######## nibble_serial_adder ########
**nibble_serial_adder: met2 routing**

Scale: 4 px per um.
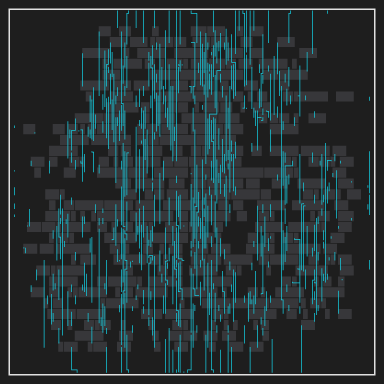

===== src/rtl/nibble_serial_adder.sv =====
// Serial WIDTH-bit adder: feeds one nibble per cycle through an external 4-bit CLA,
// chaining the carry, with valid/ready handshakes on the operand and result sides.
module nibble_serial_adder #(
    parameter int unsigned WIDTH = 16
) (
    input  logic             clk,
    input  logic             rst_n,
    input  logic             in_valid,
    output logic             in_ready,
    input  logic [WIDTH-1:0] a,
    input  logic [WIDTH-1:0] b,
    input  logic             cin,
    output logic             out_valid,
    input  logic             out_ready,
    output logic [WIDTH-1:0] sum,
    output logic             Cout,
    output logic [3:0]       cla_a,
    output logic [3:0]       cla_b,
    output logic             cla_cin,
    input  logic [3:0]       cla_sum,
    input  logic             cla_cout
);

    localparam int unsigned NIBBLES = WIDTH / 4;
    localparam int unsigned IDX_W   = (NIBBLES > 1) ? $clog2(NIBBLES) : 1;
    localparam logic [IDX_W-1:0] LAST_IDX = IDX_W'(NIBBLES - 1);

    typedef enum logic [1:0] {
        StIdle,
        StRun,
        StDone
    } state_e;

    state_e             r_state;
    state_e             w_state_d;
    logic [WIDTH-1:0]   r_a;
    logic [WIDTH-1:0]   r_b;
    logic [WIDTH-1:0]   r_sum;
    logic               r_carry;
    logic               r_cout;
    logic [IDX_W-1:0]   r_idx;
    logic [IDX_W+1:0]   w_base;
    logic               w_accept;
    logic               w_run;
    logic               w_last;

    assign w_base   = {r_idx, 2'b00};
    assign w_run    = (r_state == StRun);
    assign w_accept = (r_state == StIdle) && in_valid;
    assign w_last   = (r_idx == LAST_IDX);

    always_comb begin
        w_state_d = r_state;
        unique case (r_state)
            StIdle:  if (in_valid)  w_state_d = StRun;
            StRun:   if (w_last)    w_state_d = StDone;
            StDone:  if (out_ready) w_state_d = StIdle;
            default:                w_state_d = StIdle;
        endcase
    end

    // CLA is only driven while a nibble is in flight; zero otherwise.
    always_comb begin
        cla_a   = 4'h0;
        cla_b   = 4'h0;
        cla_cin = 1'b0;
        if (w_run) begin
            cla_a   = r_a[w_base +: 4];
            cla_b   = r_b[w_base +: 4];
            cla_cin = r_carry;
        end
    end

    assign in_ready  = rst_n && (r_state == StIdle);
    assign out_valid = (r_state == StDone);
    assign sum       = r_sum;
    assign Cout      = r_cout;

    always_ff @(posedge clk) begin
        if (!rst_n) begin
            r_state <= StIdle;
            r_a     <= '0;
            r_b     <= '0;
            r_sum   <= '0;
            r_carry <= 1'b0;
            r_cout  <= 1'b0;
            r_idx   <= '0;
        end else begin
            r_state <= w_state_d;
            if (w_accept) begin
                r_a     <= a;
                r_b     <= b;
                r_carry <= cin;
                r_idx   <= '0;
            end
            if (w_run) begin
                r_sum[w_base +: 4] <= cla_sum;
                r_carry            <= cla_cout;
                // idx parks on the last nibble; the next accept clears it.
                if (w_last) begin
                    r_cout <= cla_cout;
                end else begin
                    r_idx <= r_idx + 1'b1;
                end
            end
        end
    end

endmodule


===== config.mk =====
export PLATFORM = sky130hd
export DESIGN_NAME = nibble_serial_adder
export DESIGN_NICKNAME = d
export VERILOG_FILES = /design/src/rtl/nibble_serial_adder.sv
export SDC_FILE = /design/constraint.sdc
export NUM_CORES = 1
export LEC_CHECK = 0
export CAP_MARGIN = 15
export CORE_MARGIN = 3
export CORE_UTILIZATION = 35
export CTS_CLUSTER_DIAMETER = 40
export DETAILED_ROUTE_END_ITERATION = 7
export SETUP_SLACK_MARGIN = 0.15
export SYNTH_ARGS = -nofsm -noshare
export SYNTH_HDL_FRONTEND = slang
export SYNTH_SLANG_ARGS = --single-unit

===== constraint.sdc =====
create_clock -name clk -period 1.8 [get_ports clk]
set_input_delay 0.45 -clock clk [delete_from_list [all_inputs] [get_ports clk]]
set_output_delay 0.45 -clock clk [all_outputs]
set_load 0.01 [all_outputs]

######## hazard_ctrl_flat ########
--- src/rtl/hazard_ctrl_if.sv ---
// Pipeline-control bundle between the ID-stage decoder and the hazard sequencer.
// The master drives ID-stage fields and pipeline status; the slave returns control and forwarding.
interface hazard_ctrl_if #(
    parameter int unsigned REG_AW = 5,
    parameter int unsigned CNT_W  = 16
);
    logic              id_valid;
    logic [REG_AW-1:0] id_rs1_addr;
    logic [REG_AW-1:0] id_rs2_addr;
    logic [REG_AW-1:0] id_rd_addr;
    logic              id_use_rs1;
    logic              id_use_rs2;
    logic              id_wb_en;
    logic              id_wb_from_mem;
    logic              ex_redirect;
    logic              mem_busy;

    logic              stall_if_id;
    logic              bubble_ex;
    logic              flush_if_id;
    logic              freeze_all;
    logic [1:0]        fwd_rs1_sel;
    logic [1:0]        fwd_rs2_sel;
    logic [CNT_W-1:0]  stall_count;
    logic [CNT_W-1:0]  flush_count;

    modport master (
        output id_valid, id_rs1_addr, id_rs2_addr, id_rd_addr, id_use_rs1, id_use_rs2,
               id_wb_en, id_wb_from_mem, ex_redirect, mem_busy,
        input  stall_if_id, bubble_ex, flush_if_id, freeze_all, fwd_rs1_sel, fwd_rs2_sel,
               stall_count, flush_count
    );

    modport slave (
        input  id_valid, id_rs1_addr, id_rs2_addr, id_rd_addr, id_use_rs1, id_use_rs2,
               id_wb_en, id_wb_from_mem, ex_redirect, mem_busy,
        output stall_if_id, bubble_ex, flush_if_id, freeze_all, fwd_rs1_sel, fwd_rs2_sel,
               stall_count, flush_count
    );
endinterface

--- src/rtl/hazard_ctrl.sv ---
// Hazard sequencer for the 5-stage core: stall/bubble/flush/freeze, operand forwarding, event counters.
// Build option: define HAZARD_FWD_EN for forwarding mode; undefined gives interlock-only operation.
module hazard_ctrl #(
    parameter int unsigned REG_AW = 5,
    parameter int unsigned CNT_W  = 16
) (
    input logic          clk,
    input logic          rst_n,
    hazard_ctrl_if.slave bus
);

    // EX/MEM destination tags. The register file writes through, so a WB-stage tag
    // can never cause a hazard and is not held here.
    logic              ex_valid_q, ex_wb_q, mem_valid_q, mem_wb_q;
    logic [REG_AW-1:0] ex_rd_q, mem_rd_q;

    logic             ex_m1, ex_m2, mem_m1, mem_m2, hazard;
    logic             stall, bubble, flush, freeze, load_ex;
    logic [CNT_W-1:0] stall_cnt_q, stall_cnt_d, flush_cnt_q, flush_cnt_d;

    always_comb begin
        ex_m1  = bus.id_use_rs1 && (bus.id_rs1_addr != '0) && ex_valid_q && ex_wb_q &&
                 (ex_rd_q == bus.id_rs1_addr);
        ex_m2  = bus.id_use_rs2 && (bus.id_rs2_addr != '0) && ex_valid_q && ex_wb_q &&
                 (ex_rd_q == bus.id_rs2_addr);
        mem_m1 = bus.id_use_rs1 && (bus.id_rs1_addr != '0) && mem_valid_q && mem_wb_q &&
                 (mem_rd_q == bus.id_rs1_addr);
        mem_m2 = bus.id_use_rs2 && (bus.id_rs2_addr != '0) && mem_valid_q && mem_wb_q &&
                 (mem_rd_q == bus.id_rs2_addr);
    end

`ifdef HAZARD_FWD_EN
    logic       ex_load_q;
    logic [1:0] fwd1_q, fwd1_d, fwd2_q, fwd2_d;

    // Only a load in EX cannot be forwarded in time.
    assign hazard = bus.id_valid && (ex_m1 || ex_m2) && ex_load_q;
`else
    assign hazard = bus.id_valid && (ex_m1 || ex_m2 || mem_m1 || mem_m2);
`endif

    always_comb begin
        stall  = 1'b0;
        bubble = 1'b0;
        flush  = 1'b0;
        freeze = 1'b0;
        // Reset forces the control outputs low regardless of the status inputs.
        if (rst_n) begin
            if (bus.mem_busy) begin
                freeze = 1'b1;
            end else if (bus.ex_redirect) begin
                flush  = 1'b1;
                bubble = 1'b1;
            end else if (hazard) begin
                stall  = 1'b1;
                bubble = 1'b1;
            end
        end
    end

    assign load_ex = bus.id_valid && !bubble;

    always_comb begin
        stall_cnt_d = stall_cnt_q;
        flush_cnt_d = flush_cnt_q;
        if (stall && (stall_cnt_q != '1)) stall_cnt_d = stall_cnt_q + 1'b1;
        if (flush && (flush_cnt_q != '1)) flush_cnt_d = flush_cnt_q + 1'b1;
    end

    always_ff @(posedge clk or negedge rst_n) begin
        if (!rst_n) begin
            ex_valid_q  <= 1'b0;
            ex_wb_q     <= 1'b0;
            ex_rd_q     <= '0;
            mem_valid_q <= 1'b0;
            mem_wb_q    <= 1'b0;
            mem_rd_q    <= '0;
            stall_cnt_q <= '0;
            flush_cnt_q <= '0;
        end else if (!bus.mem_busy) begin
            mem_valid_q <= ex_valid_q;
            mem_wb_q    <= ex_wb_q;
            mem_rd_q    <= ex_rd_q;
            ex_valid_q  <= load_ex;
            ex_wb_q     <= bus.id_wb_en;
            ex_rd_q     <= bus.id_rd_addr;
            stall_cnt_q <= stall_cnt_d;
            flush_cnt_q <= flush_cnt_d;
        end
    end

`ifdef HAZARD_FWD_EN
    // Selects are computed in ID and registered alongside the EX tag, so they apply
    // during the consumer's EX cycle: EX producer then sits in MEM, MEM producer in WB.
    always_comb begin
        fwd1_d = 2'b00;
        fwd2_d = 2'b00;
        if (load_ex) begin
            if (ex_m1)       fwd1_d = 2'b01;
            else if (mem_m1) fwd1_d = 2'b10;
            if (ex_m2)       fwd2_d = 2'b01;
            else if (mem_m2) fwd2_d = 2'b10;
        end
    end

    always_ff @(posedge clk or negedge rst_n) begin
        if (!rst_n) begin
            ex_load_q <= 1'b0;
            fwd1_q    <= 2'b00;
            fwd2_q    <= 2'b00;
        end else if (!bus.mem_busy) begin
            ex_load_q <= bus.id_wb_from_mem;
            fwd1_q    <= fwd1_d;
            fwd2_q    <= fwd2_d;
        end
    end

    assign bus.fwd_rs1_sel = fwd1_q;
    assign bus.fwd_rs2_sel = fwd2_q;
`else
    assign bus.fwd_rs1_sel = 2'b00;
    assign bus.fwd_rs2_sel = 2'b00;
`endif

    assign bus.stall_if_id = stall;
    assign bus.bubble_ex   = bubble;
    assign bus.flush_if_id = flush;
    assign bus.freeze_all  = freeze;
    assign bus.stall_count = stall_cnt_q;
    assign bus.flush_count = flush_cnt_q;

endmodule

--- src/flat_wrapper.sv ---
// flat-port wrapper written by rule: the top's interface ports become plain ports
module hazard_ctrl_flat 
#(
    parameter int unsigned REG_AW = 5,
    parameter int unsigned CNT_W  = 16
)
  (clk, rst_n, bus_id_valid, bus_id_rs1_addr, bus_id_rs2_addr, bus_id_rd_addr, bus_id_use_rs1, bus_id_use_rs2, bus_id_wb_en, bus_id_wb_from_mem, bus_ex_redirect, bus_mem_busy, bus_stall_if_id, bus_bubble_ex, bus_flush_if_id, bus_freeze_all, bus_fwd_rs1_sel, bus_fwd_rs2_sel, bus_stall_count, bus_flush_count);
  hazard_ctrl_if #(.REG_AW(REG_AW), .CNT_W(CNT_W)) bus_i ();
  input logic clk;
  input logic rst_n;
  input wire logic [$bits(bus_i.id_valid)-1:0] bus_id_valid;
  input wire logic [$bits(bus_i.id_rs1_addr)-1:0] bus_id_rs1_addr;
  input wire logic [$bits(bus_i.id_rs2_addr)-1:0] bus_id_rs2_addr;
  input wire logic [$bits(bus_i.id_rd_addr)-1:0] bus_id_rd_addr;
  input wire logic [$bits(bus_i.id_use_rs1)-1:0] bus_id_use_rs1;
  input wire logic [$bits(bus_i.id_use_rs2)-1:0] bus_id_use_rs2;
  input wire logic [$bits(bus_i.id_wb_en)-1:0] bus_id_wb_en;
  input wire logic [$bits(bus_i.id_wb_from_mem)-1:0] bus_id_wb_from_mem;
  input wire logic [$bits(bus_i.ex_redirect)-1:0] bus_ex_redirect;
  input wire logic [$bits(bus_i.mem_busy)-1:0] bus_mem_busy;
  output wire logic [$bits(bus_i.stall_if_id)-1:0] bus_stall_if_id;
  output wire logic [$bits(bus_i.bubble_ex)-1:0] bus_bubble_ex;
  output wire logic [$bits(bus_i.flush_if_id)-1:0] bus_flush_if_id;
  output wire logic [$bits(bus_i.freeze_all)-1:0] bus_freeze_all;
  output wire logic [$bits(bus_i.fwd_rs1_sel)-1:0] bus_fwd_rs1_sel;
  output wire logic [$bits(bus_i.fwd_rs2_sel)-1:0] bus_fwd_rs2_sel;
  output wire logic [$bits(bus_i.stall_count)-1:0] bus_stall_count;
  output wire logic [$bits(bus_i.flush_count)-1:0] bus_flush_count;
  assign bus_i.id_valid = bus_id_valid;
  assign bus_i.id_rs1_addr = bus_id_rs1_addr;
  assign bus_i.id_rs2_addr = bus_id_rs2_addr;
  assign bus_i.id_rd_addr = bus_id_rd_addr;
  assign bus_i.id_use_rs1 = bus_id_use_rs1;
  assign bus_i.id_use_rs2 = bus_id_use_rs2;
  assign bus_i.id_wb_en = bus_id_wb_en;
  assign bus_i.id_wb_from_mem = bus_id_wb_from_mem;
  assign bus_i.ex_redirect = bus_ex_redirect;
  assign bus_i.mem_busy = bus_mem_busy;
  assign bus_stall_if_id = bus_i.stall_if_id;
  assign bus_bubble_ex = bus_i.bubble_ex;
  assign bus_flush_if_id = bus_i.flush_if_id;
  assign bus_freeze_all = bus_i.freeze_all;
  assign bus_fwd_rs1_sel = bus_i.fwd_rs1_sel;
  assign bus_fwd_rs2_sel = bus_i.fwd_rs2_sel;
  assign bus_stall_count = bus_i.stall_count;
  assign bus_flush_count = bus_i.flush_count;
  hazard_ctrl #(.REG_AW(REG_AW), .CNT_W(CNT_W)) u_core (.clk(clk), .rst_n(rst_n), .bus(bus_i));
endmodule
--- config.mk ---
export PLATFORM = sky130hd
export DESIGN_NAME = hazard_ctrl_flat
export DESIGN_NICKNAME = d
export VERILOG_FILES = /design/src/rtl/hazard_ctrl_if.sv /design/src/rtl/hazard_ctrl.sv /design/src/flat_wrapper.sv
export SDC_FILE = /design/constraint.sdc
export NUM_CORES = 1
export LEC_CHECK = 0
export CAP_MARGIN = 20
export CORE_UTILIZATION = 33
export CTS_BUF_LIST = sky130_fd_sc_hd__clkbuf_4
export DETAILED_ROUTE_END_ITERATION = 7
export GPL_ROUTABILITY_DRIVEN = 0
export PLACE_DENSITY = 0.64
export SKIP_LAST_GASP = 1
export SLEW_MARGIN = 20
export SYNTH_ARGS = -nofsm -noshare
export SYNTH_HDL_FRONTEND = slang
export SYNTH_SLANG_ARGS = --single-unit
export TNS_END_PERCENT = 50
--- constraint.sdc ---
create_clock -name clk -period 5.8 [get_ports clk]
set_input_delay 1.74 -clock clk [delete_from_list [all_inputs] [get_ports clk]]
set_output_delay 1.74 -clock clk [all_outputs]
set_load 0.02 [all_outputs]

==> screenshots <==
Cell classes on the final placement.
Scale: 4 px per um. Fill, decap, tap and diode cells in grey.
picture 1
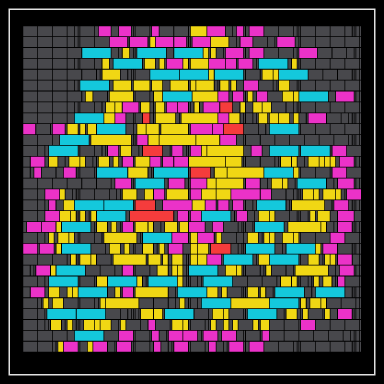
picture 2
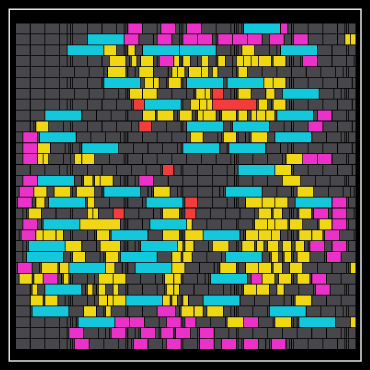
Picture 2 is hazard_ctrl_flat.
Picture 1 is nibble_serial_adder.
Of these, highest utilization: picture 1
Of these, most cells: picture 1

**nibble_serial_adder: routed clock nets over the placement**

Scale: 4 px per um.
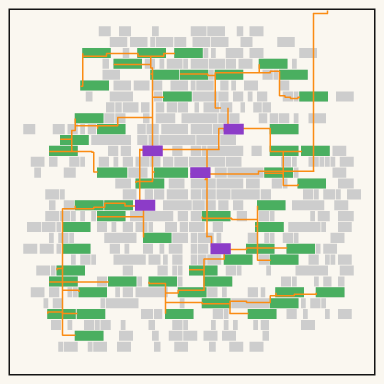
clock drivers -> purple  # count 5
flip-flops -> green  # count 54
clock wires -> orange  # length 623 um
routed clock nets = 6

## Picture notes: 'met2 routing' of nibble_serial_adder
share of all routed wire = 46%
nets with wire on the layer = 342
main direction = vertical
wire length on this layer = 3,050 um

==> out/qor.yml, nibble_serial_adder <==
max_clock_freq_ghz: 0.478
switchingPower_uw: 681
status: "finished, violations left"
max-vdd-ir-drop_mv: 0.467
setup_violations: 14
drt_pass1_iterations: 4
post-cts-setup-buffers: 13
dieArea_mm2: 0.00828
setup_ws_ns: -0.292
violations: "setup timing"
post-route-cell-area_mm2: 0.00389
dp.cells: 445
clockBufferCount: 5
synth_cells: 274
grt_overflow: 0
ys_sh_xor_pct: 0
syn_area_per_cell_um2: 9.22
cap_violations: 0
**hazard_ctrl_flat: wires at chosen ports, followed through buffers**

Scale: 4 px per um.
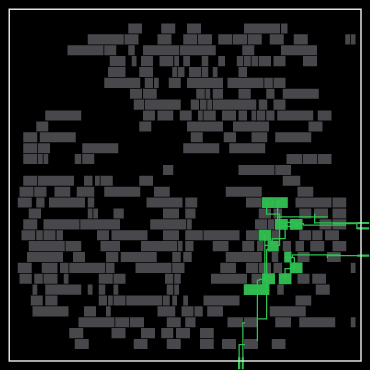
bus_id_rs2_addr -> green  # direction input, edge 3 east, 2 south, end cells 12, buffers 5, wire 184 um

==> out/qor.yml, hazard_ctrl_flat <==
status: "finished, final reports clean"
fa_ha_area_share_pct: 1.04
drive_above_1_share_pct: 15.1
cp_cell_sequence: "clkdlybuf4s50_1 -> or4_1 -> o21ai_1 -> nor4_1 -> nor2_2 -> o22ai_1 -> inv_1 -> nor3_1 -> dlygate4sd2_1"
hp-class: "register to register"
min_from: "u_core.bus.stall_count[9]$_DFFE_PN0P_"
finalCritPeriodShare_pct: 95.4
top_area_cell: "dfrtp_1"
dp.cells: 366
path_class: "input pin to output pin"
ys.flop_type: "dfrtp_1"
clock_latency_ns: 0.36
crit_required_ns: 4.06
min_path_cells: 1
power_uw: 752
seq_power_share_pct: 51.3
path_depth: 9
simple_gate_area_share_pct: 19.6
power_density_mw_per_mm2: 237
grtUsageMet2_pct: 22.8
top_logic_kind: "simple AND/OR/NAND/NOR gates"
r2r_start: "u_core.mem_rd_q[2]$_DFFE_PN0N_"
slew_violations: 0
drt_pass1_iterations: 4
setup_ws_ns: 0.265
synth-seq-cells: 46
worst_pin_slew_ns: 0.701
n_all_buffers: 60
grtUsageTotal_pct: 14.0
dr.max_layer_used: "met4"
finalHoldViolCount: 0
clockBufferCount: 5

######## h2c_ib_packer ########
**h2c_ib_packer: clock nets**

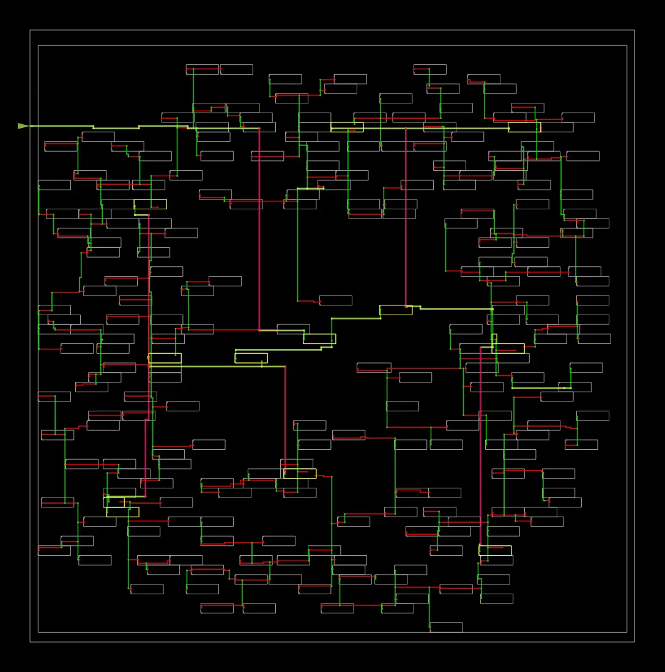

**config.mk**
```make
export PLATFORM = sky130hd
export DESIGN_NAME = h2c_ib_packer
export DESIGN_NICKNAME = d
export VERILOG_FILES = /design/src/rtl/h2c_ib_packer.sv
export SDC_FILE = /design/constraint.sdc
export NUM_CORES = 1
export LEC_CHECK = 0
export ABC_AREA = 1
export CAP_MARGIN = 20
export CORE_AREA = 2 2 169 171
export CTS_CLUSTER_DIAMETER = 150
export CTS_CLUSTER_SIZE = 30
export DETAILED_ROUTE_END_ITERATION = 8
export DIE_AREA = 0 0 171 173
export PLACE_DENSITY = 0.68
export SYNTH_ARGS = -nofsm -noshare
export SYNTH_HDL_FRONTEND = slang
export SYNTH_SLANG_ARGS = --single-unit
```
**constraint.sdc**
```tcl
create_clock -name clk -period 1.83 [get_ports clk]
set_input_delay 0.549 -clock clk [delete_from_list [all_inputs] [get_ports clk]]
set_output_delay 0.549 -clock clk [all_outputs]
set_load 0.05 [all_outputs]
```
**src/rtl/h2c_ib_packer.sv**
```systemverilog
// Packs 64-bit H2C AXI-Stream beats into 128-bit Mem words, one packet per slot.
// Slots are marked full in DataValid and released by the consumer via RamValid.
module h2c_ib_packer #(
    parameter int DATA_W = 64,
    parameter int MEM_W  = 128,
    parameter int ADDR_W = 12,
    parameter int SLOTS  = 8
) (
    input  logic                clk,
    input  logic                rst_n,
    input  logic [DATA_W-1:0]   m_axis_h2c_tdata_0,
    input  logic [DATA_W/8-1:0] m_axis_h2c_tkeep_0,
    input  logic                m_axis_h2c_tlast_0,
    input  logic                m_axis_h2c_tvalid_0,
    output logic                m_axis_h2c_tready_0,
    output logic [MEM_W-1:0]    WrData,
    output logic                WrEn,
    output logic [ADDR_W-1:0]   WrAddr,
    output logic [SLOTS-1:0]    DataValid,
    input  logic [SLOTS-1:0]    RamValid,
    output logic                ErrOvf
);

    localparam int KEEP_W = DATA_W / 8;
    localparam int SLOT_W = $clog2(SLOTS);
    localparam int OFF_W  = ADDR_W - SLOT_W;
    localparam logic [OFF_W-1:0] OFF_MAX = '1;

    localparam logic [1:0] S_IDLE = 2'd0;
    localparam logic [1:0] S_RECV = 2'd1;
    localparam logic [1:0] S_DROP = 2'd2;

    logic [1:0]        state_q, state_d;
    logic [SLOT_W-1:0] wr_slot_q, wr_slot_d;
    logic [OFF_W-1:0]  word_off_q, word_off_d;
    logic              half_q, half_d;
    logic [DATA_W-1:0] hold_q, hold_d;
    logic              wr_en_q, wr_en_d;
    logic [MEM_W-1:0]  wr_data_q, wr_data_d;
    logic [ADDR_W-1:0] wr_addr_q, wr_addr_d;
    logic [SLOTS-1:0]  data_valid_q, data_valid_d;
    logic              err_ovf_q, err_ovf_d;

    logic [DATA_W-1:0] beat_m;
    logic [SLOTS-1:0]  set_mask;
    logic              tready;
    logic              accept;

    assign tready = (state_q == S_RECV) || (state_q == S_DROP);
    assign accept = tready && m_axis_h2c_tvalid_0;

    always_comb begin
        beat_m = '0;
        for (int k = 0; k < KEEP_W; k++) begin
            if (m_axis_h2c_tkeep_0[k]) begin
                beat_m[k*8 +: 8] = m_axis_h2c_tdata_0[k*8 +: 8];
            end
        end
    end

    always_comb begin
        state_d    = state_q;
        wr_slot_d  = wr_slot_q;
        word_off_d = word_off_q;
        half_d     = half_q;
        hold_d     = hold_q;
        wr_en_d    = 1'b0;
        wr_data_d  = wr_data_q;
        wr_addr_d  = wr_addr_q;
        err_ovf_d  = err_ovf_q;
        set_mask   = '0;
        case (state_q)
            S_IDLE: begin
                if (!data_valid_q[wr_slot_q]) begin
                    state_d = S_RECV;
                end
            end
            S_RECV: begin
                if (accept) begin
                    if (!half_q && !m_axis_h2c_tlast_0) begin
                        hold_d = beat_m;
                        half_d = 1'b1;
                    end else begin
                        wr_en_d   = 1'b1;
                        wr_data_d = half_q ? {beat_m, hold_q}
                                           : {{DATA_W{1'b0}}, beat_m};
                        wr_addr_d = {wr_slot_q, word_off_q};
                        half_d    = 1'b0;
                        // A full slot closes the packet early; the rest is dropped.
                        if (m_axis_h2c_tlast_0 || word_off_q == OFF_MAX) begin
                            set_mask   = SLOTS'(1) << wr_slot_q;
                            wr_slot_d  = wr_slot_q + SLOT_W'(1);
                            word_off_d = '0;
                            if (m_axis_h2c_tlast_0) begin
                                state_d = S_IDLE;
                            end else begin
                                state_d   = S_DROP;
                                err_ovf_d = 1'b1;
                            end
                        end else begin
                            word_off_d = word_off_q + OFF_W'(1);
                        end
                    end
                end
            end
            S_DROP: begin
                if (accept && m_axis_h2c_tlast_0) begin
                    state_d = S_IDLE;
                end
            end
            default: state_d = S_IDLE;
        endcase
        // Set beats release when both hit the same slot.
        data_valid_d = (data_valid_q & ~RamValid) | set_mask;
    end

    always_ff @(posedge clk or negedge rst_n) begin
        if (!rst_n) begin
            state_q      <= S_IDLE;
            wr_slot_q    <= '0;
            word_off_q   <= '0;
            half_q       <= 1'b0;
            hold_q       <= '0;
            wr_en_q      <= 1'b0;
            wr_data_q    <= '0;
            wr_addr_q    <= '0;
            data_valid_q <= '0;
            err_ovf_q    <= 1'b0;
        end else begin
            state_q      <= state_d;
            wr_slot_q    <= wr_slot_d;
            word_off_q   <= word_off_d;
            half_q       <= half_d;
            hold_q       <= hold_d;
            wr_en_q      <= wr_en_d;
            wr_data_q    <= wr_data_d;
            wr_addr_q    <= wr_addr_d;
            data_valid_q <= data_valid_d;
            err_ovf_q    <= err_ovf_d;
        end
    end

    assign m_axis_h2c_tready_0 = tready;
    assign WrEn      = wr_en_q;
    assign WrData    = wr_data_q;
    assign WrAddr    = wr_addr_q;
    assign DataValid = data_valid_q;
    assign ErrOvf    = err_ovf_q;

endmodule
```
######## serial_mag_comparator ########
--- src/rtl/cmp_pkg.sv ---
// Shared types for the serial magnitude comparator: FSM state encoding and
// the slice-count helper.
package cmp_pkg;

  typedef enum logic [1:0] {
    IDLE = 2'd0,
    RUN  = 2'd1,
    DONE = 2'd2
  } state_t;

  function automatic int unsigned cmp_steps(input int unsigned width,
                                            input int unsigned digit);
    return width / digit;
  endfunction

endpackage

--- src/rtl/cmp_digit_cell.sv ---
// One DIGIT-wide stage of the greater/equal propagate cascade. Combinational.
module cmp_digit_cell #(
  parameter int unsigned DIGIT = 1
) (
  input  logic [DIGIT-1:0] sliceA,
  input  logic [DIGIT-1:0] sliceB,
  input  logic             is_signed_msb,
  input  logic             g_in,
  input  logic             e_in,
  input  logic             l_in,
  output logic             g_out,
  output logic             e_out,
  output logic             l_out
);

  localparam logic [DIGIT-1:0] MSB_MASK = DIGIT'(1) << (DIGIT - 1);

  logic [DIGIT-1:0] w_a;
  logic [DIGIT-1:0] w_b;

  // Flipping the sign bit maps two's-complement order onto unsigned order.
  assign w_a = sliceA ^ (is_signed_msb ? MSB_MASK : '0);
  assign w_b = sliceB ^ (is_signed_msb ? MSB_MASK : '0);

  assign g_out = g_in | (e_in & (w_a > w_b));
  assign l_out = l_in | (e_in & (w_a < w_b));
  assign e_out = e_in & (w_a == w_b);

endmodule

--- src/rtl/serial_mag_comparator.sv ---
// Multi-cycle MSB-first magnitude comparator: resolves DIGIT bits per clock,
// unsigned or two's-complement, with optional early termination.
module serial_mag_comparator #(
  parameter int unsigned WIDTH      = 8,
  parameter int unsigned DIGIT      = 1,
  parameter bit          EARLY_EXIT = 1'b1
) (
  input  logic             clk,
  input  logic             rst,
  input  logic             start,
  input  logic             signed_mode,
  input  logic [WIDTH-1:0] a,
  input  logic [WIDTH-1:0] b,
  output logic             busy,
  output logic             done,
  output logic             gt,
  output logic             eq,
  output logic             lt
);

  import cmp_pkg::*;

  localparam int unsigned STEPS = cmp_steps(WIDTH, DIGIT);
  localparam int unsigned CNT_W = (STEPS > 1) ? $clog2(STEPS) : 1;
  localparam int unsigned IDX_W = $clog2(WIDTH);
  localparam logic [CNT_W-1:0] LAST = CNT_W'(STEPS - 1);

  state_t           r_state;
  logic [WIDTH-1:0] r_a;
  logic [WIDTH-1:0] r_b;
  logic             r_signed;
  logic [CNT_W-1:0] r_cnt;
  logic             r_g_acc;
  logic             r_e_acc;
  logic             r_l_acc;
  logic             r_done;
  logic             r_gt;
  logic             r_eq;
  logic             r_lt;

  logic [IDX_W-1:0] w_base;
  logic [DIGIT-1:0] w_slice_a;
  logic [DIGIT-1:0] w_slice_b;
  logic             w_g;
  logic             w_e;
  logic             w_l;
  logic             w_exit;

  assign w_base    = IDX_W'(WIDTH - 1) - IDX_W'(32'(r_cnt) * DIGIT);
  assign w_slice_a = r_a[w_base -: DIGIT];
  assign w_slice_b = r_b[w_base -: DIGIT];

  cmp_digit_cell #(
    .DIGIT(DIGIT)
  ) u_cell (
    .sliceA       (w_slice_a),
    .sliceB       (w_slice_b),
    .is_signed_msb(r_signed && (r_cnt == '0)),
    .g_in         (r_g_acc),
    .e_in         (r_e_acc),
    .l_in         (r_l_acc),
    .g_out        (w_g),
    .e_out        (w_e),
    .l_out        (w_l)
  );

  assign w_exit = (r_cnt == LAST) || (EARLY_EXIT && !w_e);

  always_ff @(posedge clk) begin
    if (rst) begin
      r_state  <= IDLE;
      r_a      <= '0;
      r_b      <= '0;
      r_signed <= 1'b0;
      r_cnt    <= '0;
      r_g_acc  <= 1'b0;
      r_e_acc  <= 1'b0;
      r_l_acc  <= 1'b0;
      r_done   <= 1'b0;
      r_gt     <= 1'b0;
      r_eq     <= 1'b0;
      r_lt     <= 1'b0;
    end else begin
      case (r_state)
        RUN: begin
          r_g_acc <= w_g;
          r_e_acc <= w_e;
          r_l_acc <= w_l;
          r_cnt   <= r_cnt + 1'b1;
          if (w_exit) begin
            r_gt    <= w_g;
            r_eq    <= w_e;
            r_lt    <= w_l;
            r_done  <= 1'b1;
            r_state <= DONE;
          end
        end
        default: begin
          // IDLE and DONE both accept a new request; done lasts one cycle.
          r_done <= 1'b0;
          if (start) begin
            r_a      <= a;
            r_b      <= b;
            r_signed <= signed_mode;
            r_cnt    <= '0;
            r_g_acc  <= 1'b0;
            r_e_acc  <= 1'b1;
            r_l_acc  <= 1'b0;
            r_gt     <= 1'b0;
            r_eq     <= 1'b0;
            r_lt     <= 1'b0;
            r_state  <= RUN;
          end
        end
      endcase
    end
  end

  assign busy = (r_state == RUN);
  assign done = r_done;
  assign gt   = r_gt;
  assign eq   = r_eq;
  assign lt   = r_lt;

endmodule
--- config.mk ---
export PLATFORM = sky130hd
export DESIGN_NAME = serial_mag_comparator
export DESIGN_NICKNAME = d
export VERILOG_FILES = /design/src/rtl/cmp_pkg.sv /design/src/rtl/cmp_digit_cell.sv /design/src/rtl/serial_mag_comparator.sv
export SDC_FILE = /design/constraint.sdc
export NUM_CORES = 1
export LEC_CHECK = 0
export ABC_AREA = 0
export CORE_MARGIN = 2
export CORE_UTILIZATION = 50
export CTS_BUF_LIST = sky130_fd_sc_hd__clkbuf_4 sky130_fd_sc_hd__clkbuf_8
export DETAILED_ROUTE_END_ITERATION = 10
export GPL_TIMING_DRIVEN = 0
export PLACE_DENSITY = 0.74
export SLEW_MARGIN = 40
export SYNTH_ARGS = -nofsm -noshare
export SYNTH_HDL_FRONTEND = slang
export SYNTH_HIERARCHICAL = 1
export SYNTH_SLANG_ARGS = --single-unit
--- constraint.sdc ---
create_clock -name clk -period 6.4 [get_ports clk]
set_input_delay 0.64 -clock clk [delete_from_list [all_inputs] [get_ports clk]]
set_output_delay 0.64 -clock clk [all_outputs]
set_load 0.01 [all_outputs]
######## prga_decrypt ########
==> src/rtl/ksa_pkg.sv <==
// ksa_pkg -- shared definitions for the RC4 KSA/PRGA blocks.
// Contents:
//   MSG_LEN_DEFAULT : default number of message bytes decrypted per run
//   prga_state_t    : PRGA controller states (one state per memory access step)
package ksa_pkg;

    localparam int MSG_LEN_DEFAULT = 32;

    typedef enum logic [3:0] {
        IDLE      = 4'd0,
        READ_SI   = 4'd1,
        LATCH_SI  = 4'd2,
        READ_SJ   = 4'd3,
        LATCH_SJ  = 4'd4,
        WRITE_SI  = 4'd5,
        WRITE_SJ  = 4'd6,
        READ_F    = 4'd7,
        LATCH_F   = 4'd8,
        WRITE_DEC = 4'd9,
        NEXT      = 4'd10,
        DONE      = 4'd11
    } prga_state_t;

endpackage

==> src/rtl/prga_decrypt.sv <==
// prga_decrypt -- RC4 pseudo-random generation and XOR decryption.
// Walks MSG_LEN bytes: i=i+1, j=j+s[i], swap s[i]/s[j], dec[k]=s[s[i]+s[j]]^enc[k].
// Each byte takes ten cycles; one single-port S RAM access per step.
// Ports:
//   clk, rst            : clock, asynchronous active-high reset
//   start_flag          : level, S array is ready (KSA finished)
//   done_flag           : high while the whole message has been written
//   s_address/s_data/s_wren/s_q       : S RAM port (s_q one cycle after address)
//   rom_address/rom_q                 : encrypted-message ROM (address = k)
//   dec_address/dec_data/dec_wren     : decrypted-message RAM write port
// All outputs are flops loaded from the next-state decode, so no memory read
// data reaches an address output combinationally.
module prga_decrypt
    import ksa_pkg::*;
#(
    parameter int MSG_LEN = MSG_LEN_DEFAULT
) (
    input  logic       clk,
    input  logic       rst,
    input  logic       start_flag,
    output logic       done_flag,
    output logic [7:0] s_address,
    output logic [7:0] s_data,
    output logic       s_wren,
    input  logic [7:0] s_q,
    output logic [7:0] rom_address,
    input  logic [7:0] rom_q,
    output logic [7:0] dec_address,
    output logic [7:0] dec_data,
    output logic       dec_wren
);

    localparam logic [8:0] LAST_K = 9'(MSG_LEN - 1);

    prga_state_t state_r, state_s;
    logic [7:0]  i_r, i_s;
    logic [7:0]  j_r, j_s;
    logic [8:0]  k_r, k_s;
    logic [7:0]  si_r, si_s;
    logic [7:0]  sj_r, sj_s;
    logic [7:0]  f_r, f_s;

    logic [7:0]  s_address_r, s_address_s;
    logic [7:0]  s_data_r, s_data_s;
    logic        s_wren_r, s_wren_s;
    logic [7:0]  rom_address_r, rom_address_s;
    logic [7:0]  dec_address_r, dec_address_s;
    logic [7:0]  dec_data_r, dec_data_s;
    logic        dec_wren_r, dec_wren_s;
    logic        done_flag_r, done_flag_s;

    // Next-state and datapath register update logic.
    always_comb begin
        state_s = state_r;
        i_s     = i_r;
        j_s     = j_r;
        k_s     = k_r;
        si_s    = si_r;
        sj_s    = sj_r;
        f_s     = f_r;
        case (state_r)
            IDLE: begin
                if (start_flag) begin
                    i_s     = 8'd1;
                    j_s     = 8'd0;
                    k_s     = 9'd0;
                    state_s = READ_SI;
                end else begin
                    state_s = IDLE;
                end
            end
            READ_SI:  state_s = LATCH_SI;
            LATCH_SI: begin
                si_s    = s_q;
                j_s     = j_r + s_q;
                state_s = READ_SJ;
            end
            READ_SJ:  state_s = LATCH_SJ;
            LATCH_SJ: begin
                sj_s    = s_q;
                state_s = WRITE_SI;
            end
            WRITE_SI: state_s = WRITE_SJ;
            WRITE_SJ: state_s = READ_F;
            READ_F:   state_s = LATCH_F;
            LATCH_F: begin
                f_s     = s_q;
                state_s = WRITE_DEC;
            end
            WRITE_DEC: state_s = NEXT;
            NEXT: begin
                if (k_r == LAST_K) begin
                    state_s = DONE;
                end else begin
                    k_s     = k_r + 9'd1;
                    i_s     = i_r + 8'd1;
                    state_s = READ_SI;
                end
            end
            DONE: begin
                if (start_flag) begin
                    state_s = DONE;
                end else begin
                    state_s = IDLE;
                end
            end
            default: state_s = IDLE;
        endcase
    end

    // Output decode for the state being entered; loaded into output flops.
    // dec_data uses rom_q while in LATCH_F: k has been stable since the
    // previous NEXT, so the ROM word for this byte is already valid.
    always_comb begin
        s_address_s   = 8'd0;
        s_data_s      = 8'd0;
        s_wren_s      = 1'b0;
        rom_address_s = k_s[7:0];
        dec_address_s = 8'd0;
        dec_data_s    = 8'd0;
        dec_wren_s    = 1'b0;
        done_flag_s   = 1'b0;
        case (state_s)
            READ_SI: s_address_s = i_s;
            READ_SJ: s_address_s = j_s;
            WRITE_SI: begin
                s_address_s = i_s;
                s_data_s    = sj_s;
                s_wren_s    = 1'b1;
            end
            WRITE_SJ: begin
                s_address_s = j_s;
                s_data_s    = si_s;
                s_wren_s    = 1'b1;
            end
            READ_F: s_address_s = si_s + sj_s;
            WRITE_DEC: begin
                dec_address_s = k_s[7:0];
                dec_data_s    = f_s ^ rom_q;
                dec_wren_s    = 1'b1;
            end
            DONE: done_flag_s = 1'b1;
            default: begin
                s_address_s = 8'd0;
            end
        endcase
    end

    // State, datapath and output registers.
    always_ff @(posedge clk or posedge rst) begin
        if (rst) begin
            state_r       <= IDLE;
            i_r           <= 8'd0;
            j_r           <= 8'd0;
            k_r           <= 9'd0;
            si_r          <= 8'd0;
            sj_r          <= 8'd0;
            f_r           <= 8'd0;
            s_address_r   <= 8'd0;
            s_data_r      <= 8'd0;
            s_wren_r      <= 1'b0;
            rom_address_r <= 8'd0;
            dec_address_r <= 8'd0;
            dec_data_r    <= 8'd0;
            dec_wren_r    <= 1'b0;
            done_flag_r   <= 1'b0;
        end else begin
            state_r       <= state_s;
            i_r           <= i_s;
            j_r           <= j_s;
            k_r           <= k_s;
            si_r          <= si_s;
            sj_r          <= sj_s;
            f_r           <= f_s;
            s_address_r   <= s_address_s;
            s_data_r      <= s_data_s;
            s_wren_r      <= s_wren_s;
            rom_address_r <= rom_address_s;
            dec_address_r <= dec_address_s;
            dec_data_r    <= dec_data_s;
            dec_wren_r    <= dec_wren_s;
            done_flag_r   <= done_flag_s;
        end
    end

    assign done_flag   = done_flag_r;
    assign s_address   = s_address_r;
    assign s_data      = s_data_r;
    assign s_wren      = s_wren_r;
    assign rom_address = rom_address_r;
    assign dec_address = dec_address_r;
    assign dec_data    = dec_data_r;
    assign dec_wren    = dec_wren_r;

endmodule

==> config.mk <==
export PLATFORM = sky130hd
export DESIGN_NAME = prga_decrypt
export DESIGN_NICKNAME = d
export VERILOG_FILES = /design/src/rtl/ksa_pkg.sv /design/src/rtl/prga_decrypt.sv
export SDC_FILE = /design/constraint.sdc
export NUM_CORES = 1
export LEC_CHECK = 0
export CAP_MARGIN = 20
export CORE_MARGIN = 4
export CORE_UTILIZATION = 49
export DETAILED_ROUTE_END_ITERATION = 10
export GPL_TIMING_DRIVEN = 0
export HOLD_SLACK_MARGIN = 0.1
export PLACE_DENSITY = 0.74
export SYNTH_ARGS = -nofsm -noshare
export SYNTH_HDL_FRONTEND = slang
export SYNTH_SLANG_ARGS = --single-unit
==> constraint.sdc <==
create_clock -name clk -period 3.35 [get_ports clk]
set_input_delay 0.5025 -clock clk [delete_from_list [all_inputs] [get_ports clk]]
set_output_delay 0.5025 -clock clk [all_outputs]
set_load 0.05 [all_outputs]

==> gallery <==
Met2 routing.
image #1
Scale: 8 px per um.
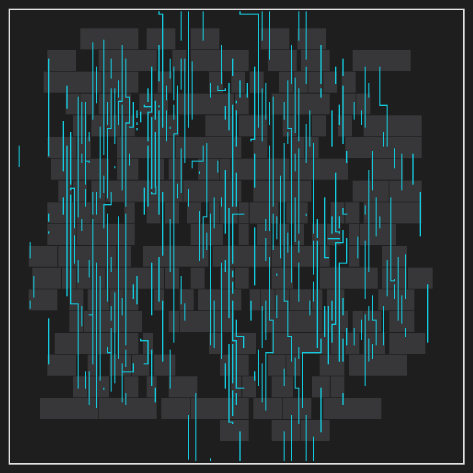
image #2
Scale: 4 px per um.
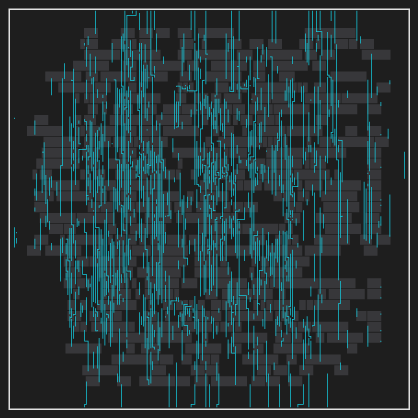
image #3
Scale: 3 px per um.
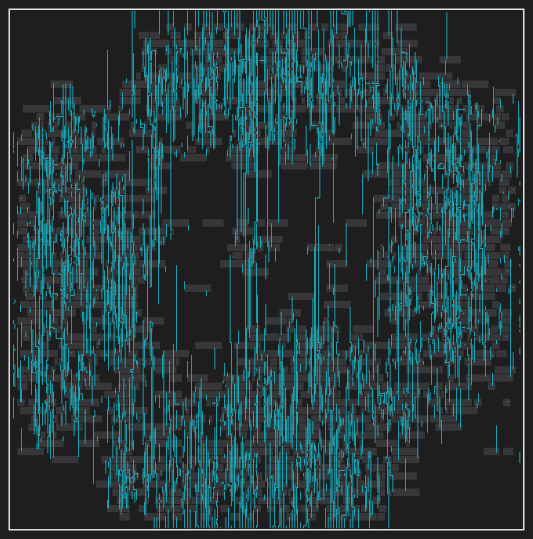
The one with the smallest die is image #1.
The one with the largest die is image #3.
- h2c_ib_packer = image #3
- serial_mag_comparator = image #1
- prga_decrypt = image #2

**h2c_ib_packer: wires at chosen ports, followed through buffers**

Scale: 2 px per um.
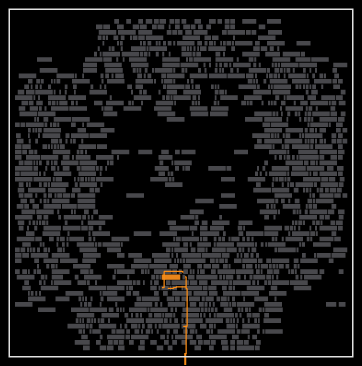
m_axis_h2c_tready_0 -> orange  # direction output, edge south, end cells 1, buffers 2, wire 72.2 um
I/O Buffers: 234
Ports: 235

## Picture notes: 'clock nets' of h2c_ib_packer
Clock Sinks: 229
clkbuf count: 12

==> out/qor.yml, h2c_ib_packer <==
finalHoldViolCount: 0
warnings: 34
cts_resized: 20
synthToLayoutAreaGrowth_pct: 48.6
top_logic_kind: "simple AND/OR/NAND/NOR gates"
max-vdd-ir-drop_mv: 1.15
comb-cell-share_pct: 27.0
cts_buffers: 11
fa_ha_area_share_pct: 1.44
ant_nets: 0
max_clock_freq_ghz: 0.504
cp-start-kind: "register"
switchingPower_uw: 13300
r2r_start: "state_q[1]$_DFFE_PN0P_"
setup_violations: 132
skew_ns: 0.0197
crit_required_ns: 1.28
violations: "setup timing"
yosys_area_mm2: 0.00958
path_class: "register to output pin"
p_comb_share_pct: 57.3
dr.max_layer_used: "met5"
cp_slowest_cell: "dfrtp_1"
setup_ws_ns: -0.152
edf_count: 0
cp-endpoint: "m_axis_h2c_tready_0"
slew_violations: 0
ys_sh_aoi_pct: 14.6
cap_violations: 0
most_common_cell: "nand2_1"
drive_above_1_share_pct: 26.1
status: "finished, violations left"
dp.cells: 1618
finalCritPeriodShare_pct: 108
ys_cells: 1040
reg2reg_depth: 11
routed_wl_um: 31200
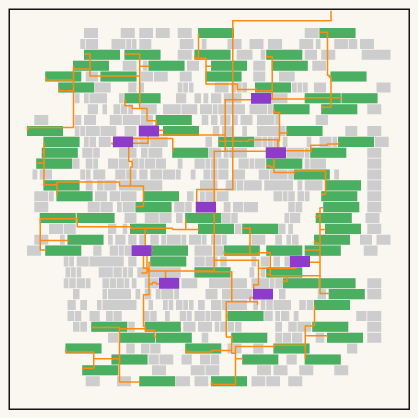
**Above:** prga_decrypt (routed clock nets over the placement).
Scale: 4 px per um.
clock drivers -> purple  # count 9
clock wires -> orange  # length 954 um
flip-flops -> green  # count 80
routed clock nets = 10
flops lie = all over the die
Clk network pwr share: 16.1%
P_clk: 749 uW
skew final: 0.0122 ns
later-pin clock latency in the skew report: 0.35 ns

==> out/qor.yml, prga_decrypt <==
status: "finished, final reports clean"
nets: 515
lay_top_count: "dfrtp_1"
cts_root_buf: "clkbuf_8"
ys_sh_xor_pct: 4.90
yosysTopAreaCellShare_pct: 48.7
grtUsageMet2_pct: 30.6
comb_area_mm2: 0.00195
post-route-cell-area_mm2: 0.00514
synth_warnings: 0
routed_wl_um: 9470
hold-worst-slack_ns: 0.503
fp_nets: 443
ys_sh_aoi_pct: 15.2
netlist_area_mm2: 0.00411
taps: 105
p_comb_uw: 2500
inverters: 14
ant_nets: 0
ios: 62
path_delay_family: "buffers and inverters"
max-vdd-ir-drop_mv: 0.524
yosys_area_mm2: 0.00411
**serial_mag_comparator: cell classes on the final placement**

Scale: 6 px per um. Fill, decap, tap and diode cells in grey.
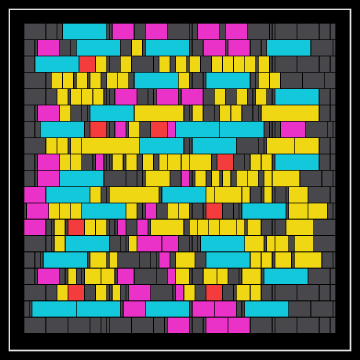
remaining buffers and delay cells -> magenta  # cells 38
clock drivers and dummy loads -> red  # cells 8
combinational and other logic -> yellow  # cells 111
sequential cells -> cyan  # cells 29

==> out/qor.yml, serial_mag_comparator <==
status: "finished, final reports clean"
cts_hold_buf: 0
ys_sh_mux_pct: 10.5
routed_wl_um: 3010
internal_power_uw: 288
place_area_mm2: 0.00166
nets: 210
yosys_area_mm2: 0.00139
cp_slowest_stage_delay_ns: 0.59
synth_cells: 154
max-vdd-ir-drop_mv: 0.202
most_common_cell: "dfxtp_1"
power_frac_clock_pct: 29.9
yosysTopAreaCellShare_pct: 41.9
taps: 31
cts_root_buf: "clkbuf_4"

######## serial_subtractor_flat ########
### src/rtl/serial_subtractor_if.sv
// rtl/serial_subtractor_if.sv - start/busy/done handshake and operand/result bundle for serial_subtractor
interface serial_subtractor_if #(
  parameter int WIDTH = 8
);
  logic             start;
  logic [WIDTH-1:0] a;
  logic [WIDTH-1:0] b;
  logic             busy;
  logic             done;
  logic [WIDTH-1:0] diff;
  logic             borrow_out;

  modport master (
    output start, a, b,
    input  busy, done, diff, borrow_out
  );

  modport slave (
    input  start, a, b,
    output busy, done, diff, borrow_out
  );
endinterface

### src/rtl/serial_subtractor.sv
// rtl/serial_subtractor.sv - bit-serial LSB-first unsigned subtractor, one full-subtractor stage
module serial_subtractor #(
  parameter int WIDTH = 8
) (
  input logic           clk,
  input logic           rst,
  serial_subtractor_if.slave bus
);
  localparam int CW = (WIDTH > 2) ? $clog2(WIDTH) : 1;
  localparam logic [CW-1:0] LAST = CW'(WIDTH - 1);

  typedef enum logic [1:0] {IDLE, RUN, DONE} state_t;

  state_t           state;
  state_t           state_nxt;
  logic             accept;
  logic [WIDTH-1:0] sa;
  logic [WIDTH-1:0] sb;
  logic [WIDTH-2:0] sr;
  logic [WIDTH-1:0] sr_next;
  logic             bf;
  logic [CW-1:0]    cnt;
  logic [WIDTH-1:0] diff_q;
  logic             borrow_q;
  logic             d;
  logic             bo;

  full_subtractor u_fs (
    .x  (sa[0]),
    .y  (sb[0]),
    .bi (bf),
    .d  (d),
    .bo (bo)
  );

  // The bit processed this edge lands in the MSB; the committed word is this vector.
  assign sr_next = {d, sr};

  always_comb begin
    state_nxt = state;
    accept    = 1'b0;
    case (state)
      IDLE: begin
        if (bus.start) begin
          state_nxt = RUN;
          accept    = 1'b1;
        end
      end
      RUN: begin
        if (cnt == LAST) state_nxt = DONE;
      end
      DONE: begin
        if (bus.start) begin
          state_nxt = RUN;
          accept    = 1'b1;
        end else begin
          state_nxt = IDLE;
        end
      end
      default: state_nxt = IDLE;
    endcase
  end

  always_ff @(posedge clk) begin
    if (rst) state <= IDLE;
    else     state <= state_nxt;
  end

  always_ff @(posedge clk) begin
    if (rst) begin
      sa       <= '0;
      sb       <= '0;
      sr       <= '0;
      bf       <= 1'b0;
      cnt      <= '0;
      diff_q   <= '0;
      borrow_q <= 1'b0;
    end else if (accept) begin
      sa  <= bus.a;
      sb  <= bus.b;
      bf  <= 1'b0;
      cnt <= '0;
    end else if (state == RUN) begin
      sa <= sa >> 1;
      sb <= sb >> 1;
      sr <= sr_next[WIDTH-1:1];
      bf <= bo;
      if (cnt == LAST) begin
        diff_q   <= sr_next;
        borrow_q <= bo;
      end else begin
        cnt <= cnt + 1'b1;
      end
    end
  end

  assign bus.busy       = (state == RUN);
  assign bus.done       = (state == DONE);
  assign bus.diff       = diff_q;
  assign bus.borrow_out = borrow_q;
endmodule

// d = x ^ y ^ bi ; bo = ~x&y | ~(x^y)&bi, inversions done with tied-input nands.
module full_subtractor (
  input  logic x,
  input  logic y,
  input  logic bi,
  output logic d,
  output logic bo
);
  logic xy;
  logic nx;
  logic nxy;
  logic g_gen;
  logic g_prop;

  xor_gate u_x0 (.a(x),  .b(y),  .y(xy));
  xor_gate u_x1 (.a(xy), .b(bi), .y(d));
  nand     u_n0 (nx,  x,  x);
  nand     u_n1 (nxy, xy, xy);
  and_gate u_a0 (.a(nx),  .b(y),  .y(g_gen));
  and_gate u_a1 (.a(nxy), .b(bi), .y(g_prop));
  or_gate  u_o0 (.a(g_gen), .b(g_prop), .y(bo));
endmodule

module xor_gate (
  input  logic a,
  input  logic b,
  output logic y
);
  assign y = a ^ b;
endmodule

module and_gate (
  input  logic a,
  input  logic b,
  output logic y
);
  assign y = a & b;
endmodule

module or_gate (
  input  logic a,
  input  logic b,
  output logic y
);
  assign y = a | b;
endmodule

### src/flat_wrapper.sv
// flat-port wrapper written by rule: the top's interface ports become plain ports
module serial_subtractor_flat 
#(
  parameter int WIDTH = 8
)
  (clk, rst, bus_start, bus_a, bus_b, bus_busy, bus_done, bus_diff, bus_borrow_out);
  serial_subtractor_if #(.WIDTH(WIDTH)) bus_i ();
  input logic clk;
  input logic rst;
  input wire logic [$bits(bus_i.start)-1:0] bus_start;
  input wire logic [$bits(bus_i.a)-1:0] bus_a;
  input wire logic [$bits(bus_i.b)-1:0] bus_b;
  output wire logic [$bits(bus_i.busy)-1:0] bus_busy;
  output wire logic [$bits(bus_i.done)-1:0] bus_done;
  output wire logic [$bits(bus_i.diff)-1:0] bus_diff;
  output wire logic [$bits(bus_i.borrow_out)-1:0] bus_borrow_out;
  assign bus_i.start = bus_start;
  assign bus_i.a = bus_a;
  assign bus_i.b = bus_b;
  assign bus_busy = bus_i.busy;
  assign bus_done = bus_i.done;
  assign bus_diff = bus_i.diff;
  assign bus_borrow_out = bus_i.borrow_out;
  serial_subtractor #(.WIDTH(WIDTH)) u_core (.clk(clk), .rst(rst), .bus(bus_i));
endmodule
### config.mk
export PLATFORM = sky130hd
export DESIGN_NAME = serial_subtractor_flat
export DESIGN_NICKNAME = d
export VERILOG_FILES = /design/src/rtl/serial_subtractor_if.sv /design/src/rtl/serial_subtractor.sv /design/src/flat_wrapper.sv
export SDC_FILE = /design/constraint.sdc
export NUM_CORES = 1
export LEC_CHECK = 0
export ABC_CLOCK_PERIOD_IN_PS = 1500
export CORE_MARGIN = 10
export CORE_UTILIZATION = 30
export DETAILED_ROUTE_END_ITERATION = 8
export MAX_ROUTING_LAYER = met4
export SLEW_MARGIN = 20
export SYNTH_ARGS = -nofsm -noshare
export SYNTH_HDL_FRONTEND = slang
export SYNTH_HIERARCHICAL = 1
export SYNTH_SLANG_ARGS = --single-unit
### constraint.sdc
create_clock -name clk -period 1.5 [get_ports clk]
set_input_delay 0.225 -clock clk [delete_from_list [all_inputs] [get_ports clk]]
set_output_delay 0.225 -clock clk [all_outputs]
set_load 0.05 [all_outputs]
######## instr_fetch_unit ########
===== config.mk =====
export PLATFORM = sky130hd
export DESIGN_NAME = instr_fetch_unit
export DESIGN_NICKNAME = d
export VERILOG_FILES = /design/src/rtl/instr_fetch_unit.sv
export SDC_FILE = /design/constraint.sdc
export NUM_CORES = 1
export LEC_CHECK = 0
export ABC_AREA = 1
export CAP_MARGIN = 20
export CORE_MARGIN = 2
export CORE_UTILIZATION = 41
export DETAILED_ROUTE_END_ITERATION = 10
export MAX_ROUTING_LAYER = met4
export PLACE_DENSITY = 0.8
export SETUP_SLACK_MARGIN = 0.1
export SLEW_MARGIN = 0
export SYNTH_ARGS = -nofsm -noshare
export SYNTH_HDL_FRONTEND = slang
export SYNTH_SLANG_ARGS = --single-unit

===== constraint.sdc =====
create_clock -name clk -period 1.7 [get_ports clk]
set_input_delay 0.34 -clock clk [delete_from_list [all_inputs] [get_ports clk]]
set_output_delay 0.34 -clock clk [all_outputs]
set_load 0.03 [all_outputs]

===== src/rtl/instr_fetch_unit.sv =====
// PC/IR fetch stage: issues req/ack fetches to a variable-latency instruction memory.
// Optional macro FETCH_TIMEOUT_EN adds a WAIT-cycle watchdog and the sticky fetch_err flag.
module instr_fetch_unit #(
  parameter int PC_W    = 8,
  parameter int INSTR_W = 16,
  parameter int TIMEOUT = 15
) (
  input  logic               clk,
  input  logic               rst,
  input  logic               PC_clr,
  input  logic               PC_inc,
  input  logic               PC_ld,
  input  logic [PC_W-1:0]    ld_addr,
  input  logic               I_rd,
  input  logic               IR_ld,
  output logic               imem_req,
  output logic [PC_W-1:0]    imem_addr,
  input  logic               imem_ack,
  input  logic [INSTR_W-1:0] imem_rdata,
  output logic [INSTR_W-1:0] instruction,
  output logic [PC_W-1:0]    pc,
  output logic               fetch_busy,
  output logic               fetch_err
);

  localparam logic [0:0] IDLE = 1'b0;
  localparam logic [0:0] WAIT = 1'b1;

  logic [0:0]         state;
  logic [PC_W-1:0]    pc_q;
  logic [INSTR_W-1:0] ir_q;
  logic               inc_p, ld_p;
  logic               launch;

  // In WAIT the request stays up even during an abort; it drops the cycle after.
  assign launch      = (state == IDLE) & ~PC_clr & ~PC_ld & I_rd;
  assign imem_req    = (state == WAIT) | launch;
  assign fetch_busy  = imem_req & ~imem_ack;
  assign imem_addr   = pc_q;
  assign pc          = pc_q;
  assign instruction = ir_q;

`ifdef FETCH_TIMEOUT_EN
  localparam int CNT_W = $clog2(TIMEOUT + 1);
  logic [CNT_W-1:0] cnt;
  logic             err_q;
  assign fetch_err = err_q;
`else
  logic [31:0] unused_timeout;
  assign unused_timeout = TIMEOUT;
  assign fetch_err      = 1'b0;
`endif

  always_ff @(posedge clk) begin
    if (rst) begin
      state <= IDLE;
      pc_q  <= '0;
      ir_q  <= '0;
      inc_p <= 1'b0;
      ld_p  <= 1'b0;
`ifdef FETCH_TIMEOUT_EN
      cnt   <= '0;
      err_q <= 1'b0;
`endif
    end else begin
      case (state)
        IDLE: begin
          if (PC_clr) begin
            pc_q <= '0;
`ifdef FETCH_TIMEOUT_EN
            err_q <= 1'b0;
`endif
          end else if (PC_ld) begin
            pc_q <= ld_addr;
          end else if (I_rd) begin
            inc_p <= PC_inc;
            ld_p  <= IR_ld;
            if (imem_ack) begin
              if (IR_ld)  ir_q <= imem_rdata;
              if (PC_inc) pc_q <= pc_q + 1'b1;
            end else begin
              state <= WAIT;
`ifdef FETCH_TIMEOUT_EN
              cnt   <= '0;
`endif
            end
          end
        end
        default: begin
          if (PC_clr) begin
            pc_q  <= '0;
            state <= IDLE;
`ifdef FETCH_TIMEOUT_EN
            err_q <= 1'b0;
`endif
          end else if (imem_ack) begin
            if (ld_p)  ir_q <= imem_rdata;
            if (inc_p) pc_q <= pc_q + 1'b1;
            state <= IDLE;
          end
`ifdef FETCH_TIMEOUT_EN
          // Last permitted wait cycle without ack: force an all-ones opcode.
          else if (cnt == CNT_W'(TIMEOUT - 1)) begin
            ir_q  <= '1;
            err_q <= 1'b1;
            state <= IDLE;
          end else begin
            cnt <= cnt + 1'b1;
          end
`endif
        end
      endcase
    end
  end

endmodule


**instr_fetch_unit: wires at chosen ports, followed through buffers**

Scale: 6 px per um.
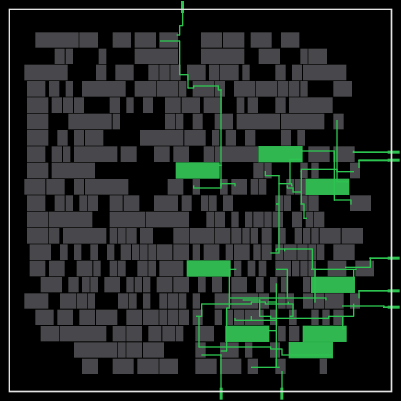
pc -> green  # direction output, edge 5 east, 2 south, 1 north, end cells 8, buffers 8, wire 342 um
Ports: 67
I/O Buffers: 65

**instr_fetch_unit: routed clock nets over the placement**

Scale: 8 px per um.
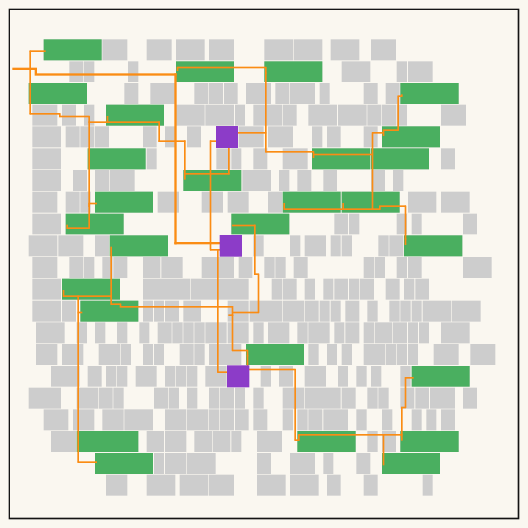
flip-flops -> green  # count 27
clock drivers -> purple  # count 3
clock wires -> orange  # length 352 um
flops lie = all over the die

==> out/qor.yml, instr_fetch_unit <==
status: "finished, final reports clean"
die_y_um: 63.5
ys.flop_type: "dfxtp_1"
vias: 1648
comb-cell-share_pct: 33.8
synth_cells: 215
synth_async_sr_flop_share_pct: 0
reg2reg_slack_ns: 0.34
p_comb_share_pct: 27.1
slew_violations: 0
top_usage_layer: "met2"
wl_per_cell_um: 11.4
path_delay_family: "flip-flops"
htreeDepth: 1
grt_pass1_wl_um: 6510
clk_path_buf_depth: 2
path_class: "register to output pin"
nets: 327
grt_start_max_net_pins: 17
wl_met1_um: 1710
p_comb_uw: 363
max_clock_freq_ghz: 0.636
crit_required_ns: 1.36
**serial_subtractor_flat: routed clock nets over the placement**

Scale: 4 px per um.
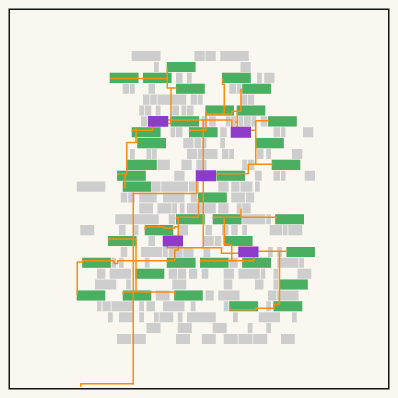
flip-flops -> green  # count 38
clock drivers -> purple  # count 5
clock wires -> orange  # length 484 um
routed clock nets = 6
P_clk: 649 uW
Clk network pwr share: 31.5%

**serial_subtractor_flat: wires at chosen ports, followed through buffers**

Scale: 4 px per um.
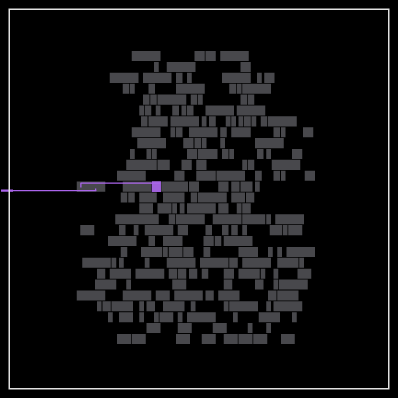
bus_done -> purple  # direction output, edge west, end cells 1, buffers 1, wire 42.2 um
Ports: 30
I/O Buffers: 29

==> out/qor.yml, serial_subtractor_flat <==
hp-class: "register to register"
status: "finished, final reports clean"
grt_start_max_net_pins: 39
power_density_mw_per_mm2: 943
lay_top_count: "nand2_1"
flops: 38
path_depth: 4
setup_ws_ns: 0.0688
taps: 72
cp_slowest_stage_delay_ns: 0.37
min_path_cells: 2
worst_pin_slew_ns: 0.422
ys_sh_xor_pct: 1.58
grt_antenna_before_repair: 0
drt_iter0_drc: 62
simple_gate_area_share_pct: 24.8
wl_per_cell_um: 12.2
cp-end-kind: "output pin"
cp_cell_sequence: "nand2b_4 -> buf_12 -> clkinv_16 -> buf_12"

######## ccd_phase_decoder_flat ########
**ccd_phase_decoder_flat: clock nets**

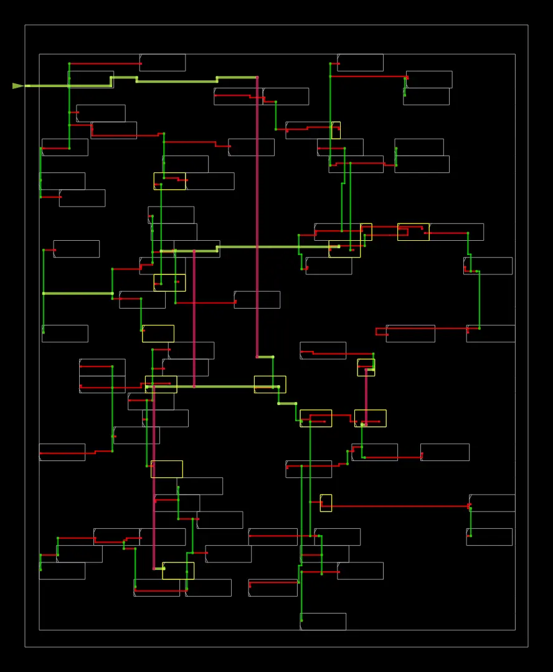

File: src/rtl/ccd_phase_decoder_if.sv
// Signal bundle between the CCD phase pins/configuration and the phase decoder.
// The decoder attaches through the slave modport and the phase source through the master modport.
interface ccd_phase_decoder_if #(
    parameter int PIX_W  = 12,
    parameter int LINE_W = 12
);
    logic              enable;
    logic              phi_p;
    logic              phi_l1;
    logic              phi_l2;
    logic              phi_r;
    logic [7:0]        rst_settle;
    logic [7:0]        sig_settle;
    logic              clr_err;
    logic              shs_rst;
    logic              shs_sig;
    logic              pixel_valid;
    logic              line_start;
    logic [PIX_W-1:0]  pixel_cnt;
    logic [LINE_W-1:0] line_cnt;
    logic              err_overlap;
    logic              err_seq;
    logic              err_timeout;
    logic [2:0]        state;

    modport master (
        output enable, phi_p, phi_l1, phi_l2, phi_r, rst_settle, sig_settle, clr_err,
        input  shs_rst, shs_sig, pixel_valid, line_start, pixel_cnt, line_cnt,
               err_overlap, err_seq, err_timeout, state
    );

    modport slave (
        input  enable, phi_p, phi_l1, phi_l2, phi_r, rst_settle, sig_settle, clr_err,
        output shs_rst, shs_sig, pixel_valid, line_start, pixel_cnt, line_cnt,
               err_overlap, err_seq, err_timeout, state
    );
endinterface

File: src/rtl/ccd_phase_decoder.sv
// Decodes CCD phases into CDS sample strobes, pixel/line counts and sticky protocol-error flags.
//
// state      | meaning
// IDLE       | waiting for a phi_r rise to start a pixel
// RST_HI     | reset gate high, waiting for phi_r to fall
// RST_SETTLE | counting down rst_settle before the reset-level sample
// WAIT_L2    | waiting for phi_l2 rise (charge dump), timeout counter running
// SIG_SETTLE | counting down sig_settle before the signal-level sample
module ccd_phase_decoder #(
    parameter int              PIX_W   = 12,
    parameter int              LINE_W  = 12,
    parameter int              TO_W    = 16,
    parameter logic [TO_W-1:0] TIMEOUT = 16'hFFFF
) (
    input  logic               clk,
    input  logic               rst_n,
    ccd_phase_decoder_if.slave io_bus
);
    typedef enum logic [2:0] {
        IDLE       = 3'd0,
        RST_HI     = 3'd1,
        RST_SETTLE = 3'd2,
        WAIT_L2    = 3'd3,
        SIG_SETTLE = 3'd4
    } state_t;

    state_t            r_state, w_state_nxt;
    logic [7:0]        r_settle, w_settle_nxt;
    logic [TO_W-1:0]   r_to_cnt, w_to_nxt, w_to_inc;
    logic [3:0]        r_ph1;      // {phi_p, phi_l1, phi_l2, phi_r}
    logic [2:0]        r_ph2;      // {phi_p, phi_l2, phi_r}
    logic              w_r_rise, w_r_fall, w_l2_rise, w_p_rise, w_overlap_evt;
    logic              w_shs_rst_nxt, w_shs_sig_nxt, w_seq_evt, w_to_evt;
    logic              r_shs_rst, r_shs_sig, r_pixel_valid, r_line_start;
    logic [PIX_W-1:0]  r_pixel_cnt;
    logic [LINE_W-1:0] r_line_cnt;
    logic              r_err_overlap, r_err_seq, r_err_timeout;

    assign w_r_rise      = r_ph1[0] & ~r_ph2[0];
    assign w_r_fall      = ~r_ph1[0] & r_ph2[0];
    assign w_l2_rise     = r_ph1[1] & ~r_ph2[1];
    assign w_p_rise      = r_ph1[3] & ~r_ph2[2];
    assign w_overlap_evt = io_bus.enable & r_ph1[2] & r_ph1[1];
    assign w_to_inc      = r_to_cnt + 1'b1;

    always_comb begin
        w_state_nxt   = r_state;
        w_settle_nxt  = r_settle;
        w_to_nxt      = r_to_cnt;
        w_shs_rst_nxt = 1'b0;
        w_shs_sig_nxt = 1'b0;
        w_seq_evt     = 1'b0;
        w_to_evt      = 1'b0;
        case (r_state)
            IDLE: begin
                if (w_r_rise) w_state_nxt = RST_HI;
            end
            RST_HI: begin
                if (w_r_fall) begin
                    w_state_nxt  = RST_SETTLE;
                    w_settle_nxt = io_bus.rst_settle;
                end
            end
            RST_SETTLE: begin
                if (w_r_rise) begin
                    w_seq_evt   = 1'b1;
                    w_state_nxt = RST_HI;
                end else if (r_settle == 8'd0) begin
                    w_shs_rst_nxt = 1'b1;
                    w_state_nxt   = WAIT_L2;
                    w_to_nxt      = '0;
                end else begin
                    w_settle_nxt = r_settle - 8'd1;
                end
            end
            WAIT_L2: begin
                // A new reset pulse wins over a charge dump arriving on the same edge.
                if (w_r_rise) begin
                    w_seq_evt   = 1'b1;
                    w_state_nxt = RST_HI;
                end else if (w_l2_rise) begin
                    w_state_nxt  = SIG_SETTLE;
                    w_settle_nxt = io_bus.sig_settle;
                end else if (w_to_inc == TIMEOUT) begin
                    w_to_evt    = 1'b1;
                    w_state_nxt = IDLE;
                end else begin
                    w_to_nxt = w_to_inc;
                end
            end
            SIG_SETTLE: begin
                if (w_r_rise) begin
                    w_seq_evt   = 1'b1;
                    w_state_nxt = RST_HI;
                end else if (r_settle == 8'd0) begin
                    w_shs_sig_nxt = 1'b1;
                    w_state_nxt   = IDLE;
                end else begin
                    w_settle_nxt = r_settle - 8'd1;
                end
            end
            default: w_state_nxt = IDLE;
        endcase
        if (!io_bus.enable) begin
            w_state_nxt   = IDLE;
            w_settle_nxt  = '0;
            w_to_nxt      = '0;
            w_shs_rst_nxt = 1'b0;
            w_shs_sig_nxt = 1'b0;
            w_seq_evt     = 1'b0;
            w_to_evt      = 1'b0;
        end
    end

    always_ff @(posedge clk) begin
        if (!rst_n) begin
            r_state  <= IDLE;
            r_settle <= '0;
            r_to_cnt <= '0;
        end else begin
            r_state  <= w_state_nxt;
            r_settle <= w_settle_nxt;
            r_to_cnt <= w_to_nxt;
        end
    end

    always_ff @(posedge clk) begin
        if (!rst_n) begin
            r_ph1         <= '0;
            r_ph2         <= '0;
            r_shs_rst     <= 1'b0;
            r_shs_sig     <= 1'b0;
            r_pixel_valid <= 1'b0;
            r_line_start  <= 1'b0;
            r_pixel_cnt   <= '0;
            r_line_cnt    <= '0;
            r_err_overlap <= 1'b0;
            r_err_seq     <= 1'b0;
            r_err_timeout <= 1'b0;
        end else begin
            r_ph1         <= {io_bus.phi_p, io_bus.phi_l1, io_bus.phi_l2, io_bus.phi_r};
            r_ph2         <= {r_ph1[3], r_ph1[1], r_ph1[0]};
            r_shs_rst     <= w_shs_rst_nxt;
            r_shs_sig     <= w_shs_sig_nxt;
            r_pixel_valid <= w_shs_sig_nxt;
            if (!io_bus.enable) begin
                r_line_start <= 1'b0;
                r_pixel_cnt  <= '0;
                r_line_cnt   <= '0;
            end else begin
                r_line_start <= w_p_rise;
                // Line boundary clear takes priority over a pixel completing on the same edge.
                if (w_p_rise) begin
                    r_line_cnt  <= r_line_cnt + 1'b1;
                    r_pixel_cnt <= '0;
                end else if (w_shs_sig_nxt) begin
                    r_pixel_cnt <= r_pixel_cnt + 1'b1;
                end
            end
            r_err_overlap <= w_overlap_evt | (r_err_overlap & ~io_bus.clr_err);
            r_err_seq     <= w_seq_evt     | (r_err_seq     & ~io_bus.clr_err);
            r_err_timeout <= w_to_evt      | (r_err_timeout & ~io_bus.clr_err);
        end
    end

    assign io_bus.shs_rst     = r_shs_rst;
    assign io_bus.shs_sig     = r_shs_sig;
    assign io_bus.pixel_valid = r_pixel_valid;
    assign io_bus.line_start  = r_line_start;
    assign io_bus.pixel_cnt   = r_pixel_cnt;
    assign io_bus.line_cnt    = r_line_cnt;
    assign io_bus.err_overlap = r_err_overlap;
    assign io_bus.err_seq     = r_err_seq;
    assign io_bus.err_timeout = r_err_timeout;
    assign io_bus.state       = r_state;
endmodule
File: src/flat_wrapper.sv
// flat-port wrapper written by rule: the top's interface ports become plain ports
module ccd_phase_decoder_flat 
#(
    parameter int              PIX_W   = 12,
    parameter int              LINE_W  = 12,
    parameter int              TO_W    = 16,
    parameter logic [TO_W-1:0] TIMEOUT = 16'hFFFF
)
  (clk, rst_n, io_bus_enable, io_bus_phi_p, io_bus_phi_l1, io_bus_phi_l2, io_bus_phi_r, io_bus_rst_settle, io_bus_sig_settle, io_bus_clr_err, io_bus_shs_rst, io_bus_shs_sig, io_bus_pixel_valid, io_bus_line_start, io_bus_pixel_cnt, io_bus_line_cnt, io_bus_err_overlap, io_bus_err_seq, io_bus_err_timeout, io_bus_state);
  ccd_phase_decoder_if #(.PIX_W(PIX_W), .LINE_W(LINE_W)) io_bus_i ();
  input  logic clk;
  input  logic rst_n;
  input wire logic [$bits(io_bus_i.enable)-1:0] io_bus_enable;
  input wire logic [$bits(io_bus_i.phi_p)-1:0] io_bus_phi_p;
  input wire logic [$bits(io_bus_i.phi_l1)-1:0] io_bus_phi_l1;
  input wire logic [$bits(io_bus_i.phi_l2)-1:0] io_bus_phi_l2;
  input wire logic [$bits(io_bus_i.phi_r)-1:0] io_bus_phi_r;
  input wire logic [$bits(io_bus_i.rst_settle)-1:0] io_bus_rst_settle;
  input wire logic [$bits(io_bus_i.sig_settle)-1:0] io_bus_sig_settle;
  input wire logic [$bits(io_bus_i.clr_err)-1:0] io_bus_clr_err;
  output wire logic [$bits(io_bus_i.shs_rst)-1:0] io_bus_shs_rst;
  output wire logic [$bits(io_bus_i.shs_sig)-1:0] io_bus_shs_sig;
  output wire logic [$bits(io_bus_i.pixel_valid)-1:0] io_bus_pixel_valid;
  output wire logic [$bits(io_bus_i.line_start)-1:0] io_bus_line_start;
  output wire logic [$bits(io_bus_i.pixel_cnt)-1:0] io_bus_pixel_cnt;
  output wire logic [$bits(io_bus_i.line_cnt)-1:0] io_bus_line_cnt;
  output wire logic [$bits(io_bus_i.err_overlap)-1:0] io_bus_err_overlap;
  output wire logic [$bits(io_bus_i.err_seq)-1:0] io_bus_err_seq;
  output wire logic [$bits(io_bus_i.err_timeout)-1:0] io_bus_err_timeout;
  output wire logic [$bits(io_bus_i.state)-1:0] io_bus_state;
  assign io_bus_i.enable = io_bus_enable;
  assign io_bus_i.phi_p = io_bus_phi_p;
  assign io_bus_i.phi_l1 = io_bus_phi_l1;
  assign io_bus_i.phi_l2 = io_bus_phi_l2;
  assign io_bus_i.phi_r = io_bus_phi_r;
  assign io_bus_i.rst_settle = io_bus_rst_settle;
  assign io_bus_i.sig_settle = io_bus_sig_settle;
  assign io_bus_i.clr_err = io_bus_clr_err;
  assign io_bus_shs_rst = io_bus_i.shs_rst;
  assign io_bus_shs_sig = io_bus_i.shs_sig;
  assign io_bus_pixel_valid = io_bus_i.pixel_valid;
  assign io_bus_line_start = io_bus_i.line_start;
  assign io_bus_pixel_cnt = io_bus_i.pixel_cnt;
  assign io_bus_line_cnt = io_bus_i.line_cnt;
  assign io_bus_err_overlap = io_bus_i.err_overlap;
  assign io_bus_err_seq = io_bus_i.err_seq;
  assign io_bus_err_timeout = io_bus_i.err_timeout;
  assign io_bus_state = io_bus_i.state;
  ccd_phase_decoder #(.PIX_W(PIX_W), .LINE_W(LINE_W), .TO_W(TO_W), .TIMEOUT(TIMEOUT)) u_core (.clk(clk), .rst_n(rst_n), .io_bus(io_bus_i));
endmodule
File: config.mk
export PLATFORM = sky130hd
export DESIGN_NAME = ccd_phase_decoder_flat
export DESIGN_NICKNAME = d
export VERILOG_FILES = /design/src/rtl/ccd_phase_decoder_if.sv /design/src/rtl/ccd_phase_decoder.sv /design/src/flat_wrapper.sv
export SDC_FILE = /design/constraint.sdc
export NUM_CORES = 1
export LEC_CHECK = 0
export ABC_AREA = 1
export CAP_MARGIN = 20
export CORE_ASPECT_RATIO = 1.25
export CORE_MARGIN = 2
export CORE_UTILIZATION = 49
export DETAILED_ROUTE_END_ITERATION = 10
export PLACE_DENSITY = 0.78
export SETUP_SLACK_MARGIN = 0.02
export SLEW_MARGIN = 5
export SYNTH_ARGS = -nofsm -noshare
export SYNTH_HDL_FRONTEND = slang
export SYNTH_SLANG_ARGS = --single-unit
File: constraint.sdc
create_clock -name clk -period 1.8 [get_ports clk]
set_input_delay 0.36 -clock clk [delete_from_list [all_inputs] [get_ports clk]]
set_output_delay 0.36 -clock clk [all_outputs]
set_load 0.01 [all_outputs]
######## dpsram_fifo_ctl ########
==> src/rtl/dpsram_fifo_ctl.sv <==
// FIFO controller for a 2-port RAM: valid/ready push -> RAM writes, RAM reads
// prefetched into a 2-deep output/skid buffer -> valid/ready pop.
module dpsram_fifo_ctl #(
  parameter int AW = 5,
  parameter int DW = 2
) (
  input  logic          clk_i,
  input  logic          rst_i,
  input  logic          ena_i,
  input  logic [DW-1:0] dat_i,
  input  logic          stb_i,
  output logic          ack_o,
  output logic [DW-1:0] dat_o,
  output logic          stb_o,
  input  logic          ack_i,
  output logic [AW+1:0] lvl_o,
  output logic [AW-1:0] ram_adr_o,
  output logic [DW-1:0] ram_dat_o,
  output logic          ram_wre_o,
  output logic [AW-1:0] ram_xadr_o,
  input  logic [DW-1:0] ram_xdat_i
);

  localparam logic [AW:0] L_FULL = {1'b1, {AW{1'b0}}};

  logic [AW:0]   r_wp, r_rp, r_mcnt;
  logic          r_fv, r_ov, r_sv;
  logic [DW-1:0] r_od, r_sd;

  logic          w_push, w_pop, w_fetch;
  logic [1:0]    w_b;
  logic [AW:0]   w_mcnt_nxt;

  assign ack_o  = ena_i & ~rst_i & (r_mcnt != L_FULL);
  assign w_push = stb_i & ack_o;
  assign w_pop  = r_ov & ack_i & ena_i;
  assign w_b    = {1'b0, r_fv} + {1'b0, r_ov} + {1'b0, r_sv};

  // A fetch may refill a full buffer only when a pop frees a slot in the same cycle.
  assign w_fetch = ena_i & ~rst_i & (r_mcnt != '0) &
                   ((w_b < 2'd2) | ((w_b == 2'd2) & w_pop));

  always_comb begin
    // NOTE: default first so every path assigns w_mcnt_nxt and no latch is inferred.
    w_mcnt_nxt = r_mcnt;
    if (w_push && !w_fetch)      w_mcnt_nxt = r_mcnt + 1'b1;
    else if (!w_push && w_fetch) w_mcnt_nxt = r_mcnt - 1'b1;
  end

  assign stb_o      = r_ov;
  assign dat_o      = r_od;
  assign ram_adr_o  = r_wp[AW-1:0];
  assign ram_dat_o  = dat_i;
  assign ram_wre_o  = w_push;
  assign ram_xadr_o = r_rp[AW-1:0];
  assign lvl_o      = (AW+2)'(r_mcnt) + (AW+2)'(r_fv) + (AW+2)'(r_ov) + (AW+2)'(r_sv);

  // NOTE: all state updates use non-blocking assignments so every register
  // sees the pre-edge values of the others.
  always_ff @(posedge clk_i) begin
    if (rst_i) begin
      r_wp   <= '0;
      r_rp   <= '0;
      r_mcnt <= '0;
      r_fv   <= 1'b0;
      r_ov   <= 1'b0;
      r_sv   <= 1'b0;
      r_od   <= '0;
      r_sd   <= '0;
    end else if (ena_i) begin
      if (w_push)  r_wp <= r_wp + 1'b1;
      if (w_fetch) r_rp <= r_rp + 1'b1;
      r_mcnt <= w_mcnt_nxt;
      r_fv   <= w_fetch;
      if (r_fv) begin
        if (!r_ov || (w_pop && !r_sv)) begin
          r_od <= ram_xdat_i;
          r_ov <= 1'b1;
        end else if (w_pop) begin
          r_od <= r_sd;
          r_sd <= ram_xdat_i;
        end else begin
          r_sd <= ram_xdat_i;
          r_sv <= 1'b1;
        end
      end else if (w_pop) begin
        if (r_sv) begin
          r_od <= r_sd;
          r_sv <= 1'b0;
        end else begin
          r_ov <= 1'b0;
        end
      end
    end
  end

endmodule

==> config.mk <==
export PLATFORM = sky130hd
export DESIGN_NAME = dpsram_fifo_ctl
export DESIGN_NICKNAME = d
export VERILOG_FILES = /design/src/rtl/dpsram_fifo_ctl.sv
export SDC_FILE = /design/constraint.sdc
export NUM_CORES = 1
export LEC_CHECK = 0
export ABC_AREA = 1
export CAP_MARGIN = 10
export CORE_UTILIZATION = 45
export DETAILED_ROUTE_END_ITERATION = 7
export DONT_BUFFER_PORTS = 1
export GPL_TIMING_DRIVEN = 0
export PLACE_DENSITY = 0.67
export SYNTH_ARGS = -nofsm -noshare
export SYNTH_HDL_FRONTEND = slang
export SYNTH_SLANG_ARGS = --single-unit
==> constraint.sdc <==
create_clock -name clk_i -period 2.59 [get_ports clk_i]
set_input_delay 0.777 -clock clk_i [delete_from_list [all_inputs] [get_ports clk_i]]
set_output_delay 0.777 -clock clk_i [all_outputs]
set_load 0.03 [all_outputs]
######## shift_right_seq16_flat ########
`config.mk`:
```
export PLATFORM = sky130hd
export DESIGN_NAME = shift_right_seq16_flat
export DESIGN_NICKNAME = d
export VERILOG_FILES = /design/src/rtl/shift_right_seq16_if.sv /design/src/rtl/shift_right_seq16.sv /design/src/flat_wrapper.sv
export SDC_FILE = /design/constraint.sdc
export NUM_CORES = 1
export LEC_CHECK = 0
export ABC_AREA = 1
export CORE_AREA = 4 4 59 61
export CTS_CLUSTER_DIAMETER = 200
export DETAILED_ROUTE_END_ITERATION = 10
export DIE_AREA = 0 0 63 65
export GPL_TIMING_DRIVEN = 0
export PLACE_DENSITY = 0.85
export RECOVER_POWER = 25
export SYNTH_ARGS = -nofsm -noshare
export SYNTH_HDL_FRONTEND = slang
export SYNTH_SLANG_ARGS = --single-unit
export TNS_END_PERCENT = 100
```
`constraint.sdc`:
```
create_clock -name clk -period 3.27 [get_ports clk]
set_input_delay 0.8175 -clock clk [delete_from_list [all_inputs] [get_ports clk]]
set_output_delay 0.8175 -clock clk [all_outputs]
set_load 0.01 [all_outputs]
```
`src/rtl/shift_right_seq16_if.sv`:
```
// shift_right_seq16_if: control, data and status signals of the sequenced right shifter
interface shift_right_seq16_if;
    logic [15:0] d;
    logic [4:0]  cnt;
    logic        start;
    logic        we;
    logic        srin;
    logic [15:0] q;
    logic        sout;
    logic        busy;
    logic        done;

    modport master (output d, cnt, start, we, srin, input q, sout, busy, done);
    modport slave  (input d, cnt, start, we, srin, output q, sout, busy, done);
endinterface

```
`src/rtl/shift_right_seq16.sv`:
```
// shift_right_seq16: 16-bit right shifter sequenced by a down-counter, serial in/out, busy/done status
module shift_right_seq16 (
    input  logic               clk,
    input  logic               rst_n,
    shift_right_seq16_if.slave bus
);
    typedef enum logic [1:0] {IDLE, SHIFT, DONE} state_t;

    state_t      state, state_nx;
    logic [15:0] q_r, q_nx;
    logic        sout_r, sout_nx;
    logic [4:0]  rem, rem_nx;
    logic [4:0]  cnt_c;

    assign cnt_c    = (bus.cnt > 5'd16) ? 5'd16 : bus.cnt;
    assign bus.q    = q_r;
    assign bus.sout = sout_r;
    assign bus.busy = (state == SHIFT);
    assign bus.done = (state == DONE);

    // Next state: load on start or we in IDLE, shift one place per SHIFT cycle, single DONE cycle
    always_comb begin
        state_nx = state;
        q_nx     = q_r;
        sout_nx  = sout_r;
        rem_nx   = rem;
        case (state)
            IDLE: begin
                if (bus.start) begin
                    q_nx     = bus.d;
                    sout_nx  = 1'b0;
                    rem_nx   = cnt_c;
                    state_nx = (cnt_c != 5'd0) ? SHIFT : DONE;
                end else if (bus.we) begin
                    q_nx = bus.d;
                end
            end
            SHIFT: begin
                q_nx     = {bus.srin, q_r[15:1]};
                sout_nx  = q_r[0];
                rem_nx   = rem - 5'd1;
                state_nx = (rem == 5'd1) ? DONE : SHIFT;
            end
            default: state_nx = IDLE;
        endcase
    end

    // State registers with asynchronous clear
    always_ff @(posedge clk or negedge rst_n) begin
        if (!rst_n) begin
            state  <= IDLE;
            q_r    <= 16'h0000;
            sout_r <= 1'b0;
            rem    <= 5'd0;
        end else begin
            state  <= state_nx;
            q_r    <= q_nx;
            sout_r <= sout_nx;
            rem    <= rem_nx;
        end
    end
endmodule
```
`src/flat_wrapper.sv`:
```
// flat-port wrapper written by rule: the top's interface ports become plain ports
module shift_right_seq16_flat 
  (clk, rst_n, bus_d, bus_cnt, bus_start, bus_we, bus_srin, bus_q, bus_sout, bus_busy, bus_done);
  shift_right_seq16_if bus_i ();
  input  logic clk;
  input  logic rst_n;
  input wire logic [$bits(bus_i.d)-1:0] bus_d;
  input wire logic [$bits(bus_i.cnt)-1:0] bus_cnt;
  input wire logic [$bits(bus_i.start)-1:0] bus_start;
  input wire logic [$bits(bus_i.we)-1:0] bus_we;
  input wire logic [$bits(bus_i.srin)-1:0] bus_srin;
  output wire logic [$bits(bus_i.q)-1:0] bus_q;
  output wire logic [$bits(bus_i.sout)-1:0] bus_sout;
  output wire logic [$bits(bus_i.busy)-1:0] bus_busy;
  output wire logic [$bits(bus_i.done)-1:0] bus_done;
  assign bus_i.d = bus_d;
  assign bus_i.cnt = bus_cnt;
  assign bus_i.start = bus_start;
  assign bus_i.we = bus_we;
  assign bus_i.srin = bus_srin;
  assign bus_q = bus_i.q;
  assign bus_sout = bus_i.sout;
  assign bus_busy = bus_i.busy;
  assign bus_done = bus_i.done;
  shift_right_seq16 u_core (.clk(clk), .rst_n(rst_n), .bus(bus_i));
endmodule
```
######## int2flt_seq ########
===== src/rtl/int2flt_seq.sv =====
// Multi-cycle integer-to-float converter. Produces {sign, exp, mant} with a hidden bit and
// bias 2^(EXP_W-1)-1, normalising the magnitude one bit per cycle. Supports signed or
// unsigned operands, round-to-nearest-even or truncation, and saturation to infinity.
module int2flt_seq #(
  parameter int unsigned INT_W = 16,
  parameter int unsigned EXP_W = 5,
  parameter int unsigned MAN_W = 10
) (
  input  logic                   clk,
  input  logic                   reset,
  input  logic                   start,
  input  logic [INT_W-1:0]       int_in,
  input  logic                   is_signed,
  input  logic                   rnd_trunc,
  output logic                   busy,
  output logic                   done,
  output logic [EXP_W+MAN_W:0]   flt_out,
  output logic                   ovf
);

  localparam int unsigned Bias    = 2 ** (EXP_W - 1) - 1;
  localparam int unsigned ExpInit = Bias + INT_W - 1;
  // Counter must reach ExpInit+1 (mantissa carry) and 2^EXP_W for the overflow compare.
  localparam int unsigned ExpNeed = $clog2(ExpInit + 2);
  localparam int unsigned ExpCntW = (ExpNeed > EXP_W + 1) ? ExpNeed : EXP_W + 1;
  localparam int unsigned ExtW    = INT_W + MAN_W;
  localparam int unsigned ExpInf  = 2 ** EXP_W - 1;

  typedef enum logic [1:0] {StIdle, StNorm, StRound, StDone} state_e;

  state_e               state_q;
  logic                 sign_q;
  logic                 rnd_q;
  logic [INT_W-1:0]     mag_q;
  logic [ExpCntW-1:0]   exp_q;
  logic                 busy_q;
  logic                 done_q;
  logic [EXP_W+MAN_W:0] flt_q;
  logic                 ovf_q;

  logic                 sign_in;
  logic [INT_W-1:0]     mag_in;
  logic [ExtW-1:0]      ext;
  logic [MAN_W-1:0]     mant_trunc;
  logic                 guard;
  logic                 sticky;
  logic                 inc;
  logic [MAN_W:0]       mant_sum;
  logic [ExpCntW-1:0]   exp_rnd;
  logic                 ovf_rnd;
  logic [EXP_W+MAN_W:0] flt_rnd;

  // Operand decode at the start edge; the most-negative value negates to 2^(INT_W-1).
  always_comb begin
    sign_in = is_signed & int_in[INT_W-1];
    mag_in  = sign_in ? -int_in : int_in;
  end

  // Rounding datapath on the normalised magnitude; zero padding covers narrow operands.
  always_comb begin
    ext        = {mag_q[INT_W-2:0], {(MAN_W + 1){1'b0}}};
    mant_trunc = ext[ExtW-1 -: MAN_W];
    guard      = ext[INT_W-1];
    sticky     = |ext[INT_W-2:0];
    inc        = ~rnd_q & guard & (sticky | mant_trunc[0]);
    mant_sum   = {1'b0, mant_trunc} + (MAN_W + 1)'(inc);
    exp_rnd    = exp_q + ExpCntW'(mant_sum[MAN_W]);
    ovf_rnd    = exp_rnd >= ExpCntW'(ExpInf);
    if (ovf_rnd) begin
      flt_rnd = {sign_q, {EXP_W{1'b1}}, {MAN_W{1'b0}}};
    end else begin
      flt_rnd = {sign_q, exp_rnd[EXP_W-1:0], mant_sum[MAN_W-1:0]};
    end
  end

  // Control FSM with registered outputs.
  always_ff @(posedge clk or negedge reset) begin
    if (!reset) begin
      state_q <= StIdle;
      sign_q  <= 1'b0;
      rnd_q   <= 1'b0;
      mag_q   <= '0;
      exp_q   <= '0;
      busy_q  <= 1'b0;
      done_q  <= 1'b0;
      flt_q   <= '0;
      ovf_q   <= 1'b0;
    end else begin
      unique case (state_q)
        StIdle: begin
          done_q <= 1'b0;
          if (start) begin
            busy_q <= 1'b1;
            rnd_q  <= rnd_trunc;
            mag_q  <= mag_in;
            exp_q  <= ExpCntW'(ExpInit);
            if (mag_in == '0) begin
              // No negative zero: sign is dropped for a zero operand.
              sign_q  <= 1'b0;
              flt_q   <= '0;
              ovf_q   <= 1'b0;
              done_q  <= 1'b1;
              state_q <= StDone;
            end else begin
              sign_q  <= sign_in;
              state_q <= StNorm;
            end
          end
        end
        StNorm: begin
          if (!mag_q[INT_W-1]) begin
            mag_q <= {mag_q[INT_W-2:0], 1'b0};
            exp_q <= exp_q - ExpCntW'(1);
          end else begin
            state_q <= StRound;
          end
        end
        StRound: begin
          flt_q   <= flt_rnd;
          ovf_q   <= ovf_rnd;
          done_q  <= 1'b1;
          state_q <= StDone;
        end
        StDone: begin
          done_q  <= 1'b0;
          busy_q  <= 1'b0;
          state_q <= StIdle;
        end
        default: state_q <= StIdle;
      endcase
    end
  end

  assign busy    = busy_q;
  assign done    = done_q;
  assign flt_out = flt_q;
  assign ovf     = ovf_q;

endmodule


===== config.mk =====
export PLATFORM = sky130hd
export DESIGN_NAME = int2flt_seq
export DESIGN_NICKNAME = d
export VERILOG_FILES = /design/src/rtl/int2flt_seq.sv
export SDC_FILE = /design/constraint.sdc
export NUM_CORES = 1
export LEC_CHECK = 0
export CORE_MARGIN = 5
export CORE_UTILIZATION = 45
export DETAILED_ROUTE_END_ITERATION = 16
export PLACE_DENSITY = 0.78
export SETUP_SLACK_MARGIN = 0.02
export SKIP_CTS_REPAIR_TIMING = 1
export SYNTH_ARGS = -nofsm -noshare
export SYNTH_HDL_FRONTEND = slang
export SYNTH_SLANG_ARGS = --single-unit

===== constraint.sdc =====
create_clock -name clk -period 6.8 [get_ports clk]
set_input_delay 1.36 -clock clk [delete_from_list [all_inputs] [get_ports clk]]
set_output_delay 1.36 -clock clk [all_outputs]
set_load 0.03 [all_outputs]

**shift_right_seq16_flat: wires at chosen ports, followed through buffers**

Scale: 6 px per um.
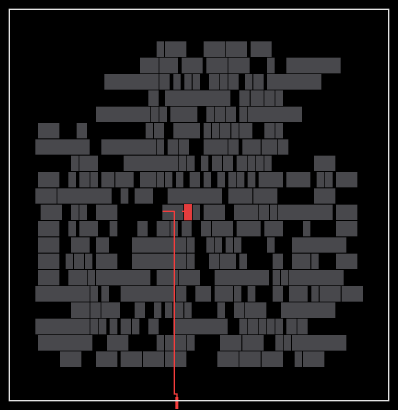
bus_srin -> red  # direction input, edge south, end cells 1, buffers 1, wire 33.9 um

**shift_right_seq16_flat: routed clock nets over the placement**

Scale: 8 px per um.
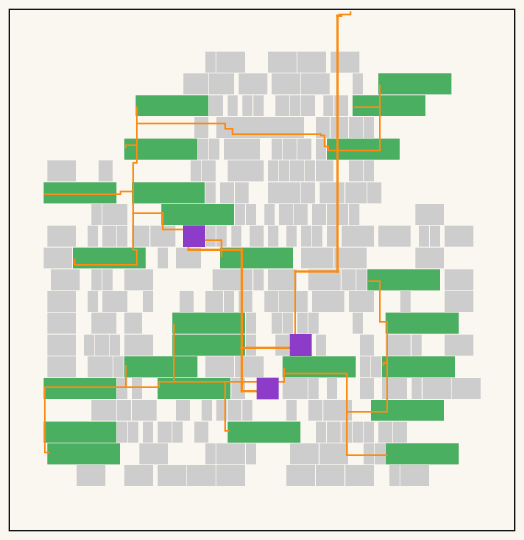
flip-flops -> green  # count 24
clock wires -> orange  # length 293 um
clock drivers -> purple  # count 3
flops lie = all over the die
routed clock nets = 4

==> out/qor.yml, shift_right_seq16_flat <==
status: "finished, final reports clean"
p_comb_uw: 1090
setup_ws_ns: 0.685
grtUsageTotal_pct: 17.2
core_area_mm2: 0.00298
grt_pass1_vias: 1250
drt_pass1_iterations: 4
min_path_cells: 2
flops: 24
initial_core_util_pct: 48.3
clock_area_share_pct: 2.74
grt_pass1_wl_um: 5610
ant_nets: 0
synthToLayoutAreaGrowth_pct: 33.5
reg2reg_slack_ns: 1.22
largest_register_ffs: 16
fp_nets: 205
grt_start_max_net_pins: 25
cp-end-kind: "register"
edf_count: 0
path_delay_family: "buffers and inverters"
top_usage_layer: "met2"
nonClkBufAreaFrac_pct: 26.3
max_clock_freq_ghz: 0.387
n_all_buffers: 51
ios: 45
via_per_inst: 5.11
ys_top_cells_by_count: "47 x nand2_1, 25 x inv_1, 24 x dfrtp_1, 20 x o21ai_2, 16 x o21ai_1"
most-common-layout-cells: "47 x nand2_1, 42 x clkdlybuf4s50_1, 25 x inv_1"
ys_cells: 177
power_frac_clock_pct: 11.8
seq_power_share_pct: 29.1
hold-worst-slack_ns: 0.515
clock_latency_ns: 0.32
finalHoldViolCount: 0
seq-power_uw: 535
cp_slowest_cell: "o21ai_0"
ys_sh_mux_pct: 0
wl_met3_um: 163
comb-cell-share_pct: 32.3
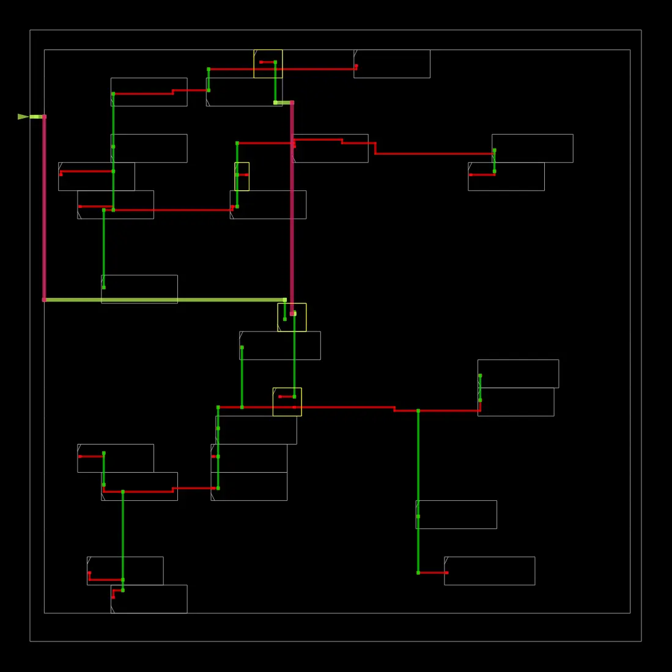
**Above:** dpsram_fifo_ctl (clock nets).
Clock Sinks: 23
skew final: 0.00478 ns
clkbuf count: 4
P_clk: 165 uW
flop count: 23

**dpsram_fifo_ctl: routed clock nets over the placement**

Scale: 8 px per um.
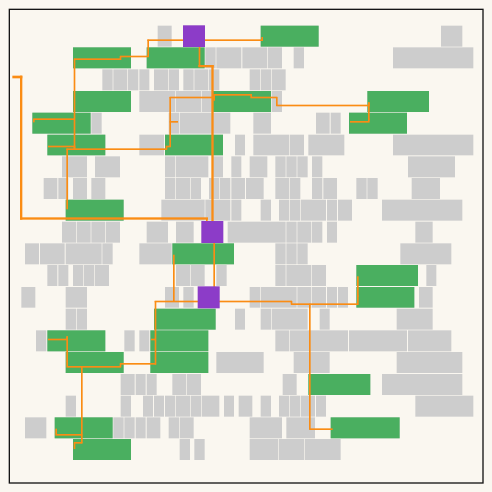
clock wires -> orange  # length 281 um
clock drivers -> purple  # count 3
flip-flops -> green  # count 23
flops lie = all over the die

==> out/qor.yml, dpsram_fifo_ctl <==
nets: 225
inverters: 23
lay_top_count: "nand2_1"
maxSlewHeadroom_pct: 69.9
multi_input_comb_cells: 144
status: "finished, violations left"
p_comb_uw: 223
synth_cell_types: 27
cp_cell_sequence: "fa_1 -> ha_2 -> fa_2 -> nand3_4 -> xor2_4"
violations: "setup timing"
simple_gate_area_share_pct: 25.5
path_delay_family: "adder cells"
synthTopCellsByArea: "dfxtp_1 31%, nand2_1 9.7%, ha_1 9.4%"
core_area_mm2: 0.00308
wl_met1_um: 1360
holdPathEnd: "r_mcnt[5]$_SDFFE_PP0P_"
min_from: "r_mcnt[5]$_SDFFE_PP0P_"
cp_slowest_stage_delay_ns: 0.49
dieArea_mm2: 0.00349
finalHoldViolCount: 0
grt_overflow: 0
grt_use_met1_pct: 23.5
setup_violations: 6
worstReg2RegEnd: "r_mcnt[4]$_SDFFE_PP0P_"
n_all_buffers: 6
warnings: 31
routed_wl_um: 3100
initial_core_util_pct: 47.6
edf_count: 0
via_per_inst: 5.18
ys.flop_type: "dfxtp_1"
rsz0062_at_grt: "yes"
switchingPower_uw: 291
grt_start_max_net_pins: 13
fa_ha_area_share_pct: 14.9
path_depth: 5
reg2reg_slack_ns: 0.09
port_buffers: 0
setup_ws_ns: -0.413
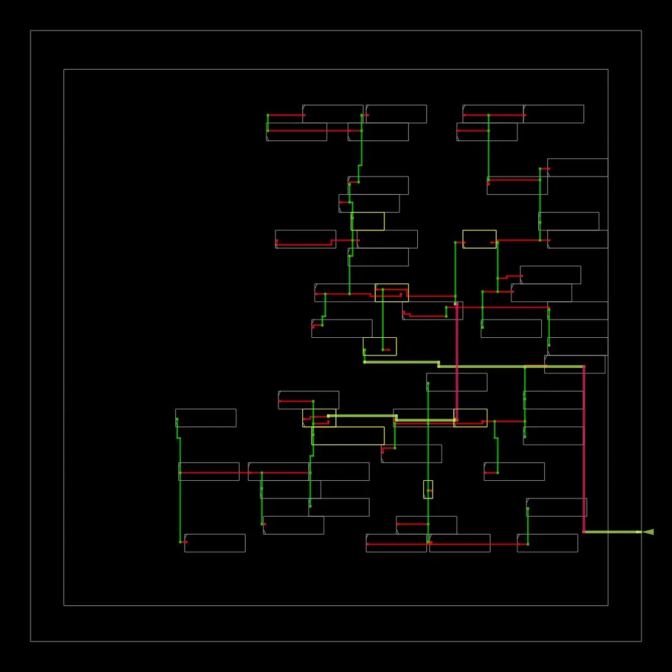
**Above:** int2flt_seq (clock nets).
clkbuf count: 7
P_clk: 205 uW
flop count: 45

**int2flt_seq: met2 routing**

Scale: 4 px per um.
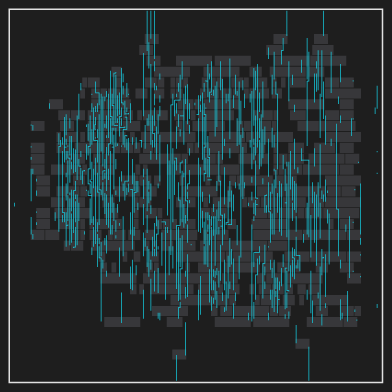
nets with wire on the layer = 325
wire length on this layer = 3,080 um
WL final: 6860 um
met2 Usage GRT: 25.8%

==> out/qor.yml, int2flt_seq <==
clk_pin_slew_ns: 0.08
via_per_inst: 5.74
inverters: 15
post-route-drc-count: 0
min_path_cells: 1
status: "finished, final reports clean"
n_all_buffers: 39
ys_sh_mux_pct: 5.70
htreeDepth: 2
finalCritPeriodShare_pct: 64.1
dp.cells: 447
holdPathEnd: "flt_out[14]$_DFFE_PN0P_"
slew_violations: 0
synth_cell_types: 61
fa_ha_area_share_pct: 4.45
hold-worst-slack_ns: 0.492
seq_power_share_pct: 35.6
core_area_mm2: 0.00676
crit_buf_inv: 2
most_common_cell: "dfrtp_1"
cp_slowest_cell: "a31oi_4"
grt_start_max_net_pins: 46
power_frac_clock_pct: 14.6
grt_overflow: 0
path_depth: 10
cp-endpoint: "flt_out[2]$_DFFE_PN0P_"
lay_top_count: "dfrtp_1"
grtUsageTotal_pct: 16.5
p_comb_share_pct: 49.8
max_clock_freq_ghz: 0.229
cp_slowest_stage_delay_ns: 0.53
maxSlewHeadroom_pct: 23.9
yosys_area_mm2: 0.00310
synthToLayoutAreaGrowth_pct: 16.8
power.group.top: "combinational logic"
cap_violations: 0
switchingPower_uw: 598
place_ws_ns: 2.12
worst_pin_slew_ns: 1.14
grt_pass1_wl_um: 11900
hp-class: "register to register"
**ccd_phase_decoder_flat: cell classes on the final placement**

Scale: 4 px per um. Fill, decap, tap and diode cells in grey.
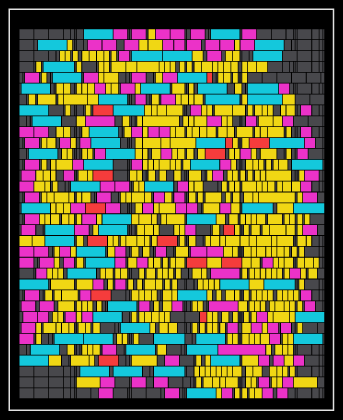
remaining buffers and delay cells -> magenta  # cells 131
combinational and other logic -> yellow  # cells 491
clock drivers and dummy loads -> red  # cells 15
sequential cells -> cyan  # cells 64

**ccd_phase_decoder_flat: wires at chosen ports, followed through buffers**

Scale: 4 px per um.
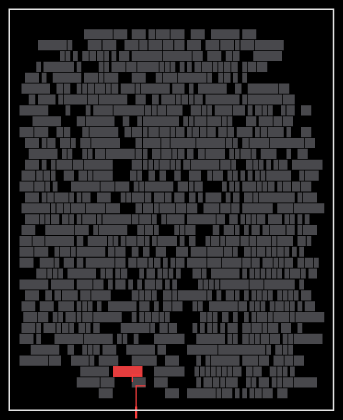
io_bus_shs_rst -> red  # direction output, edge south, end cells 1, buffers 1, wire 11.9 um

About 'clock nets' of ccd_phase_decoder_flat:
clkbuf count: 12
Num CTS Buffers: 9
Clock Sinks: 64

==> out/qor.yml, ccd_phase_decoder_flat <==
yosysTopAreaCellShare_pct: 35.5
worst_pin_slew_ns: 0.360
setup_violations: 19
power_switching_share_pct: 27.5
power.group.top: "sequential cells"
status: "finished, violations left"
yosys_area_mm2: 0.00360
setup_ws_ns: -0.205
grt_antenna_before_repair: 0
violations: "setup timing"
synth_async_sr_flop_share_pct: 0
cts_root_buf: "clkbuf_8"
grt_overflow: 0
die_width_um: 80.7
cp_max_fo: 6
comb-cell-share_pct: 42.5

######## msrv32_ifetch_queue ########
**config.mk**
```make
export PLATFORM = sky130hd
export DESIGN_NAME = msrv32_ifetch_queue
export DESIGN_NICKNAME = d
export VERILOG_FILES = /design/src/rtl/msrv32_ifetch_queue.sv
export SDC_FILE = /design/constraint.sdc
export NUM_CORES = 1
export LEC_CHECK = 0
export ABC_AREA = 1
export ABC_CLOCK_PERIOD_IN_PS = 2560
export CELL_PAD_IN_SITES_DETAIL_PLACEMENT = 0
export CELL_PAD_IN_SITES_GLOBAL_PLACEMENT = 1
export CORE_ASPECT_RATIO = 0.7
export CORE_MARGIN = 5
export CORE_UTILIZATION = 43
export DETAILED_ROUTE_END_ITERATION = 7
export PLACE_DENSITY = 0.77
export RECOVER_POWER = 25
export REMOVE_ABC_BUFFERS = 1
export SYNTH_ARGS = -nofsm -noshare
export SYNTH_HDL_FRONTEND = slang
export SYNTH_SLANG_ARGS = --single-unit
```
**constraint.sdc**
```tcl
create_clock -name ms_riscv32_mp_clk_in -period 2.56 [get_ports ms_riscv32_mp_clk_in]
set_clock_uncertainty 0.05 [all_clocks]
set_input_delay 0.384 -clock ms_riscv32_mp_clk_in [delete_from_list [all_inputs] [get_ports ms_riscv32_mp_clk_in]]
set_output_delay 0.384 -clock ms_riscv32_mp_clk_in [all_outputs]
set_load 0.02 [all_outputs]
```
**src/rtl/msrv32_ifetch_queue.sv**
```systemverilog
`default_nettype none
// ============================================================================
// Module   : msrv32_ifetch_queue
// Desc     : Pipelined AHB-Lite instruction fetcher with a DEPTH-entry prefetch
//            FIFO. Optional macro MSRV32_IFQ_BYPASS_EN: empty-FIFO bypass.
// Revision : 1.0 - initial release
// ============================================================================
module msrv32_ifetch_queue #(
   parameter int              XLEN     = 32,
   parameter int              DEPTH    = 4,
   parameter logic [XLEN-1:0] RESET_PC = {XLEN{1'b0}}
) (
   input  logic                     ms_riscv32_mp_clk_in,
   input  logic                     ms_riscv32_mp_rst_in,
   output logic [XLEN-1:0]          ms_riscv32_mp_imaddr_out,
   output logic [1:0]               ms_riscv32_mp_instr_htrans_out,
   input  logic                     ms_riscv32_mp_instr_hready_in,
   input  logic [31:0]              ms_riscv32_mp_instr_in,
   input  logic                     ms_riscv32_mp_hresp_in,
   input  logic                     redirect_in,
   input  logic [XLEN-1:0]          redirect_pc_in,
   output logic                     instr_valid_out,
   output logic [31:0]              instr_out,
   output logic [XLEN-1:0]          instr_pc_out,
   output logic                     instr_fault_out,
   input  logic                     instr_ready_in,
   output logic [$clog2(DEPTH):0]   fifo_count_out
);

   localparam int             AW          = $clog2(DEPTH);
   localparam logic [AW:0]    c_depth     = (AW+1)'(DEPTH);
   localparam logic [1:0]     c_st_run    = 2'd0;
   localparam logic [1:0]     c_st_drain  = 2'd1;
   localparam logic [1:0]     c_st_halt   = 2'd2;

   logic [1:0]       r_state;
   logic             r_started;
   logic [XLEN-1:0]  r_fetch_pc;
   logic [XLEN-1:0]  r_data_pc;
   logic             r_outstanding;
   logic [31:0]      r_mem_instr [DEPTH];
   logic [XLEN-1:0]  r_mem_pc    [DEPTH];
   logic             r_mem_fault [DEPTH];
   logic [AW-1:0]    r_rptr;
   logic [AW-1:0]    r_wptr;
   logic [AW:0]      r_count;

   logic             w_data_done;
   logic             w_push_ok;
   logic             w_err;
   logic [AW:0]      w_sum;
   logic             w_issue;
   logic             w_addr_done;
   logic             w_bypass;
   logic             w_push;
   logic             w_pop;
   logic             w_empty;
   logic [AW-1:0]    w_head_idx;

   assign w_data_done = r_outstanding & ms_riscv32_mp_instr_hready_in;
   assign w_push_ok   = (r_state == c_st_run) & w_data_done;
   assign w_err       = w_push_ok & ms_riscv32_mp_hresp_in;
   // The outstanding data phase reserves a slot so the FIFO can never overrun.
   assign w_sum       = r_count + {{AW{1'b0}}, r_outstanding};
   assign w_issue     = r_started & ~redirect_in & ~w_err &
                        (((r_state == c_st_run) & (w_sum < c_depth)) |
                         ((r_state == c_st_drain) & ms_riscv32_mp_instr_hready_in));
   assign w_addr_done = w_issue & ms_riscv32_mp_instr_hready_in;

   assign ms_riscv32_mp_imaddr_out       = r_fetch_pc;
   assign ms_riscv32_mp_instr_htrans_out = w_issue ? 2'b10 : 2'b00;

`ifdef MSRV32_IFQ_BYPASS_EN
   assign w_bypass = w_empty & w_push_ok & ~ms_riscv32_mp_hresp_in & ~redirect_in;
`else
   assign w_bypass = 1'b0;
`endif

   assign w_empty    = (r_count == '0);
   // When empty, point at the last popped slot so the outputs hold their value.
   assign w_head_idx = w_empty ? (r_rptr - AW'(1)) : r_rptr;
   assign w_pop      = ~w_empty & instr_ready_in;
   assign w_push     = w_push_ok & ~(w_bypass & instr_ready_in);

   assign instr_valid_out = ~w_empty | w_bypass;
   assign instr_out       = w_bypass ? ms_riscv32_mp_instr_in : r_mem_instr[w_head_idx];
   assign instr_pc_out    = w_bypass ? r_data_pc : r_mem_pc[w_head_idx];
   assign instr_fault_out = ~w_empty & r_mem_fault[w_head_idx];
   assign fifo_count_out  = r_count;

   always_ff @(posedge ms_riscv32_mp_clk_in or negedge ms_riscv32_mp_rst_in) begin
      if (!ms_riscv32_mp_rst_in) begin
         r_state       <= c_st_run;
         r_started     <= 1'b0;
         r_fetch_pc    <= RESET_PC;
         r_data_pc     <= RESET_PC;
         r_outstanding <= 1'b0;
         r_rptr        <= '0;
         r_wptr        <= '0;
         r_count       <= '0;
         for (int i = 0; i < DEPTH; i++) begin
            r_mem_instr[i] <= '0;
            r_mem_pc[i]    <= '0;
            r_mem_fault[i] <= 1'b0;
         end
      end else begin
         r_started <= 1'b1;
         if (redirect_in) begin
            r_fetch_pc    <= redirect_pc_in;
            r_outstanding <= r_outstanding & ~ms_riscv32_mp_instr_hready_in;
            r_wptr        <= r_rptr;
            r_count       <= '0;
            if (redirect_pc_in[1:0] != 2'b00) begin
               r_mem_instr[r_rptr] <= '0;
               r_mem_pc[r_rptr]    <= redirect_pc_in;
               r_mem_fault[r_rptr] <= 1'b1;
               r_wptr              <= r_rptr + AW'(1);
               r_count             <= (AW+1)'(1);
               r_state             <= c_st_halt;
            end else if (r_outstanding & ~ms_riscv32_mp_instr_hready_in) begin
               r_state <= c_st_drain;
            end else begin
               r_state <= c_st_run;
            end
         end else begin
            if (w_addr_done) begin
               r_outstanding <= 1'b1;
               r_data_pc     <= r_fetch_pc;
               r_fetch_pc    <= r_fetch_pc + XLEN'(4);
            end else if (w_data_done) begin
               r_outstanding <= 1'b0;
            end
            if (w_push) begin
               r_mem_instr[r_wptr] <= ms_riscv32_mp_instr_in;
               r_mem_pc[r_wptr]    <= r_data_pc;
               r_mem_fault[r_wptr] <= ms_riscv32_mp_hresp_in;
               r_wptr              <= r_wptr + AW'(1);
            end
            if (w_pop) begin
               r_rptr <= r_rptr + AW'(1);
            end
            r_count <= r_count + {{AW{1'b0}}, w_push} - {{AW{1'b0}}, w_pop};
            case (r_state)
               c_st_drain: if (ms_riscv32_mp_instr_hready_in) r_state <= c_st_run;
               c_st_run:   if (w_err) r_state <= c_st_halt;
               default:    r_state <= r_state;
            endcase
         end
      end
   end

endmodule
`default_nettype wire
```
######## fpga_slave_fifo ########
File: src/rtl/fpga_slave_pkg.sv
// Shared constants for the FPGA slave FIFO: ARM command codes, FSM states
// and synchronizer depth.
package fpga_slave_pkg;

  localparam logic [3:0] CMD_NOP      = 4'b0000;
  localparam logic [3:0] CMD_READ_SER = 4'b0001;
  localparam logic [3:0] CMD_READ_PAR = 4'b1100;
  localparam logic [3:0] CMD_FLUSH    = 4'b1111;

  localparam int unsigned SYNC_STAGES = 2;

  typedef enum logic [1:0] {
    StIdle  = 2'd0,
    StShift = 2'd1,
    StPar   = 2'd2
  } state_e;

endpackage

File: src/rtl/sync_fifo.sv
// Single-clock FIFO with flush; full/empty flags are registered from the
// next-state count so they change the cycle after a push or pop.
module sync_fifo #(
  parameter int unsigned DataW = 16,
  parameter int unsigned Depth = 4,
  localparam int unsigned CntW = $clog2(Depth) + 1
) (
  input  logic             clk,
  input  logic             rst,
  input  logic             flush_i,
  input  logic             push_i,
  input  logic             pop_i,
  input  logic [DataW-1:0] wr_data_i,
  output logic [DataW-1:0] rd_data_o,
  output logic             full_o,
  output logic             empty_o,
  output logic [CntW-1:0]  count_o
);

  localparam int unsigned AddrW = $clog2(Depth);

  logic [DataW-1:0] mem_q [Depth];
  logic [AddrW-1:0] wr_ptr_q, wr_ptr_d, rd_ptr_q, rd_ptr_d;
  logic [CntW-1:0]  count_q, count_d;
  logic             full_q, full_d, empty_q, empty_d;
  logic             do_push, do_pop;

  // Pointer and count update; pointers wrap naturally at power-of-two depth
  always_comb begin
    do_pop   = pop_i & ~empty_q;
    do_push  = push_i & (~full_q | do_pop) & ~flush_i;
    wr_ptr_d = wr_ptr_q;
    rd_ptr_d = rd_ptr_q;
    count_d  = count_q;
    if (flush_i) begin
      wr_ptr_d = '0;
      rd_ptr_d = '0;
      count_d  = '0;
    end else begin
      if (do_push) wr_ptr_d = wr_ptr_q + AddrW'(1);
      if (do_pop)  rd_ptr_d = rd_ptr_q + AddrW'(1);
      unique case ({do_push, do_pop})
        2'b10:   count_d = count_q + CntW'(1);
        2'b01:   count_d = count_q - CntW'(1);
        default: count_d = count_q;
      endcase
    end
    full_d  = (count_d == CntW'(Depth));
    empty_d = (count_d == '0);
  end

  // Control state
  always_ff @(posedge clk or posedge rst) begin
    if (rst) begin
      wr_ptr_q <= '0;
      rd_ptr_q <= '0;
      count_q  <= '0;
      full_q   <= 1'b0;
      empty_q  <= 1'b1;
    end else begin
      wr_ptr_q <= wr_ptr_d;
      rd_ptr_q <= rd_ptr_d;
      count_q  <= count_d;
      full_q   <= full_d;
      empty_q  <= empty_d;
    end
  end

  // Storage; contents are meaningless after reset since pointers are cleared
  always_ff @(posedge clk) begin
    if (do_push) mem_q[wr_ptr_q] <= wr_data_i;
  end

  assign rd_data_o = mem_q[rd_ptr_q];
  assign full_o    = full_q;
  assign empty_o   = empty_q;
  assign count_o   = count_q;

endmodule

File: src/rtl/fpga_slave_fifo.sv
// FPGA slave FIFO: buffers words from the datapath and serves them to the
// ARM host serially (paced by oversampled sclk) or as parallel slices.
// Optional trailing even-parity bit in serial mode: define FPGA_SLAVE_PARITY_EN.
module fpga_slave_fifo
  import fpga_slave_pkg::*;
#(
  parameter int unsigned DATA_W = 16,
  parameter int unsigned OUT_W  = 8,
  parameter int unsigned DEPTH  = 4,
  parameter int unsigned CMD_W  = 4
) (
  input  logic              clk,
  input  logic              rst,
  input  logic              sclk,
  input  logic              in_enable,
  input  logic [DATA_W-1:0] in_data,
  input  logic [CMD_W-1:0]  from_ARM,
  output logic              to_ARM,
  output logic              out_enable,
  output logic [OUT_W-1:0]  out_data,
  output logic              dirty,
  output logic              full,
  output logic              overflow
);

  localparam int unsigned NSlices = DATA_W / OUT_W;
  localparam int unsigned SliceW  = $clog2(NSlices + 1);
  localparam int unsigned CntW    = $clog2(DEPTH) + 1;
`ifdef FPGA_SLAVE_PARITY_EN
  localparam int unsigned NBits   = DATA_W + 1;
`else
  localparam int unsigned NBits   = DATA_W;
`endif
  localparam int unsigned BitW    = $clog2(NBits + 1);

  logic [SYNC_STAGES-1:0]            sclk_sync_q, sclk_sync_d;
  logic                              sclk_prev_q, sclk_prev_d;
  logic [SYNC_STAGES-1:0][CMD_W-1:0] cmd_sync_q, cmd_sync_d;
  state_e                            state_q, state_d;
  logic [NBits-1:0]                  shreg_q, shreg_d;
  logic [BitW-1:0]                   bit_cnt_q, bit_cnt_d;
  logic [SliceW-1:0]                 slice_cnt_q, slice_cnt_d;
  logic [OUT_W-1:0]                  out_data_q, out_data_d;
  logic                              overflow_q, overflow_d;

  logic              sclk_rise;
  logic [CMD_W-1:0]  cmd;
  logic              push, pop, flush, room;
  logic [DATA_W-1:0] head;
  logic              fifo_full, fifo_empty;
  logic [CntW-1:0]   fifo_count;

  sync_fifo #(
    .DataW (DATA_W),
    .Depth (DEPTH)
  ) u_fifo (
    .clk       (clk),
    .rst       (rst),
    .flush_i   (flush),
    .push_i    (push),
    .pop_i     (pop),
    .wr_data_i (in_data),
    .rd_data_o (head),
    .full_o    (fifo_full),
    .empty_o   (fifo_empty),
    .count_o   (fifo_count)
  );

  assign sclk_rise = sclk_sync_q[SYNC_STAGES-1] & ~sclk_prev_q;
  assign cmd       = cmd_sync_q[SYNC_STAGES-1];

  // Synchronizer shift, edge register, write acceptance and sticky overflow
  always_comb begin
    sclk_sync_d = {sclk_sync_q[SYNC_STAGES-2:0], sclk};
    cmd_sync_d  = {cmd_sync_q[SYNC_STAGES-2:0], from_ARM};
    sclk_prev_d = sclk_sync_q[SYNC_STAGES-1];
    // A pop in the same cycle frees a slot for the incoming word
    room        = (fifo_count != CntW'(DEPTH));
    push        = in_enable & (room | pop);
    overflow_d  = flush ? 1'b0 : (overflow_q | (in_enable & ~room & ~pop));
  end

  // State register and datapath flops
  always_ff @(posedge clk or posedge rst) begin
    if (rst) begin
      sclk_sync_q <= '0;
      cmd_sync_q  <= '0;
      sclk_prev_q <= 1'b0;
      state_q     <= StIdle;
      shreg_q     <= '0;
      bit_cnt_q   <= '0;
      slice_cnt_q <= '0;
      out_data_q  <= '0;
      overflow_q  <= 1'b0;
    end else begin
      sclk_sync_q <= sclk_sync_d;
      cmd_sync_q  <= cmd_sync_d;
      sclk_prev_q <= sclk_prev_d;
      state_q     <= state_d;
      shreg_q     <= shreg_d;
      bit_cnt_q   <= bit_cnt_d;
      slice_cnt_q <= slice_cnt_d;
      out_data_q  <= out_data_d;
      overflow_q  <= overflow_d;
    end
  end

  // Next-state: command decode in idle, bit pacing in shift, slice count in par
  always_comb begin
    state_d     = state_q;
    shreg_d     = shreg_q;
    bit_cnt_d   = bit_cnt_q;
    slice_cnt_d = slice_cnt_q;
    pop         = 1'b0;
    flush       = 1'b0;
    unique case (state_q)
      StIdle: begin
        if (sclk_rise) begin
          if (cmd == CMD_W'(CMD_FLUSH)) begin
            flush = 1'b1;
          end else if (cmd == CMD_W'(CMD_READ_SER) && !fifo_empty) begin
            state_d   = StShift;
            bit_cnt_d = '0;
`ifdef FPGA_SLAVE_PARITY_EN
            shreg_d   = {head, ^head};
`else
            shreg_d   = head;
`endif
          end else if (cmd == CMD_W'(CMD_READ_PAR) && !fifo_empty) begin
            state_d     = StPar;
            slice_cnt_d = '0;
          end
        end
      end
      StShift: begin
        if (sclk_rise) begin
          if (cmd == CMD_W'(CMD_FLUSH)) begin
            flush   = 1'b1;
            state_d = StIdle;
          end else if (bit_cnt_q == BitW'(NBits - 1)) begin
            pop     = 1'b1;
            state_d = StIdle;
          end else begin
            shreg_d   = {shreg_q[NBits-2:0], 1'b0};
            bit_cnt_d = bit_cnt_q + BitW'(1);
          end
        end
      end
      StPar: begin
        if (sclk_rise && cmd == CMD_W'(CMD_FLUSH)) begin
          flush   = 1'b1;
          state_d = StIdle;
        end else if (slice_cnt_q == SliceW'(NSlices - 1)) begin
          pop     = 1'b1;
          state_d = StIdle;
        end else begin
          slice_cnt_d = slice_cnt_q + SliceW'(1);
        end
      end
      default: state_d = StIdle;
    endcase
  end

  // Outputs: decoded from state so reset clears them immediately
  always_comb begin
    to_ARM     = (state_q == StShift) & shreg_q[NBits-1];
    out_enable = (state_q == StPar);
    out_data   = out_enable ? head[OUT_W*32'(slice_cnt_q) +: OUT_W] : out_data_q;
    out_data_d = out_data;
    dirty      = ~fifo_empty;
    full       = fifo_full;
    overflow   = overflow_q;
  end

endmodule

File: config.mk
export PLATFORM = sky130hd
export DESIGN_NAME = fpga_slave_fifo
export DESIGN_NICKNAME = d
export VERILOG_FILES = /design/src/rtl/fpga_slave_pkg.sv /design/src/rtl/sync_fifo.sv /design/src/rtl/fpga_slave_fifo.sv
export SDC_FILE = /design/constraint.sdc
export NUM_CORES = 1
export LEC_CHECK = 0
export ABC_AREA = 0
export ABC_CLOCK_PERIOD_IN_PS = 4850
export CAP_MARGIN = 20
export CORE_MARGIN = 1
export CORE_UTILIZATION = 57
export DETAILED_ROUTE_END_ITERATION = 6
export PLACE_DENSITY = 0.82
export SYNTH_ARGS = -nofsm -noshare
export SYNTH_HDL_FRONTEND = slang
export SYNTH_SLANG_ARGS = --single-unit
File: constraint.sdc
create_clock -name clk -period 4.85 [get_ports clk]
set_input_delay 0.7275 -clock clk [delete_from_list [all_inputs] [get_ports clk]]
set_output_delay 0.7275 -clock clk [all_outputs]
set_load 0.005 [all_outputs]
######## mmio_uart ########
===== config.mk =====
export PLATFORM = sky130hd
export DESIGN_NAME = mmio_uart
export DESIGN_NICKNAME = d
export VERILOG_FILES = /design/src/rtl/mmio_uart.sv
export SDC_FILE = /design/constraint.sdc
export NUM_CORES = 1
export LEC_CHECK = 0
export CAP_MARGIN = 20
export CORE_MARGIN = 2
export CORE_UTILIZATION = 27
export CTS_CLUSTER_SIZE = 14
export DETAILED_ROUTE_END_ITERATION = 8
export GPL_TIMING_DRIVEN = 0
export SETUP_SLACK_MARGIN = 0.15
export SYNTH_ARGS = -nofsm -noshare
export SYNTH_HDL_FRONTEND = slang
export SYNTH_SLANG_ARGS = --single-unit
export TNS_END_PERCENT = 1

===== constraint.sdc =====
create_clock -name clk -period 4 [get_ports clk]
set_input_delay 0.6 -clock clk [delete_from_list [all_inputs] [get_ports clk]]
set_output_delay 0.6 -clock clk [all_outputs]
set_load 0.01 [all_outputs]

===== src/rtl/mmio_uart.sv =====
// mmio_uart: word-addressed 8N1 UART with TX FIFO and one RX holding register.
// Reads are combinational from addr; writes and read side effects act at posedge.
module mmio_uart #(
    parameter int unsigned TX_DEPTH  = 8,
    parameter logic [15:0] DIV_RESET = 16'd867
) (
    input  logic        clk,
    input  logic        rst_n,
    input  logic [29:0] addr,
    input  logic        re,
    output logic [31:0] rd,
    input  logic        we,
    input  logic [31:0] wd,
    input  logic        rx,
    output logic        tx
);
    localparam int unsigned PW = $clog2(TX_DEPTH);
    localparam int unsigned CW = PW + 1;
    localparam logic [CW-1:0] DEPTH_C = CW'(TX_DEPTH);

    typedef enum logic [1:0] {
        TX_IDLE, TX_START, TX_DATA, TX_STOP
    } tx_state_e;

    typedef enum logic [2:0] {
        RX_IDLE, RX_START, RX_DATA, RX_STOP, RX_WAIT
    } rx_state_e;

    // register decode
    logic sel_data, sel_stat, sel_div;
    logic push, push_ok, pop;
    logic rd_clr, st_clr;
    logic full, empty, tx_empty;
    logic [5:0] status;

    // baud divisor
    logic [15:0] div_q, div_d;

    // TX FIFO
    logic [7:0]    mem_q [TX_DEPTH];
    logic [PW-1:0] wptr_q, wptr_d;
    logic [PW-1:0] rptr_q, rptr_d;
    logic [CW-1:0] cnt_q, cnt_d;

    // TX engine
    tx_state_e   tx_state_q, tx_state_d;
    logic [15:0] tx_cnt_q, tx_cnt_d;
    logic [2:0]  tx_bit_q, tx_bit_d;
    logic [7:0]  tx_sh_q, tx_sh_d;
    logic        tx_q, tx_d;

    // RX engine
    logic        rx_s1_q, rx_s2_q;
    rx_state_e   rx_state_q, rx_state_d;
    logic [15:0] rx_cnt_q, rx_cnt_d;
    logic [2:0]  rx_bit_q, rx_bit_d;
    logic [7:0]  rx_sh_q, rx_sh_d;
    logic [7:0]  rx_data_q, rx_data_d;
    logic        rx_valid_q, rx_valid_d;
    logic        rx_load, ferr_set;
    logic [16:0] half;
    logic [15:0] half_ld;

    // sticky flags
    logic ovr_q, ovr_d;
    logic drop_q, drop_d;
    logic ferr_q, ferr_d;

    logic unused_bits;

    assign unused_bits = ^{addr[29:2], wd[31:16]};

    assign sel_data = (addr[1:0] == 2'd0);
    assign sel_stat = (addr[1:0] == 2'd1);
    assign sel_div  = (addr[1:0] == 2'd2);

    assign full     = (cnt_q == DEPTH_C);
    assign empty    = (cnt_q == '0);
    assign push     = we & sel_data;
    assign push_ok  = push & ~full;
    assign rd_clr   = re & sel_data;
    assign st_clr   = re & sel_stat;
    assign tx_empty = empty & (tx_state_q == TX_IDLE);
    assign tx       = tx_q;

    assign status = {ferr_q, drop_q, ovr_q, rx_valid_q, tx_empty, full};

    // half-bit wait for start-bit validation, at least one clock
    assign half    = ({1'b0, div_q} + 17'd1) >> 1;
    assign half_ld = (half == 17'd0) ? 16'd0 : 16'(half - 17'd1);

    // combinational read mux, independent of re
    always_comb begin
        rd = 32'd0;
        unique case (addr[1:0])
            2'd0:    rd = {24'd0, rx_data_q};
            2'd1:    rd = {26'd0, status};
            2'd2:    rd = {16'd0, div_q};
            default: rd = 32'd0;
        endcase
    end

    // FIFO pointers, count, divisor and sticky flag next state
    always_comb begin
        wptr_d = wptr_q;
        rptr_d = rptr_q;
        if (push_ok) wptr_d = wptr_q + PW'(1);
        if (pop)     rptr_d = rptr_q + PW'(1);
        cnt_d  = cnt_q + CW'(push_ok) - CW'(pop);
        div_d  = (we & sel_div) ? wd[15:0] : div_q;
        rx_data_d  = rx_load ? rx_sh_q : rx_data_q;
        rx_valid_d = rx_load | (rx_valid_q & ~rd_clr);
        ovr_d  = (rx_load & rx_valid_q & ~rd_clr) | (ovr_q & ~st_clr);
        drop_d = (push & full) | (drop_q & ~st_clr);
        ferr_d = ferr_set | (ferr_q & ~st_clr);
    end

    // TX framing: start, 8 data bits LSB first, stop, chained when FIFO has more
    always_comb begin
        tx_state_d = tx_state_q;
        tx_cnt_d   = tx_cnt_q;
        tx_bit_d   = tx_bit_q;
        tx_sh_d    = tx_sh_q;
        tx_d       = tx_q;
        pop        = 1'b0;
        unique case (tx_state_q)
            TX_IDLE: begin
                tx_d = 1'b1;
                if (!empty) begin
                    pop        = 1'b1;
                    tx_state_d = TX_START;
                    tx_cnt_d   = div_q;
                    tx_sh_d    = mem_q[rptr_q];
                    tx_d       = 1'b0;
                end
            end
            TX_START: begin
                if (tx_cnt_q != 16'd0) begin
                    tx_cnt_d = tx_cnt_q - 16'd1;
                end else begin
                    tx_state_d = TX_DATA;
                    tx_cnt_d   = div_q;
                    tx_bit_d   = 3'd0;
                    tx_d       = tx_sh_q[0];
                    tx_sh_d    = {1'b0, tx_sh_q[7:1]};
                end
            end
            TX_DATA: begin
                if (tx_cnt_q != 16'd0) begin
                    tx_cnt_d = tx_cnt_q - 16'd1;
                end else if (tx_bit_q == 3'd7) begin
                    tx_state_d = TX_STOP;
                    tx_cnt_d   = div_q;
                    tx_d       = 1'b1;
                end else begin
                    tx_bit_d = tx_bit_q + 3'd1;
                    tx_cnt_d = div_q;
                    tx_d     = tx_sh_q[0];
                    tx_sh_d  = {1'b0, tx_sh_q[7:1]};
                end
            end
            TX_STOP: begin
                if (tx_cnt_q != 16'd0) begin
                    tx_cnt_d = tx_cnt_q - 16'd1;
                end else if (!empty) begin
                    pop        = 1'b1;
                    tx_state_d = TX_START;
                    tx_cnt_d   = div_q;
                    tx_sh_d    = mem_q[rptr_q];
                    tx_d       = 1'b0;
                end else begin
                    tx_state_d = TX_IDLE;
                    tx_d       = 1'b1;
                end
            end
            default: begin
                tx_state_d = TX_IDLE;
                tx_d       = 1'b1;
            end
        endcase
    end

    // RX framing: validate start at mid-bit, then sample each bit a full period apart
    always_comb begin
        rx_state_d = rx_state_q;
        rx_cnt_d   = rx_cnt_q;
        rx_bit_d   = rx_bit_q;
        rx_sh_d    = rx_sh_q;
        rx_load    = 1'b0;
        ferr_set   = 1'b0;
        unique case (rx_state_q)
            RX_IDLE: begin
                if (!rx_s2_q) begin
                    rx_state_d = RX_START;
                    rx_cnt_d   = half_ld;
                end
            end
            RX_START: begin
                if (rx_cnt_q != 16'd0) begin
                    rx_cnt_d = rx_cnt_q - 16'd1;
                end else if (!rx_s2_q) begin
                    rx_state_d = RX_DATA;
                    rx_cnt_d   = div_q;
                    rx_bit_d   = 3'd0;
                end else begin
                    rx_state_d = RX_IDLE;
                end
            end
            RX_DATA: begin
                if (rx_cnt_q != 16'd0) begin
                    rx_cnt_d = rx_cnt_q - 16'd1;
                end else begin
                    rx_sh_d  = {rx_s2_q, rx_sh_q[7:1]};
                    rx_cnt_d = div_q;
                    if (rx_bit_q == 3'd7) rx_state_d = RX_STOP;
                    else                  rx_bit_d   = rx_bit_q + 3'd1;
                end
            end
            RX_STOP: begin
                if (rx_cnt_q != 16'd0) begin
                    rx_cnt_d = rx_cnt_q - 16'd1;
                end else if (rx_s2_q) begin
                    rx_load    = 1'b1;
                    rx_state_d = RX_IDLE;
                end else begin
                    ferr_set   = 1'b1;
                    rx_state_d = RX_WAIT;
                end
            end
            RX_WAIT: begin
                if (rx_s2_q) rx_state_d = RX_IDLE;
            end
            default: rx_state_d = RX_IDLE;
        endcase
    end

    // FIFO storage needs no reset; emptiness is tracked by the count
    always_ff @(posedge clk) begin
        if (push_ok) mem_q[wptr_q] <= wd[7:0];
    end

    // state registers
    always_ff @(posedge clk or negedge rst_n) begin
        if (!rst_n) begin
            div_q      <= DIV_RESET;
            wptr_q     <= '0;
            rptr_q     <= '0;
            cnt_q      <= '0;
            tx_state_q <= TX_IDLE;
            tx_cnt_q   <= 16'd0;
            tx_bit_q   <= 3'd0;
            tx_sh_q    <= 8'd0;
            tx_q       <= 1'b1;
            rx_s1_q    <= 1'b1;
            rx_s2_q    <= 1'b1;
            rx_state_q <= RX_IDLE;
            rx_cnt_q   <= 16'd0;
            rx_bit_q   <= 3'd0;
            rx_sh_q    <= 8'd0;
            rx_data_q  <= 8'd0;
            rx_valid_q <= 1'b0;
            ovr_q      <= 1'b0;
            drop_q     <= 1'b0;
            ferr_q     <= 1'b0;
        end else begin
            div_q      <= div_d;
            wptr_q     <= wptr_d;
            rptr_q     <= rptr_d;
            cnt_q      <= cnt_d;
            tx_state_q <= tx_state_d;
            tx_cnt_q   <= tx_cnt_d;
            tx_bit_q   <= tx_bit_d;
            tx_sh_q    <= tx_sh_d;
            tx_q       <= tx_d;
            rx_s1_q    <= rx;
            rx_s2_q    <= rx_s1_q;
            rx_state_q <= rx_state_d;
            rx_cnt_q   <= rx_cnt_d;
            rx_bit_q   <= rx_bit_d;
            rx_sh_q    <= rx_sh_d;
            rx_data_q  <= rx_data_d;
            rx_valid_q <= rx_valid_d;
            ovr_q      <= ovr_d;
            drop_q     <= drop_d;
            ferr_q     <= ferr_d;
        end
    end

endmodule

######## map_bg_fetch_ctrl ########
File: src/rtl/map_bg_pkg.sv
// Shared constants, colour struct and fetch FSM states for the map background path.
// Pure declarations; no timing or flow control of its own.
package map_bg_pkg;

    localparam int MAP_W       = 320;
    localparam int MAP_H       = 240;
    localparam int SCALE_SHIFT = 1;
    localparam int IDX_W       = 3;
    localparam int ADDR_W      = 17;

    localparam int X_W         = 10;
    localparam int Y_W         = 10;
    localparam int SCROLL_W    = 9;

    typedef struct packed {
        logic [3:0] r;
        logic [3:0] g;
        logic [3:0] b;
    } rgb_t;

    typedef enum logic {
        SYNC = 1'b0,
        RUN  = 1'b1
    } fetch_state_t;

    // scroll_x never reaches 2*MAP_W, so a single conditional subtract is an exact mod
    function automatic logic [SCROLL_W-1:0] scroll_mod(input logic [SCROLL_W-1:0] s);
        return (s >= SCROLL_W'(MAP_W)) ? s - SCROLL_W'(MAP_W) : s;
    endfunction

endpackage

File: src/rtl/map_bg_addr_gen.sv
// Screen-to-map address: downscale, horizontal scroll with wrap, row multiply.
// Purely combinational; zero latency, no flow control.
module map_bg_addr_gen
    import map_bg_pkg::*;
(
    input  logic [X_W-1:0]      draw_x_i,
    input  logic [Y_W-1:0]      draw_y_i,
    input  logic [SCROLL_W-1:0] scroll_i,
    output logic [ADDR_W-1:0]   addr_o,
    output logic                y_oob_o
);

    localparam int MX_W = X_W + 1;

    logic [MX_W-1:0] mx_sum;
    logic [MX_W-1:0] mx_wrap;
    logic [Y_W-1:0]  my;

    always_comb begin
        // Full-width sum so the wrap compare sees the untruncated value
        mx_sum  = MX_W'(draw_x_i >> SCALE_SHIFT) + MX_W'(scroll_i);
        mx_wrap = (mx_sum >= MX_W'(MAP_W)) ? mx_sum - MX_W'(MAP_W) : mx_sum;
        my      = draw_y_i >> SCALE_SHIFT;
        y_oob_o = (my >= Y_W'(MAP_H));
        addr_o  = ADDR_W'(my) * ADDR_W'(MAP_W) + ADDR_W'(mx_wrap);
    end

endmodule

File: src/rtl/map_bg_fetch_ctrl.sv
// Per-pixel background fetch: coords -> ROM address -> palette -> registered RGB.
// Two-cycle latency, one pixel per clock, no backpressure (pix_en is never stalled).
module map_bg_fetch_ctrl
    import map_bg_pkg::*;
(
    input  logic                Clk,
    input  logic                Reset,
    input  logic                pix_en,
    input  logic [X_W-1:0]      DrawX,
    input  logic [Y_W-1:0]      DrawY,
    input  logic                vid_on,
    input  logic                frame_start,
    input  logic [SCROLL_W-1:0] scroll_x,
    output logic                rom_rd,
    output logic [ADDR_W-1:0]   rom_addr,
    input  logic [IDX_W-1:0]    rom_data,
    output logic [IDX_W-1:0]    pal_index,
    input  logic [3:0]          pal_red,
    input  logic [3:0]          pal_green,
    input  logic [3:0]          pal_blue,
    output logic [3:0]          red,
    output logic [3:0]          green,
    output logic [3:0]          blue,
    output logic                pix_valid
);

    fetch_state_t        state_q;
    logic [SCROLL_W-1:0] scroll_q;
    logic [SCROLL_W-1:0] scroll_d;
    logic                rom_rd_q;
    logic [ADDR_W-1:0]   rom_addr_q;
    logic [ADDR_W-1:0]   rom_addr_d;
    logic                v1_q;
    logic                b1_q;
    logic                black0_d;
    logic                y_oob;
    rgb_t                rgb_q;
    rgb_t                pal_rgb;
    logic                pix_valid_q;

    map_bg_addr_gen u_addr_gen (
        .draw_x_i (DrawX),
        .draw_y_i (DrawY),
        .scroll_i (scroll_q),
        .addr_o   (rom_addr_d),
        .y_oob_o  (y_oob)
    );

    assign scroll_d = scroll_mod(scroll_x);
    assign black0_d = ~vid_on | y_oob | (state_q == SYNC);
    assign pal_rgb  = '{r: pal_red, g: pal_green, b: pal_blue};

    // A pixel coinciding with frame_start still sees the old scroll_q
    always_ff @(posedge Clk) begin
        if (Reset) begin
            state_q     <= SYNC;
            scroll_q    <= '0;
            rom_rd_q    <= 1'b0;
            rom_addr_q  <= '0;
            v1_q        <= 1'b0;
            b1_q        <= 1'b0;
            rgb_q       <= '0;
            pix_valid_q <= 1'b0;
        end else begin
            if (frame_start) begin
                state_q  <= RUN;
                scroll_q <= scroll_d;
            end
            rom_rd_q <= pix_en & ~black0_d;
            if (pix_en) begin
                rom_addr_q <= rom_addr_d;
            end
            v1_q <= pix_en;
            b1_q <= black0_d;
            if (v1_q) begin
                rgb_q <= b1_q ? '0 : pal_rgb;
            end
            pix_valid_q <= v1_q;
        end
    end

    assign rom_rd    = rom_rd_q;
    assign rom_addr  = rom_addr_q;
    assign pal_index = rom_data;
    assign red       = rgb_q.r;
    assign green     = rgb_q.g;
    assign blue      = rgb_q.b;
    assign pix_valid = pix_valid_q;

endmodule

File: config.mk
export PLATFORM = sky130hd
export DESIGN_NAME = map_bg_fetch_ctrl
export DESIGN_NICKNAME = d
export VERILOG_FILES = /design/src/rtl/map_bg_pkg.sv /design/src/rtl/map_bg_addr_gen.sv /design/src/rtl/map_bg_fetch_ctrl.sv
export SDC_FILE = /design/constraint.sdc
export NUM_CORES = 1
export LEC_CHECK = 0
export CORE_MARGIN = 10
export CORE_UTILIZATION = 48
export CTS_CLUSTER_DIAMETER = 50
export CTS_CLUSTER_SIZE = 25
export DETAILED_ROUTE_END_ITERATION = 10
export GPL_TIMING_DRIVEN = 0
export HOLD_SLACK_MARGIN = 0.1
export PLACE_DENSITY = 0.81
export RECOVER_POWER = 50
export SLEW_MARGIN = 15
export SYNTH_ARGS = -nofsm -noshare
export SYNTH_HDL_FRONTEND = slang
export SYNTH_SLANG_ARGS = --single-unit
File: constraint.sdc
create_clock -name Clk -period 6.41 [get_ports Clk]
set_clock_uncertainty 0.05 [all_clocks]
set_input_delay 0.9615 -clock Clk [delete_from_list [all_inputs] [get_ports Clk]]
set_output_delay 0.9615 -clock Clk [all_outputs]
set_load 0.005 [all_outputs]

==> screenshots <==
Met2 routing.
panel A
Scale: 2 px per um.
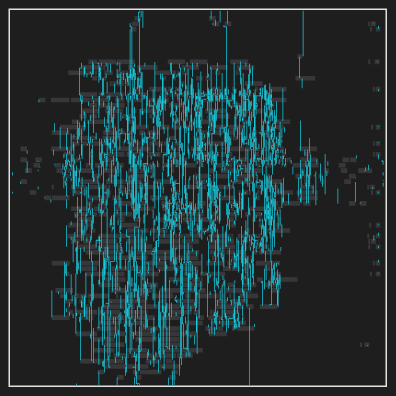
panel B
Scale: 4 px per um.
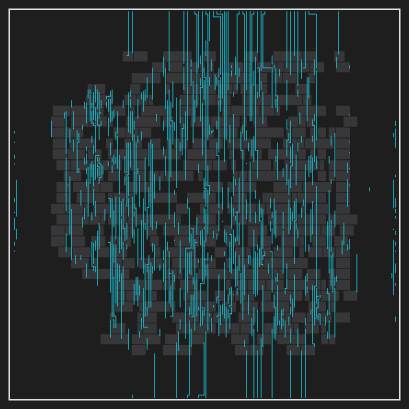
panel C
Scale: 2 px per um.
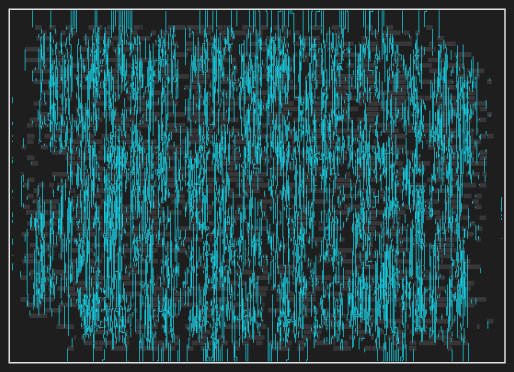
panel D
Scale: 4 px per um.
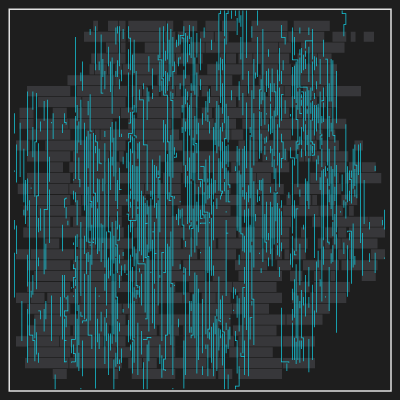
- largest die: panel C
fpga_slave_fifo -> panel D
mmio_uart -> panel A
map_bg_fetch_ctrl -> panel B
msrv32_ifetch_queue -> panel C

Key to panel B:
wire length on this layer = 3,470 um
longest straight run = 42.2 um

**msrv32_ifetch_queue: cell classes on the final placement**

Scale: 1.5 px per um. Fill, decap, tap and diode cells in grey.
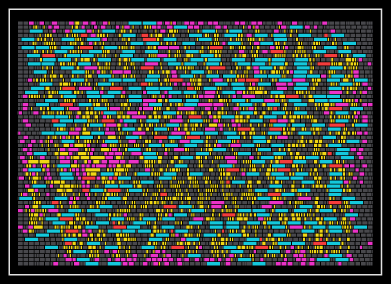
combinational and other logic -> yellow  # cells 1,682
sequential cells -> cyan  # cells 335
remaining buffers and delay cells -> magenta  # cells 347
clock drivers and dummy loads -> red  # cells 62
Core Util, Final: 57.9%
fraction of area in registers: 37.4%
num rows: 60
Design Area, Final: 0.0224 mm2

==> out/qor.yml, msrv32_ifetch_queue <==
status: "finished, violations left"
violations: "capacitance limit, slew limit, setup timing"
initial_core_util_pct: 43.8
ant_nets: 0
core_area_mm2: 0.0387
cts_resized: 436
hp-class: "input pin to register"
via_per_inst: 5.47
lay_top_count: "nand2_1"
yosysTopAreaCellShare_pct: 49.5
top_logic_kind: "simple AND/OR/NAND/NOR gates"
routed_wl_um: 60500
wl_met1_um: 27600
synth_async_sr_flop_share_pct: 100
setup_violations: 65
taps: 527
netlist_area_mm2: 0.0169
cp_max_fo: 7
grt_pass1_wl_um: 91900
synth-seq-cells: 335
rsz0062_at_grt: "yes"
path_depth: 11
synth_cells: 2162
cp-end-kind: "output pin"
synthTopCellsByArea: "dfrtp_1 50%, nand2_1 17%, o21ai_0 9.8%"
setup_ws_ns: -0.388
cap_violations: 1
p_comb_share_pct: 56.8
htreeDepth: 2
power_frac_clock_pct: 18.5
min_path_cells: 4
ys.flop_type: "dfrtp_1"
slew_violations: 63
r2r_start: "fifo_count_out[2]$_DFF_PN0_"
p_comb_uw: 16600
seq_power_share_pct: 24.7
reg2reg_depth: 13
diodes: 1
grtUsageTotal_pct: 26.8
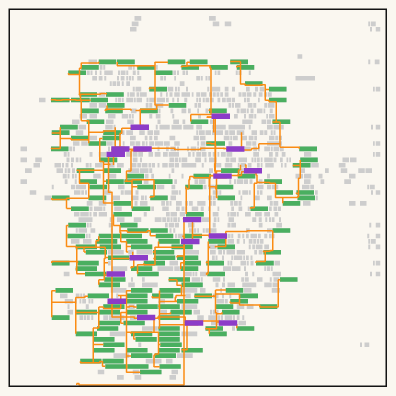
**Above:** mmio_uart (routed clock nets over the placement).
Scale: 2 px per um.
flip-flops -> green  # count 164
clock drivers -> purple  # count 17
clock wires -> orange  # length 2,100 um
routed clock nets = 18
Clk network pwr share: 23.2%
P_clk: 1580 uW

==> out/qor.yml, mmio_uart <==
status: "finished, final reports clean"
fin_crit_ns: 3.51
seq_power_share_pct: 35.2
grt_pass1_vias: 6404
fa_ha_area_share_pct: 3.24
synth_cells: 827
cp-end-kind: "output pin"
cts_resized: 1
detailed_place_hpwl_um: 15700
ys.flop_type: "dfrtp_1"
wl_per_cell_um: 15.7
synth_seq_share_pct: 48.6
wl_met1_um: 10700
synthToLayoutAreaGrowth_pct: 17.5
max_clock_freq_ghz: 0.285
post-route-drc-count: 0
clock_latency_ns: 0.44
power.group.top: "combinational logic"
most-common-layout-cells: "91 x dfrtp_1, 68 x nor2_1, 65 x nand2_1"
grt_overflow: 0
clockBufferCount: 19
power_density_mw_per_mm2: 635
htreeDepth: 4
netlist_area_mm2: 0.00912
nonClkBufAreaFrac_pct: 7.02
post-cts-setup-buffers: 0
max-vdd-ir-drop_mv: 0.351
comb-cell-share_pct: 40.4
synth_async_sr_flop_share_pct: 61.0
flops: 164
slew_violations: 0
seq_area_share_pct: 41.4
cp_slowest_cell: "clkdlybuf4s50_1"
top_logic_kind: "simple AND/OR/NAND/NOR gates"
simple_gate_area_share_pct: 14.5
via_per_inst: 4.82
fin_util_pct: 32.1
edf_count: 64
port_buffers: 38
core_area_mm2: 0.0334
ys_cells: 827
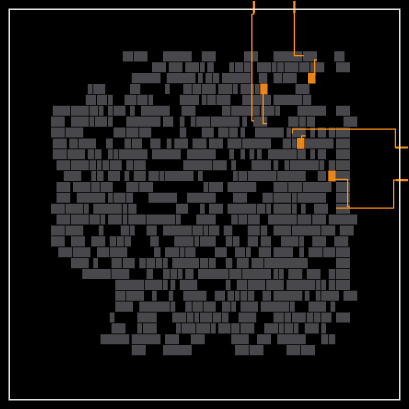
**Above:** map_bg_fetch_ctrl (wires at chosen ports, followed through buffers).
Scale: 4 px per um.
pal_blue -> orange  # direction input, edge 2 east, 2 north, end cells 4, buffers 4, wire 124 um
I/O Buffers: 75
Ports: 83

==> out/qor.yml, map_bg_fetch_ctrl <==
status: "finished, final reports clean"
ys.flop_type: "dfxtp_1"
multi_input_comb_cells: 254
holdPathEnd: "red[2]$_SDFFE_PP0P_"
seq-power_uw: 303
cts_resized: 0
cts_hold_buf: 0
synth_async_sr_flop_share_pct: 0
grt_antenna_before_repair: 0
most_common_cell: "nor2_1"
fin_crit_ns: 5.89
detailed_place_hpwl_um: 5720
slew_violations: 0
cp_cell_sequence: "dlygate4sd3_1 -> ha_1 -> inv_1 -> fa_1 -> nor2b_1 -> o21a_1 -> o31a_1 -> o21ai_1 -> and2_1 -> ha_1 -> nand2_1 -> or3_2 -> a2111o_1 -> a21boi_4 -> a31oi_1 -> a21oi_1 -> ha_1 -> a21o_1 -> a21oi_1 -> nor2b_1 -> nor2_1 -> nor4b_1 -> xor3_1 -> a211oi_1"
power_frac_clock_pct: 25.9
hold-worst-slack_ns: 0.422
dp.cells: 480
top_usage_layer: "met2"
flop_area_um2: 861
drt_pass1_iterations: 4
ys_top_cells_by_count: "51 x nor2_1, 43 x dfxtp_1, 33 x a21oi_1, 32 x ha_1, 19 x nor2b_1"
synthTopCellsByArea: "dfxtp_1 30%, ha_1 14%, nor2_1 6.7%"
wl_met1_um: 3300
drt_iter0_drc: 125
crit_buf_inv: 2
dieArea_mm2: 0.00946
edf_count: 0
yosys_area_mm2: 0.00287
clockBufferCount: 5
cp_max_fo: 4
setup_violations: 0
power_density_mw_per_mm2: 215
ys_sh_mux_pct: 5.94
place_area_mm2: 0.00371
comb-cell-share_pct: 48.9
max_clock_freq_ghz: 0.170
**fpga_slave_fifo: clock nets**

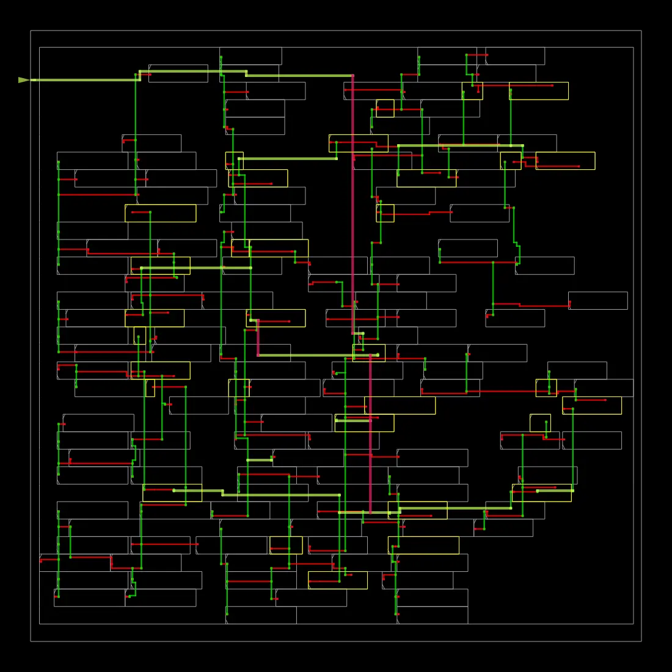
skew final: 0.00802 ns
Num CTS Buffers: 17
clkbuf count: 19

==> out/qor.yml, fpga_slave_fifo <==
cp-end-kind: "output pin"
power_density_mw_per_mm2: 623
internal_power_uw: 2600
synth_cells: 333
warnings: 32
status: "finished, final reports clean"
top_usage_layer: "met2"
clk_pin_slew_ns: 0.06
clk_path_buf_depth: 2
largest_register_ffs: 64
worst_pin_slew_ns: 0.907
synthTopCellsByArea: "edfxtp_1 39%, dfrtp_1 27%, mux4_2 7.3%"
drt_pass1_iterations: 4
edf_count: 64
ys_cells: 333
setup_violations: 0
clock_area_share_pct: 9.98
grt_pass1_vias: 3049
tritoncts: "built"
clock_latency_ns: 0.52
cts_hold_buf: 0
met2_length_um: 5430
reg2reg_depth: 13
simple_gate_area_share_pct: 7.30
fin_crit_ns: 3.86
synth-seq-cells: 118
comb_area_mm2: 0.00153
rows: 33
ant_nets: 0
rsz0062_at_grt: "no"
initial_core_util_pct: 59.5
cts_sinks: 118
setup_ws_ns: 0.990
dr.max_layer_used: "met4"
netlist_area_mm2: 0.00494
seq-power_uw: 1480
diodes: 0
seq_power_share_pct: 39.6
gp_congestion: 0.720
power.group.top: "sequential cells"
power_uw: 3750


==> gallery <==
Met2 routing.
shot_01.png
Scale: 8 px per um.
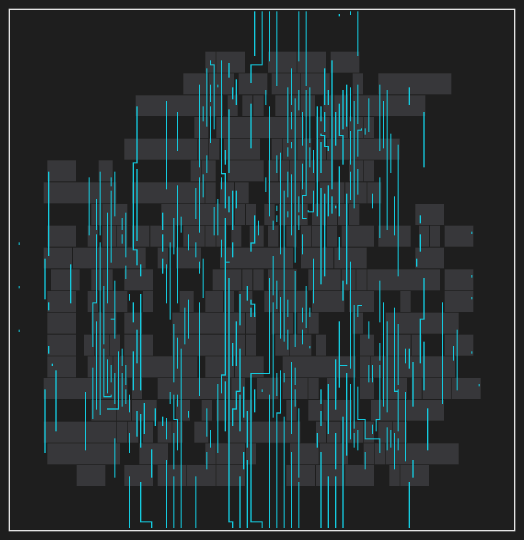
shot_02.png
Scale: 4 px per um.
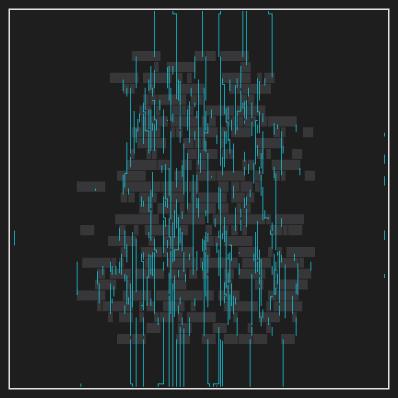
shot_03.png
Scale: 6 px per um.
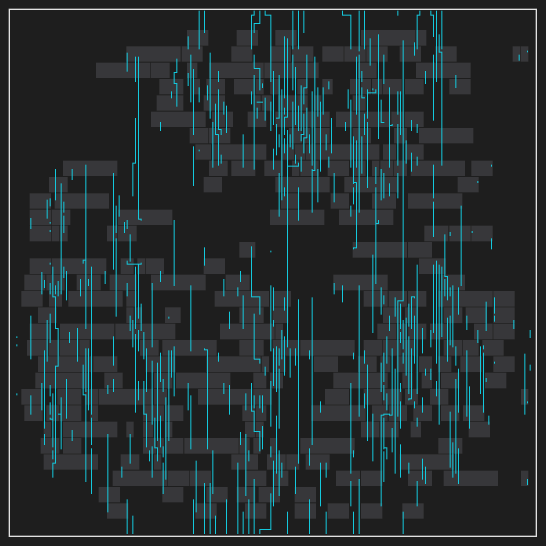
shot_04.png
Scale: 4 px per um.
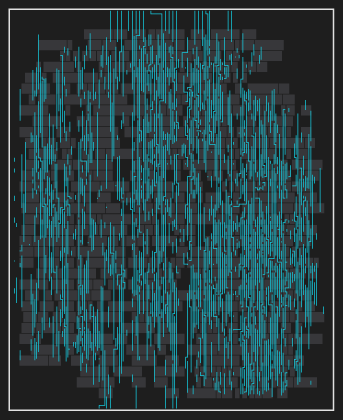
shot_05.png
Scale: 8 px per um.
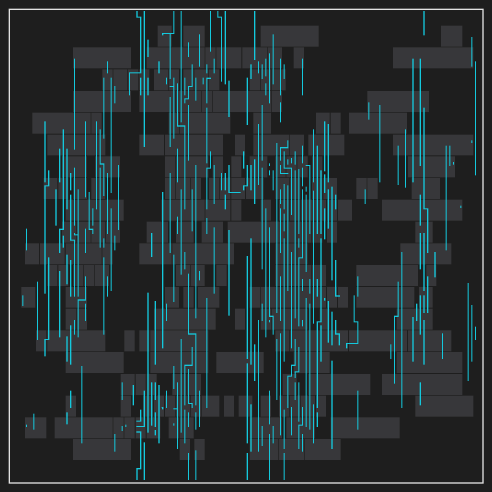
shot_06.png
Scale: 8 px per um.
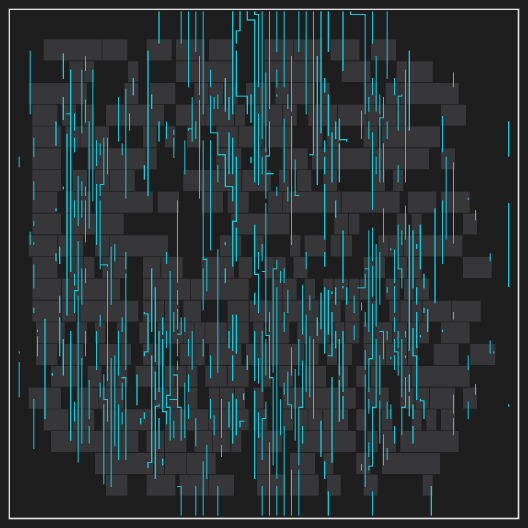
The one with the smallest die is shot_05.png.
| picture | from |
|---|---|
| shot_05.png | dpsram_fifo_ctl |
| shot_03.png | hazard_ctrl_flat |
| shot_02.png | serial_subtractor_flat |
| shot_01.png | shift_right_seq16_flat |
| shot_04.png | ccd_phase_decoder_flat |
| shot_06.png | instr_fetch_unit |

Key to shot_06.png:
longest straight run = 25.2 um
nets with wire on the layer = 267
share of all routed wire = 50%
main direction = vertical


==> notes/layouts.md <==
Pictures saved along the way, in no particular order.

Cell classes on the final placement.
Plate I
Scale: 6 px per um. Fill, decap, tap and diode cells in grey.
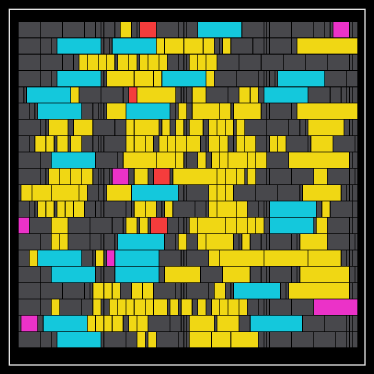
Plate II
Scale: 4 px per um. Fill, decap, tap and diode cells in grey.
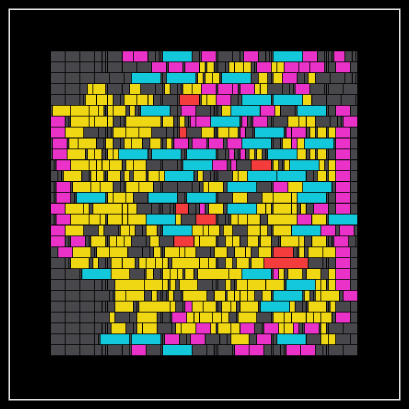
Plate III
Scale: 6 px per um. Fill, decap, tap and diode cells in grey.
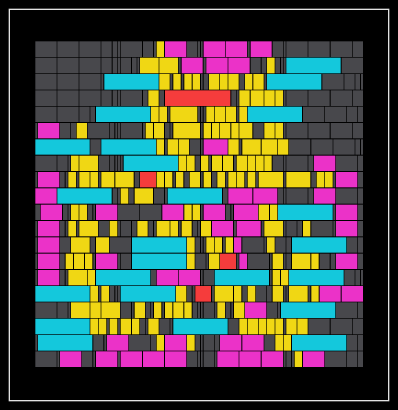
Plate IV
Scale: 6 px per um. Fill, decap, tap and diode cells in grey.
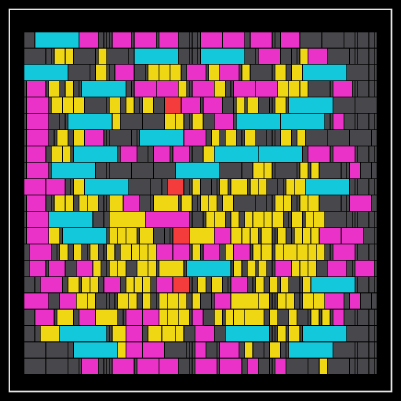
Plate V
Scale: 2 px per um. Fill, decap, tap and diode cells in grey.
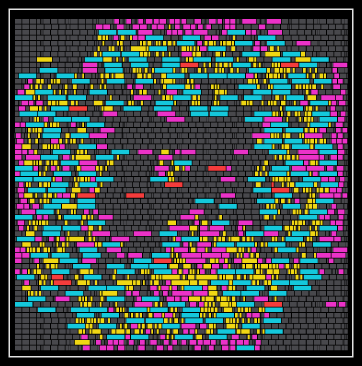
Plate VI
Scale: 2 px per um. Fill, decap, tap and diode cells in grey.
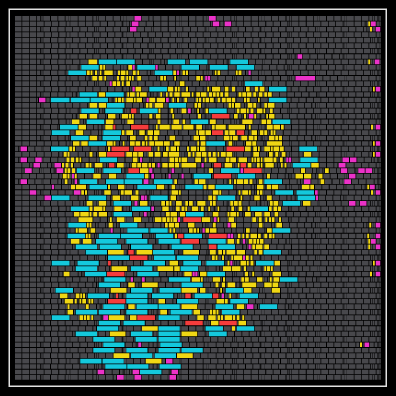
- h2c_ib_packer = Plate V
- dpsram_fifo_ctl = Plate I
- instr_fetch_unit = Plate IV
- shift_right_seq16_flat = Plate III
- mmio_uart = Plate VI
- map_bg_fetch_ctrl = Plate II
Of these, lowest utilization: Plate VI
Of these, smallest die: Plate I

Power and IR drop assume default switching activity.
